# design 1

<file path="src/rtl/uart_pkg.sv">
// Shared types and helpers for the UART receiver: FSM state encoding,
// parity mode constants and the bit-timer computation.
package uart_pkg;

    typedef enum logic [2:0] {
        ST_IDLE,
        ST_START,
        ST_DATA,
        ST_PARITY,
        ST_STOP,
        ST_DONE
    } rx_state_t;

    localparam int PAR_NONE = 0;
    localparam int PAR_ODD  = 1;
    localparam int PAR_EVEN = 2;

    // Clock cycles per bit minus one, rounded to the nearest integer.
    function automatic int calc_bit_tmr(input longint clk_freq, input longint baud);
        return int'((clk_freq + baud / 2) / baud) - 1;
    endfunction

endpackage

</file>
<file path="src/rtl/uart_rx_sampler.sv">
// Input conditioning for the UART receiver: 2-FF synchroniser, 3-deep
// history register, majority vote and falling-edge detect.
module uart_rx_sampler (
    input  logic CLK,
    input  logic RST_N,
    input  logic UART_RX,
    output logic maj,
    output logic fall,
    output logic line_high
);

    logic [1:0] sync_reg;
    logic [2:0] hist_reg;
    logic [2:0] hist_next;
    logic [2:0] seen_reg;

    // hist_reg[0] is s0 (newest), hist_reg[2] is s2 (oldest).
    genvar gi;
    generate
        for (gi = 0; gi < 3; gi++) begin : g_hist
            if (gi == 0) begin : g_head
                assign hist_next[gi] = sync_reg[1];
            end else begin : g_tail
                assign hist_next[gi] = hist_reg[gi-1];
            end
        end
    endgenerate

    // seen_reg tracks which pipeline stages hold a real line sample rather than
    // the reset preset, so a preset 1 is never mistaken for an idle-high line.
    always_ff @(posedge CLK or negedge RST_N) begin
        if (!RST_N) begin
            sync_reg <= 2'b11;
            hist_reg <= 3'b111;
            seen_reg <= 3'b000;
        end else begin
            sync_reg <= {sync_reg[0], UART_RX};
            hist_reg <= hist_next;
            seen_reg <= {seen_reg[1:0], 1'b1};
        end
    end

    assign maj       = (hist_reg[2] & hist_reg[1]) | (hist_reg[2] & hist_reg[0]) |
                       (hist_reg[1] & hist_reg[0]);
    assign fall      = hist_reg[1] & ~hist_reg[0];
    assign line_high = hist_reg[0] & seen_reg[2];

endmodule

</file>
<file path="src/rtl/uart_rx_core.sv">
// Parametrised UART receiver with majority sampling, parity/framing/overrun
// flags and a valid/ready output. Optional: UART_RX_BREAK_DETECT_EN adds rx_break.
module uart_rx_core
    import uart_pkg::*;
#(
    parameter int CLK_FREQ  = 100000000,
    parameter int BAUD      = 9600,
    parameter int DATA_BITS = 8,
    parameter int PARITY    = 0,
    parameter int STOP_BITS = 1
) (
    input  logic                 CLK,
    input  logic                 RST_N,
    input  logic                 UART_RX,
    output logic [DATA_BITS-1:0] rx_data,
    output logic                 rx_valid,
    input  logic                 rx_ready,
    output logic                 rx_parity_err,
    output logic                 rx_frame_err,
    output logic                 rx_overrun
`ifdef UART_RX_BREAK_DETECT_EN
    ,
    output logic                 rx_break
`endif
);

    localparam int BIT_TMR  = calc_bit_tmr(CLK_FREQ, BAUD);
    localparam int HALF_TMR = BIT_TMR / 2;
    localparam int TMR_W    = $clog2(BIT_TMR + 1);
    localparam int CNT_W    = 4;

    generate
        if (BIT_TMR < 7) begin : g_bad_tmr
            $error("uart_rx_core: BIT_TMR must be at least 7");
        end
        if (DATA_BITS < 5 || DATA_BITS > 9) begin : g_bad_bits
            $error("uart_rx_core: DATA_BITS must be 5..9");
        end
        if (STOP_BITS < 1 || STOP_BITS > 2) begin : g_bad_stop
            $error("uart_rx_core: STOP_BITS must be 1..2");
        end
        if (PARITY < PAR_NONE || PARITY > PAR_EVEN) begin : g_bad_par
            $error("uart_rx_core: PARITY must be 0..2");
        end
    endgenerate

    logic maj;
    logic fall;
    logic line_high;

    uart_rx_sampler u_sampler (
        .CLK       (CLK),
        .RST_N     (RST_N),
        .UART_RX   (UART_RX),
        .maj       (maj),
        .fall      (fall),
        .line_high (line_high)
    );

    rx_state_t             state_reg,   state_next;
    logic [TMR_W-1:0]      timer_reg,   timer_next;
    logic [CNT_W-1:0]      bit_cnt_reg, bit_cnt_next;
    logic [DATA_BITS-1:0]  shift_reg,   shift_next;
    logic                  perr_reg,    perr_next;
    logic                  ferr_reg,    ferr_next;
    logic                  armed_reg,   armed_next;
    logic [DATA_BITS-1:0]  data_reg,    data_next;
    logic                  valid_reg,   valid_next;
    logic                  perr_o_reg,  perr_o_next;
    logic                  ferr_o_reg,  ferr_o_next;
    logic                  ovr_reg,     ovr_next;
    logic                  break_reg,   break_next;
    logic                  tick_bit;
    logic                  stop_ferr;
    logic                  is_break;

`ifdef UART_RX_BREAK_DETECT_EN
    logic par_bit_reg, par_bit_next;
    assign is_break = (shift_reg == '0) && !par_bit_reg && ferr_reg;
    assign rx_break = break_reg;
`else
    assign is_break = 1'b0;
`endif

    assign tick_bit  = (timer_reg == TMR_W'(BIT_TMR));
    assign stop_ferr = ferr_reg | ~maj;

    always_comb begin
        state_next   = state_reg;
        timer_next   = tick_bit ? '0 : timer_reg + TMR_W'(1);
        bit_cnt_next = bit_cnt_reg;
        shift_next   = shift_reg;
        perr_next    = perr_reg;
        ferr_next    = ferr_reg;
        armed_next   = armed_reg;
        data_next    = data_reg;
        valid_next   = valid_reg & ~rx_ready;
        perr_o_next  = perr_o_reg;
        ferr_o_next  = ferr_o_reg;
        ovr_next     = 1'b0;
        break_next   = 1'b0;
`ifdef UART_RX_BREAK_DETECT_EN
        par_bit_next = par_bit_reg;
`endif

        case (state_reg)
            ST_IDLE: begin
                timer_next = '0;
                if (line_high) begin
                    armed_next = 1'b1;
                end
                if (armed_reg && fall) begin
                    state_next   = ST_START;
                    bit_cnt_next = '0;
                    perr_next    = 1'b0;
                    ferr_next    = 1'b0;
`ifdef UART_RX_BREAK_DETECT_EN
                    par_bit_next = 1'b0;
`endif
                end
            end
            ST_START: begin
                // Half-bit sample re-centres the timer on mid-bit for the rest of the frame.
                if (timer_reg == TMR_W'(HALF_TMR)) begin
                    timer_next   = '0;
                    bit_cnt_next = '0;
                    state_next   = maj ? ST_IDLE : ST_DATA;
                end else begin
                    timer_next = timer_reg + TMR_W'(1);
                end
            end
            ST_DATA: begin
                if (tick_bit) begin
                    shift_next = {maj, shift_reg[DATA_BITS-1:1]};
                    if (bit_cnt_reg == CNT_W'(DATA_BITS - 1)) begin
                        bit_cnt_next = '0;
                        state_next   = (PARITY != PAR_NONE) ? ST_PARITY : ST_STOP;
                    end else begin
                        bit_cnt_next = bit_cnt_reg + CNT_W'(1);
                    end
                end
            end
            ST_PARITY: begin
                if (tick_bit) begin
                    perr_next  = ((^shift_reg) ^ maj) != (PARITY == PAR_ODD);
                    state_next = ST_STOP;
`ifdef UART_RX_BREAK_DETECT_EN
                    par_bit_next = maj;
`endif
                end
            end
            ST_STOP: begin
                if (tick_bit) begin
                    ferr_next = stop_ferr;
                    if (bit_cnt_reg == CNT_W'(STOP_BITS - 1)) begin
                        state_next = ST_DONE;
                        // A low stop bit may be a break; insist on idle-high before re-arming.
                        if (stop_ferr) begin
                            armed_next = 1'b0;
                        end
                    end else begin
                        bit_cnt_next = bit_cnt_reg + CNT_W'(1);
                    end
                end
            end
            ST_DONE: begin
                state_next = ST_IDLE;
                timer_next = '0;
                if (is_break) begin
                    break_next = 1'b1;
                end else if (!valid_reg || rx_ready) begin
                    data_next   = shift_reg;
                    perr_o_next = perr_reg;
                    ferr_o_next = ferr_reg;
                    valid_next  = 1'b1;
                end else begin
                    ovr_next = 1'b1;
                end
            end
            default: begin
                state_next = ST_IDLE;
            end
        endcase
    end

    always_ff @(posedge CLK or negedge RST_N) begin
        if (!RST_N) begin
            state_reg   <= ST_IDLE;
            timer_reg   <= '0;
            bit_cnt_reg <= '0;
            shift_reg   <= '0;
            perr_reg    <= 1'b0;
            ferr_reg    <= 1'b0;
            armed_reg   <= 1'b0;
            data_reg    <= '0;
            valid_reg   <= 1'b0;
            perr_o_reg  <= 1'b0;
            ferr_o_reg  <= 1'b0;
            ovr_reg     <= 1'b0;
            break_reg   <= 1'b0;
`ifdef UART_RX_BREAK_DETECT_EN
            par_bit_reg <= 1'b0;
`endif
        end else begin
            state_reg   <= state_next;
            timer_reg   <= timer_next;
            bit_cnt_reg <= bit_cnt_next;
            shift_reg   <= shift_next;
            perr_reg    <= perr_next;
            ferr_reg    <= ferr_next;
            armed_reg   <= armed_next;
            data_reg    <= data_next;
            valid_reg   <= valid_next;
            perr_o_reg  <= perr_o_next;
            ferr_o_reg  <= ferr_o_next;
            ovr_reg     <= ovr_next;
            break_reg   <= break_next;
`ifdef UART_RX_BREAK_DETECT_EN
            par_bit_reg <= par_bit_next;
`endif
        end
    end

    assign rx_data       = data_reg;
    assign rx_valid      = valid_reg;
    assign rx_parity_err = perr_o_reg;
    assign rx_frame_err  = ferr_o_reg;
    assign rx_overrun    = ovr_reg;

endmodule

</file>
<file path="config.mk">
export PLATFORM = sky130hd
export DESIGN_NAME = uart_rx_core
export DESIGN_NICKNAME = d
export VERILOG_FILES = /design/src/rtl/uart_pkg.sv /design/src/rtl/uart_rx_sampler.sv /design/src/rtl/uart_rx_core.sv
export SDC_FILE = /design/constraint.sdc
export NUM_CORES = 1
export LEC_CHECK = 0
export CAP_MARGIN = 20
export CORE_ASPECT_RATIO = 1.4
export CORE_MARGIN = 3
export CORE_UTILIZATION = 55
export CTS_CLUSTER_DIAMETER = 100
export DETAILED_ROUTE_END_ITERATION = 8
export GPL_ROUTABILITY_DRIVEN = 1
export PLACE_DENSITY = 0.85
export SYNTH_ARGS = -nofsm -noshare
export SYNTH_HDL_FRONTEND = slang
export SYNTH_HIERARCHICAL = 1
export SYNTH_SLANG_ARGS = --single-unit
</file>
<file path="constraint.sdc">
create_clock -name CLK -period 2.41 [get_ports CLK]
set_input_delay 0.241 -clock CLK [delete_from_list [all_inputs] [get_ports CLK]]
set_output_delay 0.241 -clock CLK [all_outputs]
set_load 0.005 [all_outputs]
</file>
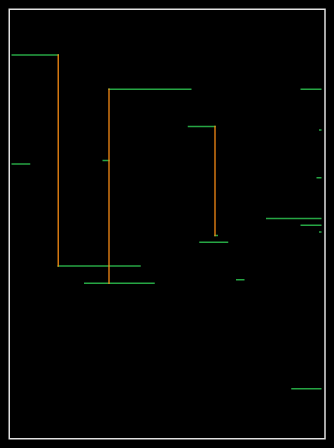
Fig. 1. Wiring by layer (design 1).
Only two layers are drawn.
[met4] orange | wire length: 103 um
[met3] green | wire length: 98.2 um

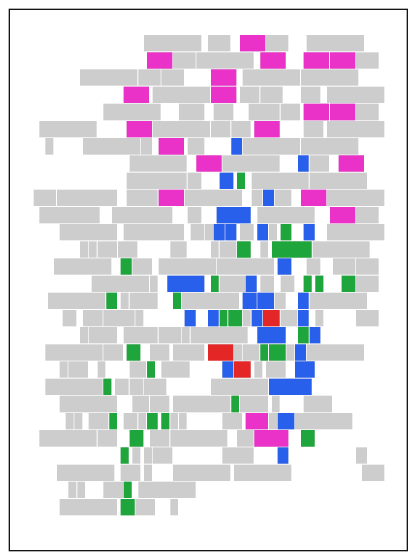
Fig. 2. Gate-type map (design 1).
[inverting AOI/OAI gates] blue | cells: 27 | most used: o21ai_0
[NAND gates] green | cells: 28 | most used: nand2_1
[AND-OR and OR-AND gates] red | cells: 3 | most used: a21o_1
[multiplexers] magenta | cells: 20 | most used: mux2_2
Comb area share: 39.2%
most numerous logic cell after layout: dfrtp_1
final non-filler cell total: 301

==> metrics.cfg <==
[outcome]
outcome=completed

[global_route]
grt_first_pass_wirelength_mm=7.70
grt.busiest_layer=met2
grt_overflow_total=0
use_met3_pct=3.41
grt_pass1_vias=1696
gr-usage-met2_pct=31.5
grt_max_degree=21

[floorplanning]
nWellTaps=60
num_io_pins=16

[clock_network]
clockRootBuffer=clkbuf_8
cts.sinks=52

[synthesis]
syn_nets=226
yosys_area_um2=2480

[worst_hold_path]
hold_path_depth=1
hold_path_class=in2reg

[route]
vias=1649
dr_wl_met2_mm=2.27
ant_nets=0
wl_per_cell_um=14.2

[cells_and_area]
utilization_pct=65.7
largest_register_ff_count=14
seq-cell-share_pct=46.6
seq_area_um2=1310

[placement]
place_ws_ps=406

[worst_setup_path]
path_buffers=2

-- cells by family after synthesis --
kind of cell               count (synthesis)
AOI/OAI and AO/OA                         30
xor gates and xnor gates                  20
adders and majority gates                  5
buffers and inverters                     15
DFF                                       52
muxes                                     20
other                                      1
and+or+nand+nor                           75
-- report_power, final --
group | switching (mW) | internal, mW | leakage (nW)
Combinational | 0.347 | 0.278 | 0.527
Clock | 0.299 | 0.209 | 0.0485
Sequential | 0.0718 | 0.938 | 0.690

# design 2

===== config.mk =====
export PLATFORM = sky130hd
export DESIGN_NAME = dp_sequencer
export DESIGN_NICKNAME = d
export VERILOG_FILES = /design/src/rtl/dp_sequencer_pkg.sv /design/src/rtl/dp_sequencer.sv
export SDC_FILE = /design/constraint.sdc
export NUM_CORES = 1
export LEC_CHECK = 0
export ABC_AREA = 1
export CORE_AREA = 2 2 103 105
export CTS_CLUSTER_DIAMETER = 60
export DETAILED_ROUTE_END_ITERATION = 12
export DIE_AREA = 0 0 105 107
export GPL_TIMING_DRIVEN = 0
export PLACE_DENSITY = 0.8
export SLEW_MARGIN = 20
export SYNTH_ARGS = -nofsm -noshare
export SYNTH_HDL_FRONTEND = slang
export SYNTH_SLANG_ARGS = --single-unit

===== constraint.sdc =====
create_clock -name Clock -period 4 [get_ports Clock]
set_input_delay 0.8 -clock Clock [delete_from_list [all_inputs] [get_ports Clock]]
set_output_delay 0.8 -clock Clock [all_outputs]
set_load 0.005 [all_outputs]

===== src/rtl/dp_sequencer_pkg.sv =====
// Shared definitions for the datapath sequencer: instruction classes,
// ALU opcodes, instruction field positions and FSM state encoding.
package dp_sequencer_pkg;

    // Instruction class codes, carried in bits [31:30]
    localparam logic [1:0] CLS_LOAD = 2'b00;
    localparam logic [1:0] CLS_ALU  = 2'b01;
    localparam logic [1:0] CLS_CMP  = 2'b10;
    localparam logic [1:0] CLS_NOP  = 2'b11;

    // ALU opcodes, forwarded to the datapath unchanged
    localparam logic [1:0] OP_ADD = 2'b00;
    localparam logic [1:0] OP_SUB = 2'b10;
    localparam logic [1:0] OP_OR  = 2'b01;
    localparam logic [1:0] OP_AND = 2'b11;

    // Instruction field positions (LSB of each field)
    localparam int F_CLS_LSB = 30;
    localparam int F_OP_LSB  = 28;
    localparam int F_RD_LSB  = 23;
    localparam int F_RS1_LSB = 18;
    localparam int F_RS2_LSB = 13;
    localparam int F_IMM_LSB = 0;
    localparam int IMM_W     = 16;

    typedef enum logic [1:0] {
        ST_IDLE  = 2'd0,
        ST_READ  = 2'd1,
        ST_WRITE = 2'd2,
        ST_RESP  = 2'd3
    } state_e;

endpackage


===== src/rtl/dp_sequencer.sv =====
// Multi-cycle sequencer driving the register-file/ALU datapath: accepts one
// instruction at a time, steps IDLE -> READ -> WRITE -> RESP, and returns
// the captured result on a valid/ready response channel.
module dp_sequencer
    import dp_sequencer_pkg::*;
#(
    parameter int DATA_W = 32,
    parameter int ADDR_W = 5
) (
    input  logic              Clock,
    input  logic              Reset,
    input  logic [31:0]       Instr_in,
    input  logic              Instr_valid,
    output logic              Instr_ready,
    output logic              Rsp_valid,
    input  logic              Rsp_ready,
    output logic [DATA_W-1:0] Rsp_result,
    output logic              Rsp_zero,
    output logic [ADDR_W-1:0] Read_Addr_1,
    output logic [ADDR_W-1:0] Read_Addr_2,
    output logic [ADDR_W-1:0] Write_Addr,
    output logic              Write_Enable,
    output logic              Mux_cntrl,
    output logic [1:0]        opcode,
    output logic [DATA_W-1:0] Data_in,
    input  logic [DATA_W-1:0] result,
    input  logic              zero_flag
);

    state_e              state_q, state_d;
    logic [31:0]         instr_q, instr_d;
    logic                instr_ready_q, instr_ready_d;
    logic                rsp_valid_q, rsp_valid_d;
    logic [DATA_W-1:0]   rsp_result_q, rsp_result_d;
    logic                rsp_zero_q, rsp_zero_d;
    logic [ADDR_W-1:0]   ra1_q, ra1_d;
    logic [ADDR_W-1:0]   ra2_q, ra2_d;
    logic [ADDR_W-1:0]   wa_q, wa_d;
    logic                we_q, we_d;
    logic                mux_q, mux_d;
    logic [1:0]          opcode_q, opcode_d;
    logic [DATA_W-1:0]   data_in_q, data_in_d;

    // Outputs are registered, so the values for the cycle after an accept
    // must come straight from Instr_in; afterwards from the latched copy.
    logic [31:0]         cur_instr;
    logic [1:0]          f_cls;
    logic [1:0]          f_op;
    logic [ADDR_W-1:0]   f_rd;
    logic [ADDR_W-1:0]   f_rs1;
    logic [ADDR_W-1:0]   f_rs2;
    logic [IMM_W-1:0]    f_imm;
    logic [DATA_W-1:0]   imm_sext;
    logic                accept;

    function automatic logic [DATA_W-1:0] sext_imm(input logic [IMM_W-1:0] imm);
        return {{(DATA_W-IMM_W){imm[IMM_W-1]}}, imm};
    endfunction

    assign cur_instr = (state_q == ST_IDLE) ? Instr_in : instr_q;
    assign f_cls     = cur_instr[F_CLS_LSB +: 2];
    assign f_op      = cur_instr[F_OP_LSB  +: 2];
    assign f_rd      = cur_instr[F_RD_LSB  +: ADDR_W];
    assign f_rs1     = cur_instr[F_RS1_LSB +: ADDR_W];
    assign f_rs2     = cur_instr[F_RS2_LSB +: ADDR_W];
    assign f_imm     = cur_instr[F_IMM_LSB +: IMM_W];
    assign imm_sext  = sext_imm(f_imm);
    assign accept    = Instr_valid && instr_ready_q;

    // Next-state, response capture and next registered datapath controls
    always_comb begin
        state_d      = state_q;
        instr_d      = instr_q;
        rsp_result_d = rsp_result_q;
        rsp_zero_d   = rsp_zero_q;

        case (state_q)
            ST_IDLE: begin
                if (accept) begin
                    instr_d = Instr_in;
                    if (f_cls == CLS_NOP) begin
                        state_d      = ST_RESP;
                        rsp_result_d = '0;
                        rsp_zero_d   = 1'b1;
                    end else begin
                        state_d = ST_READ;
                    end
                end
            end
            ST_READ: begin
                if (f_cls == CLS_LOAD) begin
                    rsp_result_d = imm_sext;
                    rsp_zero_d   = (f_imm == '0);
                end else begin
                    rsp_result_d = result;
                    rsp_zero_d   = zero_flag;
                end
                state_d = (f_cls == CLS_CMP) ? ST_RESP : ST_WRITE;
            end
            ST_WRITE: state_d = ST_RESP;
            ST_RESP: begin
                if (Rsp_ready) state_d = ST_IDLE;
            end
            default: state_d = ST_IDLE;
        endcase

        instr_ready_d = (state_d == ST_IDLE);
        rsp_valid_d   = (state_d == ST_RESP);
        we_d          = (state_d == ST_WRITE);

        // Addresses and operands are driven through READ and held into WRITE
        ra1_d     = '0;
        ra2_d     = '0;
        wa_d      = '0;
        opcode_d  = '0;
        mux_d     = 1'b0;
        data_in_d = '0;
        if ((state_d == ST_READ) || (state_d == ST_WRITE)) begin
            ra1_d     = f_rs1;
            ra2_d     = f_rs2;
            wa_d      = f_rd;
            opcode_d  = f_op;
            mux_d     = (f_cls != CLS_LOAD);
            data_in_d = (f_cls == CLS_LOAD) ? imm_sext : '0;
        end
    end

    // State and registered outputs; reset clears everything, aborting any
    // in-flight write or pending response
    always_ff @(posedge Clock or posedge Reset) begin
        if (Reset) begin
            state_q       <= ST_IDLE;
            instr_q       <= '0;
            instr_ready_q <= 1'b0;
            rsp_valid_q   <= 1'b0;
            rsp_result_q  <= '0;
            rsp_zero_q    <= 1'b0;
            ra1_q         <= '0;
            ra2_q         <= '0;
            wa_q          <= '0;
            we_q          <= 1'b0;
            mux_q         <= 1'b0;
            opcode_q      <= '0;
            data_in_q     <= '0;
        end else begin
            state_q       <= state_d;
            instr_q       <= instr_d;
            instr_ready_q <= instr_ready_d;
            rsp_valid_q   <= rsp_valid_d;
            rsp_result_q  <= rsp_result_d;
            rsp_zero_q    <= rsp_zero_d;
            ra1_q         <= ra1_d;
            ra2_q         <= ra2_d;
            wa_q          <= wa_d;
            we_q          <= we_d;
            mux_q         <= mux_d;
            opcode_q      <= opcode_d;
            data_in_q     <= data_in_d;
        end
    end

    assign Instr_ready  = instr_ready_q;
    assign Rsp_valid    = rsp_valid_q;
    assign Rsp_result   = rsp_result_q;
    assign Rsp_zero     = rsp_zero_q;
    assign Read_Addr_1  = ra1_q;
    assign Read_Addr_2  = ra2_q;
    assign Write_Addr   = wa_q;
    assign Write_Enable = we_q;
    assign Mux_cntrl    = mux_q;
    assign opcode       = opcode_q;
    assign Data_in      = data_in_q;

endmodule


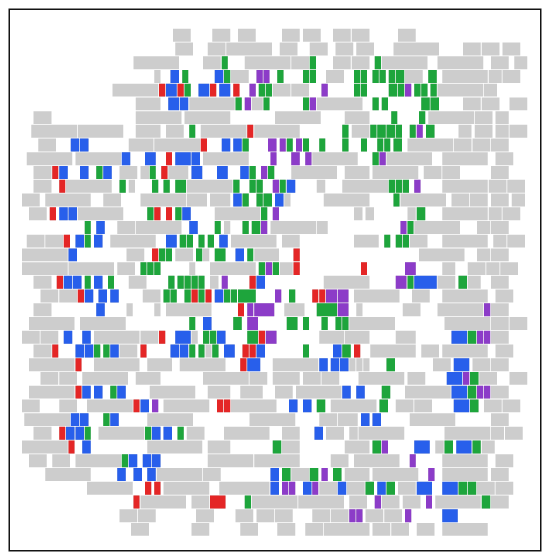
Fig. 3. Gate-type map (design 2).
[NOR gates] purple | cells: 52 | most used: nor2_1
[NAND gates] green | cells: 160 | most used: nand2_1
[inverters] red | cells: 45 | most used: inv_1
[inverting AOI/OAI gates] blue | cells: 102 | most used: o21ai_0 | where: spread over the die

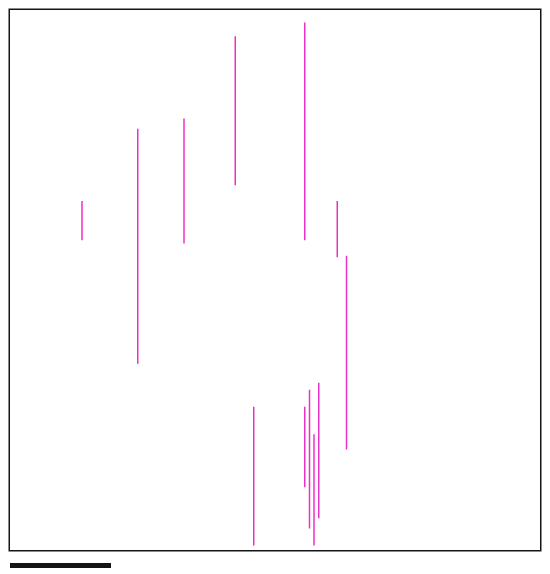
Fig. 4. The metal 4 layer (design 2).
Bar = 20 um.
share of all routed wire: 2.7%
wire length on this layer: 318 um
longest straight run: 46.2 um
Routed WL: 11.9 mm
via count: 3,969

==> metrics.cfg <==
[global_route]
grt.busiest_layer=met2
antenna_found_initial=0
grt_use_met1_pct=27.9
grt_first_pass_wirelength_mm=19.8

[final_timing]
setup_slack_ps=872
timing.slew.headroom_pct=52.8
finalSetupTns_ps=0
tightestPinTransition_ps=700
fin_crit_sh_pct=78.2
hold_violations=0

[cells_and_area]
final_nets=750
nonClkBufAreaFrac_pct=28.5
clk_share_pct=3.33

[worst_setup_path]
worst_ep_required_time_ps=4290
cp-start-kind=input pin
critPathKind=in2reg
slowest_stage=ha_1

[clock_network]
hold_buffers=0
clkLatencyLatePin_ps=360

[synthesis]
ys_types=29
synthAdderAreaFrac_pct=0.819
postSynthSeqShare_pct=56.8

[placement]
place_inst=803

[outcome]
outcome=completed

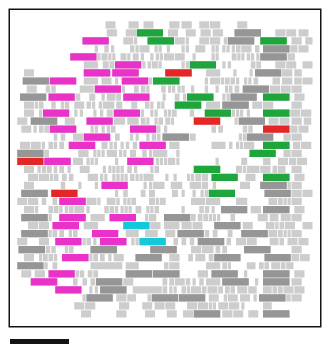
Fig. 5. Where the registers sit (design 2).
Bar = 20 um. Other sequential cells in the stronger grey, the rest of the logic in the fainter grey.
[state_q] cyan | sequential cells: 2
[instr_q] magenta | sequential cells: 32
[Read_Addr_2] red | sequential cells: 5
[Data_in] green | sequential cells: 16
not coloured: 49

-- worst max path at each step --
stage                                end  cells past startpoint         start  slack [ps]
after detailed placement  Read_Addr_1[2]                     10  Instr_in[30]         510
after CTS                 Read_Addr_1[2]                     10  Instr_in[30]         880
after floorplan               Data_in[0]                      1         Reset         470
after global routing       Write_Addr[0]                     10  Instr_in[30]         570
after global placement     Rsp_result[4]                      2         Reset        -870
final                     Read_Addr_1[2]                     10  Instr_in[30]         870

# design 3

===== src/rtl/pipe_hazard_ctrl.sv =====
// rtl/pipe_hazard_ctrl.sv - load-use stall, branch flush and forwarding select for a 5-stage pipe
module pipe_hazard_ctrl #(
  parameter int XLEN_REGS = 32,
  parameter int CNT_W     = 16
) (
  input  logic                         clk,
  input  logic                         rst,
  input  logic                         id_valid,
  input  logic [$clog2(XLEN_REGS)-1:0] id_rs1,
  input  logic [$clog2(XLEN_REGS)-1:0] id_rs2,
  input  logic                         id_rs1_used,
  input  logic                         id_rs2_used,
  input  logic [$clog2(XLEN_REGS)-1:0] id_rd,
  input  logic                         id_wr,
  input  logic                         id_is_load,
  input  logic                         br_taken,
  input  logic                         ext_stall,
  output logic                         stall_if,
  output logic                         stall_id,
  output logic                         bubble_ex,
  output logic                         flush_id,
  output logic [1:0]                   fwd1_sel,
  output logic [1:0]                   fwd2_sel,
  output logic [CNT_W-1:0]             stall_cnt
);

  localparam int RW = $clog2(XLEN_REGS);
  localparam logic [RW-1:0]    REG_ZERO = '0;
  localparam logic [CNT_W-1:0] CNT_MAX  = '1;

  localparam logic [1:0] FWD_RF  = 2'b00;
  localparam logic [1:0] FWD_EX  = 2'b01;
  localparam logic [1:0] FWD_MEM = 2'b10;

  typedef enum logic {
    RUN   = 1'b0,
    FLUSH = 1'b1
  } state_t;

  state_t state;

  // EX-stage tracker
  logic          ext_valid;
  logic          ext_wr;
  logic [RW-1:0] ext_rd;
  logic          ext_load;

  // MEM-stage tracker; its load flag never matters once the data is available
  logic          memt_valid;
  logic          memt_wr;
  logic [RW-1:0] memt_rd;

  logic [CNT_W-1:0] cnt;

  logic ext_writes;
  logic memt_writes;
  logic load_use;
  logic count_stall;

  assign ext_writes  = ext_valid && ext_wr && (ext_rd != REG_ZERO);
  assign memt_writes = memt_valid && memt_wr && (memt_rd != REG_ZERO);

  assign load_use = id_valid && ext_writes && ext_load &&
                    ((id_rs1_used && (id_rs1 == ext_rd)) ||
                     (id_rs2_used && (id_rs2 == ext_rd)));

  // A load-use only costs a cycle when nothing higher-priority is in play
  assign count_stall = rst && !ext_stall && (state == RUN) && !br_taken && load_use;

  function automatic logic [1:0] fwd_pick(input logic [RW-1:0] rs);
    logic [1:0] sel;
    sel = FWD_RF;
    if (ext_writes && !ext_load && (ext_rd == rs)) begin
      sel = FWD_EX;
    end else if (memt_writes && (memt_rd == rs)) begin
      sel = FWD_MEM;
    end
    return sel;
  endfunction

  always_comb begin
    stall_if  = 1'b0;
    stall_id  = 1'b0;
    bubble_ex = 1'b0;
    flush_id  = 1'b0;
    fwd1_sel  = FWD_RF;
    fwd2_sel  = FWD_RF;
    if (!rst) begin
      bubble_ex = 1'b1;
    end else begin
      fwd1_sel = fwd_pick(id_rs1);
      fwd2_sel = fwd_pick(id_rs2);
      if (ext_stall) begin
        stall_if = 1'b1;
        stall_id = 1'b1;
      end else if (state == FLUSH || br_taken) begin
        bubble_ex = 1'b1;
        flush_id  = 1'b1;
      end else if (load_use) begin
        stall_if  = 1'b1;
        stall_id  = 1'b1;
        bubble_ex = 1'b1;
      end
    end
  end

  always_ff @(posedge clk) begin
    if (!rst) begin
      state      <= RUN;
      ext_valid  <= 1'b0;
      ext_wr     <= 1'b0;
      ext_rd     <= '0;
      ext_load   <= 1'b0;
      memt_valid <= 1'b0;
      memt_wr    <= 1'b0;
      memt_rd    <= '0;
      cnt        <= '0;
    end else if (!ext_stall) begin
      memt_valid <= ext_valid;
      memt_wr    <= ext_wr;
      memt_rd    <= ext_rd;
      if (bubble_ex) begin
        ext_valid <= 1'b0;
        ext_wr    <= 1'b0;
        ext_rd    <= '0;
        ext_load  <= 1'b0;
      end else begin
        ext_valid <= id_valid;
        ext_wr    <= id_wr;
        ext_rd    <= id_rd;
        ext_load  <= id_is_load;
      end

      case (state)
        RUN:     if (br_taken) state <= FLUSH;
        FLUSH:   state <= RUN;
        default: state <= RUN;
      endcase

      if (count_stall && (cnt != CNT_MAX)) begin
        cnt <= cnt + 1'b1;
      end
    end
  end

  assign stall_cnt = cnt;

endmodule


===== config.mk =====
export PLATFORM = sky130hd
export DESIGN_NAME = pipe_hazard_ctrl
export DESIGN_NICKNAME = d
export VERILOG_FILES = /design/src/rtl/pipe_hazard_ctrl.sv
export SDC_FILE = /design/constraint.sdc
export NUM_CORES = 1
export LEC_CHECK = 0
export ABC_AREA = 1
export CORE_UTILIZATION = 40
export CTS_CLUSTER_DIAMETER = 30
export DETAILED_ROUTE_END_ITERATION = 12
export PLACE_DENSITY = 0.66
export SETUP_SLACK_MARGIN = 0.3
export SYNTH_ARGS = -nofsm -noshare
export SYNTH_HDL_FRONTEND = slang
export SYNTH_SLANG_ARGS = --single-unit

===== constraint.sdc =====
create_clock -name clk -period 2.06 [get_ports clk]
set_input_delay 0.412 -clock clk [delete_from_list [all_inputs] [get_ports clk]]
set_output_delay 0.412 -clock clk [all_outputs]
set_load 0.005 [all_outputs]

==> metrics.cfg <==
[global_route]
grt_overflow_total=0
use_met3_pct=4.64

[synthesis]
syn-cell-area_um2=1940
synth-main-ff-cell=dfxtp_1
netlist_logic_family_top=simple AND/OR/NAND/NOR gates
synth_dominant_cell_count=nand2_1
synth_area_leader_cell=dfxtp_1
ys_cells=287
yosys_warnings=0

[power]
seq_power_mw=0.642
seqPwrFrac_pct=43.1

[outcome]
outcome=finished, violations left
violations=setup timing

[floorplanning]
fp.dieH_um=71.7
dieArea_um2=5130

[route]
vias=2413
firstDrtPassIters=4
dr_wl_met2_mm=3.19

[worst_setup_path]
critPathMaxFanout=3
end_kind=primary output
critPathMaxStageDelay_ps=380
path_cells=buf_6 -> nand2_2 -> nand2_2 -> nor2_4 -> nand4_1 -> nand2_2 -> buf_4 -> buf_6 -> nand2_1 -> nand2_1 -> a21o_1 -> buf_2

[clock_network]
cts.sinks=32
clock_path_buffers=2

[final_timing]
setup_viol=19
max_freq_mhz=463
setup_slack_ps=-101

[placement]
place_ws_ps=-569

[cells_and_area]
mostFrequentLayoutCell=nand2_1
lay_top_cells=nand2_1 (52), buf_4 (48), clkdlybuf4s50_1 (26)

state kept, by name (all words and copies together), names as in the netlist:
signal and flops:
memt_wr 1, ext_load 1, ext_wr 1, stall_cnt 16, state 1, ext_valid 1, ext_rd 5, memt_rd 5
memt_valid 1
final cells by class:
class	count	area, um2	share of cell area [%]
clock buffers	6	72.6	2.10
repair buffers	113	1040	30.2
well taps	52	65.1	1.89
clock inverters	2	35.0	1.02
inverters	26	100	2.90
flip-flops and latches	32	668	19.4
multi-input cells	218	1470	42.5
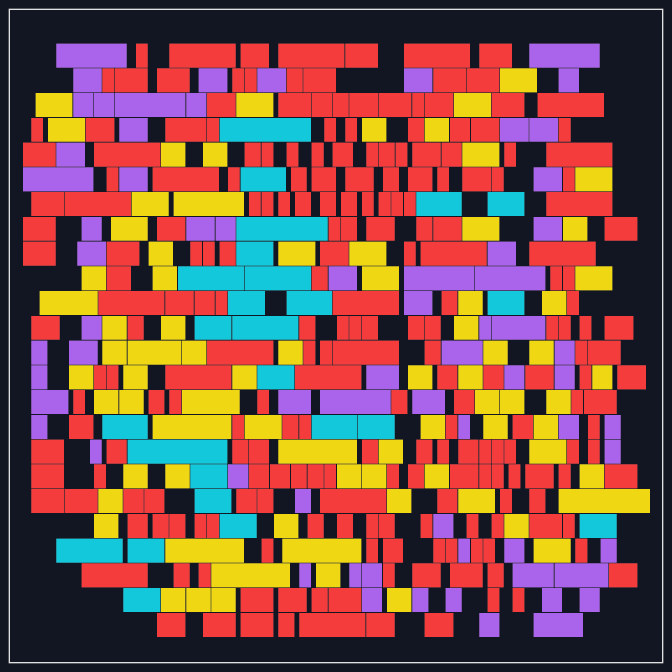
Fig. 6. Cells by drive strength (design 3).
[drive 6 and up] cyan | cells: 25 | share: 6.3% | most used: buf_6
[drive 2] purple | cells: 67 | share: 17% | most used: a21oi_2
[drive 1 or less] red | cells: 228 | share: 57% | most used: nand2_1
[drive 3 to 4] yellow | cells: 77 | share: 19% | most used: buf_4


# design 4

Fig. 7: design 4, wiring by layer
Only two layers are drawn.
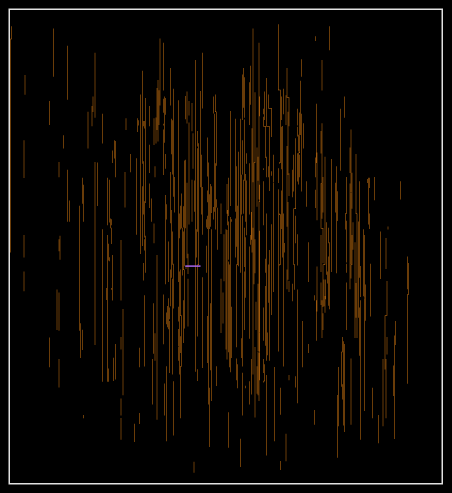
Fig. 8: design 4, track usage over the die
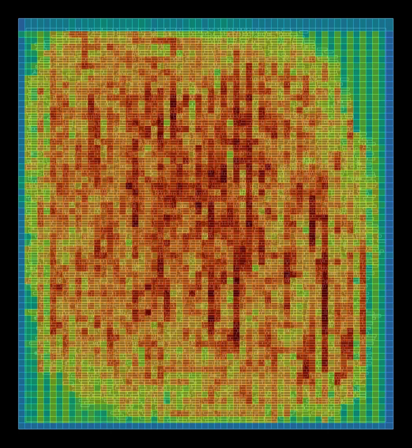
Fig. 9: design 4, where the registers sit
Bar = 100 um. Other sequential cells in the stronger grey, the rest of the logic in the fainter grey.
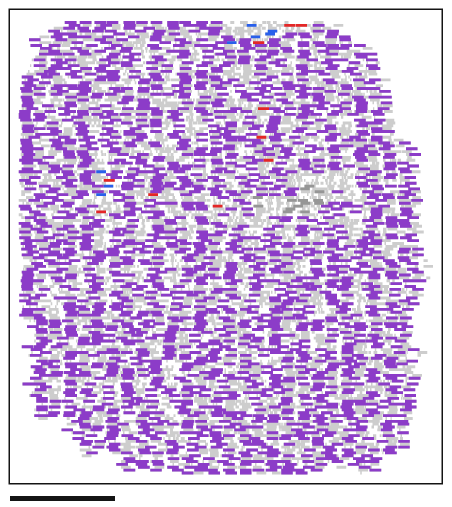
### config.mk
export PLATFORM = sky130hd
export DESIGN_NAME = gshare_predictor
export DESIGN_NICKNAME = d
export VERILOG_FILES = /design/src/rtl/gshare_predictor.sv
export SDC_FILE = /design/constraint.sdc
export NUM_CORES = 2
export LEC_CHECK = 0
export CAP_MARGIN = 20
export CELL_PAD_IN_SITES_DETAIL_PLACEMENT = 0
export CELL_PAD_IN_SITES_GLOBAL_PLACEMENT = 1
export CORE_ASPECT_RATIO = 1.1
export CORE_MARGIN = 8
export CORE_UTILIZATION = 55
export CTS_CLUSTER_DIAMETER = 30
export DETAILED_ROUTE_END_ITERATION = 8
export PLACE_DENSITY = 0.76
export SLEW_MARGIN = 10
export SYNTH_ARGS = -nofsm -noshare
export SYNTH_HDL_FRONTEND = slang
export SYNTH_SLANG_ARGS = --single-unit
### constraint.sdc
create_clock -name clk -period 75.4 [get_ports clk]
set_input_delay 11.31 -clock clk [delete_from_list [all_inputs] [get_ports clk]]
set_output_delay 11.31 -clock clk [all_outputs]
set_load 0.1 [all_outputs]
### src/rtl/gshare_predictor.sv
// gshare_predictor: bimodal/gshare direction predictor with reset-time table init
// and a two-stage update pipeline fed by resolved branches.
module gshare_predictor #(
   parameter int PC_WIDTH   = 32,
   parameter int IDX_WIDTH  = 10,
   parameter int CTR_WIDTH  = 2,
   parameter int HIST_WIDTH = 8,
   parameter int MODE       = 1,
   parameter int INIT_CTR   = 0
) (
   input  logic                  clk,
   input  logic                  rst_n,
   input  logic [PC_WIDTH-1:0]   pc,
   output logic                  pred_taken,
   output logic                  ready,
   input  logic                  upd_valid,
   input  logic [PC_WIDTH-1:0]   upd_pc,
   input  logic                  upd_is_br,
   input  logic                  upd_taken,
   output logic [HIST_WIDTH-1:0] ghr
);
   typedef enum logic {INIT, RUN} state_t;
   localparam logic [CTR_WIDTH-1:0] INIT_V = CTR_WIDTH'(INIT_CTR);
   state_t state, state_n;
   logic run, s_valid, s_is_br, s_taken, we, unused;
   logic [IDX_WIDTH-1:0] init_ptr, hist_x, idx, upd_idx, s_idx, w_idx;
   logic [CTR_WIDTH-1:0] mem [1 << IDX_WIDTH];
   logic [CTR_WIDTH-1:0] rd, wd;
   assign unused = ^{pc[PC_WIDTH-1:IDX_WIDTH+2], pc[1:0], upd_pc[PC_WIDTH-1:IDX_WIDTH+2], upd_pc[1:0]};
   assign run = state == RUN;
   assign ready = run;
   assign hist_x = (MODE != 0) ? IDX_WIDTH'(ghr) : '0;
   assign idx = pc[IDX_WIDTH+1:2] ^ hist_x;
   assign upd_idx = upd_pc[IDX_WIDTH+1:2] ^ hist_x;
   assign pred_taken = run & mem[idx][CTR_WIDTH-1];
   always_comb begin
      state_n = (state == INIT && &init_ptr) ? RUN : state;
   end
   always_ff @(posedge clk or negedge rst_n) begin
      if (!rst_n) begin
         state    <= INIT;
         init_ptr <= '0;
         ghr      <= '0;
         s_valid  <= 1'b0;
         s_idx    <= '0;
         s_is_br  <= 1'b0;
         s_taken  <= 1'b0;
      end else begin
         state   <= state_n;
         s_valid <= run & upd_valid;
         if (!run) init_ptr <= init_ptr + IDX_WIDTH'(1);
         if (run && upd_valid) begin
            s_idx   <= upd_idx;
            s_is_br <= upd_is_br;
            s_taken <= upd_taken;
            if (upd_is_br) ghr <= HIST_WIDTH'({ghr, upd_taken});
         end
      end
   end
   // Stage 2 reads the table as left by any previous write, so back-to-back updates accumulate.
   assign rd = mem[s_idx];
   assign wd = (!run || !s_is_br) ? INIT_V
             : s_taken ? (&rd ? rd : rd + CTR_WIDTH'(1))
             : (|rd ? rd - CTR_WIDTH'(1) : rd);
   assign w_idx = run ? s_idx : init_ptr;
   assign we = !run || s_valid;
   always_ff @(posedge clk) begin
      if (we) mem[w_idx] <= wd;
   end
endmodule
==> metrics.cfg <==
[cells_and_area]
signal_buffers=218
comb_share_pct=26.2
fillers=11600
clock_buffers=469
mostFrequentLayoutCell=edfxtp_1

[worst_setup_path]
cp_common_cell=buf_4
cp-start-kind=input pin
crit_family=buffers and inverters
critPathMaxFanout=32

[route]
drcViolationCount=0

[synthesis]
synthAoiAreaFrac_pct=4.43
netlist_logic_family_top=multiplexers
ys_types=78
synth-edff-count=2048
yosys_warnings=0

[flow_run]
warnings=114

[global_route]
grt_overflow_total=0
grt_max_degree=255

[floorplanning]
std_cell_rows=158
fp_util_pct=55.4

[final_timing]
holdWs_ps=500
setup_slack_ps=44870

[outcome]
outcome=completed

[worst_hold_path]
hold_path_class=reg2reg

[power]
p_sw_share_pct=20.7

[clock_network]
post_cts_buffers=0
clkLatencyLatePin_ps=980
post_cts_resize_count=0

About Fig. 7:
[met5] purple | wire length: 12.9 um
[met4] orange | wire length: 19,300 um
DR WL/cell: 37.1 um
gr usage total: 33.2%
via count: 58,900

About Fig. 8:
final core occ: 65.0%
global routing usage on met3: 9.33%
grt met1 use: 43.4%
GR peak layer: met2

About Fig. 9:
[s_idx] red | sequential cells: 10
[ghr] blue | sequential cells: 8
[mem] purple | sequential cells: 2,048 | where: spread over the die
not coloured: 14
flop share of the area: 56.8%
total sequential power: 1.25 mW
Reg area: 62,300 um2

registers in the layout, summed over array words and instances, names as in the netlist:
signal and count:
ghr 8, s_is_br 1, mem 2048, init_ptr 10, s_valid 1, ready 1, s_taken 1, s_idx 10
layer usage:
| metal | up-vias | track usage (%) | routed length, um |
|---|---|---|---|
| met5 | - | 0 | 12 |
| met4 | 2 | 18.6 | 19300 |
| met3 | 925 | 9.33 | 40800 |
| met2 | 4523 | 50.5 | 142000 |
| met1 | 30500 | 43.4 | 107000 |
| li1 | 22900 | - | - |

# design 5

[src/rtl/cla_seq_addsub_pkg.sv]
// Shared types and constants for the nibble-serial carry-lookahead adder/subtractor.
package cla_seq_addsub_pkg;

  typedef enum logic [1:0] {
    IDLE = 2'd0,
    RUN  = 2'd1,
    DONE = 2'd2
  } state_e;

  localparam int NIB = 4;

  // Ceiling log2; returns 0 for values <= 1.
  function automatic int clog2(input int value);
    int r;
    r = 0;
    for (int v = value - 1; v > 0; v = v >> 1) begin
      r = r + 1;
    end
    return r;
  endfunction

endpackage

[src/rtl/cla_seq_addsub_cla4.sv]
// Existing 4-bit carry-lookahead slice: all four carries are flattened sums of products.
module cla4
  import cla_seq_addsub_pkg::*;
(
  input  logic [NIB-1:0] a,
  input  logic [NIB-1:0] b,
  input  logic           ci,
  output logic [NIB-1:0] s,
  output logic           co
);

  logic [NIB-1:0] g;
  logic [NIB-1:0] p;
  logic [NIB:0]   c;

  always_comb begin
    g    = a & b;
    p    = a ^ b;
    c[0] = ci;
    c[1] = g[0] | (p[0] & ci);
    c[2] = g[1] | (p[1] & g[0]) | (p[1] & p[0] & ci);
    c[3] = g[2] | (p[2] & g[1]) | (p[2] & p[1] & g[0]) | (p[2] & p[1] & p[0] & ci);
    c[4] = g[3] | (p[3] & g[2]) | (p[3] & p[2] & g[1]) | (p[3] & p[2] & p[1] & g[0])
         | (p[3] & p[2] & p[1] & p[0] & ci);
    s    = p ^ c[NIB-1:0];
    co   = c[NIB];
  end

endmodule

[src/rtl/cla_seq_addsub.sv]
// Sequences one shared cla4 slice over a WORDS-nibble operand, LSB nibble first,
// with a registered ripple carry between steps; subtraction via ~b plus carry-in 1.
module cla_seq_addsub
  import cla_seq_addsub_pkg::*;
#(
  parameter int WORDS = 4
) (
  input  logic                 clk,
  input  logic                 reset,
  input  logic                 start,
  input  logic                 op_sub,
  input  logic [NIB*WORDS-1:0] a,
  input  logic [NIB*WORDS-1:0] b,
  output logic                 busy,
  output logic                 done,
  output logic [NIB*WORDS-1:0] s,
  output logic                 co,
  output logic                 ovf
);

  localparam int N     = NIB * WORDS;
  localparam int IDX_W = (clog2(WORDS) > 0) ? clog2(WORDS) : 1;
  localparam logic [IDX_W-1:0] LAST_IDX = IDX_W'(WORDS - 1);

  state_e           state_q, state_d;
  logic [IDX_W-1:0] idx_q, idx_d;
  logic             carry_q, carry_d;
  logic [N-1:0]     a_q, a_d;
  logic [N-1:0]     b_q, b_d;
  logic [N-1:0]     s_q, s_d;
  logic             co_q, co_d;
  logic             ovf_q, ovf_d;
  logic             load;

  logic [NIB-1:0]   nib_a;
  logic [NIB-1:0]   nib_b;
  logic [NIB-1:0]   nib_s;
  logic             nib_co;

  assign nib_a = a_q[int'(idx_q)*NIB +: NIB];
  assign nib_b = b_q[int'(idx_q)*NIB +: NIB];

  cla4 u_cla4 (
    .a  (nib_a),
    .b  (nib_b),
    .ci (carry_q),
    .s  (nib_s),
    .co (nib_co)
  );

  always_comb begin
    state_d = state_q;
    idx_d   = idx_q;
    carry_d = carry_q;
    a_d     = a_q;
    b_d     = b_q;
    s_d     = s_q;
    co_d    = co_q;
    ovf_d   = ovf_q;
    busy    = 1'b0;
    done    = 1'b0;
    load    = 1'b0;

    case (state_q)
      IDLE: begin
        load = start;
      end
      RUN: begin
        busy                      = 1'b1;
        s_d[int'(idx_q)*NIB +: NIB] = nib_s;
        carry_d                   = nib_co;
        idx_d                     = idx_q + IDX_W'(1);
        if (idx_q == LAST_IDX) begin
          state_d = DONE;
          co_d    = nib_co;
          // Overflow judged on the latched operands and the final sum MSB.
          ovf_d   = (a_q[N-1] == b_q[N-1]) && (nib_s[NIB-1] != a_q[N-1]);
        end
      end
      DONE: begin
        done    = 1'b1;
        load    = start;
        state_d = IDLE;
      end
      default: begin
        state_d = IDLE;
      end
    endcase

    if (load) begin
      state_d = RUN;
      a_d     = a;
      b_d     = op_sub ? ~b : b;
      carry_d = op_sub;
      idx_d   = '0;
      s_d     = '0;
    end
  end

  always_ff @(posedge clk) begin
    if (reset) begin
      state_q <= IDLE;
      idx_q   <= '0;
      carry_q <= 1'b0;
      s_q     <= '0;
      co_q    <= 1'b0;
      ovf_q   <= 1'b0;
    end else begin
      state_q <= state_d;
      idx_q   <= idx_d;
      carry_q <= carry_d;
      s_q     <= s_d;
      co_q    <= co_d;
      ovf_q   <= ovf_d;
    end
  end

  // Operand latches carry no reset; they are always reloaded before use.
  always_ff @(posedge clk) begin
    a_q <= a_d;
    b_q <= b_d;
  end

  assign s   = s_q;
  assign co  = co_q;
  assign ovf = ovf_q;

endmodule

[config.mk]
export PLATFORM = sky130hd
export DESIGN_NAME = cla_seq_addsub
export DESIGN_NICKNAME = d
export VERILOG_FILES = /design/src/rtl/cla_seq_addsub_pkg.sv /design/src/rtl/cla_seq_addsub_cla4.sv /design/src/rtl/cla_seq_addsub.sv
export SDC_FILE = /design/constraint.sdc
export NUM_CORES = 1
export LEC_CHECK = 0
export CAP_MARGIN = 20
export CELL_PAD_IN_SITES_DETAIL_PLACEMENT = 0
export CELL_PAD_IN_SITES_GLOBAL_PLACEMENT = 2
export CORE_MARGIN = 3
export CORE_UTILIZATION = 45
export DETAILED_ROUTE_END_ITERATION = 10
export DONT_BUFFER_PORTS = 1
export PLACE_DENSITY = 0.94
export SLEW_MARGIN = 0
export SYNTH_ARGS = -nofsm -noshare
export SYNTH_HDL_FRONTEND = slang
export SYNTH_SLANG_ARGS = --single-unit
[constraint.sdc]
create_clock -name clk -period 6.76 [get_ports clk]
set_input_delay 1.352 -clock clk [delete_from_list [all_inputs] [get_ports clk]]
set_output_delay 1.352 -clock clk [all_outputs]
set_load 0.02 [all_outputs]
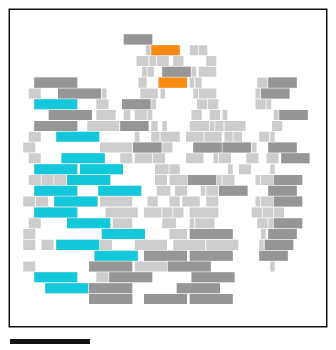
Fig. 10. Where the registers sit (design 5).
Bar = 20 um. Other sequential cells in the stronger grey, the rest of the logic in the fainter grey.
[b_q] cyan | sequential cells: 16
[state_q] orange | sequential cells: 2
not coloured: 37

==> metrics.cfg <==
[placement]
dp_hpwl_mm=3.32
place_inst=241
io_buffers=0
gp_congestion=0.838

[cells_and_area]
logic_area_um2=961
seq_area_um2=1420
multi_input_comb_cells=111
layout-drive-gt1-share_pct=11.7
final_nets=226

[power]
seqPwrFrac_pct=59.6
comb_power_mw=0.0842
p_per_area_nw_per_um2=252

[synthesis]
synth-edff-count=32
synth_dominant_cell_count=edfxtp_1
synth-main-ff-cell=edfxtp_1

[worst_setup_path]
crit_arrival_ps=3290
crit_start=idx_q[0]
critPathMaxStageDelay_ps=870
critPathKind=reg2reg

[outcome]
outcome=completed

[global_route]
gr-usage-all-layers_pct=15.0
grt_overflow_total=0

[final_timing]
finalSetupTns_ps=0
setup_slack_ps=3670

[clock_network]
clock_path_buffers=2
cts_tree=done
cts_buffers=5

[route]
firstDrtPassIters=4
drcViolationCount=0

[floorplanning]
core_um2=5170

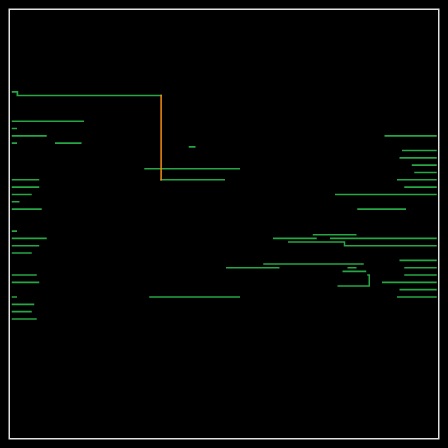
Fig. 11. Wiring by layer (design 5).
Only two layers are drawn.
[met3] green | wire length: 373 um
[met4] orange | wire length: 15.6 um

==> worst paths after layout <==
check | end | slack, ps | depth (start not counted)
worst min register to register | co | 610 | 2
worst max-delay path | ovf | 3670 | 6
worst min-delay path | co | 610 | 2
worst max register to register | ovf | 3670 | 6
==> cells by family after synthesis <==
group / share of synthesized area, %
flops: 58.5
xor+xnor: 6.49
mux: 7.42
simple gates: 8.50
compound gates: 10.6
fa+ha+maj: 6.49
buf+inv: 2.01

# design 6

[src/rtl/cpu_pkg.sv]
// Shared definitions for the CPU control path and its program loader:
// loader state encoding, 3-bit opcodes and an instruction-byte builder.
package cpu_pkg;

  localparam int unsigned DATA_W = 8;

  typedef enum logic [2:0] {
    S_IDLE,
    S_LOAD,
    S_RELEASE,
    S_RUN,
    S_HALTED,
    S_ERROR
  } loader_state_t;

  typedef enum logic [2:0] {
    OP_ADD  = 3'd0,
    OP_SUB  = 3'd1,
    OP_AND  = 3'd2,
    OP_OR   = 3'd3,
    OP_LD   = 3'd4,
    OP_ST   = 3'd5,
    OP_JMP  = 3'd6,
    OP_HALT = 3'd7
  } opcode_t;

  // Instruction byte layout: opcode in the top three bits, operand below.
  function automatic logic [DATA_W-1:0] mk_instr(input opcode_t op, input logic [4:0] arg);
    return {op, arg};
  endfunction

endpackage

[src/rtl/sat_counter.sv]
// Up-counter that sticks at all-ones; synchronous clear has priority over enable.
module sat_counter #(
  parameter int unsigned W = 16
) (
  input  logic         clk,
  input  logic         reset_n,
  input  logic         clr,
  input  logic         en,
  output logic [W-1:0] count
);

  always_ff @(posedge clk or negedge reset_n) begin
    if (!reset_n) begin
      count <= '0;
    end else if (clr) begin
      count <= '0;
    end else if (en && (count != '1)) begin
      count <= count + 1'b1;
    end
  end

endmodule

[src/rtl/program_loader.sv]
// Streams program bytes into memory while the CPU is held in reset, then
// releases the CPU, counts its run cycles and reports halt or overflow.
module program_loader
  import cpu_pkg::*;
#(
  parameter int unsigned ADDR_W = 4,
  parameter int unsigned CNT_W  = 16
) (
  input  logic              clk,
  input  logic              reset_n,
  input  logic              start,
  input  logic              in_valid,
  input  logic [DATA_W-1:0] in_data,
  input  logic              in_last,
  output logic              in_ready,
  output logic [ADDR_W-1:0] mem_addr,
  output logic [DATA_W-1:0] mem_din,
  output logic              mem_we,
  output logic              mem_own,
  output logic              cpu_reset,
  input  logic              cpu_halt,
  output logic              busy,
  output logic              done,
  output logic              err,
  output logic [ADDR_W:0]   load_count,
  output logic [CNT_W-1:0]  run_cycles
);

  loader_state_t     state, state_n;
  logic [ADDR_W-1:0] ptr;
  logic              accept;
  logic              load_start;
  logic              cpu_running;

  assign in_ready    = (state == S_LOAD);
  assign accept      = in_valid & in_ready;
  assign busy        = (state == S_LOAD) || (state == S_RELEASE);
  assign done        = (state == S_HALTED);
  assign err         = (state == S_ERROR);
  assign cpu_running = (state == S_RUN) || (state == S_HALTED);
  assign cpu_reset   = !cpu_running;
  assign mem_own     = !cpu_running;

  always_ff @(posedge clk or negedge reset_n) begin
    if (!reset_n) begin
      state <= S_IDLE;
    end else begin
      state <= state_n;
    end
  end

  always_comb begin
    state_n    = state;
    load_start = 1'b0;
    case (state)
      S_IDLE, S_HALTED, S_ERROR: begin
        if (start) begin
          state_n    = S_LOAD;
          load_start = 1'b1;
        end
      end
      S_LOAD: begin
        // in_last on the final slot is a clean fit, so it is tested first.
        if (accept) begin
          if (in_last) begin
            state_n = S_RELEASE;
          end else if (&ptr) begin
            state_n = S_ERROR;
          end
        end
      end
      S_RELEASE: state_n = S_RUN;
      S_RUN: begin
        if (start) begin
          state_n    = S_LOAD;
          load_start = 1'b1;
        end else if (cpu_halt) begin
          state_n = S_HALTED;
        end
      end
      default: state_n = S_IDLE;
    endcase
  end

  // Write port is registered: the byte accepted on one edge is presented the
  // next cycle, which is why RELEASE exists to let the final write land.
  always_ff @(posedge clk or negedge reset_n) begin
    if (!reset_n) begin
      ptr        <= '0;
      load_count <= '0;
      mem_addr   <= '0;
      mem_din    <= '0;
      mem_we     <= 1'b0;
    end else begin
      mem_we <= accept;
      if (load_start) begin
        ptr        <= '0;
        load_count <= '0;
      end else if (accept) begin
        mem_addr   <= ptr;
        mem_din    <= in_data;
        ptr        <= ptr + 1'b1;
        load_count <= load_count + 1'b1;
      end
    end
  end

  sat_counter #(
    .W(CNT_W)
  ) u_run_cnt (
    .clk    (clk),
    .reset_n(reset_n),
    .clr    (load_start),
    .en     (state == S_RUN),
    .count  (run_cycles)
  );

endmodule

[config.mk]
export PLATFORM = sky130hd
export DESIGN_NAME = program_loader
export DESIGN_NICKNAME = d
export VERILOG_FILES = /design/src/rtl/cpu_pkg.sv /design/src/rtl/sat_counter.sv /design/src/rtl/program_loader.sv
export SDC_FILE = /design/constraint.sdc
export NUM_CORES = 1
export LEC_CHECK = 0
export ABC_AREA = 0
export CORE_ASPECT_RATIO = 0.6
export CORE_MARGIN = 4
export CORE_UTILIZATION = 53
export CTS_CLUSTER_DIAMETER = 60
export CTS_CLUSTER_SIZE = 20
export DETAILED_ROUTE_END_ITERATION = 10
export PLACE_DENSITY = 0.85
export SYNTH_ARGS = -nofsm -noshare
export SYNTH_HDL_FRONTEND = slang
export SYNTH_HIERARCHICAL = 1
export SYNTH_SLANG_ARGS = --single-unit
[constraint.sdc]
create_clock -name clk -period 5.73 [get_ports clk]
set_clock_uncertainty 0.1 [all_clocks]
set_input_delay 1.146 -clock clk [delete_from_list [all_inputs] [get_ports clk]]
set_output_delay 1.146 -clock clk [all_outputs]
set_load 0.005 [all_outputs]
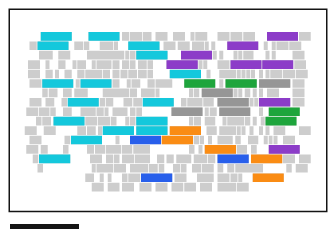
Fig. 12. Where the registers sit (design 6).
Bar = 20 um. Other sequential cells in the stronger grey, the rest of the logic in the fainter grey.
[state] blue | sequential cells: 3
[load_count] orange | sequential cells: 5
[mem_addr] green | sequential cells: 4 | where: right middle
[u_run_cnt/count] cyan | sequential cells: 16
[mem_din] purple | sequential cells: 8

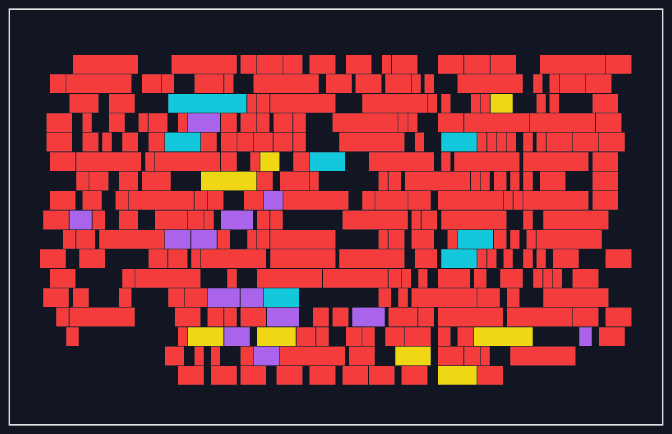
Fig. 13. Cells by drive strength (design 6).
[drive 3 to 4] yellow | cells: 8 | share: 2.9% | most used: mux2_4
[drive 2] purple | cells: 13 | share: 4.8%
[drive 6 and up] cyan | cells: 7 | share: 2.6% | most used: clkbuf_8
[drive 1 or less] red | cells: 245 | share: 90% | most used: clkdlybuf4s50_1

==> metrics.cfg <==
[synthesis]
syn_inst=225
async_reset_ff_share_pct=100

[worst_setup_path]
path_buffers=1
slowest_stage=clkdlybuf4s50_1
crit_family=simple AND/OR/NAND/NOR gates
crit_arrival_ps=1960
critPathMaxFanout=10

[cells_and_area]
multi_input_comb_cells=167
seq_area_um2=1030
layout-drive-gt1-share_pct=10.3
seq-cell-share_pct=36.5
flop-count=41
logic_area_um2=1060

[outcome]
outcome=completed

[final_timing]
tightestPinTransition_ps=893
min_period_ps=3200

[power]
comb_power_mw=0.419
power.leakage_nw=1.23
power.largest_group=registers

[clock_network]
cts_buffers=5

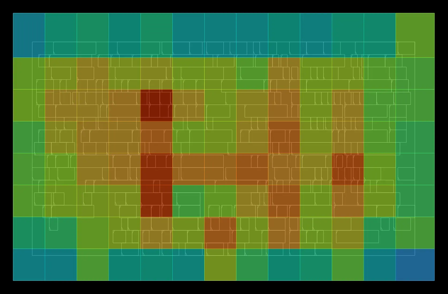
Fig. 14. Track usage over the die (design 6).
met2 GRT Util: 30.1%
final core occ: 73.4%
DR WL/cell: 15.5 um

==> synth_stat cells (3+ instances only) <==
library cell / count
nand2_1: 47
dfrtp_1: 41
a21oi_1: 12
nor2_1: 12
nand4_1: 8
o21ai_0: 8
o31ai_1: 7
buf_6: 5
nor2b_1: 5
or4_1: 5
clkbuf_1: 4
mux2_1: 4
nand3_1: 4
nor4_1: 4
o21ai_1: 4
and3_1: 3
ha_1: 3
inv_1: 3
nor3_1: 3
xor2_1: 3

# design 7

[src/rtl/pipe_stage_reg.sv]
// pipe_stage_reg: valid/ready pipeline stage with flush, optional skid entry and saturating stall counter
module pipe_stage_reg #(
  parameter int WIDTH = 64,
  parameter logic [WIDTH-1:0] RESET_VAL = '0,
  parameter int SKID = 1,
  parameter int CNT_W = 16
) (
  input  logic             clk,
  input  logic             reset,
  input  logic             flush,
  input  logic             in_valid,
  output logic             in_ready,
  input  logic [WIDTH-1:0] in_data,
  output logic             out_valid,
  input  logic             out_ready,
  output logic [WIDTH-1:0] out_data,
  output logic [1:0]       occupancy,
  output logic [CNT_W-1:0] stall_cnt
);
  logic             main_v, skid_v, accept;
  logic [WIDTH-1:0] main_d, skid_d;
  // with SKID=0 the skid entry can never load, since accept implies main is free or draining
  assign in_ready  = (SKID != 0) ? !skid_v : (!main_v || out_ready);
  assign accept    = in_valid && in_ready;
  assign out_valid = main_v;
  assign out_data  = main_d;
  assign occupancy = {1'b0, main_v} + {1'b0, skid_v};
  always_ff @(posedge clk) begin
    if (reset) begin
      main_v <= 1'b0;
      skid_v <= 1'b0;
      main_d <= RESET_VAL;
      skid_d <= RESET_VAL;
    end else if (flush) begin
      main_v <= 1'b0;
      skid_v <= 1'b0;
    end else if (skid_v && out_ready) begin
      main_d <= skid_d;
      skid_v <= 1'b0;
    end else if (accept && (!main_v || out_ready)) begin
      main_v <= 1'b1;
      main_d <= in_data;
    end else if (accept) begin
      skid_v <= 1'b1;
      skid_d <= in_data;
    end else if (main_v && out_ready) begin
      main_v <= 1'b0;
    end
  end
  always_ff @(posedge clk) begin
    if (reset) stall_cnt <= '0;
    else if (main_v && !out_ready && !(&stall_cnt)) stall_cnt <= stall_cnt + CNT_W'(1);
  end
endmodule

[config.mk]
export PLATFORM = sky130hd
export DESIGN_NAME = pipe_stage_reg
export DESIGN_NICKNAME = d
export VERILOG_FILES = /design/src/rtl/pipe_stage_reg.sv
export SDC_FILE = /design/constraint.sdc
export NUM_CORES = 1
export LEC_CHECK = 0
export CAP_MARGIN = 25
export CORE_ASPECT_RATIO = 1.75
export CORE_MARGIN = 5
export CORE_UTILIZATION = 32
export DETAILED_ROUTE_END_ITERATION = 6
export GPL_TIMING_DRIVEN = 0
export PLACE_DENSITY_LB_ADDON = 0.25
export SYNTH_ARGS = -nofsm -noshare
export SYNTH_HDL_FRONTEND = slang
export SYNTH_SLANG_ARGS = --single-unit
[constraint.sdc]
create_clock -name clk -period 4.8 [get_ports clk]
set_clock_uncertainty 0.2 [all_clocks]
set_input_delay 1.44 -clock clk [delete_from_list [all_inputs] [get_ports clk]]
set_output_delay 1.44 -clock clk [all_outputs]
set_load 0.02 [all_outputs]
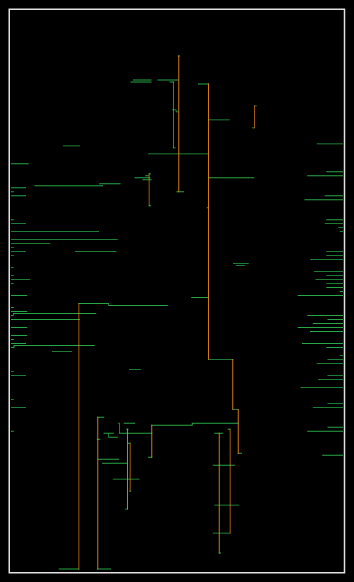
Fig. 15. Wiring by layer (design 7).
Only two layers are drawn.
[met3] green | wire length: 839 um
[met4] orange | wire length: 486 um

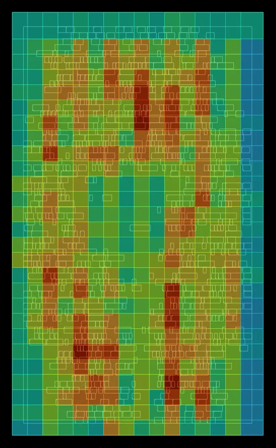
Fig. 16. Track usage over the die (design 7).
final core occ: 45.6%
global routing usage on met3: 3.48%

==> sequential cells by signal, indices dropped and copies added, names as in the netlist <==
signal	count
out_valid	1
skid_d	64
stall_cnt	16
out_data	64
skid_v	1
==> cells in the final DEF (no fill, tap or decap), drive strengths merged, types with 3 or more instances in the layout <==
cell type,instances
a211oi,3
a21oi,73
a311oi,64
a31oi,3
buf,32
bufinv,4
clkbuf,54
clkdlybuf4s50,151
clkinv,4
dfxtp,146
inv,8
mux2,3
nand2,198
nand3,73
nand4,4
nor2,75
nor3,6
nor4,6
o21ai,5
o31ai,3
or3,5
or4,3
==> metrics.cfg <==
[placement]
place_ws_ps=1200

[flow_run]
maxCapViolations=0

[worst_setup_path]
critPathKind=reg2out
reg2reg_to=stall_cnt[1]
endpoint=in_ready
cp-start-kind=flop

[synthesis]
synth_dominant_cell_count=nand2_1
ys.flops=146
syn_inst=760
synth_area_leader_cell=dfxtp_1

[final_timing]
setup_slack_ps=1010
holdWs_ps=254
timing.final.max_slew_violations=0
timing.slew.headroom_pct=33.2
fin_crit_sh_pct=79.0

[route]
met1_length_mm=7.47

[power]
p_int_mw=2.32
p_per_area_nw_per_um2=363

[clock_network]
clkLatencyLatePin_ps=420
post_cts_resize_count=0

[cells_and_area]
flop-count=146
fin_cells=1181
areaGrowthSynthToFinish_pct=40.9

[global_route]
gr-usage-all-layers_pct=18.1

[floorplanning]
fp_util_pct=32.4

[outcome]
outcome=completed


# design 8

Fig. 17: design 8, where the registers sit
Bar = 20 um. Other sequential cells in the stronger grey, the rest of the logic in the fainter grey.
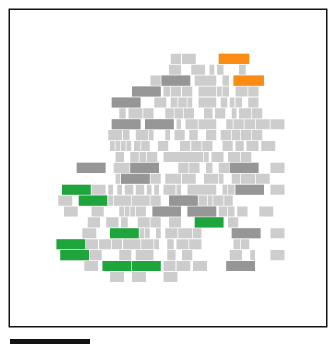
===== config.mk =====
export PLATFORM = sky130hd
export DESIGN_NAME = hdlc_rx_frame_ctrl
export DESIGN_NICKNAME = d
export VERILOG_FILES = /design/src/rtl/hdlc_rx_frame_ctrl.sv
export SDC_FILE = /design/constraint.sdc
export NUM_CORES = 1
export LEC_CHECK = 0
export CORE_MARGIN = 10
export CORE_UTILIZATION = 40
export CTS_CLUSTER_DIAMETER = 80
export DETAILED_ROUTE_END_ITERATION = 12
export GPL_ROUTABILITY_DRIVEN = 1
export PLACE_DENSITY = 0.73
export SLEW_MARGIN = 20
export SYNTH_ARGS = -nofsm -noshare
export SYNTH_HDL_FRONTEND = slang
export SYNTH_SLANG_ARGS = --single-unit

===== constraint.sdc =====
create_clock -name Clk -period 1.8 [get_ports Clk]
set_input_delay 0.18 -clock Clk [delete_from_list [all_inputs] [get_ports Clk]]
set_output_delay 0.18 -clock Clk [all_outputs]
set_load 0.005 [all_outputs]

===== src/rtl/hdlc_rx_frame_ctrl.sv =====
// hdlc_rx_frame_ctrl
// Receive-side frame controller for the HDLC core. It opens a frame on a
// flag and gates de-stuffed bytes into the Rx buffer. It counts the frame
// length, turns abort/overflow/FCS events into status, and holds a
// completed frame until the register block acknowledges it.
//
// Ports:
//   Clk, Rst          clock (rising edge) and synchronous active-high reset
//   RxEN              receiver enable
//   Rx_FlagDetect     one-cycle pulse, flag seen
//   Rx_AbortDetect    one-cycle pulse, abort pattern seen
//   Rx_NewByte        one-cycle pulse, byte available from assembler
//   Rx_FCSerr         FCS result, valid with the closing flag
//   Rx_Ack            one-cycle pulse, held frame consumed
//   Rx_ValidFrame     frame open with at least one byte
//   Rx_WrBuff         one-cycle write strobe into the Rx buffer
//   Rx_AbortSignal    one-cycle pulse, open frame aborted
//   Rx_Overflow       sticky, frame exceeded MAX_BYTES
//   Rx_EoF            one-cycle pulse, frame closed
//   Rx_Ready          completed frame held for the CPU
//   Rx_FrameError     held frame is short, has an FCS error or overflowed
//   Rx_FrameSize      data bytes of the held frame, FCS excluded
module hdlc_rx_frame_ctrl #(
    parameter int MAX_BYTES = 128,
    parameter int MIN_BYTES = 4,
    parameter int SIZE_W    = 8
) (
    input  logic              Clk,
    input  logic              Rst,
    input  logic              RxEN,
    input  logic              Rx_FlagDetect,
    input  logic              Rx_AbortDetect,
    input  logic              Rx_NewByte,
    input  logic              Rx_FCSerr,
    input  logic              Rx_Ack,
    output logic              Rx_ValidFrame,
    output logic              Rx_WrBuff,
    output logic              Rx_AbortSignal,
    output logic              Rx_Overflow,
    output logic              Rx_EoF,
    output logic              Rx_Ready,
    output logic              Rx_FrameError,
    output logic [SIZE_W-1:0] Rx_FrameSize
);

    typedef enum logic [1:0] {
        IDLE,
        OPEN,
        FRAME,
        HOLD
    } state_t;

    localparam logic [SIZE_W-1:0] MAX_CNT = SIZE_W'(MAX_BYTES);
    localparam logic [SIZE_W-1:0] MIN_CNT = SIZE_W'(MIN_BYTES);
    localparam logic [SIZE_W-1:0] FCS_LEN = SIZE_W'(2);

    state_t            state_q, state_d;
    logic [SIZE_W-1:0] count_q, count_d;
    logic              valid_frame_q, valid_frame_d;
    logic              wr_buff_q, wr_buff_d;
    logic              abort_signal_q, abort_signal_d;
    logic              overflow_q, overflow_d;
    logic              eof_q, eof_d;
    logic              ready_q, ready_d;
    logic              frame_error_q, frame_error_d;
    logic [SIZE_W-1:0] frame_size_q, frame_size_d;

    // State register and all registered outputs.
    always_ff @(posedge Clk) begin
        if (Rst) begin
            state_q        <= IDLE;
            count_q        <= '0;
            valid_frame_q  <= 1'b0;
            wr_buff_q      <= 1'b0;
            abort_signal_q <= 1'b0;
            overflow_q     <= 1'b0;
            eof_q          <= 1'b0;
            ready_q        <= 1'b0;
            frame_error_q  <= 1'b0;
            frame_size_q   <= '0;
        end else begin
            state_q        <= state_d;
            count_q        <= count_d;
            valid_frame_q  <= valid_frame_d;
            wr_buff_q      <= wr_buff_d;
            abort_signal_q <= abort_signal_d;
            overflow_q     <= overflow_d;
            eof_q          <= eof_d;
            ready_q        <= ready_d;
            frame_error_q  <= frame_error_d;
            frame_size_q   <= frame_size_d;
        end
    end

    // Next-state and output logic. The if/else order inside each state
    // encodes the priority !RxEN > abort > flag > byte, so a byte that
    // coincides with a flag or abort is simply dropped.
    always_comb begin
        state_d        = state_q;
        count_d        = count_q;
        valid_frame_d  = valid_frame_q;
        wr_buff_d      = 1'b0;
        abort_signal_d = 1'b0;
        overflow_d     = overflow_q;
        eof_d          = 1'b0;
        ready_d        = ready_q;
        frame_error_d  = frame_error_q;
        frame_size_d   = frame_size_q;

        unique case (state_q)
            IDLE: begin
                if (RxEN && !Rx_AbortDetect && Rx_FlagDetect) begin
                    state_d = OPEN;
                end
            end
            OPEN: begin
                if (!RxEN || Rx_AbortDetect) begin
                    // No data yet, so an abort here is silent.
                    state_d = IDLE;
                end else if (Rx_FlagDetect) begin
                    state_d = OPEN;
                end else if (Rx_NewByte) begin
                    state_d       = FRAME;
                    count_d       = SIZE_W'(1);
                    wr_buff_d     = 1'b1;
                    valid_frame_d = 1'b1;
                    overflow_d    = 1'b0;
                end
            end
            FRAME: begin
                if (!RxEN) begin
                    state_d       = IDLE;
                    valid_frame_d = 1'b0;
                end else if (Rx_AbortDetect) begin
                    state_d        = IDLE;
                    valid_frame_d  = 1'b0;
                    abort_signal_d = 1'b1;
                end else if (Rx_FlagDetect) begin
                    state_d       = HOLD;
                    valid_frame_d = 1'b0;
                    eof_d         = 1'b1;
                    ready_d       = 1'b1;
                    frame_error_d = overflow_q | Rx_FCSerr | (count_q < MIN_CNT);
                    // Strip the two FCS bytes, never wrapping below zero.
                    frame_size_d  = (count_q >= FCS_LEN) ? (count_q - FCS_LEN) : '0;
                end else if (Rx_NewByte) begin
                    if (count_q < MAX_CNT) begin
                        count_d   = count_q + SIZE_W'(1);
                        wr_buff_d = 1'b1;
                    end else begin
                        overflow_d = 1'b1;
                    end
                end
            end
            HOLD: begin
                // The held frame survives RxEN going low; only Ack frees it.
                if (Rx_Ack) begin
                    state_d       = IDLE;
                    ready_d       = 1'b0;
                    frame_error_d = 1'b0;
                    frame_size_d  = '0;
                    overflow_d    = 1'b0;
                end
            end
            default: begin
                state_d = IDLE;
            end
        endcase
    end

    assign Rx_ValidFrame  = valid_frame_q;
    assign Rx_WrBuff      = wr_buff_q;
    assign Rx_AbortSignal = abort_signal_q;
    assign Rx_Overflow    = overflow_q;
    assign Rx_EoF         = eof_q;
    assign Rx_Ready       = ready_q;
    assign Rx_FrameError  = frame_error_q;
    assign Rx_FrameSize   = frame_size_q;

endmodule


==> metrics.cfg <==
[worst_setup_path]
reg2reg_to=count_q[1]
cp-start-kind=flop
worst_ep_required_time_ps=2030
crit_start=state_q[0]

[synthesis]
syn_inst=156
avgSynthCellArea_um2=8.87

[route]
wl_per_cell_um=13.8
firstDrtPassIters=4

[clock_network]
cts_max_level=1
clockRootBuffer=clkbuf_4

[final_timing]
holdWs_ps=461
setup_slack_ps=102
max_freq_mhz=589

[placement]
place_inst=236

[cells_and_area]
comb_share_pct=45.0
areaGrowthSynthToFinish_pct=31.7

[outcome]
outcome=completed

[flow_run]
warnings=31

About Fig. 17:
[Rx_FrameSize] green | sequential cells: 8
[state_q] orange | sequential cells: 2
not coloured: 15
Reg area: 503 um2
flop share of the area: 27.6%
final core occ: 54.6%
total sequential power: 0.566 mW

==> worst min-delay path, cell delays in order <==
cell and delay, ps:
clkdlybuf4s50_1 460, a211oi_1 50, o32ai_1 90
==> metal layers <==
layer,global-route usage [%],vias to the layer above,share of wire (%)
li1,-,639,-
met1,12.6,596,45
met2,18.9,21,48
met3,3.15,7,5.2
met4,4.84,0,1.7
met5,0,-,0
==> what timing repair did <==
item                                    4_1_cts  5_1_grt
resized                                       1        7
endpoints found under the setup margin        1       16
setup buffers                                 0        0

# design 9

Fig. 18: design 9, wiring by layer
Only two layers are drawn.
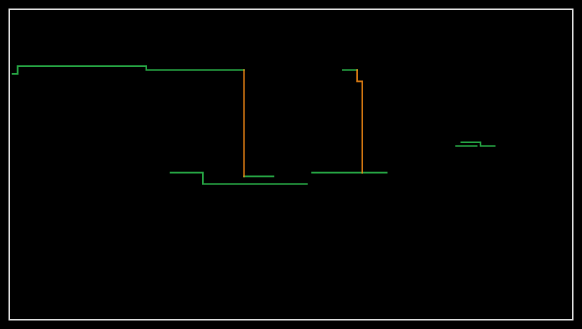
Fig. 19: design 9, gate-type map
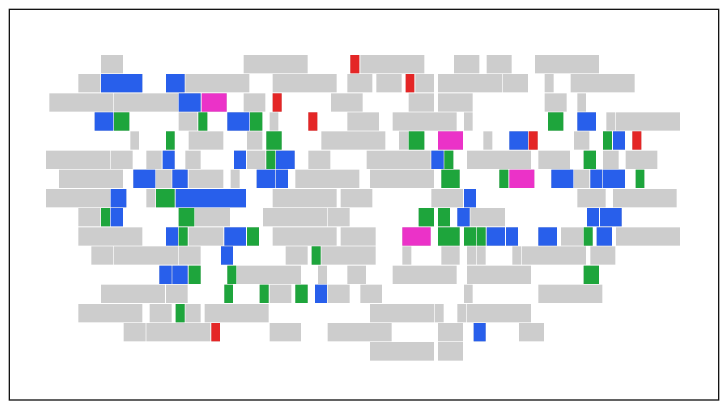
Fig. 20: design 9, cells by drive strength
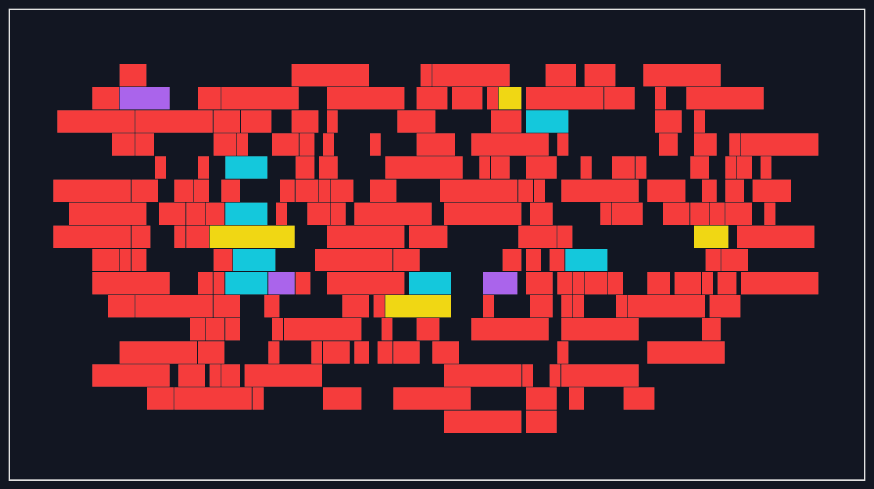
$ cat src/rtl/pokey_clk_enables_if.sv
// Clock-enable bundle shared by the POKEY enable generator and every consumer cell.
// master = pokey_clk_enables; slave = the SKCTL/AUDCTL side that owns init/sel15.
interface pokey_clk_enables_if;
  logic init;
  logic sel15;
  logic enp;
  logic enn;
  logic phi2;
  logic en64;
  logic en15;
  logic en_base;

  modport master (
    input  init, sel15,
    output enp, enn, phi2, en64, en15, en_base
  );

  modport slave (
    output init, sel15,
    input  enp, enn, phi2, en64, en15, en_base
  );
endinterface

$ cat src/rtl/pokey_clk_enables.sv
// PHI2 timebase plus 64 kHz / 15 kHz base-clock enables for all POKEY cells.
// Optional macro EXT_CLK_EN swaps the phase accumulator for a synchronized external PHI2.
module pokey_clk_enables #(
  parameter int          ACC_W  = 24,
  parameter int unsigned PH_INC = 1201096,
  parameter int          DIV64  = 28,
  parameter int          DIV15  = 114
) (
  input  logic                    clk,
  input  logic                    R,
`ifdef EXT_CLK_EN
  input  logic                    ext_clk,
`endif
  pokey_clk_enables_if.master     bus
);

  localparam int D64_W = $clog2(DIV64);
  localparam int D15_W = $clog2(DIV15);

  logic phi2_q;
  logic rise;
  logic fall;

`ifdef EXT_CLK_EN
  logic sync_q1;
  logic phi2_d;

  // ext_clk is asynchronous to clk: two flops before anything looks at it.
  always_ff @(posedge clk or posedge R) begin
    if (R) begin
      sync_q1 <= 1'b0;
      phi2_q  <= 1'b0;
      phi2_d  <= 1'b0;
    end else begin
      sync_q1 <= ext_clk;
      phi2_q  <= sync_q1;
      phi2_d  <= phi2_q;
    end
  end

  assign rise = phi2_q & ~phi2_d;
  assign fall = ~phi2_q & phi2_d;
`else
  logic [ACC_W-1:0] acc;
  logic [ACC_W:0]   sum;
  logic             carry;

  assign sum   = {1'b0, acc} + (ACC_W+1)'(PH_INC);
  assign carry = sum[ACC_W];
  assign rise  = carry & ~phi2_q;
  assign fall  = carry & phi2_q;

  // NOTE: state registers use non-blocking assignments so every flop samples
  // pre-edge values; blocking here would chain acc->phi2 within one edge.
  always_ff @(posedge clk or posedge R) begin
    if (R) begin
      acc    <= '0;
      phi2_q <= 1'b0;
    end else begin
      acc    <= sum[ACC_W-1:0];
      phi2_q <= phi2_q ^ carry;
    end
  end
`endif

  logic             enp_q;
  logic             enn_q;
  logic             en64_q;
  logic             en15_q;
  logic             en_base_q;
  logic [D64_W-1:0] div64;
  logic [D15_W-1:0] div15;
  logic             last64;
  logic             last15;

  assign last64 = (div64 == D64_W'(DIV64 - 1));
  assign last15 = (div15 == D15_W'(DIV15 - 1));

  // Base enables are registered alongside enp so they land in the enp cycle.
  always_ff @(posedge clk or posedge R) begin
    if (R) begin
      enp_q     <= 1'b0;
      enn_q     <= 1'b0;
      en64_q    <= 1'b0;
      en15_q    <= 1'b0;
      en_base_q <= 1'b0;
      div64     <= '0;
      div15     <= '0;
    end else begin
      enp_q <= rise;
      enn_q <= fall;
      if (bus.init) begin
        en64_q    <= 1'b0;
        en15_q    <= 1'b0;
        en_base_q <= 1'b0;
        div64     <= '0;
        div15     <= '0;
      end else begin
        en64_q    <= rise & last64;
        en15_q    <= rise & last15;
        en_base_q <= rise & (bus.sel15 ? last15 : last64);
        if (rise) begin
          div64 <= last64 ? '0 : div64 + D64_W'(1);
          div15 <= last15 ? '0 : div15 + D15_W'(1);
        end
      end
    end
  end

  assign bus.phi2    = phi2_q;
  assign bus.enp     = enp_q;
  assign bus.enn     = enn_q;
  assign bus.en64    = en64_q;
  assign bus.en15    = en15_q;
  assign bus.en_base = en_base_q;

endmodule

$ cat src/flat_wrapper.sv
// flat-port wrapper written by rule: the top's interface ports become plain ports
module pokey_clk_enables_flat 
#(
  parameter int          ACC_W  = 24,
  parameter int unsigned PH_INC = 1201096,
  parameter int          DIV64  = 28,
  parameter int          DIV15  = 114
)
  (clk, R, bus_init, bus_sel15, bus_enp, bus_enn, bus_phi2, bus_en64, bus_en15, bus_en_base);
  pokey_clk_enables_if bus_i ();
  input  logic clk;
  input  logic R;
  input wire logic [$bits(bus_i.init)-1:0] bus_init;
  input wire logic [$bits(bus_i.sel15)-1:0] bus_sel15;
  output wire logic [$bits(bus_i.enp)-1:0] bus_enp;
  output wire logic [$bits(bus_i.enn)-1:0] bus_enn;
  output wire logic [$bits(bus_i.phi2)-1:0] bus_phi2;
  output wire logic [$bits(bus_i.en64)-1:0] bus_en64;
  output wire logic [$bits(bus_i.en15)-1:0] bus_en15;
  output wire logic [$bits(bus_i.en_base)-1:0] bus_en_base;
  assign bus_i.init = bus_init;
  assign bus_i.sel15 = bus_sel15;
  assign bus_enp = bus_i.enp;
  assign bus_enn = bus_i.enn;
  assign bus_phi2 = bus_i.phi2;
  assign bus_en64 = bus_i.en64;
  assign bus_en15 = bus_i.en15;
  assign bus_en_base = bus_i.en_base;
  pokey_clk_enables #(.ACC_W(ACC_W), .PH_INC(PH_INC), .DIV64(DIV64), .DIV15(DIV15)) u_core (.clk(clk), .R(R), .bus(bus_i));
endmodule
$ cat config.mk
export PLATFORM = sky130hd
export DESIGN_NAME = pokey_clk_enables_flat
export DESIGN_NICKNAME = d
export VERILOG_FILES = /design/src/rtl/pokey_clk_enables_if.sv /design/src/rtl/pokey_clk_enables.sv /design/src/flat_wrapper.sv
export SDC_FILE = /design/constraint.sdc
export NUM_CORES = 1
export LEC_CHECK = 0
export CAP_MARGIN = 20
export CORE_ASPECT_RATIO = 0.5
export CORE_MARGIN = 5
export CORE_UTILIZATION = 47
export CTS_CLUSTER_DIAMETER = 30
export DETAILED_ROUTE_END_ITERATION = 8
export PLACE_DENSITY_LB_ADDON = 0.1
export SKIP_LAST_GASP = 1
export SLEW_MARGIN = 20
export SYNTH_ARGS = -nofsm -noshare
export SYNTH_HDL_FRONTEND = slang
export SYNTH_SLANG_ARGS = --single-unit
$ cat constraint.sdc
create_clock -name clk -period 5.2 [get_ports clk]
set_input_delay 1.04 -clock clk [delete_from_list [all_inputs] [get_ports clk]]
set_output_delay 1.04 -clock clk [all_outputs]
set_load 0.005 [all_outputs]
==> metrics.cfg <==
[outcome]
outcome=completed

[power]
p_total_mw=0.539
seqPwrFrac_pct=56.8
p_clk_mw=0.220

[floorplanning]
std_cell_rows=16
fp.dieH_um=55.3

[global_route]
grt.busiest_layer=met2
grt_pass1_vias=1357

[clock_network]
clockRootBuffer=clkbuf_8
post_cts_buffers=0
cts_max_level=2

[synthesis]
ys_top_cells_by_area=dfrtp_1 (51%), ha_1 (4.5%), xor2_1 (4.5%)
synth_area_leader_cell=dfrtp_1
postSynthSeqShare_pct=50.6
syn_inst=181
ys_types=43
ys.flops=39

[final_timing]
holdWs_ps=462
min_period_ps=2830

[worst_setup_path]
reg2reg_depth=8
worst_ep_required_time_ps=5380
crit_family=AND-OR/OR-AND gates
end_kind=flop

[worst_hold_path]
hold_path_depth=1

[cells_and_area]
antenna_cells=0
flop-count=39
largestClassByArea=sequential cells

[route]
ant_nets=0
routed.top_layer=met4

[placement]
placed_cell_area_um2=2070

About Fig. 18:
[met3] green | wire length: 101 um
[met4] orange | wire length: 38.3 um

About Fig. 19:
[inverting AOI/OAI gates] blue | cells: 37 | most used: a21oi_1
[multiplexers] magenta | cells: 4 | most used: mux2i_1
[inverters] red | cells: 7 | most used: inv_1
[NAND gates] green | cells: 33 | most used: nand2_1

About Fig. 20:
[drive 1 or less] red | cells: 181 | share: 93% | most used: dfrtp_1
[drive 2] purple | cells: 3 | share: 1.5%
[drive 3 to 4] yellow | cells: 4 | share: 2.1%
[drive 6 and up] cyan | cells: 7 | share: 3.6% | most used: clkbuf_8

==> flip-flops by register name, summed over array words and instances (netlist names) <==
register	flops
u_core.bus.en64	1
u_core.acc	21
u_core.bus.phi2	1
u_core.bus.enp	1
u_core.div15	7
u_core.div64	5
u_core.bus.enn	1
u_core.bus.en15	1
u_core.bus.en_base	1
==> through the flow <==
stage | util (%) | instances
after floorplan | - | 181
after global placement | 52.8 | 241
after detailed placement | 52.8 | 241
after CTS | 55.4 | 249
after global routing | 55.4 | 249
final | 55.4 | 249

# design 10

[src/rtl/expr_result_if.sv]
// Result-vector handshake between an expression block (master) and its capture stage (slave).
interface expr_result_if #(
  parameter int Y_W = 90
) ();
  logic           in_valid;
  logic           in_ready;
  logic [Y_W-1:0] in_y;

  modport master (output in_valid, output in_y, input in_ready);
  modport slave  (input in_valid, input in_y, output in_ready);
endinterface

[src/rtl/expr_result_compactor.sv]
// Compacts 90-bit expression results into a 32-bit MISR signature, one vector per cycle.
// Optional per-field parity accumulator: define EXPR_COMPACT_FIELD_PARITY_EN.
module expr_result_compactor #(
  parameter int              Y_W   = 90,
  parameter int              SIG_W = 32,
  parameter logic [SIG_W-1:0] POLY = 32'h04C1_1DB7,
  parameter int              CNT_W = 16
) (
  input  logic              clk,
  input  logic              rst_n,
  input  logic              start,
  input  logic [CNT_W-1:0]  cfg_num_vectors,
  input  logic [SIG_W-1:0]  cfg_seed,
  expr_result_if.slave      bus,
  output logic              busy,
  output logic              done,
  output logic [SIG_W-1:0]  sig,
  output logic [CNT_W-1:0]  vec_count
`ifdef EXPR_COMPACT_FIELD_PARITY_EN
  ,
  output logic [17:0]       field_par
`endif
);

  typedef enum logic [1:0] {IDLE, RUN, DRAIN, DONE} state_t;

  state_t           state, state_next;
  logic [CNT_W-1:0] rem;
  logic             stage_valid;
  logic [Y_W-1:0]   stage_y;
  logic             load, accept;
  logic [SIG_W-1:0] fold, stepped;

  assign load   = start && (state == IDLE || state == DONE);
  assign accept = bus.in_valid && bus.in_ready;

  assign fold    = stage_y[31:0] ^ stage_y[63:32]
                 ^ {{(SIG_W-(Y_W-64)){1'b0}}, stage_y[Y_W-1:64]};
  assign stepped = {sig[SIG_W-2:0], 1'b0} ^ (sig[SIG_W-1] ? POLY : '0);

  always_ff @(posedge clk or negedge rst_n) begin
    if (!rst_n) state <= IDLE;
    else        state <= state_next;
  end

  // RUN waits until rem hits zero, so the last vector is folded on the
  // RUN->DRAIN edge and done appears two edges after the final accept.
  always_comb begin
    state_next = state;
    case (state)
      IDLE, DONE: if (start) state_next = (cfg_num_vectors == '0) ? DONE : RUN;
      RUN:        if (rem == '0) state_next = DRAIN;
      DRAIN:      state_next = DONE;
      default:    state_next = IDLE;
    endcase
  end

  always_comb begin
    bus.in_ready = (state == RUN) && (rem != '0);
    busy         = (state == RUN) || (state == DRAIN);
    done         = (state == DONE);
  end

  always_ff @(posedge clk or negedge rst_n) begin
    if (!rst_n) begin
      sig         <= '0;
      vec_count   <= '0;
      rem         <= '0;
      stage_valid <= 1'b0;
      stage_y     <= '0;
    end else if (load) begin
      sig         <= cfg_seed;
      vec_count   <= '0;
      rem         <= cfg_num_vectors;
      stage_valid <= 1'b0;
    end else begin
      if (stage_valid) begin
        sig       <= stepped ^ fold;
        vec_count <= vec_count + 1'b1;
      end
      stage_valid <= accept;
      if (accept) begin
        stage_y <= bus.in_y;
        rem     <= rem - 1'b1;
      end
    end
  end

`ifdef EXPR_COMPACT_FIELD_PARITY_EN
  logic [17:0] field_bits;

  // Fields are packed MSB-first in groups of 15 bits with widths 4,5,6.
  generate
    for (genvar gi = 0; gi < 18; gi++) begin : g_field
      localparam int W   = 4 + (gi % 3);
      localparam int OFF = (gi / 3) * 15 + ((gi % 3 == 0) ? 0 : ((gi % 3 == 1) ? 4 : 9));
      assign field_bits[17-gi] = ^stage_y[Y_W-1-OFF -: W];
    end
  endgenerate

  always_ff @(posedge clk or negedge rst_n) begin
    if (!rst_n)           field_par <= '0;
    else if (load)        field_par <= '0;
    else if (stage_valid) field_par <= field_par ^ field_bits;
  end
`endif

endmodule

[src/flat_wrapper.sv]
// flat-port wrapper written by rule: the top's interface ports become plain ports
module expr_result_compactor_flat 
#(
  parameter int              Y_W   = 90,
  parameter int              SIG_W = 32,
  parameter logic [SIG_W-1:0] POLY = 32'h04C1_1DB7,
  parameter int              CNT_W = 16
)
  (clk, rst_n, start, cfg_num_vectors, cfg_seed, busy, done, sig, vec_count, bus_in_valid, bus_in_y, bus_in_ready);
  expr_result_if #(.Y_W(Y_W)) bus_i ();
  input  logic clk;
  input  logic rst_n;
  input  logic start;
  input  logic [CNT_W-1:0] cfg_num_vectors;
  input  logic [SIG_W-1:0] cfg_seed;
  output logic busy;
  output logic done;
  output logic [SIG_W-1:0] sig;
  output logic [CNT_W-1:0] vec_count;
  input wire logic [$bits(bus_i.in_valid)-1:0] bus_in_valid;
  input wire logic [$bits(bus_i.in_y)-1:0] bus_in_y;
  output wire logic [$bits(bus_i.in_ready)-1:0] bus_in_ready;
  assign bus_i.in_valid = bus_in_valid;
  assign bus_i.in_y = bus_in_y;
  assign bus_in_ready = bus_i.in_ready;
  expr_result_compactor #(.Y_W(Y_W), .SIG_W(SIG_W), .POLY(POLY), .CNT_W(CNT_W)) u_core (.clk(clk), .rst_n(rst_n), .start(start), .cfg_num_vectors(cfg_num_vectors), .cfg_seed(cfg_seed), .bus(bus_i), .busy(busy), .done(done), .sig(sig), .vec_count(vec_count));
endmodule
[config.mk]
export PLATFORM = sky130hd
export DESIGN_NAME = expr_result_compactor_flat
export DESIGN_NICKNAME = d
export VERILOG_FILES = /design/src/rtl/expr_result_if.sv /design/src/rtl/expr_result_compactor.sv /design/src/flat_wrapper.sv
export SDC_FILE = /design/constraint.sdc
export NUM_CORES = 1
export LEC_CHECK = 0
export CAP_MARGIN = 0
export CELL_PAD_IN_SITES_DETAIL_PLACEMENT = 1
export CELL_PAD_IN_SITES_GLOBAL_PLACEMENT = 1
export CORE_AREA = 2 2 146 148
export CTS_CLUSTER_SIZE = 30
export DETAILED_ROUTE_END_ITERATION = 7
export DIE_AREA = 0 0 148 150
export PLACE_DENSITY = 0.82
export SETUP_SLACK_MARGIN = 0.3
export SYNTH_ARGS = -nofsm -noshare
export SYNTH_HDL_FRONTEND = slang
export SYNTH_SLANG_ARGS = --single-unit
[constraint.sdc]
create_clock -name clk -period 5.8 [get_ports clk]
set_clock_uncertainty 0.05 [all_clocks]
set_input_delay 1.16 -clock clk [delete_from_list [all_inputs] [get_ports clk]]
set_output_delay 1.16 -clock clk [all_outputs]
set_load 0.01 [all_outputs]
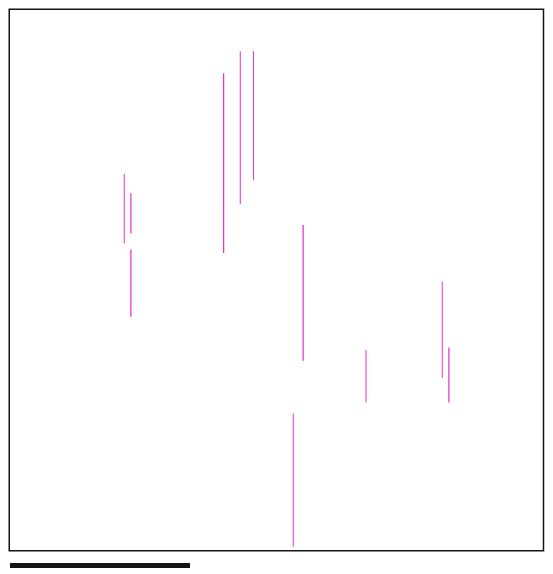
Fig. 21. The metal 4 layer (design 10).
Bar = 50 um.
nets with wire on the layer: 10
longest straight run: 49.6 um
main direction: vertical
share of all routed wire: 1.4%
wire length on this layer: 305 um

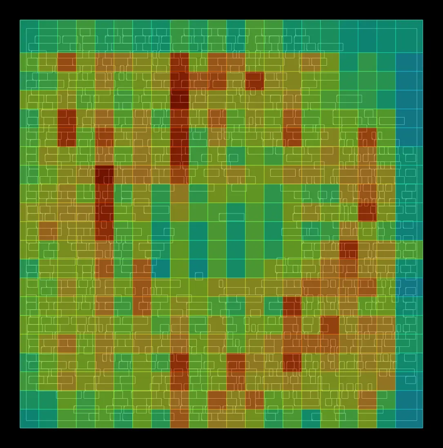
Fig. 22. Track usage over the die (design 10).
DR WL/cell: 18.8 um
global routing usage on met3: 5.79%

==> metrics.cfg <==
[worst_setup_path]
crit_start=u_core.rem[0]
crit_family=simple AND/OR/NAND/NOR gates
worst_ep_required_time_ps=4590
reg2reg_depth=7

[power]
p_total_mw=5.88

[cells_and_area]
antenna_cells=0
utilization_pct=51.9
layout-drive-gt1-share_pct=16.0
final_nets=986

[route]
ant_nets=0
avgViaCountPerCell=5.09

[final_timing]
setup_viol=0

[synthesis]
simple_gate_share_pct=9.46
syn_inst=654
postSynthSeqShare_pct=48.1

[outcome]
outcome=completed

[placement]
place_inst=1095

[global_route]
antenna_found_initial=0

-- final cells by class --
cell class                 count  share of cell area (%)
sequential                   157                    36.6
multi-input combinational    456                    36.5
timing repair buffer         198                    18.3
clock buffer                  19                    4.03
tap                          275                    3.20
clock inverter                13                    1.04
inverter                       9                   0.384
-- power by group --
part           switching [mW]  total (mW)  internal, mW
Combinational            1.13        2.76          1.63
Clock                   0.494        1.05         0.559
Sequential              0.471        2.08          1.61
-- registers in the layout, summed over array words and instances (netlist names) --
name and cells:
u_core.rem 16, u_core.stage_y 90, u_core.vec_count 16, u_core.state 2
u_core.stage_valid 1, u_core.sig 32

# design 11

$ cat config.mk
export PLATFORM = sky130hd
export DESIGN_NAME = fifo_ctrl
export DESIGN_NICKNAME = d
export VERILOG_FILES = /design/src/rtl/fifo_ctrl.sv
export SDC_FILE = /design/constraint.sdc
export NUM_CORES = 1
export LEC_CHECK = 0
export CAP_MARGIN = 20
export CORE_MARGIN = 2
export CORE_UTILIZATION = 43
export DETAILED_ROUTE_END_ITERATION = 6
export PLACE_DENSITY = 0.87
export SYNTH_ARGS = -nofsm -noshare
export SYNTH_HDL_FRONTEND = slang
export SYNTH_SLANG_ARGS = --single-unit
$ cat constraint.sdc
create_clock -name clk -period 4 [get_ports clk]
set_input_delay 0.8 -clock clk [delete_from_list [all_inputs] [get_ports clk]]
set_output_delay 0.8 -clock clk [all_outputs]
set_load 0.01 [all_outputs]
$ cat src/rtl/fifo_ctrl.sv
// fifo_ctrl: FWFT FIFO pointer/flag controller for a registered-write, async-read dual-port RAM.
// Define FIFO_CTRL_ERR_EN to add sticky ovf_err/udf_err protocol-violation flags.
module fifo_ctrl #(
  parameter int addr_width = 2,
  parameter int data_width = 2,
  parameter int af_level   = 3
) (
  input  logic                  clk,
  input  logic                  rst,
  input  logic                  in_valid,
  input  logic [data_width-1:0] in_data,
  output logic                  in_ready,
  output logic                  out_valid,
  output logic [data_width-1:0] out_data,
  input  logic                  out_ready,
  output logic                  ram_we,
  output logic [addr_width-1:0] ram_addr_wr,
  output logic [addr_width-1:0] ram_addr_rd,
  output logic [data_width-1:0] ram_din,
  input  logic [data_width-1:0] ram_dout,
  output logic [addr_width:0]   count,
  output logic                  full,
  output logic                  empty,
  output logic                  almost_full
`ifdef FIFO_CTRL_ERR_EN
  ,
  output logic                  ovf_err,
  output logic                  udf_err
`endif
);
  localparam logic [addr_width:0] AF  = (addr_width+1)'(af_level);
  localparam logic [addr_width:0] ONE = (addr_width+1)'(1);
  logic [addr_width:0] r_wr_ptr, r_rd_ptr;
  logic                w_push, w_pop;
  // Extra MSB distinguishes full from empty when the address bits match.
  assign count       = r_wr_ptr - r_rd_ptr;
  assign empty       = r_wr_ptr == r_rd_ptr;
  assign full        = (r_wr_ptr[addr_width-1:0] == r_rd_ptr[addr_width-1:0]) &&
                       (r_wr_ptr[addr_width] != r_rd_ptr[addr_width]);
  assign almost_full = count >= AF;
  assign in_ready    = !full;
  assign out_valid   = !empty;
  assign w_push      = in_valid && !full && !rst;
  assign w_pop       = out_ready && !empty;
  assign ram_we      = w_push;
  assign ram_addr_wr = r_wr_ptr[addr_width-1:0];
  assign ram_addr_rd = r_rd_ptr[addr_width-1:0];
  assign ram_din     = in_data;
  assign out_data    = ram_dout;
  always_ff @(posedge clk) begin
    if (rst) begin
      r_wr_ptr <= '0;
      r_rd_ptr <= '0;
    end else begin
      if (w_push) r_wr_ptr <= r_wr_ptr + ONE;
      if (w_pop) r_rd_ptr <= r_rd_ptr + ONE;
    end
  end
`ifdef FIFO_CTRL_ERR_EN
  always_ff @(posedge clk) begin
    if (rst) begin
      ovf_err <= 1'b0;
      udf_err <= 1'b0;
    end else begin
      ovf_err <= ovf_err | (in_valid & full);
      udf_err <= udf_err | (out_ready & empty);
    end
  end
`endif
endmodule
==> metrics.cfg <==
[route]
avgViaCountPerCell=5.73
vias=516
routed.top_layer=met4

[cells_and_area]
final_nets=91
mostFrequentLayoutCell=clkdlybuf4s50_1

[synthesis]
syn-cell-area_um2=558
simple_gate_share_pct=27.8
syn_inst=67

[global_route]
grt_first_pass_wirelength_mm=1.90

[floorplanning]
fp_util_pct=48.3
fp.dieH_um=40.0

[outcome]
outcome=completed

[worst_hold_path]
min_to=r_wr_ptr[2]

[clock_network]
clk_pin_slew_ps=40

[worst_setup_path]
end_kind=primary output

## cell type report
type / instances / area (um2) / area share (%)
Inverter: 7 / 26.3 / 3.81
Timing Repair Buffer: 16 / 160 / 23.2
Tap cell: 14 / 17.5 / 2.54
Sequential cell: 6 / 120 / 17.4
Clock buffer: 3 / 22.5 / 3.27
Multi-Input combinational cell: 44 / 343 / 49.7
## power by group
group          total [mW]  internal (mW)  leakage, nW  switching [mW]
sequential          0.107         0.0783       0.0492          0.0285
combinational       0.408          0.217        0.205           0.191
clock              0.0596         0.0342       0.0138          0.0254
total               0.574          0.330        0.268           0.244
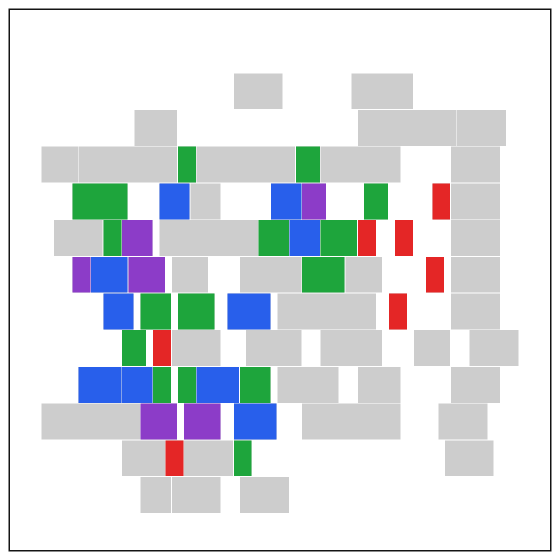
Fig. 23. Gate-type map (design 11).
[NOR gates] purple | cells: 6 | most used: nor3b_1 | where: left middle
[inverters] red | cells: 7 | most used: inv_1
[NAND gates] green | cells: 15 | most used: nand2_1
[inverting AOI/OAI gates] blue | cells: 10 | most used: a31oi_1

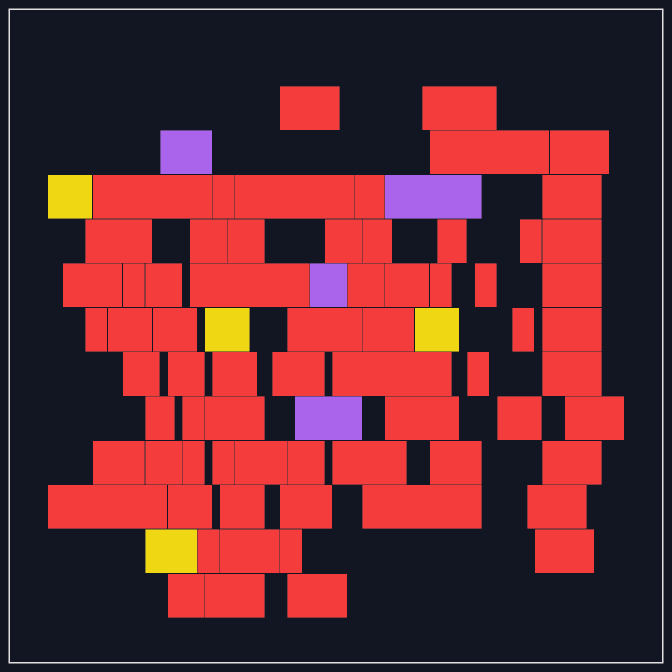
Fig. 24. Cells by drive strength (design 11).
[drive 1 or less] red | cells: 68 | share: 89% | most used: clkdlybuf4s50_1
[drive 3 to 4] yellow | cells: 4 | share: 5.3% | most used: clkbuf_4
[drive 2] purple | cells: 4 | share: 5.3%
Non-clock buffers: 16
Design Area, Final: 689 um2
fin worst setup slack: 822 ps
Layout area overhead: 23.5%


# design 12

## src/rtl/id_ex_stage.sv

```systemverilog
// ID/EX pipeline register for the RV32I pipeline: load-use bubble insertion, branch flush,
// WB-to-ID capture bypass, MEM/WB operand forwarding and ALU operand selection.
module id_ex_stage #(
  parameter int unsigned CNT_W = 16
) (
  input  logic             clk,
  input  logic             rst,
  input  logic             id_valid,
  input  logic [31:0]      id_pc,
  input  logic [4:0]       id_opcode,
  input  logic [2:0]       id_func3,
  input  logic             id_func7,
  input  logic [4:0]       id_rs1,
  input  logic [4:0]       id_rs2,
  input  logic [4:0]       id_rd,
  input  logic             id_uses_rs1,
  input  logic             id_uses_rs2,
  input  logic [31:0]      id_rs1_data,
  input  logic [31:0]      id_rs2_data,
  input  logic [31:0]      id_imm,
  input  logic             id_reg_write,
  input  logic             id_mem_read,
  input  logic             id_mem_write,
  input  logic             flush,
  input  logic             hold,
  input  logic [4:0]       mem_rd,
  input  logic             mem_reg_write,
  input  logic             mem_mem_read,
  input  logic [31:0]      mem_fwd_data,
  input  logic [4:0]       wb_rd,
  input  logic             wb_reg_write,
  input  logic [31:0]      wb_data,
  output logic             stall_out,
  output logic             ex_valid,
  output logic             ex_reg_write,
  output logic             ex_mem_read,
  output logic             ex_mem_write,
  output logic [4:0]       ex_opcode,
  output logic [2:0]       ex_func3,
  output logic             ex_func7,
  output logic [4:0]       ex_rd,
  output logic [31:0]      ex_pc,
  output logic [31:0]      ex_operand1,
  output logic [31:0]      ex_operand2,
  output logic [31:0]      ex_store_data,
  output logic [CNT_W-1:0] bubble_cnt,
  output logic [CNT_W-1:0] flush_cnt
);

  localparam logic [4:0] OpAuipc  = 5'b00101;
  localparam logic [4:0] OpJal    = 5'b11011;
  localparam logic [4:0] OpJalr   = 5'b11001;
  localparam logic [4:0] OpLui    = 5'b01101;
  localparam logic [4:0] OpRType  = 5'b01100;
  localparam logic [4:0] OpBranch = 5'b11000;

  logic             valid_q, reg_write_q, mem_read_q, mem_write_q, func7_q;
  logic [4:0]       opcode_q, rd_q, rs1_idx_q, rs2_idx_q;
  logic [2:0]       func3_q;
  logic [31:0]      pc_q, rs1_val_q, rs2_val_q, imm_q;
  logic [CNT_W-1:0] bubble_cnt_q, flush_cnt_q;

  logic        load_use;
  logic [31:0] rs1_capture, rs2_capture, rs1_fwd, rs2_fwd;

  always_comb begin
    load_use = valid_q & mem_read_q & (rd_q != 5'd0) & id_valid &
               ((id_uses_rs1 & (id_rs1 == rd_q)) | (id_uses_rs2 & (id_rs2 == rd_q)));
    stall_out = load_use & ~flush & ~hold;
  end

  // Register file writes in WB the same cycle ID reads it, so bypass the stale read.
  always_comb begin
    rs1_capture = (wb_reg_write && wb_rd != 5'd0 && wb_rd == id_rs1) ? wb_data : id_rs1_data;
    rs2_capture = (wb_reg_write && wb_rd != 5'd0 && wb_rd == id_rs2) ? wb_data : id_rs2_data;
  end

  function automatic logic [31:0] fwd_sel(input logic [4:0] idx, input logic [31:0] val);
    if (mem_reg_write && !mem_mem_read && mem_rd != 5'd0 && mem_rd == idx) begin
      return mem_fwd_data;
    end else if (wb_reg_write && wb_rd != 5'd0 && wb_rd == idx) begin
      return wb_data;
    end
    return val;
  endfunction

  always_comb begin
    rs1_fwd = fwd_sel(rs1_idx_q, rs1_val_q);
    rs2_fwd = fwd_sel(rs2_idx_q, rs2_val_q);
    unique case (opcode_q)
      OpAuipc, OpJal, OpJalr: ex_operand1 = pc_q;
      OpLui:                  ex_operand1 = 32'd0;
      default:                ex_operand1 = rs1_fwd;
    endcase
    ex_operand2   = (opcode_q == OpRType || opcode_q == OpBranch) ? rs2_fwd : imm_q;
    ex_store_data = rs2_fwd;
  end

  always_ff @(posedge clk or posedge rst) begin
    if (rst) begin
      valid_q      <= 1'b0;
      reg_write_q  <= 1'b0;
      mem_read_q   <= 1'b0;
      mem_write_q  <= 1'b0;
      func7_q      <= 1'b0;
      opcode_q     <= '0;
      rd_q         <= '0;
      rs1_idx_q    <= '0;
      rs2_idx_q    <= '0;
      func3_q      <= '0;
      pc_q         <= '0;
      rs1_val_q    <= '0;
      rs2_val_q    <= '0;
      imm_q        <= '0;
      bubble_cnt_q <= '0;
      flush_cnt_q  <= '0;
    end else if (flush) begin
      valid_q     <= 1'b0;
      reg_write_q <= 1'b0;
      mem_read_q  <= 1'b0;
      mem_write_q <= 1'b0;
      opcode_q    <= '0;
      if (flush_cnt_q != '1) flush_cnt_q <= flush_cnt_q + CNT_W'(1);
    end else if (hold) begin
      // Freeze: every register keeps its value.
    end else if (load_use) begin
      valid_q     <= 1'b0;
      reg_write_q <= 1'b0;
      mem_read_q  <= 1'b0;
      mem_write_q <= 1'b0;
      opcode_q    <= '0;
      if (bubble_cnt_q != '1) bubble_cnt_q <= bubble_cnt_q + CNT_W'(1);
    end else begin
      valid_q     <= id_valid;
      reg_write_q <= id_reg_write & id_valid;
      mem_read_q  <= id_mem_read & id_valid;
      mem_write_q <= id_mem_write & id_valid;
      func7_q     <= id_func7;
      opcode_q    <= id_opcode;
      rd_q        <= id_rd;
      rs1_idx_q   <= id_rs1;
      rs2_idx_q   <= id_rs2;
      func3_q     <= id_func3;
      pc_q        <= id_pc;
      rs1_val_q   <= rs1_capture;
      rs2_val_q   <= rs2_capture;
      imm_q       <= id_imm;
    end
  end

  assign ex_valid     = valid_q;
  assign ex_reg_write = reg_write_q;
  assign ex_mem_read  = mem_read_q;
  assign ex_mem_write = mem_write_q;
  assign ex_opcode    = opcode_q;
  assign ex_func3     = func3_q;
  assign ex_func7     = func7_q;
  assign ex_rd        = rd_q;
  assign ex_pc        = pc_q;
  assign bubble_cnt   = bubble_cnt_q;
  assign flush_cnt    = flush_cnt_q;

endmodule
```

## config.mk

```make
export PLATFORM = sky130hd
export DESIGN_NAME = id_ex_stage
export DESIGN_NICKNAME = d
export VERILOG_FILES = /design/src/rtl/id_ex_stage.sv
export SDC_FILE = /design/constraint.sdc
export NUM_CORES = 1
export LEC_CHECK = 0
export CAP_MARGIN = 20
export CORE_UTILIZATION = 30
export DETAILED_ROUTE_END_ITERATION = 8
export PLACE_DENSITY_LB_ADDON = 0.25
export SYNTH_ARGS = -nofsm -noshare
export SYNTH_HDL_FRONTEND = slang
export SYNTH_SLANG_ARGS = --single-unit
```

## constraint.sdc

```tcl
create_clock -name clk -period 7.6 [get_ports clk]
set_input_delay 1.9 -clock clk [delete_from_list [all_inputs] [get_ports clk]]
set_output_delay 1.9 -clock clk [all_outputs]
set_load 0.03 [all_outputs]
```

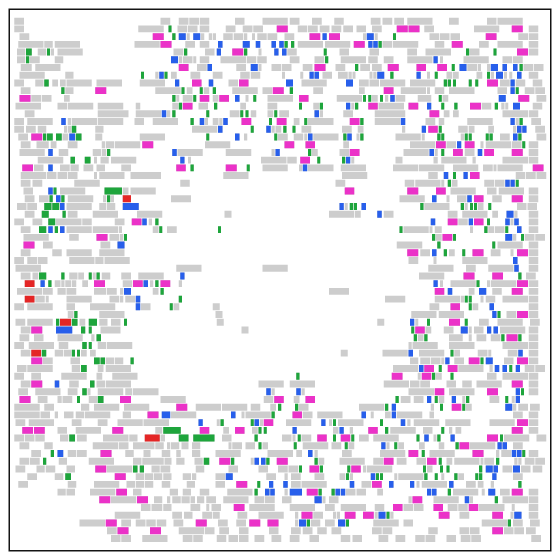
Fig. 25. Gate-type map (design 12).
[NAND gates] green | cells: 251 | most used: nand2_1 | where: spread over the die
[multiplexers] magenta | cells: 149 | most used: mux2_2 | where: spread over the die
[inverting AOI/OAI gates] blue | cells: 175 | most used: a21oi_1 | where: spread over the die
[AND-OR and OR-AND gates] red | cells: 6 | most used: a32o_1 | where: left middle

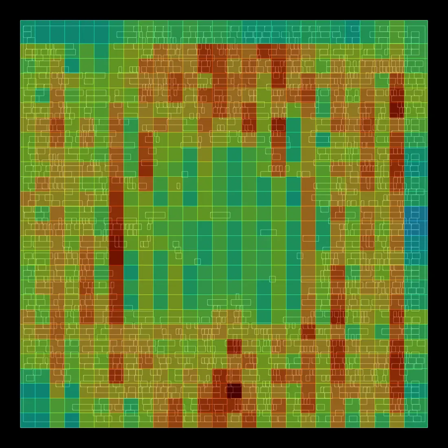
Fig. 26. Track usage over the die (design 12).
global routing usage on met3: 5.76%
final core occ: 45.4%
GR peak layer: met2

[state kept, by name (all words and copies together), names as in the netlist]
name,cells
ex_mem_read,1
ex_rd,5
bubble_cnt,16
rs1_val_q,32
ex_reg_write,1
imm_q,32
ex_func3,3
flush_cnt,16
ex_pc,32
ex_opcode,5
ex_func7,1
rs1_idx_q,5
ex_mem_write,1
rs2_idx_q,5
ex_valid,1
rs2_val_q,32
[critical path, delay by kind of cell]
kind                   cells  cell delay (ps)
and+or+nand+nor            4             1120
buffers and inverters      3             1540
AOI/OAI and AO/OA          2              450
==> metrics.cfg <==
[outcome]
outcome=completed

[placement]
dp_hpwl_mm=27.8

[final_timing]
max_freq_mhz=144
timing.slew.headroom_pct=14.8

[synthesis]
ys_types=48
mux_area_share_pct=15.0
synth_top_area_share_pct=44.2
yosys_area_um2=10600
synth_dominant_cell_count=nand2_1

[worst_setup_path]
path_cells=clkdlybuf4s50_1 -> or4_4 -> o21a_4 -> nand3_2 -> buf_4 -> nand2_1 -> and3_1 -> o21ai_1 -> clkdlybuf4s50_1
reg2reg_depth=6

[clock_network]
cts_max_level=4

[floorplanning]
fp_util_pct=30.6
dieArea_um2=36200

[cells_and_area]
nonClkBufAreaFrac_pct=27.4
final_nets=1776

[global_route]
antenna_found_initial=2
grt_overflow_total=0

[route]
drcViolationCount=0
drt_iter0_markers=440
dr_wl_met2_mm=18.9

[power]
p_switching_mw=1.12


# design 13

Fig. 27: design 13, where the registers sit
Bar = 20 um. Other sequential cells in the stronger grey, the rest of the logic in the fainter grey.
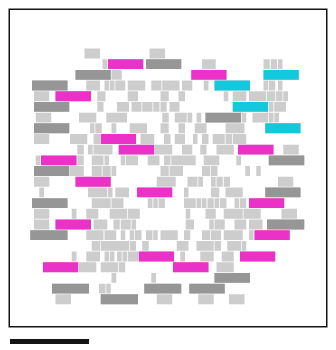
Fig. 28: design 13, cells by drive strength
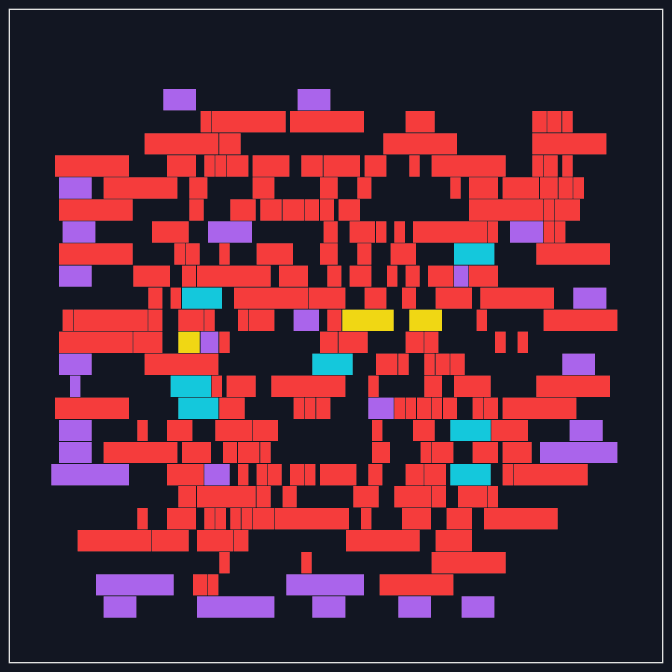
===== config.mk =====
export PLATFORM = sky130hd
export DESIGN_NAME = uart_baud_gen
export DESIGN_NICKNAME = d
export VERILOG_FILES = /design/src/rtl/uart_baud_gen.sv
export SDC_FILE = /design/constraint.sdc
export NUM_CORES = 1
export LEC_CHECK = 0
export ABC_CLOCK_PERIOD_IN_PS = 6640
export CAP_MARGIN = 5
export CORE_MARGIN = 5
export CORE_UTILIZATION = 45
export CTS_BUF_LIST = sky130_fd_sc_hd__clkbuf_8
export CTS_CLUSTER_SIZE = 8
export DETAILED_ROUTE_END_ITERATION = 7
export DONT_BUFFER_PORTS = 1
export GPL_TIMING_DRIVEN = 0
export PLACE_DENSITY = 0.6
export SYNTH_ARGS = -nofsm -noshare
export SYNTH_HDL_FRONTEND = slang
export SYNTH_SLANG_ARGS = --single-unit
export TNS_END_PERCENT = 1

===== constraint.sdc =====
create_clock -name clk -period 6.64 [get_ports clk]
set_clock_uncertainty 0.1 [all_clocks]
set_input_delay 0.664 -clock clk [delete_from_list [all_inputs] [get_ports clk]]
set_output_delay 0.664 -clock clk [all_outputs]
set_load 0.02 [all_outputs]

===== src/rtl/uart_baud_gen.sv =====
// rtl/uart_baud_gen.sv - fractional phase-accumulator baud tick generator with oversample divider
module uart_baud_gen #(
    parameter int ACC_WIDTH  = 16,
    parameter int OVERSAMPLE = 16,
    parameter int INC_RESET  = 151
) (
    input  logic                 clk,
    input  logic                 rst,
    input  logic                 enable,
    input  logic [ACC_WIDTH-1:0] inc_in,
    input  logic                 inc_load,
    input  logic                 restart,
    output logic                 tick_os,
    output logic                 tick,
    output logic [ACC_WIDTH-1:0] inc_q
);

    localparam int OS_W = (OVERSAMPLE > 1) ? $clog2(OVERSAMPLE) : 1;
    localparam logic [OS_W-1:0]      OS_LAST    = OS_W'(OVERSAMPLE - 1);
    localparam logic [ACC_WIDTH-1:0] HALF_PHASE = {1'b1, {(ACC_WIDTH-1){1'b0}}};
    localparam logic [ACC_WIDTH-1:0] INC_INIT   = ACC_WIDTH'(INC_RESET);

    logic [ACC_WIDTH-1:0] acc_q, acc_d;
    logic                 carry_q, carry_d;
    logic [OS_W-1:0]      os_cnt_q, os_cnt_d;
    logic [ACC_WIDTH-1:0] inc_d;
    logic [ACC_WIDTH:0]   sum;

    // Next-state: strobes re-phase and win over enable; otherwise accumulate or freeze
    always_comb begin
        sum      = {1'b0, acc_q} + {1'b0, inc_q};
        acc_d    = acc_q;
        carry_d  = 1'b0;
        os_cnt_d = os_cnt_q;
        inc_d    = inc_q;
        if (inc_load || restart) begin
            // A carry pending on this edge is dropped, so os_cnt stays cleared
            if (inc_load) begin
                inc_d = inc_in;
            end
            acc_d    = restart ? HALF_PHASE : '0;
            os_cnt_d = '0;
        end else begin
            // The pulse currently on tick_os is counted whether or not we keep running
            if (carry_q) begin
                os_cnt_d = (os_cnt_q == OS_LAST) ? '0 : os_cnt_q + 1'b1;
            end
            if (enable) begin
                acc_d   = sum[ACC_WIDTH-1:0];
                carry_d = sum[ACC_WIDTH];
            end
        end
    end

    // State registers; reset clears pulses immediately without a clock edge
    always_ff @(posedge clk or posedge rst) begin
        if (rst) begin
            acc_q    <= '0;
            carry_q  <= 1'b0;
            os_cnt_q <= '0;
            inc_q    <= INC_INIT;
        end else begin
            acc_q    <= acc_d;
            carry_q  <= carry_d;
            os_cnt_q <= os_cnt_d;
            inc_q    <= inc_d;
        end
    end

    assign tick_os = carry_q;
    assign tick    = carry_q && (os_cnt_q == OS_LAST);

endmodule


==> metrics.cfg <==
[outcome]
outcome=completed

[final_timing]
max_freq_mhz=350

[clock_network]
clkLatencyLatePin_ps=290

[worst_setup_path]
endpoint=acc_q[14]
rrSetupSlack_ps=3780

[cells_and_area]
multi_input_comb_cells=166
lay_top_cells=dfrtp_1 (32), nor2_1 (23), a21oi_1 (19)
areaGrowthSynthToFinish_pct=8.30
final_cell_area_um2=2420
logic_area_um2=1230
fin_cells=295
utilization_pct=50.8
inverters=11

[floorplanning]
fp.dieW_um=80.4

[synthesis]
synth-edff-count=0
synthAoiAreaFrac_pct=14.9
synthAdderAreaFrac_pct=10.4
synth_top_area_share_pct=35.9
top_cells_by_count=dfrtp_1 (32), nor2_1 (23), a21oi_1 (19)
ys_top_cells_by_area=dfrtp_1 (36%), ha_1 (9.5%), mux2_2 (8.1%)
netlist_logic_family_top=AND-OR/OR-AND gates

[route]
dr_wl_met2_mm=1.86

[flow_run]
maxCapViolations=0

[global_route]
grt_pass1_vias=1619
gr-usage-all-layers_pct=15.3
grt_overflow_total=0

[placement]
dp_hpwl_mm=3.30
gp_congestion=0.766

## Picture notes: Fig. 27
[acc_q] magenta | sequential cells: 16
[os_cnt_q] cyan | sequential cells: 4 | where: top right

## Picture notes: Fig. 28
[drive 2] purple | cells: 28 | share: 12% | most used: mux2_2
[drive 1 or less] red | cells: 190 | share: 83% | most used: dfrtp_1
[drive 3 to 4] yellow | cells: 3 | share: 1.3%
[drive 6 and up] cyan | cells: 7 | share: 3.1% | most used: clkbuf_8

## routing by layer
layer	global-route usage (%)	up-vias
met1	21.9	753
met4	5.07	0
li1	-	802
met3	4.15	5
met5	0	-
met2	22.0	47
## registers in the layout, summed over array words and instances, names as in the netlist
| register | count |
|---|---|
| tick_os | 1 |
| inc_q | 16 |
| os_cnt_q | 4 |
| acc_q | 16 |
## critical path: stages (launching register included)
cell and delay (ps):
dfstp_2 610, ha_1 190, inv_1 50, fa_1 400, nor2b_1 160, o21ai_2 70
a21oi_1 310, o21ai_2 140, a41oi_1 290, o21ai_0 150, a32o_1 270

# design 14

Fig. 29: design 14, track usage over the die
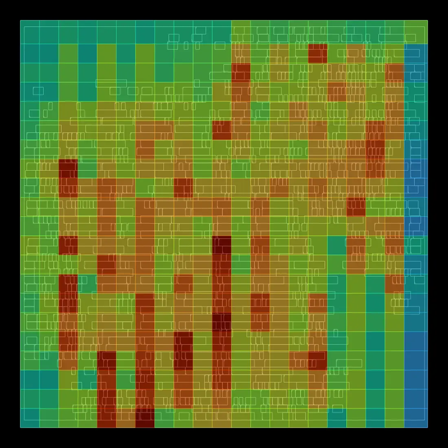
Fig. 30: design 14, where the registers sit
Bar = 50 um. Other sequential cells in the stronger grey, the rest of the logic in the fainter grey.
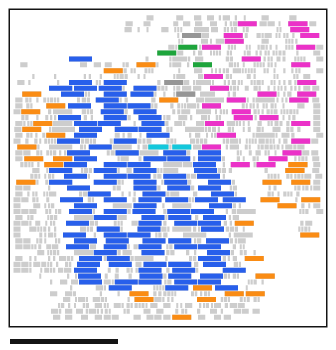
==> src/rtl/instr_encoder.sv <==
// rtl/instr_encoder.sv - RV32I field-bundle to instruction-word encoder with output FIFO
//
// Packs RV32I instruction fields (R/I/S/B/U/J formats) into 32-bit words. It
// queues the words in a DEPTH-entry FIFO and streams them out, each tagged with
// a word address, towards an instruction-memory write port.
//
// Optional feature: define IMM_RANGE_CHECK_EN to reject bundles whose immediate
// does not fit the selected format.
//
// Ports:
//   clk, rst        clock (rising edge), asynchronous active-high reset
//   flush           synchronous clear of FIFO and address counter
//   in_valid/ready  field-bundle handshake
//   fmt             0=R 1=I 2=S 3=B 4=U 5=J, 6/7 illegal
//   opcode, funct3, funct7, rd, rs1, rs2, imm   instruction fields
//   out_valid/ready encoded-word handshake
//   out_instr       head-of-FIFO word; holds the last popped word when empty
//   out_addr        byte address of out_instr
//   count           FIFO occupancy
//   enc_err         one-cycle pulse after an accepted bundle was rejected
module instr_encoder #(
  parameter int          DEPTH     = 4,
  parameter logic [31:0] BASE_ADDR = 32'h0000_0000
) (
  input  logic                       clk,
  input  logic                       rst,
  input  logic                       flush,
  input  logic                       in_valid,
  output logic                       in_ready,
  input  logic [2:0]                 fmt,
  input  logic [6:0]                 opcode,
  input  logic [2:0]                 funct3,
  input  logic [6:0]                 funct7,
  input  logic [4:0]                 rd,
  input  logic [4:0]                 rs1,
  input  logic [4:0]                 rs2,
  input  logic [31:0]                imm,
  output logic                       out_valid,
  input  logic                       out_ready,
  output logic [31:0]                out_instr,
  output logic [31:0]                out_addr,
  output logic [$clog2(DEPTH):0]     count,
  output logic                       enc_err
);

  localparam int AW = $clog2(DEPTH);
  localparam int CW = AW + 1;

  logic [31:0]   mem_q [DEPTH];
  logic [AW-1:0] wr_ptr_q, wr_ptr_d;
  logic [AW-1:0] rd_ptr_q, rd_ptr_d;
  logic [CW-1:0] count_q, count_d;
  logic [31:0]   addr_q, addr_d;
  logic [31:0]   last_q, last_d;
  logic          enc_err_q, enc_err_d;

  logic [31:0]   enc_word;
  logic          bad_fmt;
  logic          range_err;
  logic          full, empty, accept, push, pop;

  always_comb begin
    enc_word = 32'h0;
    bad_fmt  = 1'b0;
    case (fmt)
      3'd0: enc_word = {funct7, rs2, rs1, funct3, rd, opcode};
      3'd1: enc_word = {imm[11:0], rs1, funct3, rd, opcode};
      3'd2: enc_word = {imm[11:5], rs2, rs1, funct3, imm[4:0], opcode};
      3'd3: enc_word = {imm[12], imm[10:5], rs2, rs1, funct3, imm[4:1], imm[11], opcode};
      3'd4: enc_word = {imm[31:12], rd, opcode};
      3'd5: enc_word = {imm[20], imm[10:1], imm[11], imm[19:12], rd, opcode};
      default: bad_fmt = 1'b1;
    endcase
  end

`ifdef IMM_RANGE_CHECK_EN
  always_comb begin
    range_err = 1'b0;
    case (fmt)
      3'd1, 3'd2: range_err = ($signed(imm) < -32'sd2048) || ($signed(imm) > 32'sd2047);
      3'd3: range_err = ($signed(imm) < -32'sd4096) || ($signed(imm) > 32'sd4094) || imm[0];
      3'd4: range_err = |imm[11:0];
      3'd5: range_err = ($signed(imm) < -32'sd1048576) || ($signed(imm) > 32'sd1048574) || imm[0];
      default: range_err = 1'b0;
    endcase
  end
`else
  assign range_err = 1'b0;
`endif

  assign full   = (count_q == CW'(DEPTH));
  assign empty  = (count_q == '0);
  // Held low during reset so the loader never sees a handshake it cannot complete.
  assign in_ready = !full && !flush && !rst;
  assign accept = in_valid && in_ready;
  assign push   = accept && !bad_fmt && !range_err;
  assign pop    = !empty && out_ready && !flush;

  always_comb begin
    wr_ptr_d  = wr_ptr_q;
    rd_ptr_d  = rd_ptr_q;
    count_d   = count_q;
    addr_d    = addr_q;
    last_d    = last_q;
    enc_err_d = accept && (bad_fmt || range_err);
    if (flush) begin
      wr_ptr_d = '0;
      rd_ptr_d = '0;
      count_d  = '0;
      addr_d   = BASE_ADDR;
    end else begin
      if (push) wr_ptr_d = wr_ptr_q + AW'(1);
      if (pop) begin
        rd_ptr_d = rd_ptr_q + AW'(1);
        addr_d   = addr_q + 32'd4;
        last_d   = mem_q[rd_ptr_q];
      end
      count_d = count_q + CW'(push) - CW'(pop);
    end
  end

  // Storage has no reset; occupancy alone decides what is valid.
  always_ff @(posedge clk) begin
    if (push) mem_q[wr_ptr_q] <= enc_word;
  end

  always_ff @(posedge clk or posedge rst) begin
    if (rst) begin
      wr_ptr_q  <= '0;
      rd_ptr_q  <= '0;
      count_q   <= '0;
      addr_q    <= BASE_ADDR;
      last_q    <= 32'h0;
      enc_err_q <= 1'b0;
    end else begin
      wr_ptr_q  <= wr_ptr_d;
      rd_ptr_q  <= rd_ptr_d;
      count_q   <= count_d;
      addr_q    <= addr_d;
      last_q    <= last_d;
      enc_err_q <= enc_err_d;
    end
  end

  assign out_valid = !empty;
  assign out_instr = empty ? last_q : mem_q[rd_ptr_q];
  assign out_addr  = addr_q;
  assign count     = count_q;
  assign enc_err   = enc_err_q;

endmodule

==> config.mk <==
export PLATFORM = sky130hd
export DESIGN_NAME = instr_encoder
export DESIGN_NICKNAME = d
export VERILOG_FILES = /design/src/rtl/instr_encoder.sv
export SDC_FILE = /design/constraint.sdc
export NUM_CORES = 1
export LEC_CHECK = 0
export ABC_AREA = 1
export CORE_MARGIN = 1
export CORE_UTILIZATION = 44
export DETAILED_ROUTE_END_ITERATION = 6
export GPL_ROUTABILITY_DRIVEN = 0
export PLACE_DENSITY = 0.69
export SKIP_LAST_GASP = 1
export SYNTH_ARGS = -nofsm -noshare
export SYNTH_HDL_FRONTEND = slang
export SYNTH_SLANG_ARGS = --single-unit
==> constraint.sdc <==
create_clock -name clk -period 3.35 [get_ports clk]
set_input_delay 0.67 -clock clk [delete_from_list [all_inputs] [get_ports clk]]
set_output_delay 0.67 -clock clk [all_outputs]
set_load 0.01 [all_outputs]
==> metrics.cfg <==
[cells_and_area]
nonClkBufAreaFrac_pct=13.9
clk_share_pct=5.35
logic_area_um2=3020
final_nets=1196
final_cell_area_um2=11500
comb_share_pct=26.2

[placement]
place_inst=1367
io_buffers=139

[final_timing]
finalSetupTns_ps=0
setup_viol=0
setup_slack_ps=127
holdWs_ps=519

[worst_setup_path]
worst_ep_required_time_ps=2680
endpoint=out_instr[30]
reg2reg_to=count[2]
end_kind=primary output

[clock_network]
post_cts_resize_count=0
clkLatencyLatePin_ps=440
post_cts_buffers=0

[synthesis]
ys_sh_xor_pct=0.191
simple_gate_share_pct=19.7
synthAdderAreaFrac_pct=1.17
ys.flops=198

[outcome]
outcome=completed

[power]
p_per_area_nw_per_um2=676
p_clk_mw=2.12
power.leakage_nw=4.51

[floorplanning]
num_io_pins=142

[flow_run]
maxCapViolations=0

[global_route]
grt_overflow_total=0

Notes on Fig. 29 above:
final core occ: 56.7%
GR peak layer: met2
global routing usage on met3: 4.31%
DR WL/cell: 15.2 um
gr usage total: 21.0%

Notes on Fig. 30 above:
[count] green | sequential cells: 3
[last_q] orange | sequential cells: 32 | where: spread over the die
[out_addr] magenta | sequential cells: 30
[rd_ptr_q] cyan | sequential cells: 2
[mem_q] blue | sequential cells: 128
not coloured: 3

[per-layer routing]
layer  share of wire [%]  vias up  track usage (%)
met2                  47      213             34.3
met1                  46     3284             28.2
met4                 1.5        0             6.77
met5                   0        -                0
met3                 5.0       29             4.31
li1                    -     3535                -
[state kept, by name (all words and copies together) (netlist names)]
register  cells
count         3
mem_q       128
out_addr     30
wr_ptr_q      2
last_q       32
enc_err       1
rd_ptr_q      2
[worst max-delay path, stage by stage, from the launching register on]
cell	delay [ps]
dfrtp_2	520
inv_2	230
buf_4	240
o21ai_0	100
o22ai_1	230
nand2_1	70
o21ai_0	120
clkdlybuf4s50_1	610

# design 15

Fig. 31: design 15, where the registers sit
Bar = 20 um. Other sequential cells in the stronger grey, the rest of the logic in the fainter grey.
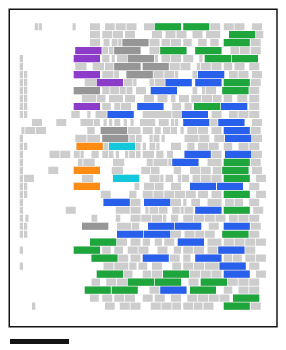
Fig. 32: design 15, track usage over the die
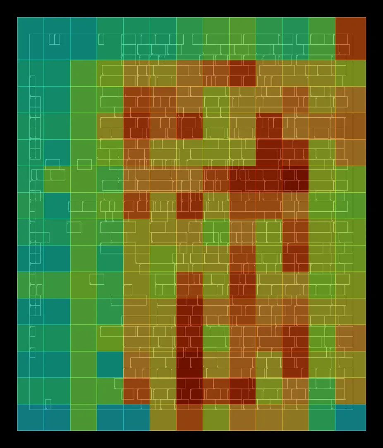
Fig. 33: design 15, gate-type map
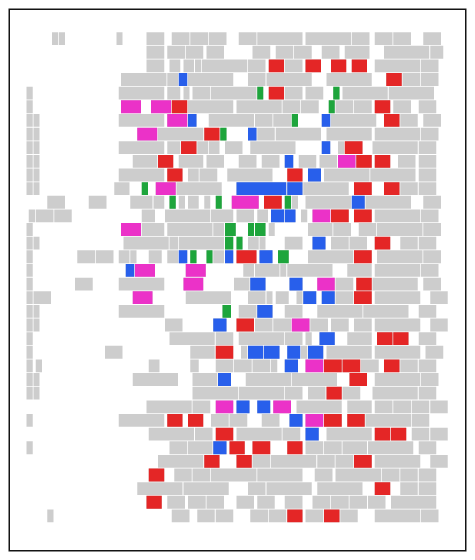
$ cat src/rtl/wb_unit.sv
// wb_unit: writeback stage with ALU results, one outstanding load, and rd-0 write suppression.
// Optional WB_UNIT_FWD_EN mirrors the register-file write port onto fwd_*.
module wb_unit #(
  parameter int ADDR_WIDTH = 5,
  parameter int DATA_WIDTH = 32
) (
  input  logic                  clk,
  input  logic                  rst_n,
  input  logic                  in_valid,
  output logic                  in_ready,
  input  logic [ADDR_WIDTH-1:0] in_rd,
  input  logic [DATA_WIDTH-1:0] in_data,
  input  logic                  in_load,
  input  logic [2:0]            in_funct3,
  output logic                  mem_req,
  output logic [DATA_WIDTH-1:0] mem_addr,
  input  logic                  mem_rvalid,
  input  logic [DATA_WIDTH-1:0] mem_rdata,
  output logic                  rf_wen,
  output logic [ADDR_WIDTH-1:0] rf_waddr,
  output logic [DATA_WIDTH-1:0] rf_wdata,
  output logic                  busy,
  output logic [ADDR_WIDTH-1:0] pend_rd,
  output logic                  ld_err,
  output logic                  fwd_valid,
  output logic [ADDR_WIDTH-1:0] fwd_rd,
  output logic [DATA_WIDTH-1:0] fwd_data
);
  typedef enum logic [1:0] {IDLE, MEM_WAIT, WRITE} state_t;
  state_t state, state_d;
  logic [ADDR_WIDTH-1:0] rd_q, rd_d, waddr_d;
  logic [2:0] f3_q, f3_d;
  logic [1:0] lo_q, lo_d;
  logic wen_d, req_d, err_d, accept, bad;
  logic [DATA_WIDTH-1:0] wdata_d, addr_d, ld_data;
  logic [7:0] b;
  logic [15:0] h;
  assign in_ready = state != MEM_WAIT;
  assign accept = in_valid && in_ready;
  assign busy = state != IDLE;
  assign pend_rd = busy ? rd_q : '0;
  assign bad = in_funct3 == 3'b011 || in_funct3[2:1] == 2'b11 ||
               (in_funct3[1:0] == 2'b01 && in_data[0]) ||
               (in_funct3 == 3'b010 && in_data[1:0] != 2'b00);
  // Only legal funct3 values are held, so bit 1 alone marks LW and bit 2 marks unsigned.
  assign b = mem_rdata[{lo_q, 3'b000} +: 8];
  assign h = lo_q[1] ? mem_rdata[31:16] : mem_rdata[15:0];
  assign ld_data = f3_q[1] ? mem_rdata :
                   f3_q[0] ? {{16{~f3_q[2] & h[15]}}, h} : {{24{~f3_q[2] & b[7]}}, b};
  always_comb begin
    state_d = state;
    rd_d = rd_q;
    f3_d = f3_q;
    lo_d = lo_q;
    wen_d = 1'b0;
    waddr_d = '0;
    wdata_d = '0;
    req_d = 1'b0;
    addr_d = '0;
    err_d = 1'b0;
    if (state == MEM_WAIT) begin
      req_d = !mem_rvalid;
      addr_d = mem_rvalid ? '0 : mem_addr;
      if (mem_rvalid) begin
        state_d = WRITE;
        wen_d = rd_q != '0;
        waddr_d = rd_q;
        wdata_d = ld_data;
      end
    end else begin
      state_d = IDLE;
      if (accept) begin
        rd_d = in_rd;
        f3_d = in_funct3;
        lo_d = in_data[1:0];
        if (!in_load) begin
          state_d = WRITE;
          wen_d = in_rd != '0;
          waddr_d = in_rd;
          wdata_d = in_data;
        end else if (bad) begin
          err_d = 1'b1;
        end else begin
          state_d = MEM_WAIT;
          req_d = 1'b1;
          addr_d = {in_data[DATA_WIDTH-1:2], 2'b00};
        end
      end
    end
  end
  always_ff @(posedge clk or negedge rst_n) begin
    if (!rst_n) begin
      state <= IDLE;
      rd_q <= '0;
      f3_q <= '0;
      lo_q <= '0;
      rf_wen <= 1'b0;
      rf_waddr <= '0;
      rf_wdata <= '0;
      mem_req <= 1'b0;
      mem_addr <= '0;
      ld_err <= 1'b0;
    end else begin
      state <= state_d;
      rd_q <= rd_d;
      f3_q <= f3_d;
      lo_q <= lo_d;
      rf_wen <= wen_d;
      rf_waddr <= waddr_d;
      rf_wdata <= wdata_d;
      mem_req <= req_d;
      mem_addr <= addr_d;
      ld_err <= err_d;
    end
  end
`ifdef WB_UNIT_FWD_EN
  assign fwd_valid = rf_wen;
  assign fwd_rd = rf_waddr;
  assign fwd_data = rf_wdata;
`else
  assign fwd_valid = 1'b0;
  assign fwd_rd = '0;
  assign fwd_data = '0;
`endif
endmodule

$ cat config.mk
export PLATFORM = sky130hd
export DESIGN_NAME = wb_unit
export DESIGN_NICKNAME = d
export VERILOG_FILES = /design/src/rtl/wb_unit.sv
export SDC_FILE = /design/constraint.sdc
export NUM_CORES = 1
export LEC_CHECK = 0
export CORE_ASPECT_RATIO = 1.2
export CORE_MARGIN = 3
export CORE_UTILIZATION = 43
export DETAILED_ROUTE_END_ITERATION = 10
export HOLD_SLACK_MARGIN = 0.02
export PLACE_DENSITY = 0.89
export SLEW_MARGIN = 20
export SYNTH_ARGS = -nofsm -noshare
export SYNTH_HDL_FRONTEND = slang
export SYNTH_SLANG_ARGS = --single-unit
$ cat constraint.sdc
create_clock -name clk -period 3.7 [get_ports clk]
set_clock_uncertainty 0.1 [all_clocks]
set_input_delay 0.74 -clock clk [delete_from_list [all_inputs] [get_ports clk]]
set_output_delay 0.74 -clock clk [all_outputs]
set_load 0.01 [all_outputs]
==> metrics.cfg <==
[cells_and_area]
fillers=587
inverters=3
clock_buffers=14

[outcome]
outcome=completed

[global_route]
gr-usage-met2_pct=42.6
gr-usage-all-layers_pct=23.4
antenna_found_initial=0

[worst_hold_path]
hold_path_startpoint=mem_addr[20]
hold_path_class=reg2reg

[worst_setup_path]
critPathMaxStageDelay_ps=520
path_buffers=2
endpoint=in_ready

[floorplanning]
core_um2=8240

[synthesis]
syn_inst=305
ys_top_cells_by_area=dfrtp_1 (55%), a22o_1 (8.5%), buf_4 (8.1%)
async_reset_ff_share_pct=100
synthAoiAreaFrac_pct=20.6
synth-edff-count=0

[route]
met1_length_mm=4.18
vias=3135
finalWirelength_mm=11.6
drt_iter0_markers=256

[power]
p_clk_share_pct=29.7

[final_timing]
setup_viol=0

[flow_run]
maxCapViolations=0

[clock_network]
cts.sinks=82

[placement]
dp_hpwl_mm=8.63

Notes on Fig. 31 above:
[lo_q] cyan | sequential cells: 2
[rd_q] purple | sequential cells: 5
[f3_q] orange | sequential cells: 3
[mem_addr] green | sequential cells: 30
[rf_wdata] blue | sequential cells: 32
not coloured: 10
flop share of the area: 38.3%
Reg area: 2050 um2
final core occ: 65.0%
total sequential power: 0.995 mW

Notes on Fig. 32 above:
grt met1 use: 25.5%
DR WL/cell: 20.2 um

Notes on Fig. 33 above:
[inverting AOI/OAI gates] blue | cells: 35
[NAND gates] green | cells: 18 | most used: nand2_1
[AND-OR and OR-AND gates] red | cells: 54 | most used: a22o_1
[multiplexers] magenta | cells: 19 | most used: mux2_2
final non-filler cell total: 572
most numerous logic cell after layout: clkdlybuf4s50_1
Comb area share: 26.4%

flip-flops by register name, summed over array words and instances (netlist names):
name,flops
rf_waddr,5
rd_q,5
ld_err,1
mem_req,1
state,2
f3_q,3
lo_q,2
rf_wdata,32
mem_addr,30
rf_wen,1
metrics by stage:
stage	hold WS [ps]	instances	instance area [um2]	power, mW	worst slack [ps]
after floorplan	344	344	3850	1.21	1790
after global placement	387	556	5170	1.43	1000
after detailed placement	391	556	5170	1.44	898
after CTS	411	572	5360	2.03	1080
after global routing	426	572	5360	2.11	928
final	409	572	5360	2.03	1090

# design 16

Fig. 34: design 16, where the registers sit
Bar = 20 um. Other sequential cells in the stronger grey, the rest of the logic in the fainter grey.
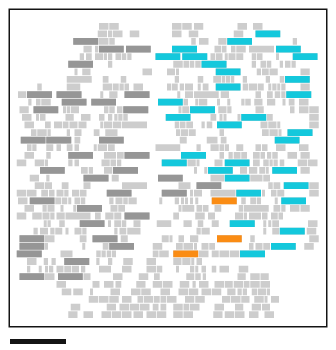
Fig. 35: design 16, track usage over the die
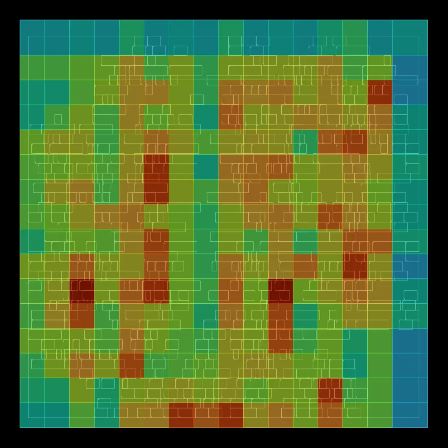
[src/rtl/pipeline_controller.sv]
// Run-control and hazard sequencer for the 5-stage MIPS pipeline:
// start/stall/flush gating, halt drain, memory dump stepping.
module pipeline_controller #(
  parameter logic [31:0] HALT_INSTR   = 32'hFFFF_FFFF,
  parameter int unsigned DRAIN_CYCLES = 4,
  parameter int unsigned MEM_WORDS    = 512
) (
  input  logic        CLK,
  input  logic        RESET,
  input  logic        start,
  input  logic [31:0] instr_F,
  input  logic [4:0]  Rs_D,
  input  logic [4:0]  Rt_D,
  input  logic [4:0]  Rt_E,
  input  logic        MemtoReg_E,
  input  logic        RegWrite_E,
  input  logic        branch_taken_M,
  output logic        pc_en,
  output logic        if_id_en,
  output logic        if_id_flush,
  output logic        id_ex_flush,
  output logic        ex_mem_flush,
  output logic        dump_en,
  output logic [31:0] dump_addr,
  output logic        running,
  output logic        done,
  output logic [31:0] cycle_count
);

  localparam int CW = $clog2(DRAIN_CYCLES + 1);
  localparam logic [31:0] LAST_ADDR = 32'(MEM_WORDS - 1);

  typedef enum logic [2:0] {
    S_IDLE, S_RUN, S_DRAIN, S_DUMP, S_DONE
  } state_t;

  state_t      state_q, state_d;
  logic [CW-1:0] drain_q, drain_d;
  logic [31:0] dump_addr_q, dump_addr_d;
  logic [31:0] cycle_count_q, cycle_count_d;
  logic        loaduse;

  assign loaduse = MemtoReg_E & RegWrite_E & (Rt_E != 5'd0)
                 & ((Rt_E == Rs_D) | (Rt_E == Rt_D));

  always_ff @(posedge CLK or posedge RESET) begin
    if (RESET) begin
      state_q       <= S_IDLE;
      drain_q       <= '0;
      dump_addr_q   <= '0;
      cycle_count_q <= '0;
    end else begin
      state_q       <= state_d;
      drain_q       <= drain_d;
      dump_addr_q   <= dump_addr_d;
      cycle_count_q <= cycle_count_d;
    end
  end

  always_comb begin
    state_d       = state_q;
    drain_d       = drain_q;
    dump_addr_d   = dump_addr_q;
    cycle_count_d = cycle_count_q;
    pc_en         = 1'b0;
    if_id_en      = 1'b0;
    if_id_flush   = 1'b0;
    id_ex_flush   = 1'b0;
    ex_mem_flush  = 1'b0;
    dump_en       = 1'b0;
    done          = 1'b0;

    if ((state_q == S_RUN || state_q == S_DRAIN)
        && cycle_count_q != 32'hFFFF_FFFF)
      cycle_count_d = cycle_count_q + 32'd1;

    unique case (state_q)
      S_IDLE: begin
        if (start) begin
          state_d       = S_RUN;
          cycle_count_d = '0;
        end
      end
      S_RUN: begin
        pc_en    = 1'b1;
        if_id_en = 1'b1;
        if (branch_taken_M) begin
          if_id_flush  = 1'b1;
          id_ex_flush  = 1'b1;
          ex_mem_flush = 1'b1;
        end else if (loaduse) begin
          pc_en       = 1'b0;
          if_id_en    = 1'b0;
          id_ex_flush = 1'b1;
        end else if (instr_F == HALT_INSTR) begin
          pc_en       = 1'b0;
          if_id_flush = 1'b1;
          state_d     = S_DRAIN;
          drain_d     = CW'(DRAIN_CYCLES);
        end
      end
      S_DRAIN: begin
        if_id_en    = 1'b1;
        if_id_flush = 1'b1;
        drain_d     = drain_q - CW'(1);
        // A taken branch here means the halt was fetched on the wrong path
        if (branch_taken_M) begin
          pc_en        = 1'b1;
          id_ex_flush  = 1'b1;
          ex_mem_flush = 1'b1;
          state_d      = S_RUN;
        end else if (drain_q == CW'(1)) begin
          state_d     = S_DUMP;
          dump_addr_d = '0;
        end
      end
      S_DUMP: begin
        dump_en = 1'b1;
        if (dump_addr_q == LAST_ADDR) begin
          state_d = S_DONE;
        end else begin
          dump_addr_d = dump_addr_q + 32'd1;
        end
      end
      S_DONE: begin
        done = 1'b1;
      end
      default: begin
        state_d = S_IDLE;
      end
    endcase
  end

  assign running     = (state_q == S_RUN) || (state_q == S_DRAIN);
  assign dump_addr   = dump_addr_q;
  assign cycle_count = cycle_count_q;

endmodule

[config.mk]
export PLATFORM = sky130hd
export DESIGN_NAME = pipeline_controller
export DESIGN_NICKNAME = d
export VERILOG_FILES = /design/src/rtl/pipeline_controller.sv
export SDC_FILE = /design/constraint.sdc
export NUM_CORES = 1
export LEC_CHECK = 0
export CAP_MARGIN = 20
export CORE_MARGIN = 2
export CORE_UTILIZATION = 35
export DETAILED_ROUTE_END_ITERATION = 8
export PLACE_DENSITY_LB_ADDON = 0.2
export SLEW_MARGIN = 20
export SYNTH_ARGS = -nofsm -noshare
export SYNTH_HDL_FRONTEND = slang
export SYNTH_SLANG_ARGS = --single-unit
[constraint.sdc]
create_clock -name CLK -period 7.3 [get_ports CLK]
set_clock_uncertainty 0.1 [all_clocks]
set_input_delay 1.46 -clock CLK [delete_from_list [all_inputs] [get_ports CLK]]
set_output_delay 1.46 -clock CLK [all_outputs]
set_load 0.1 [all_outputs]
==> metrics.cfg <==
[outcome]
outcome=completed

[synthesis]
synthAoiAreaFrac_pct=18.4
synth_area_leader_cell=dfrtp_1
ys.flops=70
ys_types=57

[floorplanning]
fp_util_pct=36.3
fp.dieW_um=113

[worst_hold_path]
min_to=drain_q[2]
hold_path_startpoint=drain_q[2]
hold_path_depth=1

[cells_and_area]
fin_cells=733
nonClkBufAreaFrac_pct=21.9
seq_area_um2=1750
lay_top_cells=clkdlybuf4s50_1 (124), dfrtp_1 (70), nand2_1 (37)

[worst_setup_path]
slowest_stage=clkdlybuf4s50_1
crit_family=buffers and inverters
rrSetupSlack_ps=4310

[route]
firstDrtPassIters=5
avgViaCountPerCell=5.69

[final_timing]
min_period_ps=5860
timing.final.max_slew_violations=0
finalSetupTns_ps=0

[global_route]
grt_pass1_vias=3927
grt.busiest_layer=met2

[flow_run]
maxCapViolations=0

[clock_network]
clk_pin_slew_ps=50
cts_max_level=3

About Fig. 34:
[state_q] orange | sequential cells: 3
[dump_addr] cyan | sequential cells: 32
not coloured: 35
total sequential power: 0.425 mW
final core occ: 50.8%
flop share of the area: 30.0%

About Fig. 35:
DR WL/cell: 16.4 um
gr usage total: 19.2%
met2 GRT Util: 33.1%
grt met1 use: 24.3%
global routing usage on met3: 4.02%

## per-layer routing
metal | vias up | wire, um
met5 | - | 0
met4 | 0 | 160
met3 | 16 | 492
met2 | 106 | 6270
met1 | 2006 | 5130
li1 | 2042 | -
## state kept, by name, summed over array words and instances (netlist names)
signal and cells:
cycle_count 32, drain_q 3, dump_addr 32, state_q 3
## power by group
group	leakage, nW	internal [mW]	switching [mW]	total [mW]
clock network	0.138	0.254	0.160	0.413
logic	1.17	0.0657	0.148	0.214
registers	0.818	0.402	0.0224	0.425

# design 17

Fig. 36: design 17, wiring by layer
Only two layers are drawn.
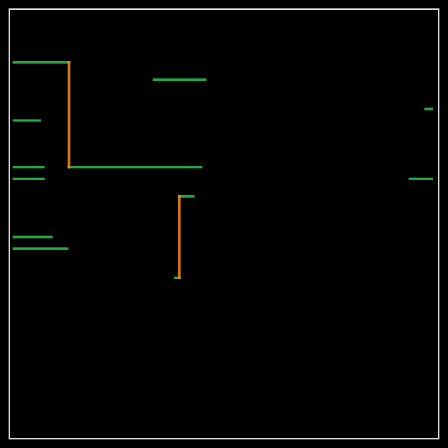
Fig. 37: design 17, track usage over the die
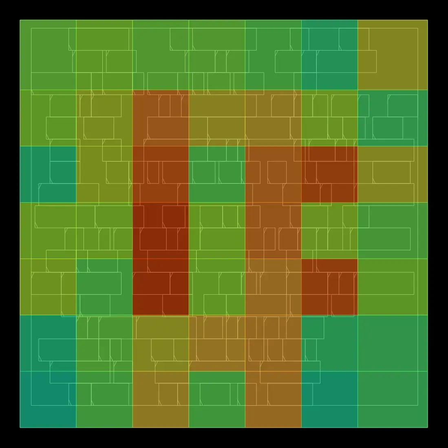
$ cat src/rtl/p2s_frame_tx.sv
// p2s_frame_tx
//   Parallel-to-serial frame transmitter. Accepts a 4-bit code on a valid/ready
//   handshake and sends it on a two-wire scl/sda pair:
//   START, 4 data bits MSB first, one trailing pulse with sda=0, then STOP.
//   The trailing pulse lets the downstream receiver's bit FSM reach its end
//   state before the next START.
//
//   Frame timing is counted in quarter periods of scl (QTR clocks each):
//     START 2 quarters, BIT 5 slots x 4 quarters, STOP 4 quarters = 26 quarters.
//
// Ports
//   clk    in   system clock, posedge
//   rst_n  in   synchronous reset, active low
//   data   in   [3:0] code, sampled on acceptance only
//   valid  in   request
//   ready  out  idle, a request is accepted this cycle
//   busy   out  frame in progress
//   done   out  one-clock pulse on the last cycle of STOP
//   scl    out  serial clock, idles high
//   sda    out  serial data, idles high
module p2s_frame_tx #(
  parameter int QTR = 4
) (
  input  logic       clk,
  input  logic       rst_n,
  input  logic [3:0] data,
  input  logic       valid,
  output logic       ready,
  output logic       busy,
  output logic       done,
  output logic       scl,
  output logic       sda
);

  localparam int QW = (QTR > 1) ? $clog2(QTR) : 1;
  localparam logic [QW-1:0] QLAST = QW'(QTR - 1);
  localparam logic [QW-1:0] QPRE  = QW'(QTR - 2);

  typedef enum logic [1:0] {S_IDLE, S_START, S_BIT, S_STOP} state_t;

  state_t          state_q;
  logic [1:0]      q_q;       // quarter index within the current phase
  logic [QW-1:0]   qcnt_q;    // clocks within the current quarter
  logic [2:0]      bitcnt_q;  // slot 0..4
  logic [3:0]      shreg_q;
  logic            scl_q, sda_q, ready_q, busy_q, done_q;
  logic            qwrap_d;

  assign qwrap_d = (qcnt_q == QLAST);

  // Levels are applied on the edge that enters a quarter, so each assignment
  // below sets the levels of the quarter that follows the wrapping one.
  always_ff @(posedge clk) begin
    if (!rst_n) begin
      state_q  <= S_IDLE;
      q_q      <= 2'd0;
      qcnt_q   <= '0;
      bitcnt_q <= 3'd0;
      shreg_q  <= 4'd0;
      scl_q    <= 1'b1;
      sda_q    <= 1'b1;
      ready_q  <= 1'b1;
      busy_q   <= 1'b0;
      done_q   <= 1'b0;
    end else begin
      done_q <= 1'b0;
      case (state_q)
        S_IDLE: begin
          scl_q <= 1'b1;
          sda_q <= 1'b1;
          if (valid && ready_q) begin
            shreg_q  <= data;
            state_q  <= S_START;
            q_q      <= 2'd0;
            qcnt_q   <= '0;
            bitcnt_q <= 3'd0;
            ready_q  <= 1'b0;
            busy_q   <= 1'b1;
          end
        end
        default: begin
          if (qwrap_d) begin
            qcnt_q <= '0;
            q_q    <= q_q + 2'd1;
          end else begin
            qcnt_q <= qcnt_q + 1'b1;
          end

          // Raise done one clock ahead so it lands on the final STOP clock.
          if (state_q == S_STOP && q_q == 2'd3 && qcnt_q == QPRE)
            done_q <= 1'b1;

          if (qwrap_d) begin
            case (state_q)
              S_START: begin
                if (q_q == 2'd0) begin
                  sda_q <= 1'b0;          // start condition, scl high
                end else begin
                  state_q <= S_BIT;
                  q_q     <= 2'd0;
                  scl_q   <= 1'b0;
                end
              end
              S_BIT: begin
                case (q_q)
                  2'd0: begin
                    // Shifting MSB-first leaves zeros behind, so slot 4 sends 0.
                    sda_q   <= shreg_q[3];
                    shreg_q <= {shreg_q[2:0], 1'b0};
                  end
                  2'd1: scl_q <= 1'b1;
                  2'd2: ;
                  default: begin
                    scl_q <= 1'b0;
                    if (bitcnt_q == 3'd4) state_q  <= S_STOP;
                    else                  bitcnt_q <= bitcnt_q + 3'd1;
                  end
                endcase
              end
              S_STOP: begin
                case (q_q)
                  2'd0: sda_q <= 1'b0;
                  2'd1: scl_q <= 1'b1;
                  2'd2: sda_q <= 1'b1;    // stop condition, scl high
                  default: begin
                    state_q <= S_IDLE;
                    ready_q <= 1'b1;
                    busy_q  <= 1'b0;
                  end
                endcase
              end
              default: ;
            endcase
          end
        end
      endcase
    end
  end

  assign ready = ready_q;
  assign busy  = busy_q;
  assign done  = done_q;
  assign scl   = scl_q;
  assign sda   = sda_q;

endmodule

$ cat config.mk
export PLATFORM = sky130hd
export DESIGN_NAME = p2s_frame_tx
export DESIGN_NICKNAME = d
export VERILOG_FILES = /design/src/rtl/p2s_frame_tx.sv
export SDC_FILE = /design/constraint.sdc
export NUM_CORES = 1
export LEC_CHECK = 0
export CORE_UTILIZATION = 49
export CTS_CLUSTER_DIAMETER = 30
export DETAILED_ROUTE_END_ITERATION = 6
export GPL_TIMING_DRIVEN = 0
export PLACE_DENSITY_LB_ADDON = 0.1
export SLEW_MARGIN = 30
export SYNTH_ARGS = -nofsm -noshare
export SYNTH_HDL_FRONTEND = slang
export SYNTH_SLANG_ARGS = --single-unit
$ cat constraint.sdc
create_clock -name clk -period 1.6 [get_ports clk]
set_input_delay 0.16 -clock clk [delete_from_list [all_inputs] [get_ports clk]]
set_output_delay 0.16 -clock clk [all_outputs]
set_load 0.005 [all_outputs]
==> metrics.cfg <==
[outcome]
outcome=finished, violations left
violations=setup timing

[cells_and_area]
antenna_cells=0
layout-drive-gt1-share_pct=22.8

[final_timing]
timing.final.max_slew_violations=0
tightestPinTransition_ps=384
setup_viol=2
finalSetupTns_ps=-113
setup_slack_ps=-57.0

[route]
drt_iter0_markers=5
firstDrtPassIters=4
ant_nets=0
met1_length_mm=1.05

[power]
power.largest_group=combinational cells
comb_power_mw=1.08
seq_power_mw=0.631

[floorplanning]
num_io_pins=12

[synthesis]
avgSynthCellArea_um2=8.88
synthAdderAreaFrac_pct=16.6
synth_area_leader_cell=dfxtp_1

[worst_setup_path]
reg2reg_depth=7
crit_cells=7
crit_start=state_q[0]
crit_arrival_ps=1880

[worst_hold_path]
min_to=shreg_q[0]

[clock_network]
post_cts_resize_count=11

[placement]
place_inst=166

Notes on Fig. 36 above:
[met4] orange | wire length: 21.8 um
[met3] green | wire length: 53.4 um

Notes on Fig. 37 above:
gr usage total: 20.8%
GR peak layer: met2
global routing usage on met3: 3.70%
met2 GRT Util: 37.2%

layout make-up:
class,instances,area (um2)
Clock buffer,3,22.5
Fill cell,174,731
Buffer,2,18.8
Tap cell,28,35.0
Timing Repair Buffer,20,178
Multi-Input combinational cell,96,801
Inverter,10,42.5
Sequential cell,18,363
sequential cells by signal (all words and copies together) (netlist names):
name	count
qcnt_q	2
sda	1
q_q	2
scl	1
done	1
shreg_q	4
ready	1
busy	1
bitcnt_q	3
state_q	2

# design 18

Fig. 38: design 18, the metal 4 layer
Bar = 20 um.
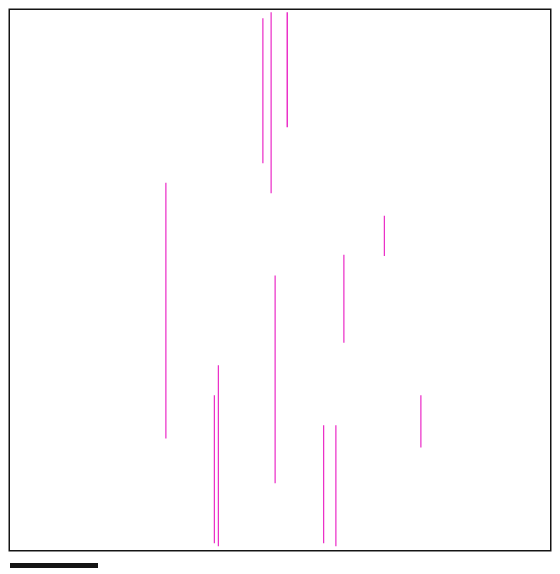
Fig. 39: design 18, wiring by layer
Only two layers are drawn.
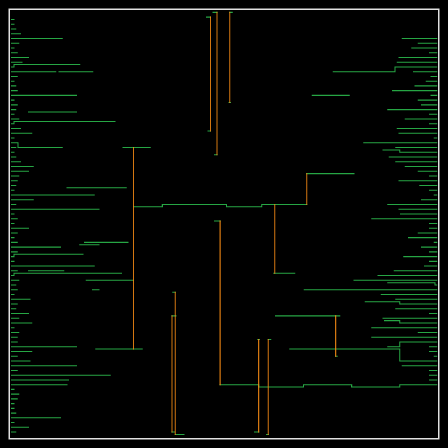
File: src/rtl/unified_mem_arbiter_pkg.sv
// Shared types and constants for the unified instruction/data memory arbiter.
package arb_pkg;

  typedef enum logic [1:0] {IDLE, REQ, WAIT, RESP} state_t;

  typedef enum logic {OWN_IF, OWN_D} owner_t;

  localparam logic [1:0] WE_NONE = 2'b00;
  localparam logic [1:0] WE_BYTE = 2'b01;
  localparam logic [1:0] WE_HALF = 2'b10;
  localparam logic [1:0] WE_WORD = 2'b11;

  localparam logic [2:0] RTYPE_WORD = 3'b010;

endpackage

File: src/rtl/unified_mem_arbiter_if.sv
// Core-side fetch/data channels plus the shared memory port.
// master = arbiter view, slave = core + memory view.
interface unified_mem_arbiter_if #(
  parameter int unsigned ADDR_W = 32,
  parameter int unsigned DATA_W = 32
);
  logic              if_req;
  logic [ADDR_W-1:0] if_addr;
  logic              if_ack;
  logic [DATA_W-1:0] if_rdata;

  logic              d_req;
  logic [1:0]        d_we;
  logic [ADDR_W-1:0] d_addr;
  logic [DATA_W-1:0] d_wdata;
  logic [2:0]        d_rtype;
  logic              d_ack;
  logic [DATA_W-1:0] d_rdata;

  logic              m_req;
  logic [1:0]        m_we;
  logic [ADDR_W-1:0] m_addr;
  logic [DATA_W-1:0] m_wdata;
  logic [2:0]        m_rtype;
  logic              m_gnt;
  logic              m_rvalid;
  logic [DATA_W-1:0] m_rdata;

  logic              stall;

  modport master (
    input  if_req, if_addr, d_req, d_we, d_addr, d_wdata, d_rtype,
    input  m_gnt, m_rvalid, m_rdata,
    output if_ack, if_rdata, d_ack, d_rdata,
    output m_req, m_we, m_addr, m_wdata, m_rtype, stall
  );

  modport slave (
    output if_req, if_addr, d_req, d_we, d_addr, d_wdata, d_rtype,
    output m_gnt, m_rvalid, m_rdata,
    input  if_ack, if_rdata, d_ack, d_rdata,
    input  m_req, m_we, m_addr, m_wdata, m_rtype, stall
  );
endinterface

File: src/rtl/unified_mem_arbiter_perf.sv
// Wait-cycle counters for the fetch and data channels (built under ARB_PERF_CNT_EN).
module arb_perf_counters (
  input  logic        clk,
  input  logic        reset,
  input  logic        if_req,
  input  logic        if_ack,
  input  logic        d_req,
  input  logic        d_ack,
  output logic [31:0] perf_if_wait,
  output logic [31:0] perf_d_wait
);

  always_ff @(posedge clk) begin
    if (!reset) begin
      perf_if_wait <= '0;
      perf_d_wait  <= '0;
    end else begin
      if (if_req && !if_ack) perf_if_wait <= perf_if_wait + 32'd1;
      if (d_req && !d_ack)   perf_d_wait  <= perf_d_wait + 32'd1;
    end
  end

endmodule

File: src/rtl/unified_mem_arbiter.sv
// Shares one memory port between instruction fetch and load/store.
// Optional ARB_PERF_CNT_EN adds perf_if_wait/perf_d_wait wait-cycle counters.
module unified_mem_arbiter
  import arb_pkg::*;
#(
  parameter int unsigned ADDR_W       = 32,
  parameter int unsigned DATA_W       = 32,
  parameter int unsigned MAX_D_STREAK = 4
) (
  input  logic                   clk,
  input  logic                   reset,
  unified_mem_arbiter_if.master  bus
`ifdef ARB_PERF_CNT_EN
  ,
  output logic [31:0]            perf_if_wait,
  output logic [31:0]            perf_d_wait
`endif
);

  localparam int unsigned STREAK_W = $clog2(MAX_D_STREAK + 1);
  localparam logic [STREAK_W-1:0] STREAK_MAX = STREAK_W'(MAX_D_STREAK);

  state_t              state;
  owner_t              owner;
  logic [STREAK_W-1:0] streak;

  logic              m_req_r;
  logic [1:0]        m_we_r;
  logic [ADDR_W-1:0] m_addr_r;
  logic [DATA_W-1:0] m_wdata_r;
  logic [2:0]        m_rtype_r;
  logic              if_ack_r;
  logic              d_ack_r;
  logic [DATA_W-1:0] if_rdata_r;
  logic [DATA_W-1:0] d_rdata_r;

  logic fetch_wins;
  logic complete;

  // Data has priority unless fetch has already waited through MAX_D_STREAK data grants.
  assign fetch_wins = bus.if_req && (!bus.d_req || (streak == STREAK_MAX));

  assign complete = ((state == REQ)  && bus.m_gnt && bus.m_rvalid) ||
                    ((state == WAIT) && bus.m_rvalid);

  always_ff @(posedge clk) begin
    if (!reset) begin
      state      <= IDLE;
      owner      <= OWN_IF;
      streak     <= '0;
      m_req_r    <= 1'b0;
      m_we_r     <= '0;
      m_addr_r   <= '0;
      m_wdata_r  <= '0;
      m_rtype_r  <= '0;
      if_ack_r   <= 1'b0;
      d_ack_r    <= 1'b0;
      if_rdata_r <= '0;
      d_rdata_r  <= '0;
    end else begin
      case (state)
        IDLE: begin
          if (fetch_wins) begin
            owner     <= OWN_IF;
            m_we_r    <= WE_NONE;
            m_addr_r  <= bus.if_addr;
            m_wdata_r <= '0;
            m_rtype_r <= RTYPE_WORD;
            streak    <= '0;
            m_req_r   <= 1'b1;
            state     <= REQ;
          end else if (bus.d_req) begin
            owner     <= OWN_D;
            m_we_r    <= bus.d_we;
            m_addr_r  <= bus.d_addr;
            m_wdata_r <= bus.d_wdata;
            m_rtype_r <= bus.d_rtype;
            m_req_r   <= 1'b1;
            state     <= REQ;
            if (!bus.if_req)              streak <= '0;
            else if (streak != STREAK_MAX) streak <= streak + 1'b1;
          end else begin
            streak <= '0;
          end
        end
        REQ: begin
          if (bus.m_gnt) begin
            m_req_r <= 1'b0;
            state   <= bus.m_rvalid ? RESP : WAIT;
          end
        end
        WAIT: begin
          if (bus.m_rvalid) state <= RESP;
        end
        RESP: begin
          if_ack_r <= 1'b0;
          d_ack_r  <= 1'b0;
          state    <= IDLE;
        end
        default: state <= IDLE;
      endcase

      // Completion is shared by the REQ fast path and WAIT; the ack lands in RESP.
      if (complete) begin
        if (owner == OWN_IF) begin
          if_rdata_r <= bus.m_rdata;
          if_ack_r   <= 1'b1;
        end else begin
          d_rdata_r <= bus.m_rdata;
          d_ack_r   <= 1'b1;
        end
      end
    end
  end

  assign bus.m_req    = m_req_r;
  assign bus.m_we     = m_we_r;
  assign bus.m_addr   = m_addr_r;
  assign bus.m_wdata  = m_wdata_r;
  assign bus.m_rtype  = m_rtype_r;
  assign bus.if_ack   = if_ack_r;
  assign bus.d_ack    = d_ack_r;
  assign bus.if_rdata = if_rdata_r;
  assign bus.d_rdata  = d_rdata_r;
  assign bus.stall    = reset & (bus.if_req | bus.d_req) & ~(if_ack_r | d_ack_r);

`ifdef ARB_PERF_CNT_EN
  arb_perf_counters u_perf (
    .clk          (clk),
    .reset        (reset),
    .if_req       (bus.if_req),
    .if_ack       (if_ack_r),
    .d_req        (bus.d_req),
    .d_ack        (d_ack_r),
    .perf_if_wait (perf_if_wait),
    .perf_d_wait  (perf_d_wait)
  );
`endif

endmodule

File: src/flat_wrapper.sv
// flat-port wrapper written by rule: the top's interface ports become plain ports
module unified_mem_arbiter_flat import arb_pkg::*;
#(
  parameter int unsigned ADDR_W       = 32,
  parameter int unsigned DATA_W       = 32,
  parameter int unsigned MAX_D_STREAK = 4
)
  (clk, reset, bus_if_req, bus_if_addr, bus_d_req, bus_d_we, bus_d_addr, bus_d_wdata, bus_d_rtype, bus_m_gnt, bus_m_rvalid, bus_m_rdata, bus_if_ack, bus_if_rdata, bus_d_ack, bus_d_rdata, bus_m_req, bus_m_we, bus_m_addr, bus_m_wdata, bus_m_rtype, bus_stall);
  unified_mem_arbiter_if #(.ADDR_W(ADDR_W), .DATA_W(DATA_W)) bus_i ();
  input  logic clk;
  input  logic reset;
  input wire logic [$bits(bus_i.if_req)-1:0] bus_if_req;
  input wire logic [$bits(bus_i.if_addr)-1:0] bus_if_addr;
  input wire logic [$bits(bus_i.d_req)-1:0] bus_d_req;
  input wire logic [$bits(bus_i.d_we)-1:0] bus_d_we;
  input wire logic [$bits(bus_i.d_addr)-1:0] bus_d_addr;
  input wire logic [$bits(bus_i.d_wdata)-1:0] bus_d_wdata;
  input wire logic [$bits(bus_i.d_rtype)-1:0] bus_d_rtype;
  input wire logic [$bits(bus_i.m_gnt)-1:0] bus_m_gnt;
  input wire logic [$bits(bus_i.m_rvalid)-1:0] bus_m_rvalid;
  input wire logic [$bits(bus_i.m_rdata)-1:0] bus_m_rdata;
  output wire logic [$bits(bus_i.if_ack)-1:0] bus_if_ack;
  output wire logic [$bits(bus_i.if_rdata)-1:0] bus_if_rdata;
  output wire logic [$bits(bus_i.d_ack)-1:0] bus_d_ack;
  output wire logic [$bits(bus_i.d_rdata)-1:0] bus_d_rdata;
  output wire logic [$bits(bus_i.m_req)-1:0] bus_m_req;
  output wire logic [$bits(bus_i.m_we)-1:0] bus_m_we;
  output wire logic [$bits(bus_i.m_addr)-1:0] bus_m_addr;
  output wire logic [$bits(bus_i.m_wdata)-1:0] bus_m_wdata;
  output wire logic [$bits(bus_i.m_rtype)-1:0] bus_m_rtype;
  output wire logic [$bits(bus_i.stall)-1:0] bus_stall;
  assign bus_i.if_req = bus_if_req;
  assign bus_i.if_addr = bus_if_addr;
  assign bus_i.d_req = bus_d_req;
  assign bus_i.d_we = bus_d_we;
  assign bus_i.d_addr = bus_d_addr;
  assign bus_i.d_wdata = bus_d_wdata;
  assign bus_i.d_rtype = bus_d_rtype;
  assign bus_i.m_gnt = bus_m_gnt;
  assign bus_i.m_rvalid = bus_m_rvalid;
  assign bus_i.m_rdata = bus_m_rdata;
  assign bus_if_ack = bus_i.if_ack;
  assign bus_if_rdata = bus_i.if_rdata;
  assign bus_d_ack = bus_i.d_ack;
  assign bus_d_rdata = bus_i.d_rdata;
  assign bus_m_req = bus_i.m_req;
  assign bus_m_we = bus_i.m_we;
  assign bus_m_addr = bus_i.m_addr;
  assign bus_m_wdata = bus_i.m_wdata;
  assign bus_m_rtype = bus_i.m_rtype;
  assign bus_stall = bus_i.stall;
  unified_mem_arbiter #(.ADDR_W(ADDR_W), .DATA_W(DATA_W), .MAX_D_STREAK(MAX_D_STREAK)) u_core (.clk(clk), .reset(reset), .bus(bus_i));
endmodule
File: config.mk
export PLATFORM = sky130hd
export DESIGN_NAME = unified_mem_arbiter_flat
export DESIGN_NICKNAME = d
export VERILOG_FILES = /design/src/rtl/unified_mem_arbiter_pkg.sv /design/src/rtl/unified_mem_arbiter_if.sv /design/src/rtl/unified_mem_arbiter_perf.sv /design/src/rtl/unified_mem_arbiter.sv /design/src/flat_wrapper.sv
export SDC_FILE = /design/constraint.sdc
export NUM_CORES = 1
export LEC_CHECK = 0
export CORE_UTILIZATION = 40
export DETAILED_ROUTE_END_ITERATION = 16
export MAX_ROUTING_LAYER = met4
export PLACE_DENSITY = 0.79
export SETUP_SLACK_MARGIN = 0.02
export SLEW_MARGIN = 20
export SYNTH_ARGS = -nofsm -noshare
export SYNTH_HDL_FRONTEND = slang
export SYNTH_SLANG_ARGS = --single-unit
File: constraint.sdc
create_clock -name clk -period 2.4 [get_ports clk]
set_clock_uncertainty 0.2 [all_clocks]
set_input_delay 0.36 -clock clk [delete_from_list [all_inputs] [get_ports clk]]
set_output_delay 0.36 -clock clk [all_outputs]
set_load 0.02 [all_outputs]
==> metrics.cfg <==
[final_timing]
tightestPinTransition_ps=581
hold_violations=0

[global_route]
grt_max_degree=133

[flow_run]
warnings=33

[clock_network]
cts_tree=done
cts_buffers=17
clock_path_buffers=2

[worst_setup_path]
crit_family=simple AND/OR/NAND/NOR gates
worst_ep_required_time_ps=2510
reg2reg_to=u_core.state[1]
rrSetupSlack_ps=390
path_cells=inv_1 -> ha_1 -> nor3b_1 -> nor4b_1 -> o21a_1
crit_cells=5

[synthesis]
syn_nets=805
synthAdderAreaFrac_pct=1.50
ys_types=35

[power]
p_clk_share_pct=29.2
p_int_mw=5.96
p_sw_share_pct=33.7

[floorplanning]
core_um2=14000
fp.dieH_um=123

[worst_hold_path]
hold_path_depth=2

[placement]
place_ws_ps=46.5
placed_cell_area_um2=8730
gp_congestion=0.754

[outcome]
outcome=completed

[cells_and_area]
logic_area_um2=2660

About Fig. 38:
nets with wire on the layer: 9
wire length on this layer: 372 um
longest straight run: 57.8 um
share of all routed wire: 2.1%
main direction: vertical

About Fig. 39:
[met3] green | wire length: 1,490 um
[met4] orange | wire length: 372 um
DR WL/cell: 15.8 um
gr usage total: 23.5%
via count: 5,657

-- synthesized netlist by cell type (all sizes together) (3+ instances only) --
master,n
ha,7
a31oi,32
buf,40
o21a,3
nand3,33
clkbuf,24
o21ai,67
dfxtp,142
o211ai,37
mux2i,64
nor2b,4
nand2,134
a21oi,44
inv,5
nand2b,5
-- metal layers --
layer,vias up,wire [um],track usage [%]
met3,26,1490,7.16
met1,2615,7270,27.2
met5,-,0,-
met4,0,371,8.84
met2,211,8220,38.3
li1,2805,-,-

# design 19

[config.mk]
export PLATFORM = sky130hd
export DESIGN_NAME = uart_byte_rx
export DESIGN_NICKNAME = d
export VERILOG_FILES = /design/src/rtl/uart_pkg.sv /design/src/rtl/rx_sync.sv /design/src/rtl/uart_byte_rx.sv
export SDC_FILE = /design/constraint.sdc
export NUM_CORES = 1
export LEC_CHECK = 0
export CORE_AREA = 5 5 67 69
export CTS_CLUSTER_DIAMETER = 150
export DETAILED_ROUTE_END_ITERATION = 16
export DIE_AREA = 0 0 72 74
export SLEW_MARGIN = 15
export SYNTH_ARGS = -nofsm -noshare
export SYNTH_HDL_FRONTEND = slang
export SYNTH_SLANG_ARGS = --single-unit
[constraint.sdc]
create_clock -name clk -period 3.1 [get_ports clk]
set_input_delay 0.93 -clock clk [delete_from_list [all_inputs] [get_ports clk]]
set_output_delay 0.93 -clock clk [all_outputs]
set_load 0.05 [all_outputs]
[src/rtl/uart_pkg.sv]
// rtl/uart_pkg.sv - shared types and helpers for the uart byte receiver
//
// Contents:
//   rx_state_e     receiver state encoding
//   DATA_BITS      data bits per frame
//   clk_cnt_width  bit-clock counter width for a given clocks-per-bit
package uart_pkg;

  localparam int DATA_BITS = 8;

  typedef enum logic [2:0] {
    IDLE   = 3'd0,
    START  = 3'd1,
    DATA   = 3'd2,
    PARITY = 3'd3,
    STOP   = 3'd4,
    DONE   = 3'd5,
    BREAK  = 3'd6
  } rx_state_e;

  // The counter only ever has to hold values up to cpb-1.
  function automatic int clk_cnt_width(input int cpb);
    return (cpb <= 2) ? 1 : $clog2(cpb);
  endfunction

endpackage

[src/rtl/rx_sync.sv]
// rtl/rx_sync.sv - two-flop synchronizer for the asynchronous rx line
//
// Ports:
//   clk   system clock
//   rst   synchronous active-high reset; both flops reset to 1 (idle line)
//   d_i   asynchronous input
//   q_o   synchronized output
module rx_sync (
  input  logic clk,
  input  logic rst,
  input  logic d_i,
  output logic q_o
);

  logic meta_q;
  logic sync_q;

  always_ff @(posedge clk) begin
    if (rst) begin
      meta_q <= 1'b1;
      sync_q <= 1'b1;
    end else begin
      meta_q <= d_i;
      sync_q <= meta_q;
    end
  end

  assign q_o = sync_q;

endmodule

[src/rtl/uart_byte_rx.sv]
// rtl/uart_byte_rx.sv - oversampling 8N1 serial byte receiver with strobe output
//
// Ports:
//   clk        system clock, all logic on rising edge
//   rst        synchronous active-high reset
//   rx_data    asynchronous serial line, idles high
//   rd_cmd     one-cycle pulse when a valid byte is received
//   rcv_data   last valid byte, held until the next valid byte
//   frame_err  one-cycle pulse when a frame is rejected
//
// Optional feature: define UART_RX_PARITY_CHECK_EN to expect an even parity
// bit between the data bits and the stop bit.
module uart_byte_rx
  import uart_pkg::*;
#(
  parameter int CLK_FREQ  = 50_000_000,
  parameter int BAUD_RATE = 115_200
) (
  input  logic       clk,
  input  logic       rst,
  input  logic       rx_data,
  output logic       rd_cmd,
  output logic [7:0] rcv_data,
  output logic       frame_err
);

  localparam int CLKS_PER_BIT = CLK_FREQ / BAUD_RATE;
  localparam int CW           = clk_cnt_width(CLKS_PER_BIT);
  localparam int BW           = $clog2(DATA_BITS);

  localparam logic [CW-1:0] HALF_M1  = CW'(CLKS_PER_BIT / 2 - 1);
  localparam logic [CW-1:0] FULL_M1  = CW'(CLKS_PER_BIT - 1);
  localparam logic [BW-1:0] LAST_BIT = BW'(DATA_BITS - 1);

  if (CLKS_PER_BIT < 4) begin : g_bad_baud
    $error("uart_byte_rx: CLK_FREQ/BAUD_RATE must be at least 4");
  end

  logic rx_s;

  rx_sync u_rx_sync (
    .clk (clk),
    .rst (rst),
    .d_i (rx_data),
    .q_o (rx_s)
  );

  rx_state_e             state_q, state_d;
  logic [CW-1:0]         cnt_q, cnt_d;
  logic [BW-1:0]         bit_q, bit_d;
  logic [DATA_BITS-1:0]  shift_q, shift_d;
  logic [7:0]            data_q, data_d;
  logic                  rd_q, rd_d;
  logic                  ferr_q, ferr_d;
  logic                  frame_ok;
`ifdef UART_RX_PARITY_CHECK_EN
  logic                  par_err_q, par_err_d;
`endif

  always_ff @(posedge clk) begin
    if (rst) begin
      state_q <= IDLE;
      cnt_q   <= '0;
      bit_q   <= '0;
      shift_q <= '0;
      data_q  <= 8'h00;
      rd_q    <= 1'b0;
      ferr_q  <= 1'b0;
`ifdef UART_RX_PARITY_CHECK_EN
      par_err_q <= 1'b0;
`endif
    end else begin
      state_q <= state_d;
      cnt_q   <= cnt_d;
      bit_q   <= bit_d;
      shift_q <= shift_d;
      data_q  <= data_d;
      rd_q    <= rd_d;
      ferr_q  <= ferr_d;
`ifdef UART_RX_PARITY_CHECK_EN
      par_err_q <= par_err_d;
`endif
    end
  end

  // A frame is accepted only if the stop bit is high (and parity matched).
`ifdef UART_RX_PARITY_CHECK_EN
  assign frame_ok = rx_s & ~par_err_q;
`else
  assign frame_ok = rx_s;
`endif

  // The strobes are registered on the transition into DONE/BREAK so that they
  // and the updated rcv_data are all visible during the DONE/BREAK cycle.
  always_comb begin
    state_d = state_q;
    cnt_d   = cnt_q;
    bit_d   = bit_q;
    shift_d = shift_q;
    data_d  = data_q;
    rd_d    = 1'b0;
    ferr_d  = 1'b0;
`ifdef UART_RX_PARITY_CHECK_EN
    par_err_d = par_err_q;
`endif
    case (state_q)
      IDLE: begin
        if (!rx_s) begin
          cnt_d   = '0;
          bit_d   = '0;
          state_d = START;
        end
      end
      START: begin
        // Re-check the line at mid start bit to reject glitches.
        if (cnt_q == HALF_M1) begin
          cnt_d   = '0;
          state_d = rx_s ? IDLE : DATA;
        end else begin
          cnt_d = cnt_q + 1'b1;
        end
      end
      DATA: begin
        if (cnt_q == FULL_M1) begin
          cnt_d          = '0;
          shift_d[bit_q] = rx_s;
          bit_d          = bit_q + 1'b1;
          if (bit_q == LAST_BIT) begin
`ifdef UART_RX_PARITY_CHECK_EN
            state_d = PARITY;
`else
            state_d = STOP;
`endif
          end
        end else begin
          cnt_d = cnt_q + 1'b1;
        end
      end
`ifdef UART_RX_PARITY_CHECK_EN
      PARITY: begin
        if (cnt_q == FULL_M1) begin
          cnt_d     = '0;
          par_err_d = ^{shift_q, rx_s};
          state_d   = STOP;
        end else begin
          cnt_d = cnt_q + 1'b1;
        end
      end
`endif
      STOP: begin
        if (cnt_q == FULL_M1) begin
          cnt_d = '0;
          if (frame_ok) begin
            state_d = DONE;
            rd_d    = 1'b1;
            data_d  = shift_q;
          end else begin
            state_d = BREAK;
            ferr_d  = 1'b1;
          end
        end else begin
          cnt_d = cnt_q + 1'b1;
        end
      end
      DONE: begin
        state_d = IDLE;
      end
      BREAK: begin
        // Stay until the line is released so a held-low line is not
        // mistaken for a stream of start bits.
        if (rx_s) begin
          state_d = IDLE;
        end
      end
      default: begin
        state_d = IDLE;
      end
    endcase
  end

  assign rd_cmd    = rd_q;
  assign frame_err = ferr_q;
  assign rcv_data  = data_q;

endmodule

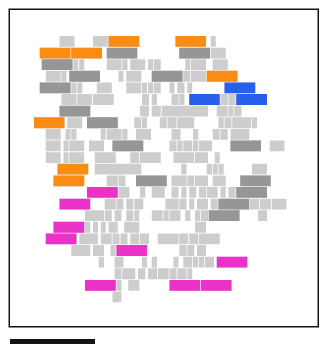
Fig. 40. Where the registers sit (design 19).
Bar = 20 um. Other sequential cells in the stronger grey, the rest of the logic in the fainter grey.
[cnt_q] magenta | sequential cells: 9
[bit_q] blue | sequential cells: 3
[rcv_data] orange | sequential cells: 8
not coloured: 15

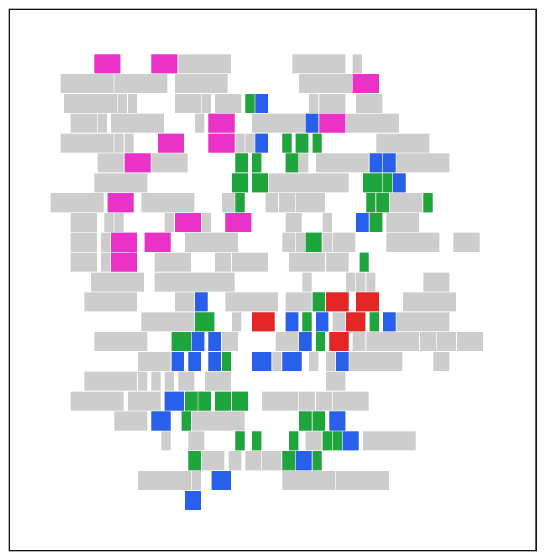
Fig. 41. Gate-type map (design 19).
[inverting AOI/OAI gates] blue | cells: 27 | most used: a21oi_1
[AND-OR and OR-AND gates] red | cells: 5
[NAND gates] green | cells: 40 | most used: nand2_1
[multiplexers] magenta | cells: 14 | most used: mux2i_1

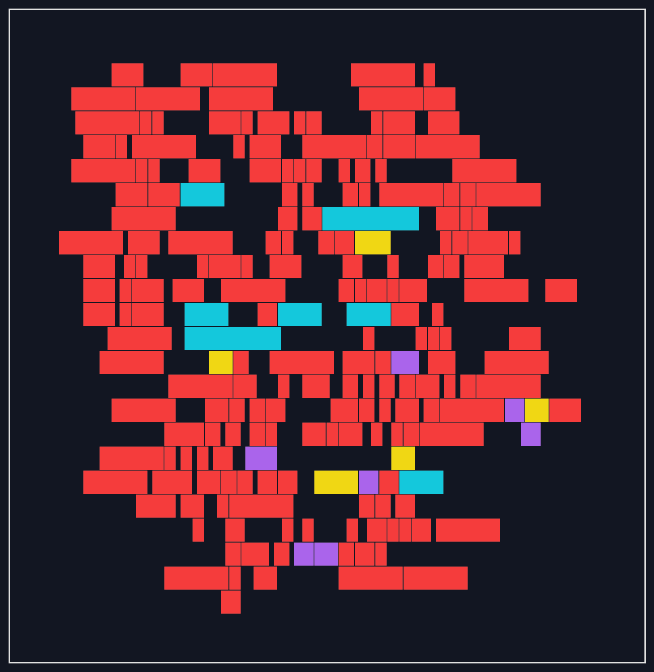
Fig. 42. Cells by drive strength (design 19).
[drive 6 and up] cyan | cells: 7 | share: 3.3% | most used: clkbuf_8
[drive 1 or less] red | cells: 190 | share: 91% | most used: dfxtp_1
[drive 3 to 4] yellow | cells: 5 | share: 2.4% | most used: buf_4
[drive 2] purple | cells: 7 | share: 3.3% | most used: or2_2

==> metrics.cfg <==
[synthesis]
synth_dominant_cell_count=dfxtp_1
top_cells_by_count=dfxtp_1 (35), nor2_1 (26), nand2_1 (20)
ys_cells=197

[cells_and_area]
fillers=382
signal_buffers=14
logic_area_um2=876
inverters=8

[global_route]
grt_pass1_vias=1322
use_met3_pct=3.78

[final_timing]
hold_violations=0
timing.final.max_slew_violations=0

[outcome]
outcome=completed

[route]
drt_iter0_markers=107

[power]
p_sw_share_pct=22.5
comb_power_mw=0.0890

-- cell usage in the layout, fill, tap and decap left out, types with 3 or more instances in the layout --
cell and count:
nand4_1 5, xor2_1 3, nand3b_1 3, ha_1 5
or2_2 4, dfxtp_1 35, clkbuf_8 5, a21oi_1 12
clkdlybuf4s50_1 12, or3_1 4, mux2i_1 14, nand3_1 12
nand2_1 20, nor3_1 6, a31oi_1 4, nor2_1 26
o21ai_0 5, inv_1 8

# design 20

Fig. 43: design 20, the metal 4 layer
Bar = 50 um.
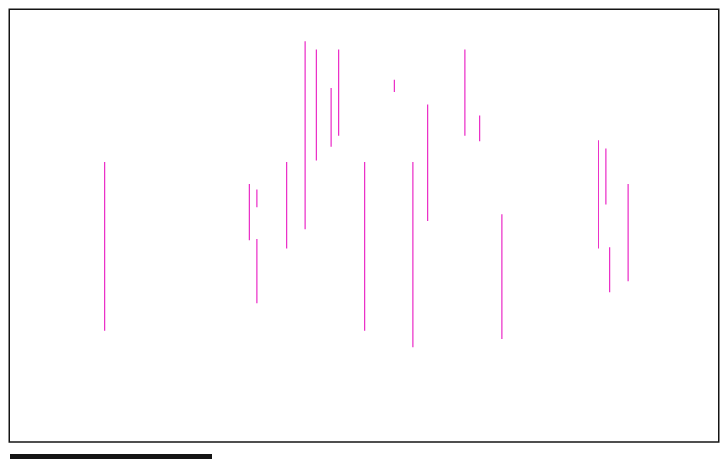
Fig. 44: design 20, gate-type map
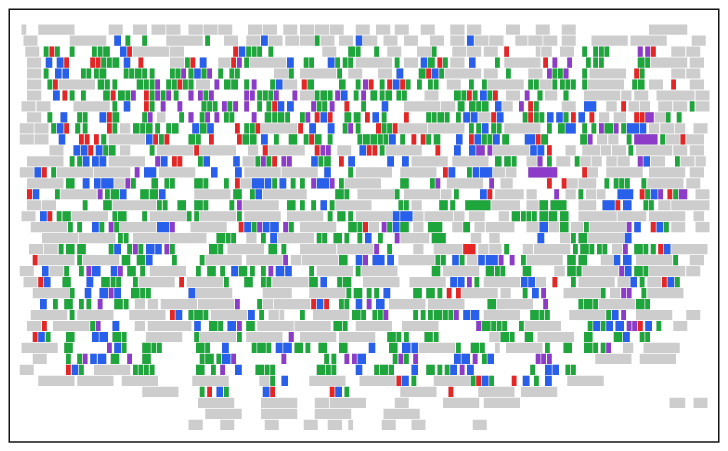
Fig. 45: design 20, where the registers sit
Bar = 50 um. Other sequential cells in the stronger grey, the rest of the logic in the fainter grey.
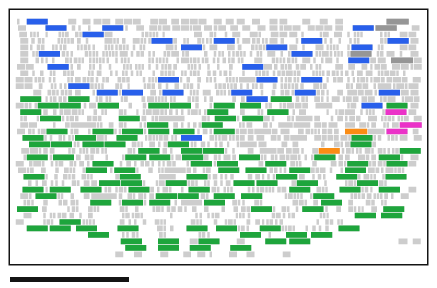
<file path="src/rtl/fetch_pc_gen_pkg.sv">
// Shared frontend definitions for the fetch-PC generator: PC source encoding and
// architectural defaults.
package fetch_pc_gen_pkg;

    localparam int          PKG_XLEN     = 32;
    localparam logic [31:0] PKG_RESET_PC = 32'h0000_0000;
    localparam int          INSTR_BYTES  = 4;

    typedef enum logic [1:0] {
        PC_SEL_SEQ   = 2'd0,
        PC_SEL_PRED  = 2'd1,
        PC_SEL_RAS   = 2'd2,
        PC_SEL_REDIR = 2'd3
    } pc_sel_e;

endpackage

</file>
<file path="src/rtl/fetch_pc_gen_ras.sv">
// Circular return-address stack. A simultaneous pop and push replaces the top entry
// in place; on overflow the oldest entry is overwritten.
module return_addr_stack #(
    parameter int XLEN  = 32,
    parameter int DEPTH = 4
) (
    input  logic            clk,
    input  logic            reset_n,
    input  logic            push,
    input  logic            pop,
    input  logic [XLEN-1:0] push_data,
    output logic [XLEN-1:0] top_data,
    output logic            empty,
    output logic            full
);
    localparam int PTR_W = $clog2(DEPTH);
    localparam int CNT_W = $clog2(DEPTH + 1);

    logic [XLEN-1:0]  mem_q [DEPTH];
    logic [PTR_W-1:0] ptr_q, ptr_d, wr_ptr_s;
    logic [CNT_W-1:0] cnt_q, cnt_d;
    logic             wr_en_s;
    logic             do_pop_s;

    assign top_data = mem_q[ptr_q];
    assign empty    = (cnt_q == CNT_W'(0));
    assign full     = (cnt_q == CNT_W'(DEPTH));

    // Next pointer, count and write slot for the requested operation.
    always_comb begin
        ptr_d    = ptr_q;
        cnt_d    = cnt_q;
        wr_en_s  = 1'b0;
        wr_ptr_s = ptr_q;
        do_pop_s = pop & (cnt_q != CNT_W'(0));
        if (push && do_pop_s) begin
            wr_en_s = 1'b1;
        end else if (push) begin
            ptr_d    = ptr_q + PTR_W'(1);
            wr_ptr_s = ptr_q + PTR_W'(1);
            wr_en_s  = 1'b1;
            if (cnt_q != CNT_W'(DEPTH)) begin
                cnt_d = cnt_q + CNT_W'(1);
            end else begin
                cnt_d = cnt_q;
            end
        end else if (do_pop_s) begin
            ptr_d = ptr_q - PTR_W'(1);
            cnt_d = cnt_q - CNT_W'(1);
        end else begin
            ptr_d = ptr_q;
        end
    end

    // Stack state and entry storage.
    always_ff @(posedge clk or negedge reset_n) begin
        if (!reset_n) begin
            ptr_q <= PTR_W'(0);
            cnt_q <= CNT_W'(0);
            for (int i = 0; i < DEPTH; i++) begin
                mem_q[i] <= XLEN'(0);
            end
        end else begin
            ptr_q <= ptr_d;
            cnt_q <= cnt_d;
            if (wr_en_s) begin
                mem_q[wr_ptr_s] <= push_data;
            end
        end
    end

endmodule

</file>
<file path="src/rtl/fetch_pc_gen.sv">
// Fetch-PC generator: prioritised next-PC select (redirect > RAS > predictor > sequential),
// fetch-valid register and lane mask for an aligned fetch block.
module fetch_pc_gen
    import fetch_pc_gen_pkg::*;
#(
    parameter int              XLEN        = PKG_XLEN,
    parameter logic [XLEN-1:0] RESET_PC    = PKG_RESET_PC,
    parameter int              FETCH_WIDTH = 2,
    parameter int              RAS_DEPTH   = 4
) (
    input  logic                   clk,
    input  logic                   reset_n,
    input  logic                   pc_en,
    input  logic                   pc_stall,
    input  logic                   redir_valid,
    input  logic [XLEN-1:0]        redir_target,
    input  logic                   pred_taken,
    input  logic [XLEN-1:0]        pred_target,
    input  logic                   dec_call,
    input  logic                   dec_ret,
    input  logic [XLEN-1:0]        call_ret_addr,
    input  logic                   fetch_ready,
    output logic                   fetch_valid,
    output logic [XLEN-1:0]        pc,
    output logic [FETCH_WIDTH-1:0] fetch_mask,
    output pc_sel_e                pc_sel,
    output logic                   ras_empty
);
    localparam logic [XLEN-1:0] BLK_BYTES = XLEN'(FETCH_WIDTH * INSTR_BYTES);

    // Lanes at or after the lane addressed by pc within its block are valid.
    function automatic logic [FETCH_WIDTH-1:0] lane_mask(input logic [XLEN-1:0] addr);
        logic [XLEN-1:0] lane;
        lane = (addr >> 2) & XLEN'(FETCH_WIDTH - 1);
        for (int i = 0; i < FETCH_WIDTH; i++) begin
            lane_mask[i] = (XLEN'(i) >= lane);
        end
    endfunction

    logic                   fetch_valid_q, fetch_valid_d;
    logic [XLEN-1:0]        pc_q, pc_d;
    logic [FETCH_WIDTH-1:0] fetch_mask_q, fetch_mask_d;
    pc_sel_e                pc_sel_q, pc_sel_d;

    logic            advance_s, load_s, ras_push_s, ras_pop_s;
    logic [XLEN-1:0] seq_pc_s, tgt_s, ras_top_s;
    pc_sel_e         sel_s;
    logic            ras_full_s;

    return_addr_stack #(.XLEN(XLEN), .DEPTH(RAS_DEPTH)) u_ras (
        .clk       (clk),
        .reset_n   (reset_n),
        .push      (ras_push_s),
        .pop       (ras_pop_s),
        .push_data (call_ret_addr),
        .top_data  (ras_top_s),
        .empty     (ras_empty),
        .full      (ras_full_s)
    );

    // Next-PC source selection and register next-state.
    always_comb begin
        advance_s = fetch_valid_q & fetch_ready & pc_en & ~pc_stall;
        seq_pc_s  = (pc_q & ~(BLK_BYTES - XLEN'(1))) + BLK_BYTES;
        if (redir_valid) begin
            sel_s = PC_SEL_REDIR;
            tgt_s = redir_target;
        end else if (dec_ret && !ras_empty) begin
            sel_s = PC_SEL_RAS;
            tgt_s = ras_top_s;
        end else if (pred_taken) begin
            sel_s = PC_SEL_PRED;
            tgt_s = pred_target;
        end else begin
            sel_s = PC_SEL_SEQ;
            tgt_s = seq_pc_s;
        end
        // A redirect lands even while stalled or while the I-cache is busy.
        load_s = redir_valid | advance_s;
        if (load_s) begin
            pc_d     = tgt_s & ~XLEN'(3);
            pc_sel_d = sel_s;
        end else begin
            pc_d     = pc_q;
            pc_sel_d = pc_sel_q;
        end
        fetch_mask_d  = lane_mask(pc_d);
        fetch_valid_d = pc_en;
        ras_push_s    = advance_s & ~redir_valid & dec_call;
        ras_pop_s     = advance_s & ~redir_valid & dec_ret;
    end

    // Fetch request registers.
    always_ff @(posedge clk or negedge reset_n) begin
        if (!reset_n) begin
            fetch_valid_q <= 1'b0;
            pc_q          <= RESET_PC;
            fetch_mask_q  <= lane_mask(RESET_PC);
            pc_sel_q      <= PC_SEL_SEQ;
        end else begin
            fetch_valid_q <= fetch_valid_d;
            pc_q          <= pc_d;
            fetch_mask_q  <= fetch_mask_d;
            pc_sel_q      <= pc_sel_d;
        end
    end

    assign fetch_valid = fetch_valid_q;
    assign pc          = pc_q;
    assign fetch_mask  = fetch_mask_q;
    assign pc_sel      = pc_sel_q;

endmodule

</file>
<file path="config.mk">
export PLATFORM = sky130hd
export DESIGN_NAME = fetch_pc_gen
export DESIGN_NICKNAME = d
export VERILOG_FILES = /design/src/rtl/fetch_pc_gen_pkg.sv /design/src/rtl/fetch_pc_gen_ras.sv /design/src/rtl/fetch_pc_gen.sv
export SDC_FILE = /design/constraint.sdc
export NUM_CORES = 1
export LEC_CHECK = 0
export ABC_AREA = 1
export CAP_MARGIN = 0
export CORE_ASPECT_RATIO = 0.6
export CORE_MARGIN = 2
export CORE_UTILIZATION = 51
export CTS_BUF_LIST = sky130_fd_sc_hd__clkbuf_4
export CTS_CLUSTER_DIAMETER = 40
export DETAILED_ROUTE_END_ITERATION = 8
export GPL_ROUTABILITY_DRIVEN = 0
export PLACE_DENSITY_LB_ADDON = 0.25
export SLEW_MARGIN = 10
export SYNTH_ARGS = -nofsm -noshare
export SYNTH_HDL_FRONTEND = slang
export SYNTH_SLANG_ARGS = --single-unit
</file>
<file path="constraint.sdc">
create_clock -name clk -period 2.48 [get_ports clk]
set_clock_uncertainty 0.1 [all_clocks]
set_input_delay 0.248 -clock clk [delete_from_list [all_inputs] [get_ports clk]]
set_output_delay 0.248 -clock clk [all_outputs]
set_load 0.05 [all_outputs]
</file>
==> metrics.cfg <==
[outcome]
outcome=completed

[power]
power.leakage_nw=5.57
seq_power_mw=3.38
p_per_area_nw_per_um2=817
seqPwrFrac_pct=37.1

[cells_and_area]
final_cell_area_um2=11100
layout-drive-gt1-share_pct=7.64
logic_area_um2=4230
largestClassByArea=combinational gates
seq_area_um2=3980

[global_route]
gr-usage-all-layers_pct=30.2

[final_timing]
max_freq_mhz=433
tightestPinTransition_ps=576

[floorplanning]
core_um2=17200
fp.dieH_um=107
dieArea_um2=18700

[worst_setup_path]
end_kind=flop
critPathMaxFanout=6

[placement]
io_buffers=133
placed_cell_area_um2=10700

[synthesis]
synth_area_leader_cell=dfrtp_1
synth-edff-count=0
ys_top_cells_by_area=dfrtp_1 (44%), nand2_1 (17%), nand4_1 (6.5%)

[clock_network]
hold_buffers=1

[route]
firstDrtPassIters=6
routed.top_layer=met4
avgViaCountPerCell=5.70

About Fig. 43:
nets with wire on the layer: 16
share of all routed wire: 1.6%
main direction: vertical

About Fig. 44:
[inverting AOI/OAI gates] blue | cells: 202 | most used: o21ai_0 | where: spread over the die
[NOR gates] purple | cells: 121 | most used: nor2_1 | where: spread over the die
[inverters] red | cells: 113 | most used: inv_1
[NAND gates] green | cells: 566 | most used: nand2_1 | where: spread over the die
most numerous logic cell after layout: nand2_1
Comb area share: 38.0%
final non-filler cell total: 1,635

About Fig. 45:
[pc] blue | sequential cells: 30
[u_ras.ptr_q] orange | sequential cells: 2
[u_ras.mem_q] green | sequential cells: 120
[u_ras.cnt_q] magenta | sequential cells: 3
not coloured: 4

path summary, 6_finish.rpt:
path                              endpoint  cells after the start             from
min                            fetch_valid                      1            pc_en
max                                 pc[27]                     10            pc[3]
max in group asynchronous  u_ras.mem_q[59]                      3          reset_n
max reg2reg                         pc[27]                     10            pc[3]
min reg2reg                u_ras.mem_q[44]                      2  u_ras.mem_q[44]
min in group asynchronous  u_ras.mem_q[73]                      2          reset_n

# design 21

Fig. 46: design 21, where the registers sit
Bar = 20 um. Other sequential cells in the stronger grey, the rest of the logic in the fainter grey.
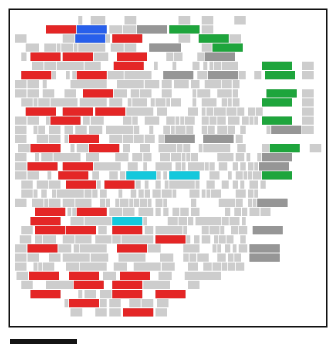
$ cat config.mk
export PLATFORM = sky130hd
export DESIGN_NAME = hsync_generator_flat
export DESIGN_NICKNAME = d
export VERILOG_FILES = /design/src/rtl/hsync_generator_pkg.sv /design/src/rtl/hsync_generator_if.sv /design/src/rtl/hsync_generator_pixel_tick_divider.sv /design/src/rtl/hsync_generator.sv /design/src/flat_wrapper.sv
export SDC_FILE = /design/constraint.sdc
export NUM_CORES = 1
export LEC_CHECK = 0
export CAP_MARGIN = 10
export CORE_UTILIZATION = 50
export CTS_CLUSTER_SIZE = 24
export DETAILED_ROUTE_END_ITERATION = 10
export HOLD_SLACK_MARGIN = 0.15
export PLACE_DENSITY = 0.84
export SLEW_MARGIN = 40
export SYNTH_ARGS = -nofsm -noshare
export SYNTH_HDL_FRONTEND = slang
export SYNTH_SLANG_ARGS = --single-unit
$ cat constraint.sdc
create_clock -name clock -period 5.4 [get_ports clock]
set_input_delay 1.08 -clock clock [delete_from_list [all_inputs] [get_ports clock]]
set_output_delay 1.08 -clock clock [all_outputs]
set_load 0.02 [all_outputs]
$ cat src/rtl/hsync_generator_pkg.sv
// ----------------------------------------------------------------------------
// hsync_generator_pkg : shared VGA horizontal timing encodings and defaults
// Rev 1.0
// ----------------------------------------------------------------------------
`default_nettype none

package hsync_generator_pkg;

  typedef enum logic [2:0] {
    ST_START  = 3'd0,
    ST_ACTIVE = 3'd1,
    ST_BACK   = 3'd2,
    ST_SYNC   = 3'd3,
    ST_FRONT  = 3'd4
  } state_e;

  typedef logic [1:0] phase_idx_t;

  localparam int NUM_PHASES      = 4;
  localparam int DEF_XRESOLUTION = 10;

  // 640x480 line timing in pixel periods
  localparam int DEF_ACTIVE = 640;
  localparam int DEF_BACK   = 48;
  localparam int DEF_SYNC   = 96;
  localparam int DEF_FRONT  = 16;

  // Phase index 0..3 maps onto the state code 1..4 in line order.
  function automatic state_e phase_state(input phase_idx_t idx);
    return state_e'({1'b0, idx} + 3'd1);
  endfunction

  function automatic state_e first_nz_from(input logic [NUM_PHASES-1:0] nz,
                                           input logic [2:0]            from);
    state_e r;
    r = ST_START;
    for (int i = NUM_PHASES - 1; i >= 0; i--) begin
      if (nz[2'(i)] && (3'(i) >= from)) begin
        r = phase_state(2'(i));
      end
    end
    return r;
  endfunction

  function automatic state_e last_nz(input logic [NUM_PHASES-1:0] nz);
    state_e r;
    r = ST_START;
    for (int i = 0; i < NUM_PHASES; i++) begin
      if (nz[2'(i)]) begin
        r = phase_state(2'(i));
      end
    end
    return r;
  endfunction

endpackage

`default_nettype wire

$ cat src/rtl/hsync_generator_if.sv
// ----------------------------------------------------------------------------
// hsync_generator_if : timing inputs and line-timing outputs of the hsync stage
// Rev 1.0
// ----------------------------------------------------------------------------
`default_nettype none

interface hsync_generator_if
  import hsync_generator_pkg::*;
#(
  parameter int XRESOLUTION = DEF_XRESOLUTION
) ();

  logic [XRESOLUTION-1:0] ActiveVideo;
  logic [XRESOLUTION-1:0] BackPorch;
  logic [XRESOLUTION-1:0] SynchPulse;
  logic [XRESOLUTION-1:0] FrontPorch;

  logic                   hsync;
  logic [XRESOLUTION-1:0] xposition;
  logic                   videoOn;
  logic                   LineEnd;
  logic                   pixelTick;

  modport master (
    output ActiveVideo, BackPorch, SynchPulse, FrontPorch,
    input  hsync, xposition, videoOn, LineEnd, pixelTick
  );

  modport slave (
    input  ActiveVideo, BackPorch, SynchPulse, FrontPorch,
    output hsync, xposition, videoOn, LineEnd, pixelTick
  );

endinterface

`default_nettype wire

$ cat src/rtl/hsync_generator_pixel_tick_divider.sv
// ----------------------------------------------------------------------------
// pixel_tick_divider : one-clock pixel strobe every PIXEL_DIV system clocks
// Rev 1.0
// ----------------------------------------------------------------------------
`default_nettype none

module pixel_tick_divider
  import hsync_generator_pkg::*;
#(
  parameter int unsigned PIXEL_DIV = 4
) (
  input  logic clock,
  input  logic reset,
  output logic pixelTick
);

  localparam int unsigned      CW   = (PIXEL_DIV > 1) ? $clog2(PIXEL_DIV) : 1;
  localparam logic [CW-1:0]    LAST = CW'(PIXEL_DIV - 1);

  logic [CW-1:0] div_q, div_d;
  logic          tick_q, tick_d;

  // The strobe is registered from the next count so it is high exactly while
  // the counter sits at LAST, and stays low throughout reset.
  always_comb begin
    div_d  = (div_q == LAST) ? '0 : div_q + CW'(1);
    tick_d = (div_d == LAST);
  end

  always_ff @(posedge clock or negedge reset) begin
    if (!reset) begin
      div_q  <= '0;
      tick_q <= 1'b0;
    end else begin
      div_q  <= div_d;
      tick_q <= tick_d;
    end
  end

  assign pixelTick = tick_q;

endmodule

`default_nettype wire

$ cat src/rtl/hsync_generator.sv
// ----------------------------------------------------------------------------
// hsync_generator : per-line phase sequencer producing hsync, x, videoOn, LineEnd
// Rev 1.0
// ----------------------------------------------------------------------------
`default_nettype none

module hsync_generator
  import hsync_generator_pkg::*;
#(
  parameter int          XRESOLUTION = DEF_XRESOLUTION,
  parameter int unsigned PIXEL_DIV   = 4,
  parameter bit          HSYNC_POL   = 1'b0
) (
  input  logic              clock,
  input  logic              reset,
  hsync_generator_if.slave  bus
);

  typedef logic [XRESOLUTION-1:0] xval_t;

  logic pixel_tick;

  pixel_tick_divider #(
    .PIXEL_DIV (PIXEL_DIV)
  ) u_pixel_tick_divider (
    .clock     (clock),
    .reset     (reset),
    .pixelTick (pixel_tick)
  );

  state_e                  state_q, state_d;
  xval_t                   count_q, count_d;
  xval_t                   shadow_q [NUM_PHASES];
  xval_t                   shadow_d [NUM_PHASES];
  logic                    hsync_q, hsync_d;
  xval_t                   xpos_q, xpos_d;
  logic                    video_on_q, video_on_d;
  logic                    line_end_q, line_end_d;

  xval_t                   in_timing [NUM_PHASES];
  logic [NUM_PHASES-1:0]   in_nz, cur_nz, nxt_nz;
  phase_idx_t              cur_idx, nxt_idx;
  xval_t                   cur_len;
  logic                    last_tick;
  logic                    relatch;

  assign in_timing[0] = bus.ActiveVideo;
  assign in_timing[1] = bus.BackPorch;
  assign in_timing[2] = bus.SynchPulse;
  assign in_timing[3] = bus.FrontPorch;

  for (genvar g = 0; g < NUM_PHASES; g++) begin : g_phase_nz
    assign in_nz[g]  = (in_timing[g] != '0);
    assign cur_nz[g] = (shadow_q[g] != '0);
  end

  assign cur_idx   = 2'(state_q - 3'd1);
  assign cur_len   = shadow_q[cur_idx];
  assign last_tick = (({1'b0, count_q} + 1'b1) == {1'b0, cur_len});

  always_ff @(posedge clock or negedge reset) begin
    if (!reset) begin
      state_q <= ST_START;
      count_q <= '0;
      shadow_q <= '{default: '0};
    end else begin
      state_q <= state_d;
      count_q <= count_d;
      shadow_q <= shadow_d;
    end
  end

  // Next phase / count. Zero-length phases are skipped in the same tick, and
  // the timing inputs are only sampled when a new line begins.
  always_comb begin
    state_d  = state_q;
    count_d  = count_q;
    shadow_d = shadow_q;
    relatch  = 1'b0;

    if (pixel_tick) begin
      if (state_q == ST_START) begin
        relatch = 1'b1;
        state_d = first_nz_from(in_nz, 3'd0);
        count_d = '0;
      end else if (last_tick) begin
        count_d = '0;
        state_d = first_nz_from(cur_nz, state_q);
        if (state_d == ST_START) begin
          relatch = 1'b1;
          state_d = first_nz_from(in_nz, 3'd0);
        end
      end else begin
        count_d = count_q + 1'b1;
      end
    end

    if (relatch) begin
      shadow_d = in_timing;
    end
  end

  assign nxt_nz  = relatch ? in_nz : cur_nz;
  assign nxt_idx = 2'(state_d - 3'd1);

  always_comb begin
    video_on_d = (state_d == ST_ACTIVE);
    xpos_d     = video_on_d ? count_d : '0;
    hsync_d    = (state_d == ST_SYNC) ? HSYNC_POL : ~HSYNC_POL;
    line_end_d = (state_d != ST_START)
              && (state_d == last_nz(nxt_nz))
              && (({1'b0, count_d} + 1'b1) == {1'b0, shadow_d[nxt_idx]});
  end

  always_ff @(posedge clock or negedge reset) begin
    if (!reset) begin
      hsync_q    <= ~HSYNC_POL;
      xpos_q     <= '0;
      video_on_q <= 1'b0;
      line_end_q <= 1'b0;
    end else begin
      hsync_q    <= hsync_d;
      xpos_q     <= xpos_d;
      video_on_q <= video_on_d;
      line_end_q <= line_end_d;
    end
  end

  assign bus.hsync     = hsync_q;
  assign bus.xposition = xpos_q;
  assign bus.videoOn   = video_on_q;
  assign bus.LineEnd   = line_end_q;
  assign bus.pixelTick = pixel_tick;

endmodule

`default_nettype wire
$ cat src/flat_wrapper.sv
// flat-port wrapper written by rule: the top's interface ports become plain ports
module hsync_generator_flat import hsync_generator_pkg::*;
#(
  parameter int          XRESOLUTION = DEF_XRESOLUTION,
  parameter int unsigned PIXEL_DIV   = 4,
  parameter bit          HSYNC_POL   = 1'b0
)
  (clock, reset, bus_ActiveVideo, bus_BackPorch, bus_SynchPulse, bus_FrontPorch, bus_hsync, bus_xposition, bus_videoOn, bus_LineEnd, bus_pixelTick);
  hsync_generator_if #(.XRESOLUTION(XRESOLUTION)) bus_i ();
  input  logic clock;
  input  logic reset;
  input wire logic [$bits(bus_i.ActiveVideo)-1:0] bus_ActiveVideo;
  input wire logic [$bits(bus_i.BackPorch)-1:0] bus_BackPorch;
  input wire logic [$bits(bus_i.SynchPulse)-1:0] bus_SynchPulse;
  input wire logic [$bits(bus_i.FrontPorch)-1:0] bus_FrontPorch;
  output wire logic [$bits(bus_i.hsync)-1:0] bus_hsync;
  output wire logic [$bits(bus_i.xposition)-1:0] bus_xposition;
  output wire logic [$bits(bus_i.videoOn)-1:0] bus_videoOn;
  output wire logic [$bits(bus_i.LineEnd)-1:0] bus_LineEnd;
  output wire logic [$bits(bus_i.pixelTick)-1:0] bus_pixelTick;
  assign bus_i.ActiveVideo = bus_ActiveVideo;
  assign bus_i.BackPorch = bus_BackPorch;
  assign bus_i.SynchPulse = bus_SynchPulse;
  assign bus_i.FrontPorch = bus_FrontPorch;
  assign bus_hsync = bus_i.hsync;
  assign bus_xposition = bus_i.xposition;
  assign bus_videoOn = bus_i.videoOn;
  assign bus_LineEnd = bus_i.LineEnd;
  assign bus_pixelTick = bus_i.pixelTick;
  hsync_generator #(.XRESOLUTION(XRESOLUTION), .PIXEL_DIV(PIXEL_DIV), .HSYNC_POL(HSYNC_POL)) u_core (.clock(clock), .reset(reset), .bus(bus_i));
endmodule
==> metrics.cfg <==
[outcome]
outcome=completed

[synthesis]
ys.flops=69
syn_nets=441
synth_dominant_cell_count=dfrtp_1
synth-edff-count=0

[power]
comb_power_mw=1.59
p_clk_share_pct=16.7
p_switching_mw=1.17

[worst_hold_path]
hold_path_depth=1
min_to=u_core.u_pixel_tick_divider.div_q[0]

[final_timing]
min_period_ps=5040
hold_violations=0
setup_slack_ps=361

[placement]
placed_cell_area_um2=4900

[cells_and_area]
nonClkBufAreaFrac_pct=11.9

[floorplanning]
fp_util_pct=51.7

## Picture notes: Fig. 46
[u_core.state_q] cyan | sequential cells: 3
[u_core.u_pixel_tick_divider.div_q] blue | sequential cells: 2
[u_core.bus.xposition] green | sequential cells: 10
[u_core.shadow_q] red | sequential cells: 40
total sequential power: 0.866 mW
final core occ: 62.4%
flop share of the area: 33.7%
Reg area: 1730 um2

## critical path, cell delays in order, from the launching register on
cell and delay, ps:
dfrtp_1 370, inv_1 70, ha_1 440, mux4_2 440
or4_1 540, nand4_1 100, mux2i_2 110, o41ai_1 510
a21oi_1 140, a21oi_1 340, ha_1 300, inv_1 120
buf_4 220, mux4_1 320, xor2_1 180, a311oi_1 260
a41oi_1 80, a2111oi_2 360
## routing by layer
layer	global-route usage (%)	vias up	part of all wire (%)
met3	6.88	31	7.4
met4	14.5	0	3.8
met1	32.4	1663	39
li1	-	1540	-
met2	44.0	170	49
met5	0	-	0

# design 22

Fig. 47: design 22, wiring by layer
Only two layers are drawn.
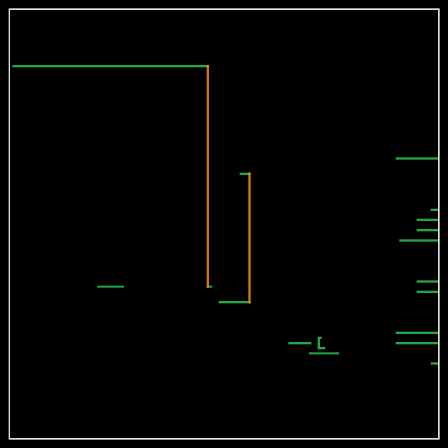
Fig. 48: design 22, track usage over the die
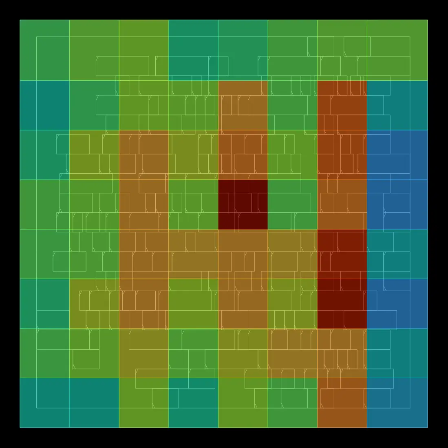
File: src/rtl/parity_frame_rx.sv
// rtl/parity_frame_rx.sv - serial frame receiver with parity/framing check and error counter
//
// Receives start + DATA_W data bits (LSB first) + parity + stop, sampling each
// bit at its centre, and reports the word with a one-cycle strobe.
//
// Ports:
//   clk         rising-edge clock
//   rst_n       synchronous active-low reset
//   rx_in       serial line, idle high, already synchronous to clk
//   clr_count   synchronous clear of err_count (wins over an increment)
//   data_out    last received data word (updates on error frames too)
//   data_valid  one-cycle pulse per completed frame
//   parity_err  parity mismatch of the last strobed frame (held)
//   frame_err   stop bit sampled low in the last strobed frame (held)
//   busy        high while the receiver is not idle
//   err_count   saturating count of frames with parity or framing error
module parity_frame_rx #(
  parameter int DATA_W       = 4,
  parameter int CLKS_PER_BIT = 4,
  parameter int PARITY_ODD   = 0
) (
  input  logic              clk,
  input  logic              rst_n,
  input  logic              rx_in,
  input  logic              clr_count,
  output logic [DATA_W-1:0] data_out,
  output logic              data_valid,
  output logic              parity_err,
  output logic              frame_err,
  output logic              busy,
  output logic [7:0]        err_count
);

  localparam int CNT_W = (CLKS_PER_BIT > 2) ? $clog2(CLKS_PER_BIT) : 1;
  localparam int IDX_W = (DATA_W > 1) ? $clog2(DATA_W) : 1;

  localparam logic [CNT_W-1:0] HALF_M1  = CNT_W'(CLKS_PER_BIT / 2 - 1);
  localparam logic [CNT_W-1:0] BIT_LAST = CNT_W'(CLKS_PER_BIT - 1);
  localparam logic [IDX_W-1:0] IDX_LAST = IDX_W'(DATA_W - 1);
  localparam logic             ODD_BIT  = (PARITY_ODD != 0);

  typedef enum logic [2:0] {
    S_IDLE,
    S_START,
    S_DATA,
    S_PARITY,
    S_STOP
  } state_t;

  state_t              state_q, state_d;
  logic [CNT_W-1:0]    cnt_q, cnt_d;
  logic [IDX_W-1:0]    idx_q, idx_d;
  logic [DATA_W-1:0]   shift_q, shift_d;
  logic                par_q, par_d;
  logic [DATA_W-1:0]   data_q, data_d;
  logic                valid_q, valid_d;
  logic                perr_q, perr_d;
  logic                ferr_q, ferr_d;
  logic                busy_q, busy_d;
  logic [7:0]          errcnt_q, errcnt_d;

  always_comb begin
    state_d  = state_q;
    cnt_d    = cnt_q;
    idx_d    = idx_q;
    shift_d  = shift_q;
    par_d    = par_q;
    data_d   = data_q;
    valid_d  = 1'b0;
    perr_d   = perr_q;
    ferr_d   = ferr_q;
    errcnt_d = errcnt_q;

    case (state_q)
      S_IDLE: begin
        if (!rx_in) begin
          state_d = S_START;
          cnt_d   = '0;
        end
      end
      S_START: begin
        cnt_d = cnt_q + CNT_W'(1);
        // Re-check the line at the start bit centre; a high here was a glitch.
        if (cnt_q == HALF_M1) begin
          cnt_d = '0;
          if (!rx_in) begin
            state_d = S_DATA;
            idx_d   = '0;
          end else begin
            state_d = S_IDLE;
          end
        end
      end
      S_DATA: begin
        cnt_d = cnt_q + CNT_W'(1);
        if (cnt_q == BIT_LAST) begin
          cnt_d          = '0;
          shift_d[idx_q] = rx_in;
          if (idx_q == IDX_LAST) begin
            state_d = S_PARITY;
          end else begin
            idx_d = idx_q + IDX_W'(1);
          end
        end
      end
      S_PARITY: begin
        cnt_d = cnt_q + CNT_W'(1);
        if (cnt_q == BIT_LAST) begin
          cnt_d   = '0;
          par_d   = rx_in;
          state_d = S_STOP;
        end
      end
      S_STOP: begin
        cnt_d = cnt_q + CNT_W'(1);
        if (cnt_q == BIT_LAST) begin
          cnt_d   = '0;
          state_d = S_IDLE;
          data_d  = shift_q;
          valid_d = 1'b1;
          perr_d  = (par_q != (^shift_q ^ ODD_BIT));
          ferr_d  = ~rx_in;
        end
      end
      default: begin
        state_d = S_IDLE;
      end
    endcase

    // Counting happens on the edge that closes the strobe cycle, so a clear
    // issued alongside the strobe takes priority.
    if (clr_count) begin
      errcnt_d = '0;
    end else if (valid_q && (perr_q || ferr_q) && (errcnt_q != 8'hFF)) begin
      errcnt_d = errcnt_q + 8'd1;
    end

    busy_d = (state_d != S_IDLE);
  end

  always_ff @(posedge clk) begin
    if (!rst_n) begin
      state_q  <= S_IDLE;
      cnt_q    <= '0;
      idx_q    <= '0;
      shift_q  <= '0;
      par_q    <= 1'b0;
      data_q   <= '0;
      valid_q  <= 1'b0;
      perr_q   <= 1'b0;
      ferr_q   <= 1'b0;
      busy_q   <= 1'b0;
      errcnt_q <= '0;
    end else begin
      state_q  <= state_d;
      cnt_q    <= cnt_d;
      idx_q    <= idx_d;
      shift_q  <= shift_d;
      par_q    <= par_d;
      data_q   <= data_d;
      valid_q  <= valid_d;
      perr_q   <= perr_d;
      ferr_q   <= ferr_d;
      busy_q   <= busy_d;
      errcnt_q <= errcnt_d;
    end
  end

  assign data_out   = data_q;
  assign data_valid = valid_q;
  assign parity_err = perr_q;
  assign frame_err  = ferr_q;
  assign busy       = busy_q;
  assign err_count  = errcnt_q;

endmodule

File: config.mk
export PLATFORM = sky130hd
export DESIGN_NAME = parity_frame_rx
export DESIGN_NICKNAME = d
export VERILOG_FILES = /design/src/rtl/parity_frame_rx.sv
export SDC_FILE = /design/constraint.sdc
export NUM_CORES = 1
export LEC_CHECK = 0
export ABC_CLOCK_PERIOD_IN_PS = 3000
export CAP_MARGIN = 25
export CORE_MARGIN = 2
export CORE_UTILIZATION = 54
export CTS_CLUSTER_DIAMETER = 150
export CTS_CLUSTER_SIZE = 28
export DETAILED_ROUTE_END_ITERATION = 8
export PLACE_DENSITY = 0.79
export SYNTH_ARGS = -nofsm -noshare
export SYNTH_HDL_FRONTEND = slang
export SYNTH_SLANG_ARGS = --single-unit
File: constraint.sdc
create_clock -name clk -period 3 [get_ports clk]
set_input_delay 0.6 -clock clk [delete_from_list [all_inputs] [get_ports clk]]
set_output_delay 0.6 -clock clk [all_outputs]
set_load 0.05 [all_outputs]
==> metrics.cfg <==
[outcome]
outcome=completed

[clock_network]
cts_tree=done

[cells_and_area]
flop-count=28
fillers=225
layout-drive-gt1-share_pct=5.95

[global_route]
grt.busiest_layer=met2

[worst_setup_path]
critPathMaxFanout=6
crit_family=buffers and inverters

[route]
wl_per_cell_um=12.3

[final_timing]
setup_viol=0
fin_crit_sh_pct=75.6

[synthesis]
syn_inst=170
syn_nets=184

[power]
seqPwrFrac_pct=62.1
p_switching_mw=0.146

About Fig. 47:
[met3] green | wire length: 75.2 um
[met4] orange | wire length: 46.2 um
Routed WL: 2.66 mm
via count: 1,202

About Fig. 48:
met2 GRT Util: 31.1%
final core occ: 64.6%

==> metrics by stage <==
stage | instance area, um2 | total power [mW] | hold slack, ps
5_1_grt | 1740 | 0.657 | 516
3_5_place_dp | 1700 | 0.456 | 459
4_1_cts | 1740 | 0.633 | 478
2_1_floorplan | 1500 | 0.441 | 455
3_3_place_gp | 1700 | 0.453 | 454
6_report | 1740 | 0.627 | 473
==> path summary, 6_finish.rpt <==
kind | to | slack, ps | cells past startpoint
hold reg to reg | data_out[2] | 470 | 2
setup / recovery | err_count[2] | 730 | 1
hold / removal | data_out[2] | 470 | 2
setup reg to reg | err_count[7] | 1310 | 5

# design 23

Fig. 49: design 23, gate-type map
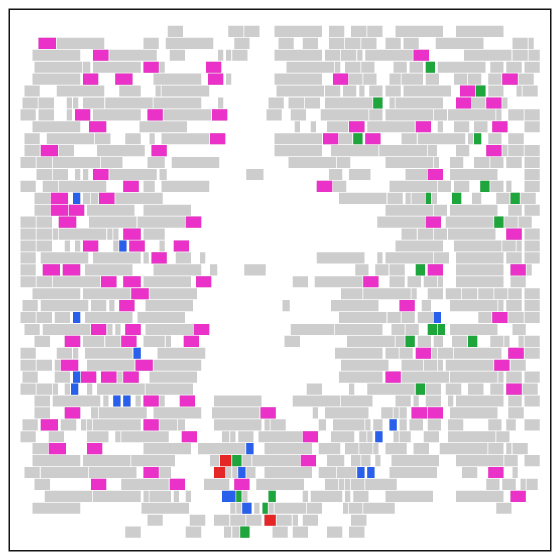
===== config.mk =====
export PLATFORM = sky130hd
export DESIGN_NAME = store_buffer
export DESIGN_NICKNAME = d
export VERILOG_FILES = /design/src/rtl/store_buffer.sv
export SDC_FILE = /design/constraint.sdc
export NUM_CORES = 1
export LEC_CHECK = 0
export CORE_MARGIN = 2
export CORE_UTILIZATION = 45
export CTS_BUF_LIST = sky130_fd_sc_hd__clkbuf_4 sky130_fd_sc_hd__clkbuf_8
export CTS_CLUSTER_DIAMETER = 60
export DETAILED_ROUTE_END_ITERATION = 10
export GPL_TIMING_DRIVEN = 0
export PLACE_DENSITY = 0.88
export SLEW_MARGIN = 25
export SYNTH_ARGS = -nofsm -noshare
export SYNTH_HDL_FRONTEND = slang
export SYNTH_SLANG_ARGS = --single-unit
export TNS_END_PERCENT = 10

===== constraint.sdc =====
create_clock -name clk -period 12.8 [get_ports clk]
set_input_delay 2.56 -clock clk [delete_from_list [all_inputs] [get_ports clk]]
set_output_delay 2.56 -clock clk [all_outputs]
set_load 0.05 [all_outputs]

===== src/rtl/store_buffer.sv =====
// store_buffer
//   Converts RV32I store requests from the MEM stage into word-aligned,
//   lane-replicated write data with byte enables. Entries wait in a small
//   circular FIFO that drains in program order to data memory over a
//   request/acknowledge handshake. Misaligned stores are dropped and
//   flagged. Loads are checked against pending entries so the hazard unit
//   can stall.
//
// Handshakes:
//   MEM side: a store is taken at a rising edge when st_valid & st_ready
//             and the request is a real, aligned store. st_ready never looks
//             at the memory side, so a full buffer refuses a store even when
//             the head pops in the same cycle.
//   Memory side: mem_wr_en requests a write of the head entry. mem_wr_ack
//             at an edge while mem_wr_en=1 pops the head. An ack while
//             mem_wr_en=0 is ignored.
//
// Ports:
//   clk, rst                    clock, synchronous active-high reset
//   st_valid, st_type           store request and kind (SB/SH/SW/NOMEM)
//   st_addr, st_data            store byte address, rs2 value
//   st_ready                    buffer can take a store this cycle
//   st_misaligned               one-cycle pulse after a dropped misaligned store
//   mem_wr_en/addr/data/be      head entry write request toward memory
//   mem_wr_ack                  memory accepted the head write
//   ld_valid, ld_addr           load in MEM stage
//   ld_hit                      load word matches a pending entry
//   buf_empty                   no pending entries
module store_buffer #(
    parameter int         DEPTH    = 2,
    parameter logic [2:0] ST_SB    = 3'b000,
    parameter logic [2:0] ST_SH    = 3'b001,
    parameter logic [2:0] ST_SW    = 3'b010,
    parameter logic [2:0] ST_NOMEM = 3'b111
) (
    input  logic        clk,
    input  logic        rst,
    input  logic        st_valid,
    input  logic [2:0]  st_type,
    input  logic [31:0] st_addr,
    input  logic [31:0] st_data,
    output logic        st_ready,
    output logic        st_misaligned,
    output logic        mem_wr_en,
    output logic [31:0] mem_wr_addr,
    output logic [31:0] mem_wr_data,
    output logic [3:0]  mem_wr_be,
    input  logic        mem_wr_ack,
    input  logic        ld_valid,
    input  logic [31:0] ld_addr,
    output logic        ld_hit,
    output logic        buf_empty
);

    localparam int PW = $clog2(DEPTH);
    localparam int CW = PW + 1;

    logic [31:0]   addr_q [DEPTH];
    logic [31:0]   data_q [DEPTH];
    logic [3:0]    be_q   [DEPTH];
    logic [PW-1:0] head;
    logic [PW-1:0] tail;
    logic [CW-1:0] count;

    logic        is_store;
    logic        bad_align;
    logic [31:0] new_data;
    logic [3:0]  new_be;
    logic        push;
    logic        pop;
    logic [DEPTH-1:0] live;

    // Byte offset within the word is irrelevant to the hazard check.
    logic unused_ld_lsbs;
    assign unused_ld_lsbs = ^ld_addr[1:0];

    // Entry formation: data is replicated across lanes so the memory only
    // needs the byte enables to pick the right bytes.
    always_comb begin
        is_store  = 1'b0;
        bad_align = 1'b0;
        new_data  = st_data;
        new_be    = 4'b0000;
        case (st_type)
            ST_SB: begin
                is_store = 1'b1;
                new_data = {4{st_data[7:0]}};
                new_be   = 4'b0001 << st_addr[1:0];
            end
            ST_SH: begin
                is_store  = 1'b1;
                bad_align = st_addr[0];
                new_data  = {2{st_data[15:0]}};
                new_be    = st_addr[1] ? 4'b1100 : 4'b0011;
            end
            ST_SW: begin
                is_store  = 1'b1;
                bad_align = |st_addr[1:0];
                new_data  = st_data;
                new_be    = 4'b1111;
            end
            ST_NOMEM: ;
            default: ;
        endcase
    end

    assign st_ready  = (count < CW'(DEPTH)) & ~rst;
    assign push      = st_valid & st_ready & is_store & ~bad_align;
    assign pop       = mem_wr_ack & mem_wr_en;

    assign mem_wr_en   = ~rst & (count != '0);
    assign mem_wr_addr = mem_wr_en ? addr_q[head] : 32'h0;
    assign mem_wr_data = mem_wr_en ? data_q[head] : 32'h0;
    assign mem_wr_be   = mem_wr_en ? be_q[head]   : 4'h0;
    assign buf_empty   = rst | (count == '0);

    // An entry is pending when its distance from head is below count.
    for (genvar g = 0; g < DEPTH; g++) begin : g_live
        logic [PW-1:0] off;
        assign off     = PW'(g) - head;
        assign live[g] = ({1'b0, off} < count);
    end

    always_comb begin
        ld_hit = 1'b0;
        for (int i = 0; i < DEPTH; i++) begin
            if (live[i] && (addr_q[i][31:2] == ld_addr[31:2])) begin
                ld_hit = 1'b1;
            end
        end
        ld_hit = ld_hit & ld_valid & ~rst;
    end

    // Storage needs no reset: outputs and the hazard check are qualified
    // by count and liveness.
    always_ff @(posedge clk) begin
        if (push) begin
            addr_q[tail] <= {st_addr[31:2], 2'b00};
            data_q[tail] <= new_data;
            be_q[tail]   <= new_be;
        end
    end

    always_ff @(posedge clk) begin
        if (rst) begin
            head          <= '0;
            tail          <= '0;
            count         <= '0;
            st_misaligned <= 1'b0;
        end else begin
            st_misaligned <= st_valid & st_ready & is_store & bad_align;
            if (push) tail <= tail + 1'b1;
            if (pop)  head <= head + 1'b1;
            case ({push, pop})
                2'b10:   count <= count + CW'(1);
                2'b01:   count <= count - CW'(1);
                default: count <= count;
            endcase
        end
    end

endmodule


==> metrics.cfg <==
[clock_network]
cts_max_level=4
post_cts_resize_count=0

[worst_setup_path]
critPathKind=in2out
reg2reg_from=count[1]
end_kind=primary output
crit_cells=7
critPathMaxStageDelay_ps=830

[route]
avgViaCountPerCell=5.15
wl_per_cell_um=19.0
drt_iter0_markers=264

[placement]
dp_hpwl_mm=12.1
gp_congestion=0.820

[floorplanning]
nWellTaps=180
fp.dieW_um=123

[cells_and_area]
largestClassByArea=sequential cells
antenna_cells=1

[outcome]
outcome=completed

[synthesis]
netlist_logic_family_top=multiplexers

[worst_hold_path]
min_to=count[1]

[power]
p_clk_share_pct=40.9

[final_timing]
min_period_ps=7640
setup_viol=0

About Fig. 49:
[AND-OR and OR-AND gates] red | cells: 3 | most used: o21a_1
[inverting AOI/OAI gates] blue | cells: 17 | most used: a21oi_1
[multiplexers] magenta | cells: 90 | most used: mux2i_1 | where: spread over the die
[NAND gates] green | cells: 21 | most used: nand4_1

[routing by layer]
layer | vias up | part of all wire, % | track usage [%]
li1 | 2062 | - | -
met1 | 2090 | 39 | 25.6
met2 | 216 | 50 | 37.2
met3 | 28 | 8.9 | 6.18
met4 | 0 | 2.1 | 8.52
met5 | - | 0 | 0
[flip-flops by register name, summed over array words and instances (netlist names), named ones only]
| register | count |
|---|---|
| count | 2 |
| data_q | 64 |
| st_misaligned | 1 |
| be_q | 8 |
| head | 1 |
| addr_q | 60 |
| tail | 1 |

# design 24

Fig. 50: design 24, wiring by layer
Only two layers are drawn.
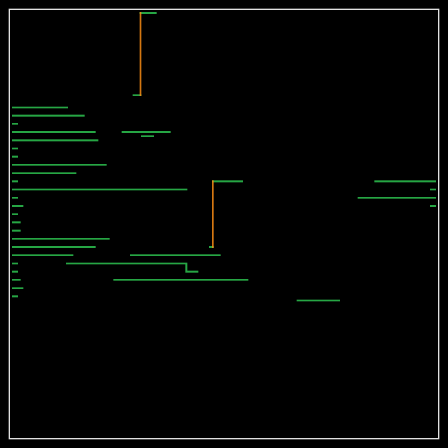
Fig. 51: design 24, gate-type map
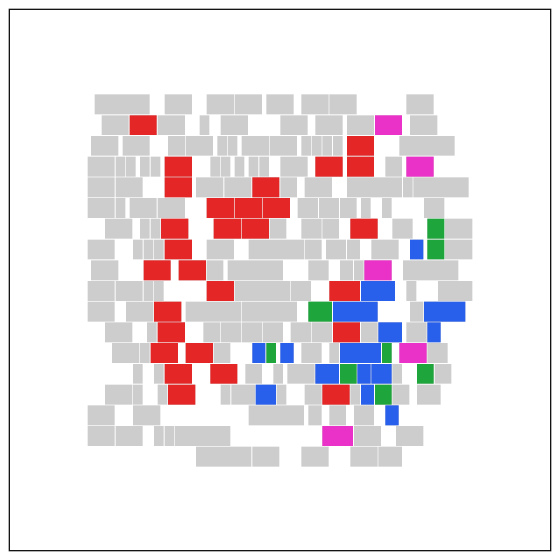
File: src/rtl/rr_mux_arb.sv
// rr_mux_arb -- N-channel request/grant multiplexer with a registered output.
//
// Each cycle the arbiter picks one requesting channel (round-robin or fixed
// priority), forwards its word into a single output register, and reports
// the grant on in_ready. The output register behaves as a one-deep pipeline
// stage with valid/ready handshaking.
//
// Ports
//   clk        in   1              clock, all state changes on rising edge
//   rst        in   1              synchronous active-high reset
//   in_data    in   NUM_CH*DATA_W  channel i at [i*DATA_W +: DATA_W]
//   in_valid   in   NUM_CH         per-channel request
//   in_ready   out  NUM_CH         per-channel grant (combinational, one-hot or zero)
//   prio_mode  in   1              0 = round-robin, 1 = fixed priority (ch0 highest)
//   out_data   out  DATA_W         registered selected word
//   out_ch     out  CH_W           registered source channel of out_data
//   out_valid  out  1              registered output valid
//   out_ready  in   1              downstream accepts the output word
module rr_mux_arb #(
  parameter int NUM_CH = 4,
  parameter int DATA_W = 8,
  localparam int CH_W  = (NUM_CH > 2) ? $clog2(NUM_CH) : 1
) (
  input  logic                     clk,
  input  logic                     rst,
  input  logic [NUM_CH*DATA_W-1:0] in_data,
  input  logic [NUM_CH-1:0]        in_valid,
  output logic [NUM_CH-1:0]        in_ready,
  input  logic                     prio_mode,
  output logic [DATA_W-1:0]        out_data,
  output logic [CH_W-1:0]          out_ch,
  output logic                     out_valid,
  input  logic                     out_ready
);

  logic [DATA_W-1:0] ch_data [NUM_CH];

  logic [DATA_W-1:0] out_data_q;
  logic [CH_W-1:0]   out_ch_q;
  logic              out_valid_q;
  logic [CH_W-1:0]   ptr_q;
  logic [CH_W-1:0]   ptr_d;

  logic              load;
  logic              grant_any;
  logic [CH_W-1:0]   grant_idx;
  logic              xfer;

  int                start_idx;
  int                cand;
  logic [CH_W-1:0]   cand_ch;

  genvar gi;
  generate
    for (gi = 0; gi < NUM_CH; gi++) begin : g_unpack
      assign ch_data[gi] = in_data[gi*DATA_W +: DATA_W];
    end
  endgenerate

  // The output register can take a new word when it is empty or being drained.
  assign load = !out_valid_q || out_ready;

  // Search NUM_CH candidates starting at ptr (round-robin) or at 0 (fixed),
  // wrapping modulo NUM_CH; the first requesting candidate wins.
  always_comb begin
    grant_any = 1'b0;
    grant_idx = '0;
    cand      = 0;
    cand_ch   = '0;
    start_idx = prio_mode ? 0 : int'(ptr_q);
    for (int k = 0; k < NUM_CH; k++) begin
      cand = start_idx + k;
      if (cand >= NUM_CH) begin
        cand = cand - NUM_CH;
      end
      cand_ch = CH_W'(cand);
      if (!grant_any && in_valid[cand_ch]) begin
        grant_any = 1'b1;
        grant_idx = cand_ch;
      end
    end
  end

  // A transfer happens only when the output stage can load and we are not in reset.
  assign xfer = load && !rst && grant_any;

  generate
    for (gi = 0; gi < NUM_CH; gi++) begin : g_ready
      assign in_ready[gi] = xfer && (grant_idx == CH_W'(gi));
    end
  endgenerate

  // Pointer moves just past the winner so it becomes lowest priority next time.
  assign ptr_d = (grant_idx == CH_W'(NUM_CH - 1)) ? '0 : grant_idx + CH_W'(1);

  always_ff @(posedge clk) begin
    if (rst) begin
      out_data_q  <= '0;
      out_ch_q    <= '0;
      out_valid_q <= 1'b0;
      ptr_q       <= '0;
    end else if (load) begin
      if (grant_any) begin
        out_data_q  <= ch_data[grant_idx];
        out_ch_q    <= grant_idx;
        out_valid_q <= 1'b1;
        if (!prio_mode) begin
          ptr_q <= ptr_d;
        end
      end else begin
        // Nothing to forward: drop valid but keep the last word and channel.
        out_valid_q <= 1'b0;
      end
    end
  end

  assign out_data  = out_data_q;
  assign out_ch    = out_ch_q;
  assign out_valid = out_valid_q;

endmodule
File: config.mk
export PLATFORM = sky130hd
export DESIGN_NAME = rr_mux_arb
export DESIGN_NICKNAME = d
export VERILOG_FILES = /design/src/rtl/rr_mux_arb.sv
export SDC_FILE = /design/constraint.sdc
export NUM_CORES = 1
export LEC_CHECK = 0
export CORE_MARGIN = 10
export CORE_UTILIZATION = 44
export DETAILED_ROUTE_END_ITERATION = 12
export HOLD_SLACK_MARGIN = 0.1
export PLACE_DENSITY = 0.86
export SLEW_MARGIN = 20
export SYNTH_ARGS = -nofsm -noshare
export SYNTH_HDL_FRONTEND = slang
export SYNTH_SLANG_ARGS = --single-unit
export TNS_END_PERCENT = 1
File: constraint.sdc
create_clock -name clk -period 4.3 [get_ports clk]
set_clock_uncertainty 0.2 [all_clocks]
set_input_delay 0.86 -clock clk [delete_from_list [all_inputs] [get_ports clk]]
set_output_delay 0.86 -clock clk [all_outputs]
set_load 0.02 [all_outputs]
==> metrics.cfg <==
[power]
seq_power_mw=0.151
comb_power_mw=0.271
p_int_mw=0.318

[route]
routed.top_layer=met4

[cells_and_area]
areaGrowthSynthToFinish_pct=56.6

[synthesis]
ys_cells=146
synth-main-ff-cell=dfxtp_1
postSynthSeqShare_pct=22.9

[global_route]
use_met3_pct=5.02

[clock_network]
cts_tree=done
cts.sinks=13
cts_max_level=1

[final_timing]
holdWs_ps=302
rsz0062_at_grt=yes
fin_crit_sh_pct=99.5

[worst_setup_path]
end_kind=primary output
slowest_stage=clkdlybuf4s50_1
path_buffers=2
cp_common_cell=clkdlybuf4s50_1

[outcome]
outcome=completed

[flow_run]
warnings=27

[placement]
place_ws_ps=-60.7
io_buffers=54

Notes on Fig. 50 above:
[met3] green | wire length: 264 um
[met4] orange | wire length: 24.5 um
DR WL/cell: 16.8 um
Routed WL: 3.95 mm
gr usage total: 15.2%
via count: 1,349

Notes on Fig. 51 above:
[AND-OR and OR-AND gates] red | cells: 28 | most used: a221o_1
[inverting AOI/OAI gates] blue | cells: 15 | most used: a21oi_1
[NAND gates] green | cells: 8 | most used: nand2b_1
[multiplexers] magenta | cells: 5 | most used: mux2i_1
most numerous logic cell after layout: clkdlybuf4s50_1
final non-filler cell total: 236
Comb area share: 41.5%

worst paths after layout:
path | cells after the start | end | start
setup / recovery | 7 | in_ready[2] | prio_mode
hold / removal | 2 | out_valid | out_valid
setup reg to reg | 7 | out_data[6] | ptr_q[0]
hold reg to reg | 2 | out_valid | out_valid
final cells by class:
class	count	area, um2	area share [%]
Multi-Input combinational cell	102	741	41.5
Sequential cell	13	260	14.6
Clock buffer	4	26.3	1.47
Inverter	19	71.3	4.00
Tap cell	30	37.5	2.11
Timing Repair Buffer	68	647	36.3
sequential cells by signal, indices dropped and copies added (netlist names):
register   flops
ptr_q          2
out_data       8
out_valid      1
out_ch         2

# design 25

--- config.mk ---
export PLATFORM = sky130hd
export DESIGN_NAME = efuse_clk_monitor
export DESIGN_NICKNAME = d
export VERILOG_FILES = /design/src/rtl/efuse_pkg.sv /design/src/rtl/efuse_sync_edge.sv /design/src/rtl/efuse_clk_monitor.sv
export SDC_FILE = /design/constraint.sdc
export NUM_CORES = 1
export LEC_CHECK = 0
export ABC_AREA = 1
export CORE_ASPECT_RATIO = 1.75
export CORE_MARGIN = 10
export CORE_UTILIZATION = 43
export CTS_CLUSTER_SIZE = 14
export DETAILED_ROUTE_END_ITERATION = 10
export PLACE_DENSITY_LB_ADDON = 0.3
export SKIP_CTS_REPAIR_TIMING = 1
export SLEW_MARGIN = 15
export SYNTH_ARGS = -nofsm -noshare
export SYNTH_HDL_FRONTEND = slang
export SYNTH_SLANG_ARGS = --single-unit
--- constraint.sdc ---
create_clock -name int_clock -period 2.6 [get_ports int_clock]
set_input_delay 0.39 -clock int_clock [delete_from_list [all_inputs] [get_ports int_clock]]
set_output_delay 0.39 -clock int_clock [all_outputs]
set_load 0.005 [all_outputs]
--- src/rtl/efuse_pkg.sv ---
// Shared types and default timing constants for the eFuse clock monitor.
// Periods are counted in int_clock cycles.
package efuse_pkg;

    localparam int DEF_MIN_PERIOD = 18;
    localparam int DEF_MAX_PERIOD = 22;
    localparam int DEF_TIMEOUT    = 64;
    localparam int DEF_LOCK_COUNT = 4;
    localparam int CNT_W          = 7;

    typedef enum logic [2:0] {
        ST_IDLE,
        ST_ACQUIRE,
        ST_CHECK,
        ST_LOCKED,
        ST_FAULT
    } mon_state_t;

    typedef struct packed {
        logic             clk_ok;
        logic             clk_lost;
        logic             freq_err;
        logic             meas_valid;
        logic [CNT_W-1:0] period;
    } mon_out_t;

    function automatic logic in_window(input logic [CNT_W-1:0] p, input int lo, input int hi);
        return (int'(p) >= lo) && (int'(p) <= hi);
    endfunction

endpackage

--- src/rtl/efuse_sync_edge.sv ---
// Two-flop synchronizer for the asynchronous clk_in plus a history flop;
// rise is high for one int_clock cycle per synchronized rising edge.
module efuse_sync_edge (
    input  logic int_clock,
    input  logic rst,
    input  logic d_async,
    output logic rise
);

    // sync_q[0] = sync1, sync_q[1] = sync2, sync_q[2] = sync3 (history)
    logic [2:0] sync_q;

    always_ff @(posedge int_clock or posedge rst) begin
        if (rst) sync_q <= '0;
        else     sync_q <= {sync_q[1:0], d_async};
    end

    assign rise = sync_q[1] & ~sync_q[2];

endmodule

--- src/rtl/efuse_clk_monitor.sv ---
// Measures the clk_in period against int_clock, locks after a run of in-range
// periods and raises sticky faults for a lost or off-frequency clock.
module efuse_clk_monitor
    import efuse_pkg::*;
#(
    parameter int MIN_PERIOD = DEF_MIN_PERIOD,
    parameter int MAX_PERIOD = DEF_MAX_PERIOD,
    parameter int TIMEOUT    = DEF_TIMEOUT,
    parameter int LOCK_COUNT = DEF_LOCK_COUNT
) (
    input  logic             int_clock,
    input  logic             rst,
    input  logic             clk_in,
    input  logic             enable,
    input  logic             clear_err,
    output logic             clk_ok,
    output logic             clk_lost,
    output logic             freq_err,
    output logic             meas_valid,
    output logic [CNT_W-1:0] period
);

    localparam logic [CNT_W-1:0] TO_VAL = CNT_W'(TIMEOUT);
    localparam int               GOOD_W = $clog2(LOCK_COUNT + 1);

    mon_state_t        state_q, state_d;
    logic [CNT_W-1:0]  cnt_q, cnt_d;
    logic [GOOD_W-1:0] good_q, good_d;
    mon_out_t          out_q, out_d;
    logic              rise;
    logic              in_range;
    logic              timeout;

    efuse_sync_edge u_sync (
        .int_clock (int_clock),
        .rst       (rst),
        .d_async   (clk_in),
        .rise      (rise)
    );

    assign in_range = in_window(cnt_q, MIN_PERIOD, MAX_PERIOD);
    // A rise in the saturated cycle takes priority over the timeout.
    assign timeout  = (cnt_q == TO_VAL) && !rise;

    always_ff @(posedge int_clock or posedge rst) begin
        if (rst) begin
            state_q <= ST_IDLE;
            cnt_q   <= '0;
            good_q  <= '0;
            out_q   <= '0;
        end else begin
            state_q <= state_d;
            cnt_q   <= cnt_d;
            good_q  <= good_d;
            out_q   <= out_d;
        end
    end

    always_comb begin
        state_d           = state_q;
        good_d            = good_q;
        out_d             = out_q;
        out_d.meas_valid  = 1'b0;

        if (rise)                 cnt_d = CNT_W'(1);
        else if (cnt_q != TO_VAL) cnt_d = cnt_q + CNT_W'(1);
        else                      cnt_d = cnt_q;

        // The first rise after ACQUIRE only opens the window; later ones measure.
        if (rise && (state_q == ST_CHECK || state_q == ST_LOCKED || state_q == ST_FAULT)) begin
            out_d.period     = cnt_q;
            out_d.meas_valid = 1'b1;
        end

        case (state_q)
            ST_IDLE: begin
                cnt_d  = '0;
                good_d = '0;
                if (enable) state_d = ST_ACQUIRE;
            end
            ST_ACQUIRE: begin
                if (rise) begin
                    state_d = ST_CHECK;
                    good_d  = '0;
                end else if (timeout) begin
                    state_d        = ST_FAULT;
                    out_d.clk_lost = 1'b1;
                    out_d.clk_ok   = 1'b0;
                end
            end
            ST_CHECK: begin
                if (rise) begin
                    if (in_range) begin
                        good_d = good_q + GOOD_W'(1);
                        if (int'(good_q) + 1 >= LOCK_COUNT) begin
                            state_d      = ST_LOCKED;
                            out_d.clk_ok = 1'b1;
                        end
                    end else begin
                        good_d = '0;
                    end
                end else if (timeout) begin
                    state_d        = ST_FAULT;
                    out_d.clk_lost = 1'b1;
                    out_d.clk_ok   = 1'b0;
                end
            end
            ST_LOCKED: begin
                if (rise) begin
                    if (!in_range) begin
                        state_d        = ST_FAULT;
                        out_d.freq_err = 1'b1;
                        out_d.clk_ok   = 1'b0;
                    end
                end else if (timeout) begin
                    state_d        = ST_FAULT;
                    out_d.clk_lost = 1'b1;
                    out_d.clk_ok   = 1'b0;
                end
            end
            ST_FAULT: begin
                out_d.clk_ok = 1'b0;
                if (clear_err) begin
                    state_d        = ST_ACQUIRE;
                    out_d.clk_lost = 1'b0;
                    out_d.freq_err = 1'b0;
                    cnt_d          = '0;
                    good_d         = '0;
                end
            end
            default: state_d = ST_IDLE;
        endcase

        // Disable overrides everything except the held period value.
        if (!enable) begin
            state_d          = ST_IDLE;
            cnt_d            = '0;
            good_d           = '0;
            out_d.clk_ok     = 1'b0;
            out_d.clk_lost   = 1'b0;
            out_d.freq_err   = 1'b0;
            out_d.meas_valid = 1'b0;
        end
    end

    assign clk_ok     = out_q.clk_ok;
    assign clk_lost   = out_q.clk_lost;
    assign freq_err   = out_q.freq_err;
    assign meas_valid = out_q.meas_valid;
    assign period     = out_q.period;

endmodule
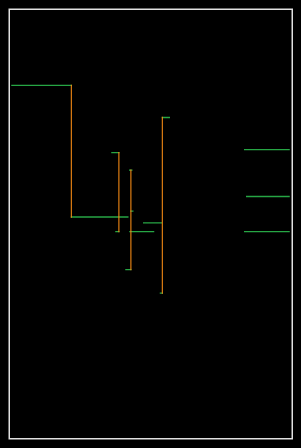
Fig. 52. Wiring by layer (design 25).
Only two layers are drawn.
[met4] orange | wire length: 113 um
[met3] green | wire length: 72.9 um
via count: 1,323
DR WL/cell: 12.7 um

[worst paths after layout]
| check | start | endpoint |
|---|---|---|
| min reg2reg | u_sync.sync_q[0] | u_sync.sync_q[1] |
| min in group asynchronous | rst | u_sync.sync_q[2] |
| min | u_sync.sync_q[0] | u_sync.sync_q[1] |
| max reg2reg | state_q[0] | clk_ok |
| max | state_q[0] | clk_ok |
| max in group asynchronous | rst | clk_lost |
[power by group]
| part | leakage [nW] | switching [mW] | internal, mW |
|---|---|---|---|
| Clock | 0.0255 | 0.128 | 0.107 |
| Sequential | 0.365 | 0.0135 | 0.435 |
| Combinational | 0.532 | 0.0790 | 0.0452 |
==> metrics.cfg <==
[synthesis]
top_cells_by_count=nand2_1 (54), nor2_1 (28), dfrtp_1 (27)
async_reset_ff_share_pct=100
synth-edff-count=0
ys_top_cells_by_area=dfrtp_1 (44%), nand2_1 (13%), nor2_1 (6.8%)
synthAdderAreaFrac_pct=3.23

[flow_run]
maxCapViolations=0
warnings=28

[floorplanning]
fp.dieW_um=65.4
std_cell_rows=28

[placement]
place_inst=268
place_ws_ps=668

[final_timing]
finalSetupTns_ps=0
fin_crit_sh_pct=63.8
skew_ps=2.26
rsz0062_at_grt=no
min_period_ps=1660

[route]
dr_wl_met2_mm=1.96
dr_wl_met3_um=72

[worst_setup_path]
crit_cells=9
reg2reg_depth=9
end_kind=flop

[cells_and_area]
comb_share_pct=41.4
inverters=31
fin_cells=272

[global_route]
gr-usage-met2_pct=22.7
grt_first_pass_wirelength_mm=6.15

[outcome]
outcome=completed

[clock_network]
cts.sinks=27


# design 26

Fig. 53: design 26, gate-type map
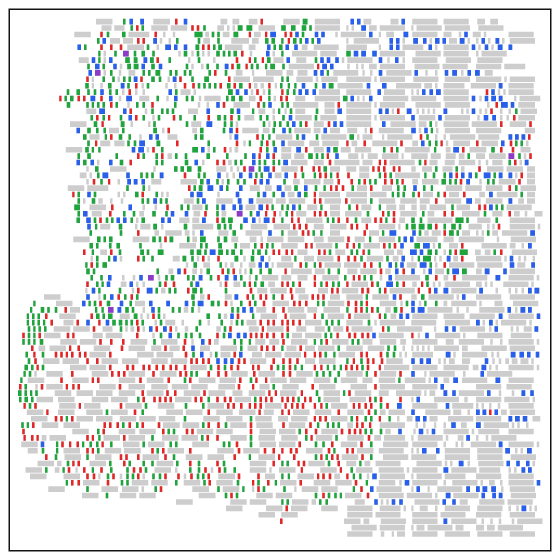
Fig. 54: design 26, the metal 4 layer
Bar = 50 um.
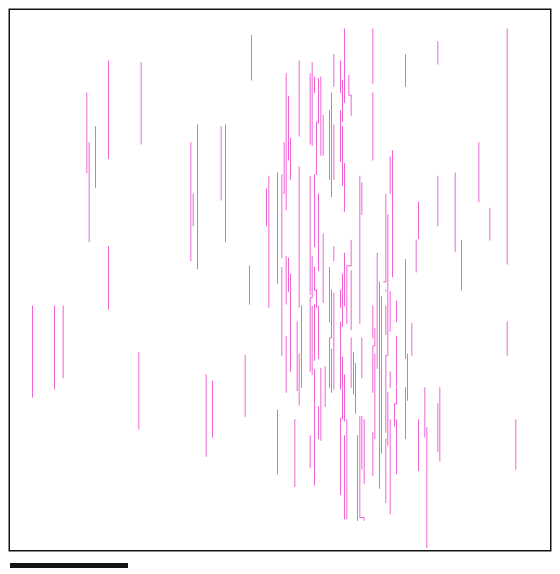
$ cat config.mk
export PLATFORM = sky130hd
export DESIGN_NAME = idct8_seq
export DESIGN_NICKNAME = d
export VERILOG_FILES = /design/src/rtl/idct8_pkg.sv /design/src/rtl/idct8_mac.sv /design/src/rtl/idct8_seq.sv
export SDC_FILE = /design/constraint.sdc
export NUM_CORES = 1
export LEC_CHECK = 0
export ABC_AREA = 1
export CELL_PAD_IN_SITES_DETAIL_PLACEMENT = 1
export CELL_PAD_IN_SITES_GLOBAL_PLACEMENT = 1
export CORE_MARGIN = 3
export CORE_UTILIZATION = 49
export DETAILED_ROUTE_END_ITERATION = 12
export PLACE_DENSITY = 0.91
export SYNTH_ARGS = -nofsm -noshare
export SYNTH_HDL_FRONTEND = slang
export SYNTH_HIERARCHICAL = 1
export SYNTH_SLANG_ARGS = --single-unit
$ cat constraint.sdc
create_clock -name clk -period 13 [get_ports clk]
set_clock_uncertainty 0.2 [all_clocks]
set_input_delay 1.3 -clock clk [delete_from_list [all_inputs] [get_ports clk]]
set_output_delay 1.3 -clock clk [all_outputs]
set_load 0.05 [all_outputs]
$ cat src/rtl/idct8_pkg.sv
`default_nettype none
// +----------------------------------------------------------------------------+
// | Module      : idct8_pkg                                                     |
// | Description : Shared widths, FSM state type and cosine ROM function for     |
// |               the sequential 8-point inverse DCT.                           |
// | Revision    : 1.0 - initial release                                         |
// +----------------------------------------------------------------------------+
package idct8_pkg;

  localparam int IDCT_IN_W       = 16;  // coefficient, signed Q8.8
  localparam int IDCT_COS_W      = 16;  // cosine word, signed Q1.14
  localparam int IDCT_OUT_W      = 8;   // output sample, signed integer
  localparam int IDCT_ACC_W      = 35;  // IN_W + COS_W + 3 guard bits for 8 terms
  localparam int IDCT_N_PTS      = 8;
  // Q8.8 * Q1.14 leaves 22 fractional bits in every product.
  localparam int IDCT_FRAC_SHIFT = 22;

  typedef enum logic [1:0] {
    ST_LOAD = 2'd0,
    ST_COMP = 2'd1,
    ST_OUT  = 2'd2
  } state_t;

  // Base magnitudes: index 0 carries the C_0 = 1/sqrt(2) factor,
  // indices 1..7 are round(8192 * cos(j*pi/16)).
  function automatic logic [IDCT_COS_W-1:0] cos_base(input logic [2:0] j);
    logic [IDCT_COS_W-1:0] v;
    case (j)
      3'd0:    v = IDCT_COS_W'(5793);
      3'd1:    v = IDCT_COS_W'(8035);
      3'd2:    v = IDCT_COS_W'(7568);
      3'd3:    v = IDCT_COS_W'(6811);
      3'd4:    v = IDCT_COS_W'(5793);
      3'd5:    v = IDCT_COS_W'(4551);
      3'd6:    v = IDCT_COS_W'(3135);
      default: v = IDCT_COS_W'(1598);
    endcase
    return v;
  endfunction

  // ROM[n][k]: fold the phase m = (2n+1)k mod 32 into the first quadrant.
  //   m  0..7  : +base[m]
  //   m  8..15 : -base[16-m]
  //   m 16..23 : -base[m-16]
  //   m 24..31 : +base[32-m]
  // Since 2n+1 is odd and k < 8, m can never be 8, 16 or 24 for k != 0,
  // so index 0 (the C_0-scaled word) is only ever reached with k = 0.
  // The m = 8/24 zero-crossing is still returned as 0 for completeness.
  function automatic logic [IDCT_COS_W-1:0] rom_val(input logic [2:0] n,
                                                     input logic [2:0] k);
    logic [4:0]            odd;
    logic [4:0]            kk;
    logic [4:0]            m;
    logic [2:0]            j;
    logic                  neg;
    logic [IDCT_COS_W-1:0] mag;
    logic [IDCT_COS_W-1:0] res;
    odd = {1'b0, n, 1'b1};
    kk  = {2'b00, k};
    m   = odd * kk;              // 5-bit product is the phase modulo 32
    neg = m[4] ^ m[3];
    // 16-m and 32-m share the same low three bits as -m.
    j   = m[3] ? (3'd0 - m[2:0]) : m[2:0];
    mag = cos_base(j);
    if (m[3] && (m[2:0] == 3'd0)) begin
      res = '0;
    end else if (neg) begin
      res = '0 - mag;
    end else begin
      res = mag;
    end
    return res;
  endfunction

endpackage
`default_nettype wire

$ cat src/rtl/idct8_mac.sv
`default_nettype none
// +----------------------------------------------------------------------------+
// | Module      : idct8_mac                                                     |
// | Description : Time-shared multiply-accumulate with round-half-up and        |
// |               saturation to the output sample width.                        |
// | Ports       : clk, clr      - clock, synchronous active-high reset          |
// |               mac_en_i      - accumulate this cycle                         |
// |               first_i       - first term of a sample (load, not add)        |
// |               coef_i        - coefficient, signed Q8.8                      |
// |               cos_i         - cosine word, signed Q1.14                     |
// |               sample_o      - rounded, saturated accumulator value          |
// |               sat_o         - sample_o was clipped                          |
// | Revision    : 1.0 - initial release                                         |
// +----------------------------------------------------------------------------+
module idct8_mac
  import idct8_pkg::*;
#(
  parameter int IN_W  = IDCT_IN_W,
  parameter int COS_W = IDCT_COS_W,
  parameter int OUT_W = IDCT_OUT_W,
  parameter int ACC_W = IDCT_ACC_W
) (
  input  logic             clk,
  input  logic             clr,
  input  logic             mac_en_i,
  input  logic             first_i,
  input  logic [IN_W-1:0]  coef_i,
  input  logic [COS_W-1:0] cos_i,
  output logic [OUT_W-1:0] sample_o,
  output logic             sat_o
);

  localparam int PROD_W = IN_W + COS_W;

  localparam logic signed [ACC_W-1:0] ROUND_BIAS = ACC_W'(1 << (IDCT_FRAC_SHIFT - 1));
  localparam logic signed [ACC_W-1:0] SAT_MAX    = ACC_W'((1 << (OUT_W - 1)) - 1);
  localparam logic signed [ACC_W-1:0] SAT_MIN    = ACC_W'(-(1 << (OUT_W - 1)));

  logic signed [PROD_W-1:0] prod;
  logic signed [ACC_W-1:0]  prod_ext;
  logic signed [ACC_W-1:0]  acc_q;
  logic signed [ACC_W-1:0]  acc_d;
  logic signed [ACC_W-1:0]  biased;
  logic signed [ACC_W-1:0]  shifted;
  logic                     over_hi;
  logic                     over_lo;

  assign prod     = $signed(coef_i) * $signed(cos_i);
  assign prod_ext = {{(ACC_W - PROD_W){prod[PROD_W-1]}}, prod};

  // The first term of each sample overwrites the accumulator, which is
  // what clears it between samples without spending an extra cycle.
  always_comb begin
    acc_d = acc_q;
    if (mac_en_i) begin
      acc_d = first_i ? prod_ext : (acc_q + prod_ext);
    end
  end

  always_ff @(posedge clk) begin
    if (clr) begin
      acc_q <= '0;
    end else begin
      acc_q <= acc_d;
    end
  end

  // Round half up: add half an LSB, then arithmetic shift floors.
  assign biased  = acc_q + ROUND_BIAS;
  assign shifted = biased >>> IDCT_FRAC_SHIFT;
  assign over_hi = (shifted > SAT_MAX);
  assign over_lo = (shifted < SAT_MIN);

  always_comb begin
    sample_o = shifted[OUT_W-1:0];
    sat_o    = 1'b0;
    if (over_hi) begin
      sample_o = {1'b0, {(OUT_W - 1){1'b1}}};
      sat_o    = 1'b1;
    end else if (over_lo) begin
      sample_o = {1'b1, {(OUT_W - 1){1'b0}}};
      sat_o    = 1'b1;
    end
  end

endmodule
`default_nettype wire

$ cat src/rtl/idct8_seq.sv
`default_nettype none
// +----------------------------------------------------------------------------+
// | Module      : idct8_seq                                                     |
// | Description : Sequential 8-point orthonormal inverse DCT. Collects eight    |
// |               Q8.8 coefficients, computes each sample as an 8-term dot      |
// |               product on one shared MAC, then streams eight 8-bit samples.  |
// | Ports       : clk, clr              - clock, synchronous active-high reset  |
// |               in_valid/in_ready     - coefficient handshake                 |
// |               in_data               - X[k], beat order gives k = 0..7       |
// |               out_valid/out_ready   - sample handshake                      |
// |               out_data, out_idx     - sample x[n] and its index n           |
// |               out_sat               - current sample was clipped            |
// |               busy                  - computing or emitting                 |
// | Revision    : 1.0 - initial release                                         |
// +----------------------------------------------------------------------------+
module idct8_seq
  import idct8_pkg::*;
#(
  parameter int IN_W  = IDCT_IN_W,
  parameter int COS_W = IDCT_COS_W,
  parameter int OUT_W = IDCT_OUT_W,
  parameter int ACC_W = IDCT_ACC_W
) (
  input  logic             clk,
  input  logic             clr,
  input  logic             in_valid,
  output logic             in_ready,
  input  logic [IN_W-1:0]  in_data,
  output logic             out_valid,
  input  logic             out_ready,
  output logic [OUT_W-1:0] out_data,
  output logic [2:0]       out_idx,
  output logic             out_sat,
  output logic             busy
);

  state_t                  state_q;
  state_t                  state_d;
  logic [2:0]              ld_cnt_q;
  logic [2:0]              ld_cnt_d;
  logic [2:0]              n_q;
  logic [2:0]              n_d;
  logic [3:0]              k_q;        // 0..7 MAC terms, 8 = finish cycle
  logic [3:0]              k_d;
  logic [2:0]              oi_q;
  logic [2:0]              oi_d;

  logic [IN_W-1:0]         cbuf_q [IDCT_N_PTS];
  logic [OUT_W-1:0]        sbuf_q [IDCT_N_PTS];
  logic [IDCT_N_PTS-1:0]   satbuf_q;

  logic                    in_fire;
  logic                    out_fire;
  logic                    in_comp;
  logic                    mac_en;
  logic                    mac_first;
  logic                    fin_en;
  logic [IN_W-1:0]         mac_coef;
  logic [COS_W-1:0]        mac_cos;
  logic [OUT_W-1:0]        mac_sample;
  logic                    mac_sat;

  // ---------------------------------------------------------------------------
  // Handshakes. in_ready is masked by clr so nothing is captured in the
  // reset cycle even if the FSM was already sitting in LOAD.
  // ---------------------------------------------------------------------------
  assign in_ready  = (state_q == ST_LOAD) && !clr;
  assign in_fire   = in_valid && in_ready;
  assign out_valid = (state_q == ST_OUT);
  assign out_fire  = out_valid && out_ready;
  assign busy      = (state_q != ST_LOAD);

  assign out_data  = out_valid ? sbuf_q[oi_q] : '0;
  assign out_idx   = out_valid ? oi_q : 3'd0;
  assign out_sat   = out_valid ? satbuf_q[oi_q] : 1'b0;

  // ---------------------------------------------------------------------------
  // Control FSM: next state and counters.
  // ---------------------------------------------------------------------------
  always_comb begin
    state_d  = state_q;
    ld_cnt_d = ld_cnt_q;
    n_d      = n_q;
    k_d      = k_q;
    oi_d     = oi_q;
    case (state_q)
      ST_LOAD: begin
        if (in_fire) begin
          ld_cnt_d = ld_cnt_q + 3'd1;
          if (ld_cnt_q == 3'd7) begin
            state_d = ST_COMP;
            n_d     = 3'd0;
            k_d     = 4'd0;
          end
        end
      end
      ST_COMP: begin
        if (k_q[3]) begin
          // Finish cycle for sample n_q: move on to the next sample.
          k_d = 4'd0;
          n_d = n_q + 3'd1;
          if (n_q == 3'd7) begin
            state_d = ST_OUT;
            oi_d    = 3'd0;
          end
        end else begin
          k_d = k_q + 4'd1;
        end
      end
      ST_OUT: begin
        if (out_fire) begin
          oi_d = oi_q + 3'd1;
          if (oi_q == 3'd7) begin
            state_d  = ST_LOAD;
            ld_cnt_d = 3'd0;
          end
        end
      end
      default: begin
        state_d = ST_LOAD;
      end
    endcase
  end

  always_ff @(posedge clk) begin
    if (clr) begin
      state_q  <= ST_LOAD;
      ld_cnt_q <= 3'd0;
      n_q      <= 3'd0;
      k_q      <= 4'd0;
      oi_q     <= 3'd0;
    end else begin
      state_q  <= state_d;
      ld_cnt_q <= ld_cnt_d;
      n_q      <= n_d;
      k_q      <= k_d;
      oi_q     <= oi_d;
    end
  end

  // ---------------------------------------------------------------------------
  // Data buffers. They carry no reset: a block is only ever read after it has
  // been completely rewritten, so stale contents after clr are never visible.
  // ---------------------------------------------------------------------------
  always_ff @(posedge clk) begin
    if (in_fire) begin
      cbuf_q[ld_cnt_q] <= in_data;
    end
  end

  always_ff @(posedge clk) begin
    if (fin_en) begin
      sbuf_q[n_q]   <= mac_sample;
      satbuf_q[n_q] <= mac_sat;
    end
  end

  // ---------------------------------------------------------------------------
  // MAC datapath: one coefficient and one ROM word per cycle.
  // ---------------------------------------------------------------------------
  assign in_comp   = (state_q == ST_COMP);
  assign mac_en    = in_comp && !k_q[3];
  assign mac_first = (k_q == 4'd0);
  assign fin_en    = in_comp && k_q[3] && !clr;
  assign mac_coef  = cbuf_q[k_q[2:0]];
  assign mac_cos   = rom_val(n_q, k_q[2:0]);

  idct8_mac #(
    .IN_W  (IN_W),
    .COS_W (COS_W),
    .OUT_W (OUT_W),
    .ACC_W (ACC_W)
  ) u_mac (
    .clk      (clk),
    .clr      (clr),
    .mac_en_i (mac_en),
    .first_i  (mac_first),
    .coef_i   (mac_coef),
    .cos_i    (mac_cos),
    .sample_o (mac_sample),
    .sat_o    (mac_sat)
  );

endmodule
`default_nettype wire

==> metrics.cfg <==
[synthesis]
ys.flops=256
ys_cells=3055
synth_top_area_share_pct=24.6
synth-main-ff-cell=edfxtp_1
ys_top_cells_by_area=edfxtp_1 (25%), fa_1 (22%), nand2_1 (10%)

[global_route]
gr-usage-met2_pct=57.3
antenna_found_initial=1

[worst_setup_path]
crit_cells=53
endpoint=u_mac/acc_q[24]
path_buffers=12
reg2reg_depth=53
reg2reg_to=u_mac/acc_q[24]

[route]
met1_length_mm=31.2
vias=21200

[placement]
placed_cell_area_um2=25500

[floorplanning]
std_cell_rows=81
fp.dieH_um=229

[final_timing]
timing.final.max_slew_violations=0

[outcome]
outcome=completed

[cells_and_area]
areaGrowthSynthToFinish_pct=8.14

## Picture notes: Fig. 53
[NAND gates] green | cells: 814 | most used: nand2_1
[inverters] red | cells: 640 | most used: inv_1
[AND-OR and OR-AND gates] purple | cells: 7 | most used: a21o_1
[inverting AOI/OAI gates] blue | cells: 393 | most used: o21ai_0 | where: spread over the die
most numerous logic cell after layout: nand2_1
Comb area share: 54.9%
final non-filler cell total: 3,732

## Picture notes: Fig. 54
longest straight run: 100 um
wire length on this layer: 4,160 um
share of all routed wire: 5.1%

cell families (layout without fill, tap and decap cells):
group | count (synthesis) | count (layout) | synth area share (%)
flops | 256 | 256 | 29.2
other cells | 0 | 1 | 0
simple gates | 1212 | 1212 | 20.4
xor+xnor | 32 | 32 | 1.15
fa+ha+maj | 401 | 401 | 28.7
compound gates | 400 | 400 | 8.87
buf+inv | 754 | 766 | 11.8
sequential cells by signal, summed over array words and instances (netlist names), named ones only:
register	count
cbuf_q	128
sbuf_q	64
u_mac/acc_q	35
satbuf_q	8
k_q	4
ld_cnt_q	3
n_q	3
oi_q	3
state_q	2

# design 27

--- src/rtl/breathing_pwm_multi.sv ---
// Multi-channel breathing PWM: each channel emits n high ticks then LOW_MULT*n low ticks,
// with n stepping along a triangle or sawtooth. Define BREATH_PRESCALE_EN for a shared tick prescaler.
module breathing_pwm_multi #(
  parameter int CHANNELS = 4,
  parameter int N_MAX    = 15,
  parameter int LOW_MULT = 2,
  parameter int PRESCALE = 4
) (
  input  logic                                clk,
  input  logic                                rst,
  input  logic [CHANNELS-1:0]                 en,
  input  logic [CHANNELS-1:0]                 mode,
  output logic [CHANNELS-1:0]                 pwm_out,
  output logic [CHANNELS-1:0]                 period_done,
  output logic [CHANNELS*$clog2(N_MAX+1)-1:0] level
);

  localparam int N_W   = $clog2(N_MAX + 1);
  localparam int CNT_W = $clog2(LOW_MULT * N_MAX + 1);

  typedef enum logic [1:0] {
    ST_IDLE = 2'd0,
    ST_HIGH = 2'd1,
    ST_LOW  = 2'd2
  } state_t;

  // Elaboration-time guard: illegal parameter sets produce a visibly named empty block.
  if (CHANNELS < 1 || N_MAX < 1 || LOW_MULT < 1 || PRESCALE < 1) begin : g_illegal_params
  end

  logic tick;

`ifdef BREATH_PRESCALE_EN
  localparam int PS_W = (PRESCALE > 1) ? $clog2(PRESCALE) : 1;
  logic [PS_W-1:0] ps_cnt;

  // Free-running, independent of any channel enable.
  always_ff @(posedge clk or posedge rst) begin
    if (rst) begin
      ps_cnt <= '0;
    end else if (ps_cnt == PS_W'(PRESCALE - 1)) begin
      ps_cnt <= '0;
    end else begin
      ps_cnt <= ps_cnt + PS_W'(1);
    end
  end

  assign tick = (ps_cnt == PS_W'(PRESCALE - 1));
`else
  assign tick = 1'b1;
`endif

  for (genvar c = 0; c < CHANNELS; c++) begin : g_ch
    state_t           state;
    logic [CNT_W-1:0] cnt;
    logic [N_W-1:0]   n;
    logic             dir_up;
    logic             pwm_q;
    logic             pd_q;

    logic [N_W-1:0]   n_next;
    logic             dir_up_next;
    logic [CNT_W-1:0] high_last;
    logic [CNT_W-1:0] low_last;

    always_comb begin
      high_last   = CNT_W'(n) - CNT_W'(1);
      low_last    = CNT_W'(LOW_MULT) * CNT_W'(n) - CNT_W'(1);
      n_next      = n;
      dir_up_next = 1'b1;
      if (N_MAX == 1) begin
        n_next = N_W'(1);
      end else if (mode[c]) begin
        // Sawtooth keeps dir up, so a later switch to triangle always starts climbing.
        n_next = (n == N_W'(N_MAX)) ? N_W'(1) : n + N_W'(1);
      end else if (dir_up) begin
        if (n == N_W'(N_MAX)) begin
          n_next      = N_W'(N_MAX - 1);
          dir_up_next = 1'b0;
        end else begin
          n_next = n + N_W'(1);
        end
      end else begin
        if (n == N_W'(1)) begin
          n_next = N_W'(2);
        end else begin
          n_next      = n - N_W'(1);
          dir_up_next = 1'b0;
        end
      end
    end

    always_ff @(posedge clk or posedge rst) begin
      if (rst) begin
        state  <= ST_IDLE;
        cnt    <= '0;
        n      <= N_W'(1);
        dir_up <= 1'b1;
        pwm_q  <= 1'b0;
        pd_q   <= 1'b0;
      end else begin
        pd_q <= 1'b0;
        if (!en[c]) begin
          state  <= ST_IDLE;
          cnt    <= '0;
          n      <= N_W'(1);
          dir_up <= 1'b1;
          pwm_q  <= 1'b0;
        end else if (tick) begin
          case (state)
            ST_IDLE: begin
              state <= ST_HIGH;
              cnt   <= '0;
              pwm_q <= 1'b1;
            end
            ST_HIGH: begin
              if (cnt == high_last) begin
                state <= ST_LOW;
                cnt   <= '0;
                pwm_q <= 1'b0;
              end else begin
                cnt <= cnt + CNT_W'(1);
              end
            end
            ST_LOW: begin
              if (cnt == low_last) begin
                state  <= ST_HIGH;
                cnt    <= '0;
                pwm_q  <= 1'b1;
                pd_q   <= 1'b1;
                n      <= n_next;
                dir_up <= dir_up_next;
              end else begin
                cnt <= cnt + CNT_W'(1);
              end
            end
            default: begin
              state <= ST_IDLE;
              cnt   <= '0;
              pwm_q <= 1'b0;
            end
          endcase
        end
      end
    end

    assign pwm_out[c]            = pwm_q;
    assign period_done[c]        = pd_q;
    assign level[c*N_W +: N_W]   = n;
  end

endmodule

--- config.mk ---
export PLATFORM = sky130hd
export DESIGN_NAME = breathing_pwm_multi
export DESIGN_NICKNAME = d
export VERILOG_FILES = /design/src/rtl/breathing_pwm_multi.sv
export SDC_FILE = /design/constraint.sdc
export NUM_CORES = 1
export LEC_CHECK = 0
export CAP_MARGIN = 25
export CELL_PAD_IN_SITES_DETAIL_PLACEMENT = 0
export CELL_PAD_IN_SITES_GLOBAL_PLACEMENT = 2
export CORE_MARGIN = 2
export CORE_UTILIZATION = 35
export DETAILED_ROUTE_END_ITERATION = 7
export PLACE_DENSITY_LB_ADDON = 0.1
export REMOVE_ABC_BUFFERS = 1
export SYNTH_ARGS = -nofsm -noshare
export SYNTH_HDL_FRONTEND = slang
export SYNTH_SLANG_ARGS = --single-unit
--- constraint.sdc ---
create_clock -name clk -period 3.2 [get_ports clk]
set_input_delay 0.64 -clock clk [delete_from_list [all_inputs] [get_ports clk]]
set_output_delay 0.64 -clock clk [all_outputs]
set_load 0.005 [all_outputs]
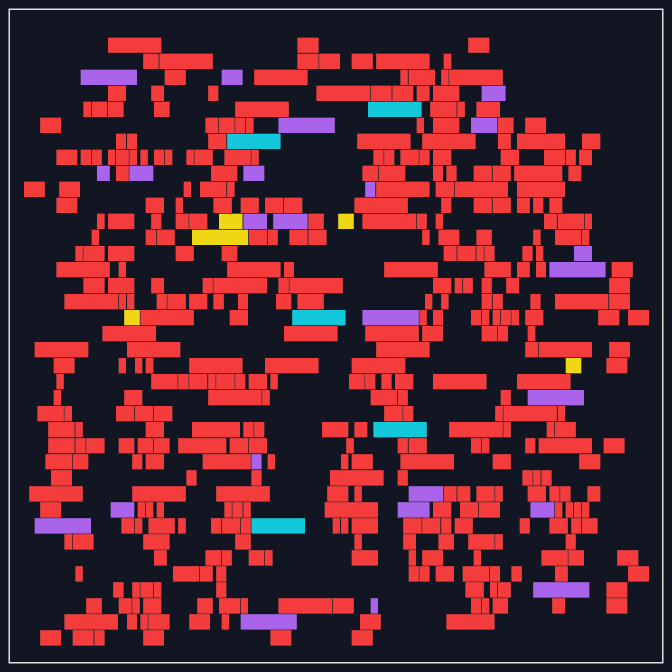
Fig. 55. Cells by drive strength (design 27).
[drive 6 and up] cyan | cells: 5 | share: 1.1% | most used: clkbuf_16
[drive 1 or less] red | cells: 409 | share: 92% | most used: dfrtp_1
[drive 3 to 4] yellow | cells: 5 | share: 1.1% | most used: buf_4
[drive 2] purple | cells: 24 | share: 5.4% | most used: dfstp_2

==> metrics.cfg <==
[outcome]
outcome=completed

[power]
power.leakage_nw=1.87
seqPwrFrac_pct=46.5
p_int_mw=1.14
p_comb_share_pct=19.8

[synthesis]
ys_cells=426
synth_top_area_share_pct=28.3
synth_dominant_cell_count=dfrtp_1
yosys_area_um2=3990

[final_timing]
tightestPinTransition_ps=701
timing.slew.headroom_pct=52.5

[worst_setup_path]
endpoint=g_ch[1].cnt[4]

[cells_and_area]
comb_share_pct=53.3
lay_top_cells=dfrtp_1 (45), nand2_1 (34), clkdlybuf4s50_1 (33)
clk_share_pct=3.09
seq-cell-share_pct=29.7
flop-count=53
multi_input_comb_cells=319

[flow_run]
warnings=43

[worst_hold_path]
hold_path_class=reg2reg

[route]
dr_wl_met2_mm=3.84
avgViaCountPerCell=5.23
ant_nets=0

[global_route]
grt.busiest_layer=met2

[clock_network]
cts_max_level=2
cts_buffers=5
clkLatencyLatePin_ps=300

[floorplanning]
std_cell_rows=38

## through the flow
stage / setup WS (ps) / hold WS, ps / cells / area (um2)
after floorplan: 921 / 470 / 399 / 3830
after global placement: 689 / 487 / 575 / 4360
after detailed placement: 655 / 493 / 575 / 4360
after CTS: 638 / 503 / 583 / 4500
after global routing: 448 / 540 / 583 / 4500
final: 676 / 501 / 583 / 4500
## logic make-up after synthesis
group | synth area share [%]
AND/OR/NAND/NOR | 18.4
AND-OR/OR-AND | 16.3
buffers and inverters | 6.31
flip-flops | 33.5
XOR/XNOR | 12.7
adder cells (fa/ha/maj) | 9.42
multiplexers | 3.36


==> gallery <==
Wiring by layer.
Only two layers are drawn.
(a)
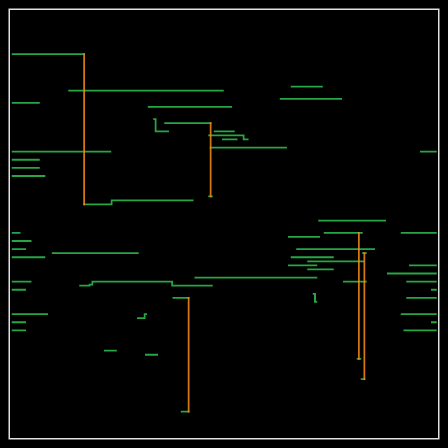
(b)
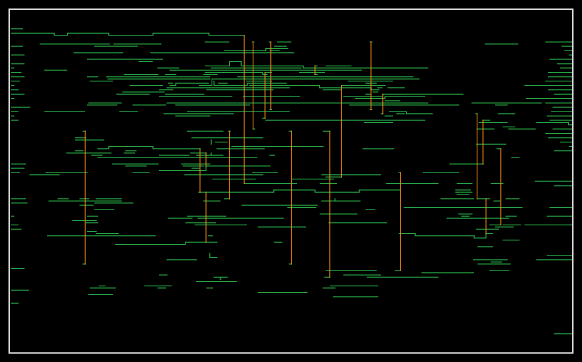
(c)
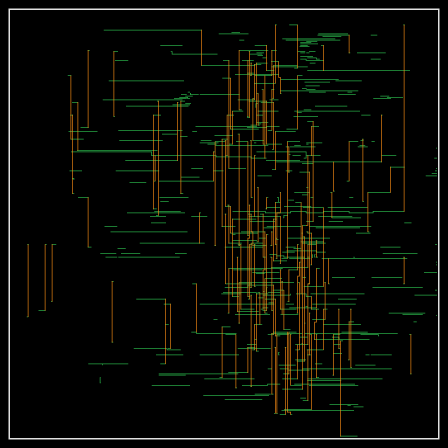
(d)
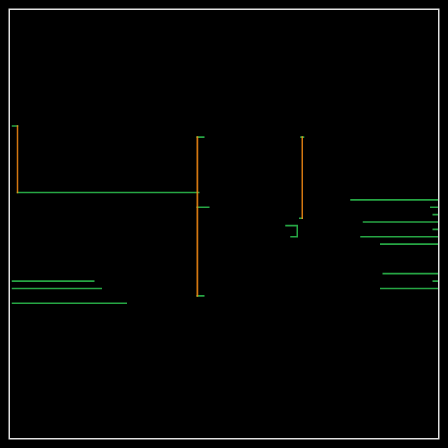
(e)
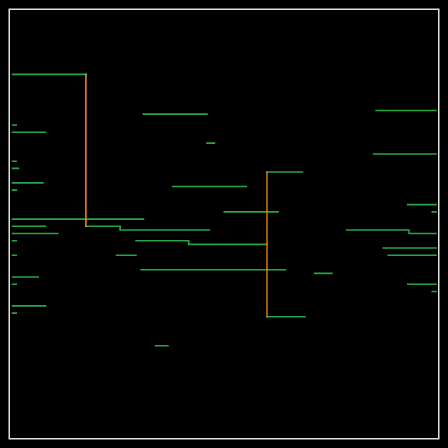
(f)
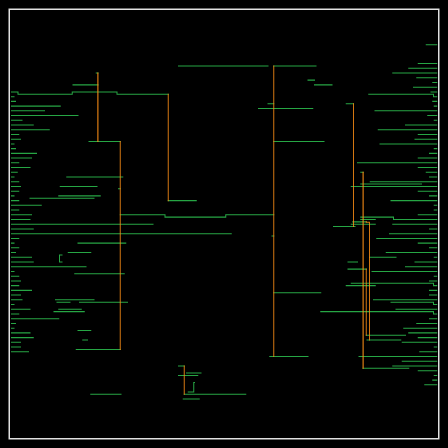
| from | picture |
|---|---|
| design 3 | (a) |
| design 13 | (e) |
| design 23 | (f) |
| design 20 | (b) |
| design 8 | (d) |
| design 26 | (c) |

Key to (c):
[met4] orange | wire length: 4,160 um
[met3] green | wire length: 4,300 um


## Gallery

Where the registers sit.
Plate I
Bar = 20 um. Other sequential cells in the stronger grey, the rest of the logic in the fainter grey.
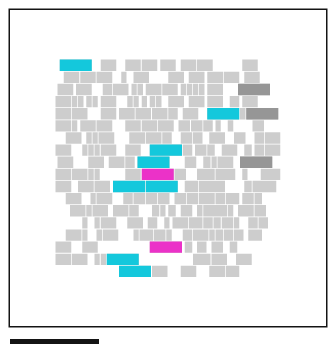
Plate II
Bar = 50 um. Other sequential cells in the stronger grey, the rest of the logic in the fainter grey.
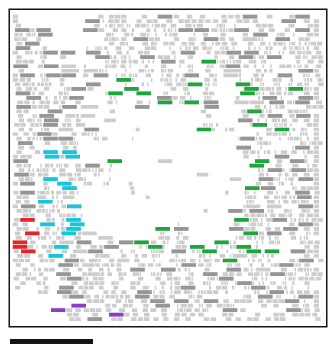
Plate III
Bar = 20 um. Other sequential cells in the stronger grey, the rest of the logic in the fainter grey.
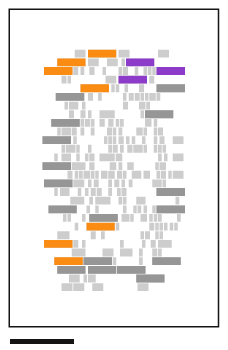
Plate IV
Bar = 50 um. Other sequential cells in the stronger grey, the rest of the logic in the fainter grey.
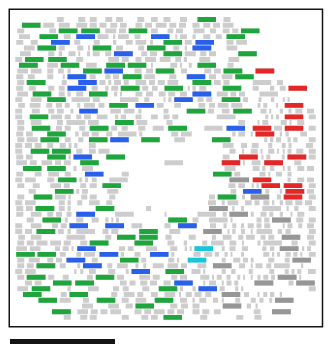
Plate V
Bar = 50 um. Other sequential cells in the stronger grey, the rest of the logic in the fainter grey.
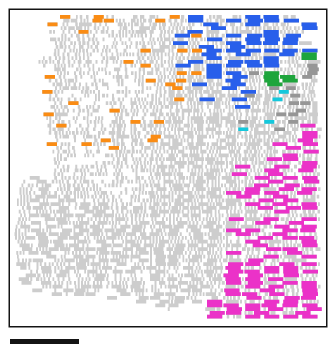
Plate VI
Bar = 20 um. Other sequential cells in the stronger grey, the rest of the logic in the fainter grey.
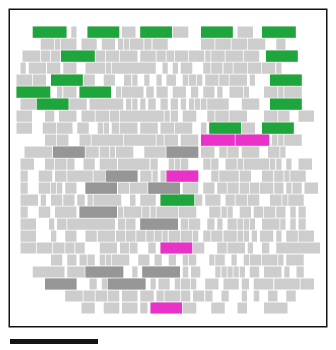
Plate V: design 26
Plate I: design 24
Plate VI: design 3
Plate II: design 12
Plate IV: design 10
Plate III: design 25
Of these, largest die: Plate V
Of these, fewest sequential cells: Plate I

Key to Plate IV:
[u_core.stage_y] green | sequential cells: 90
[u_core.vec_count] red | sequential cells: 16 | where: right middle
[u_core.state] cyan | sequential cells: 2
[u_core.sig] blue | sequential cells: 32
not coloured: 17

Power figures rest on the tool's default switching activity, not on a simulated workload.
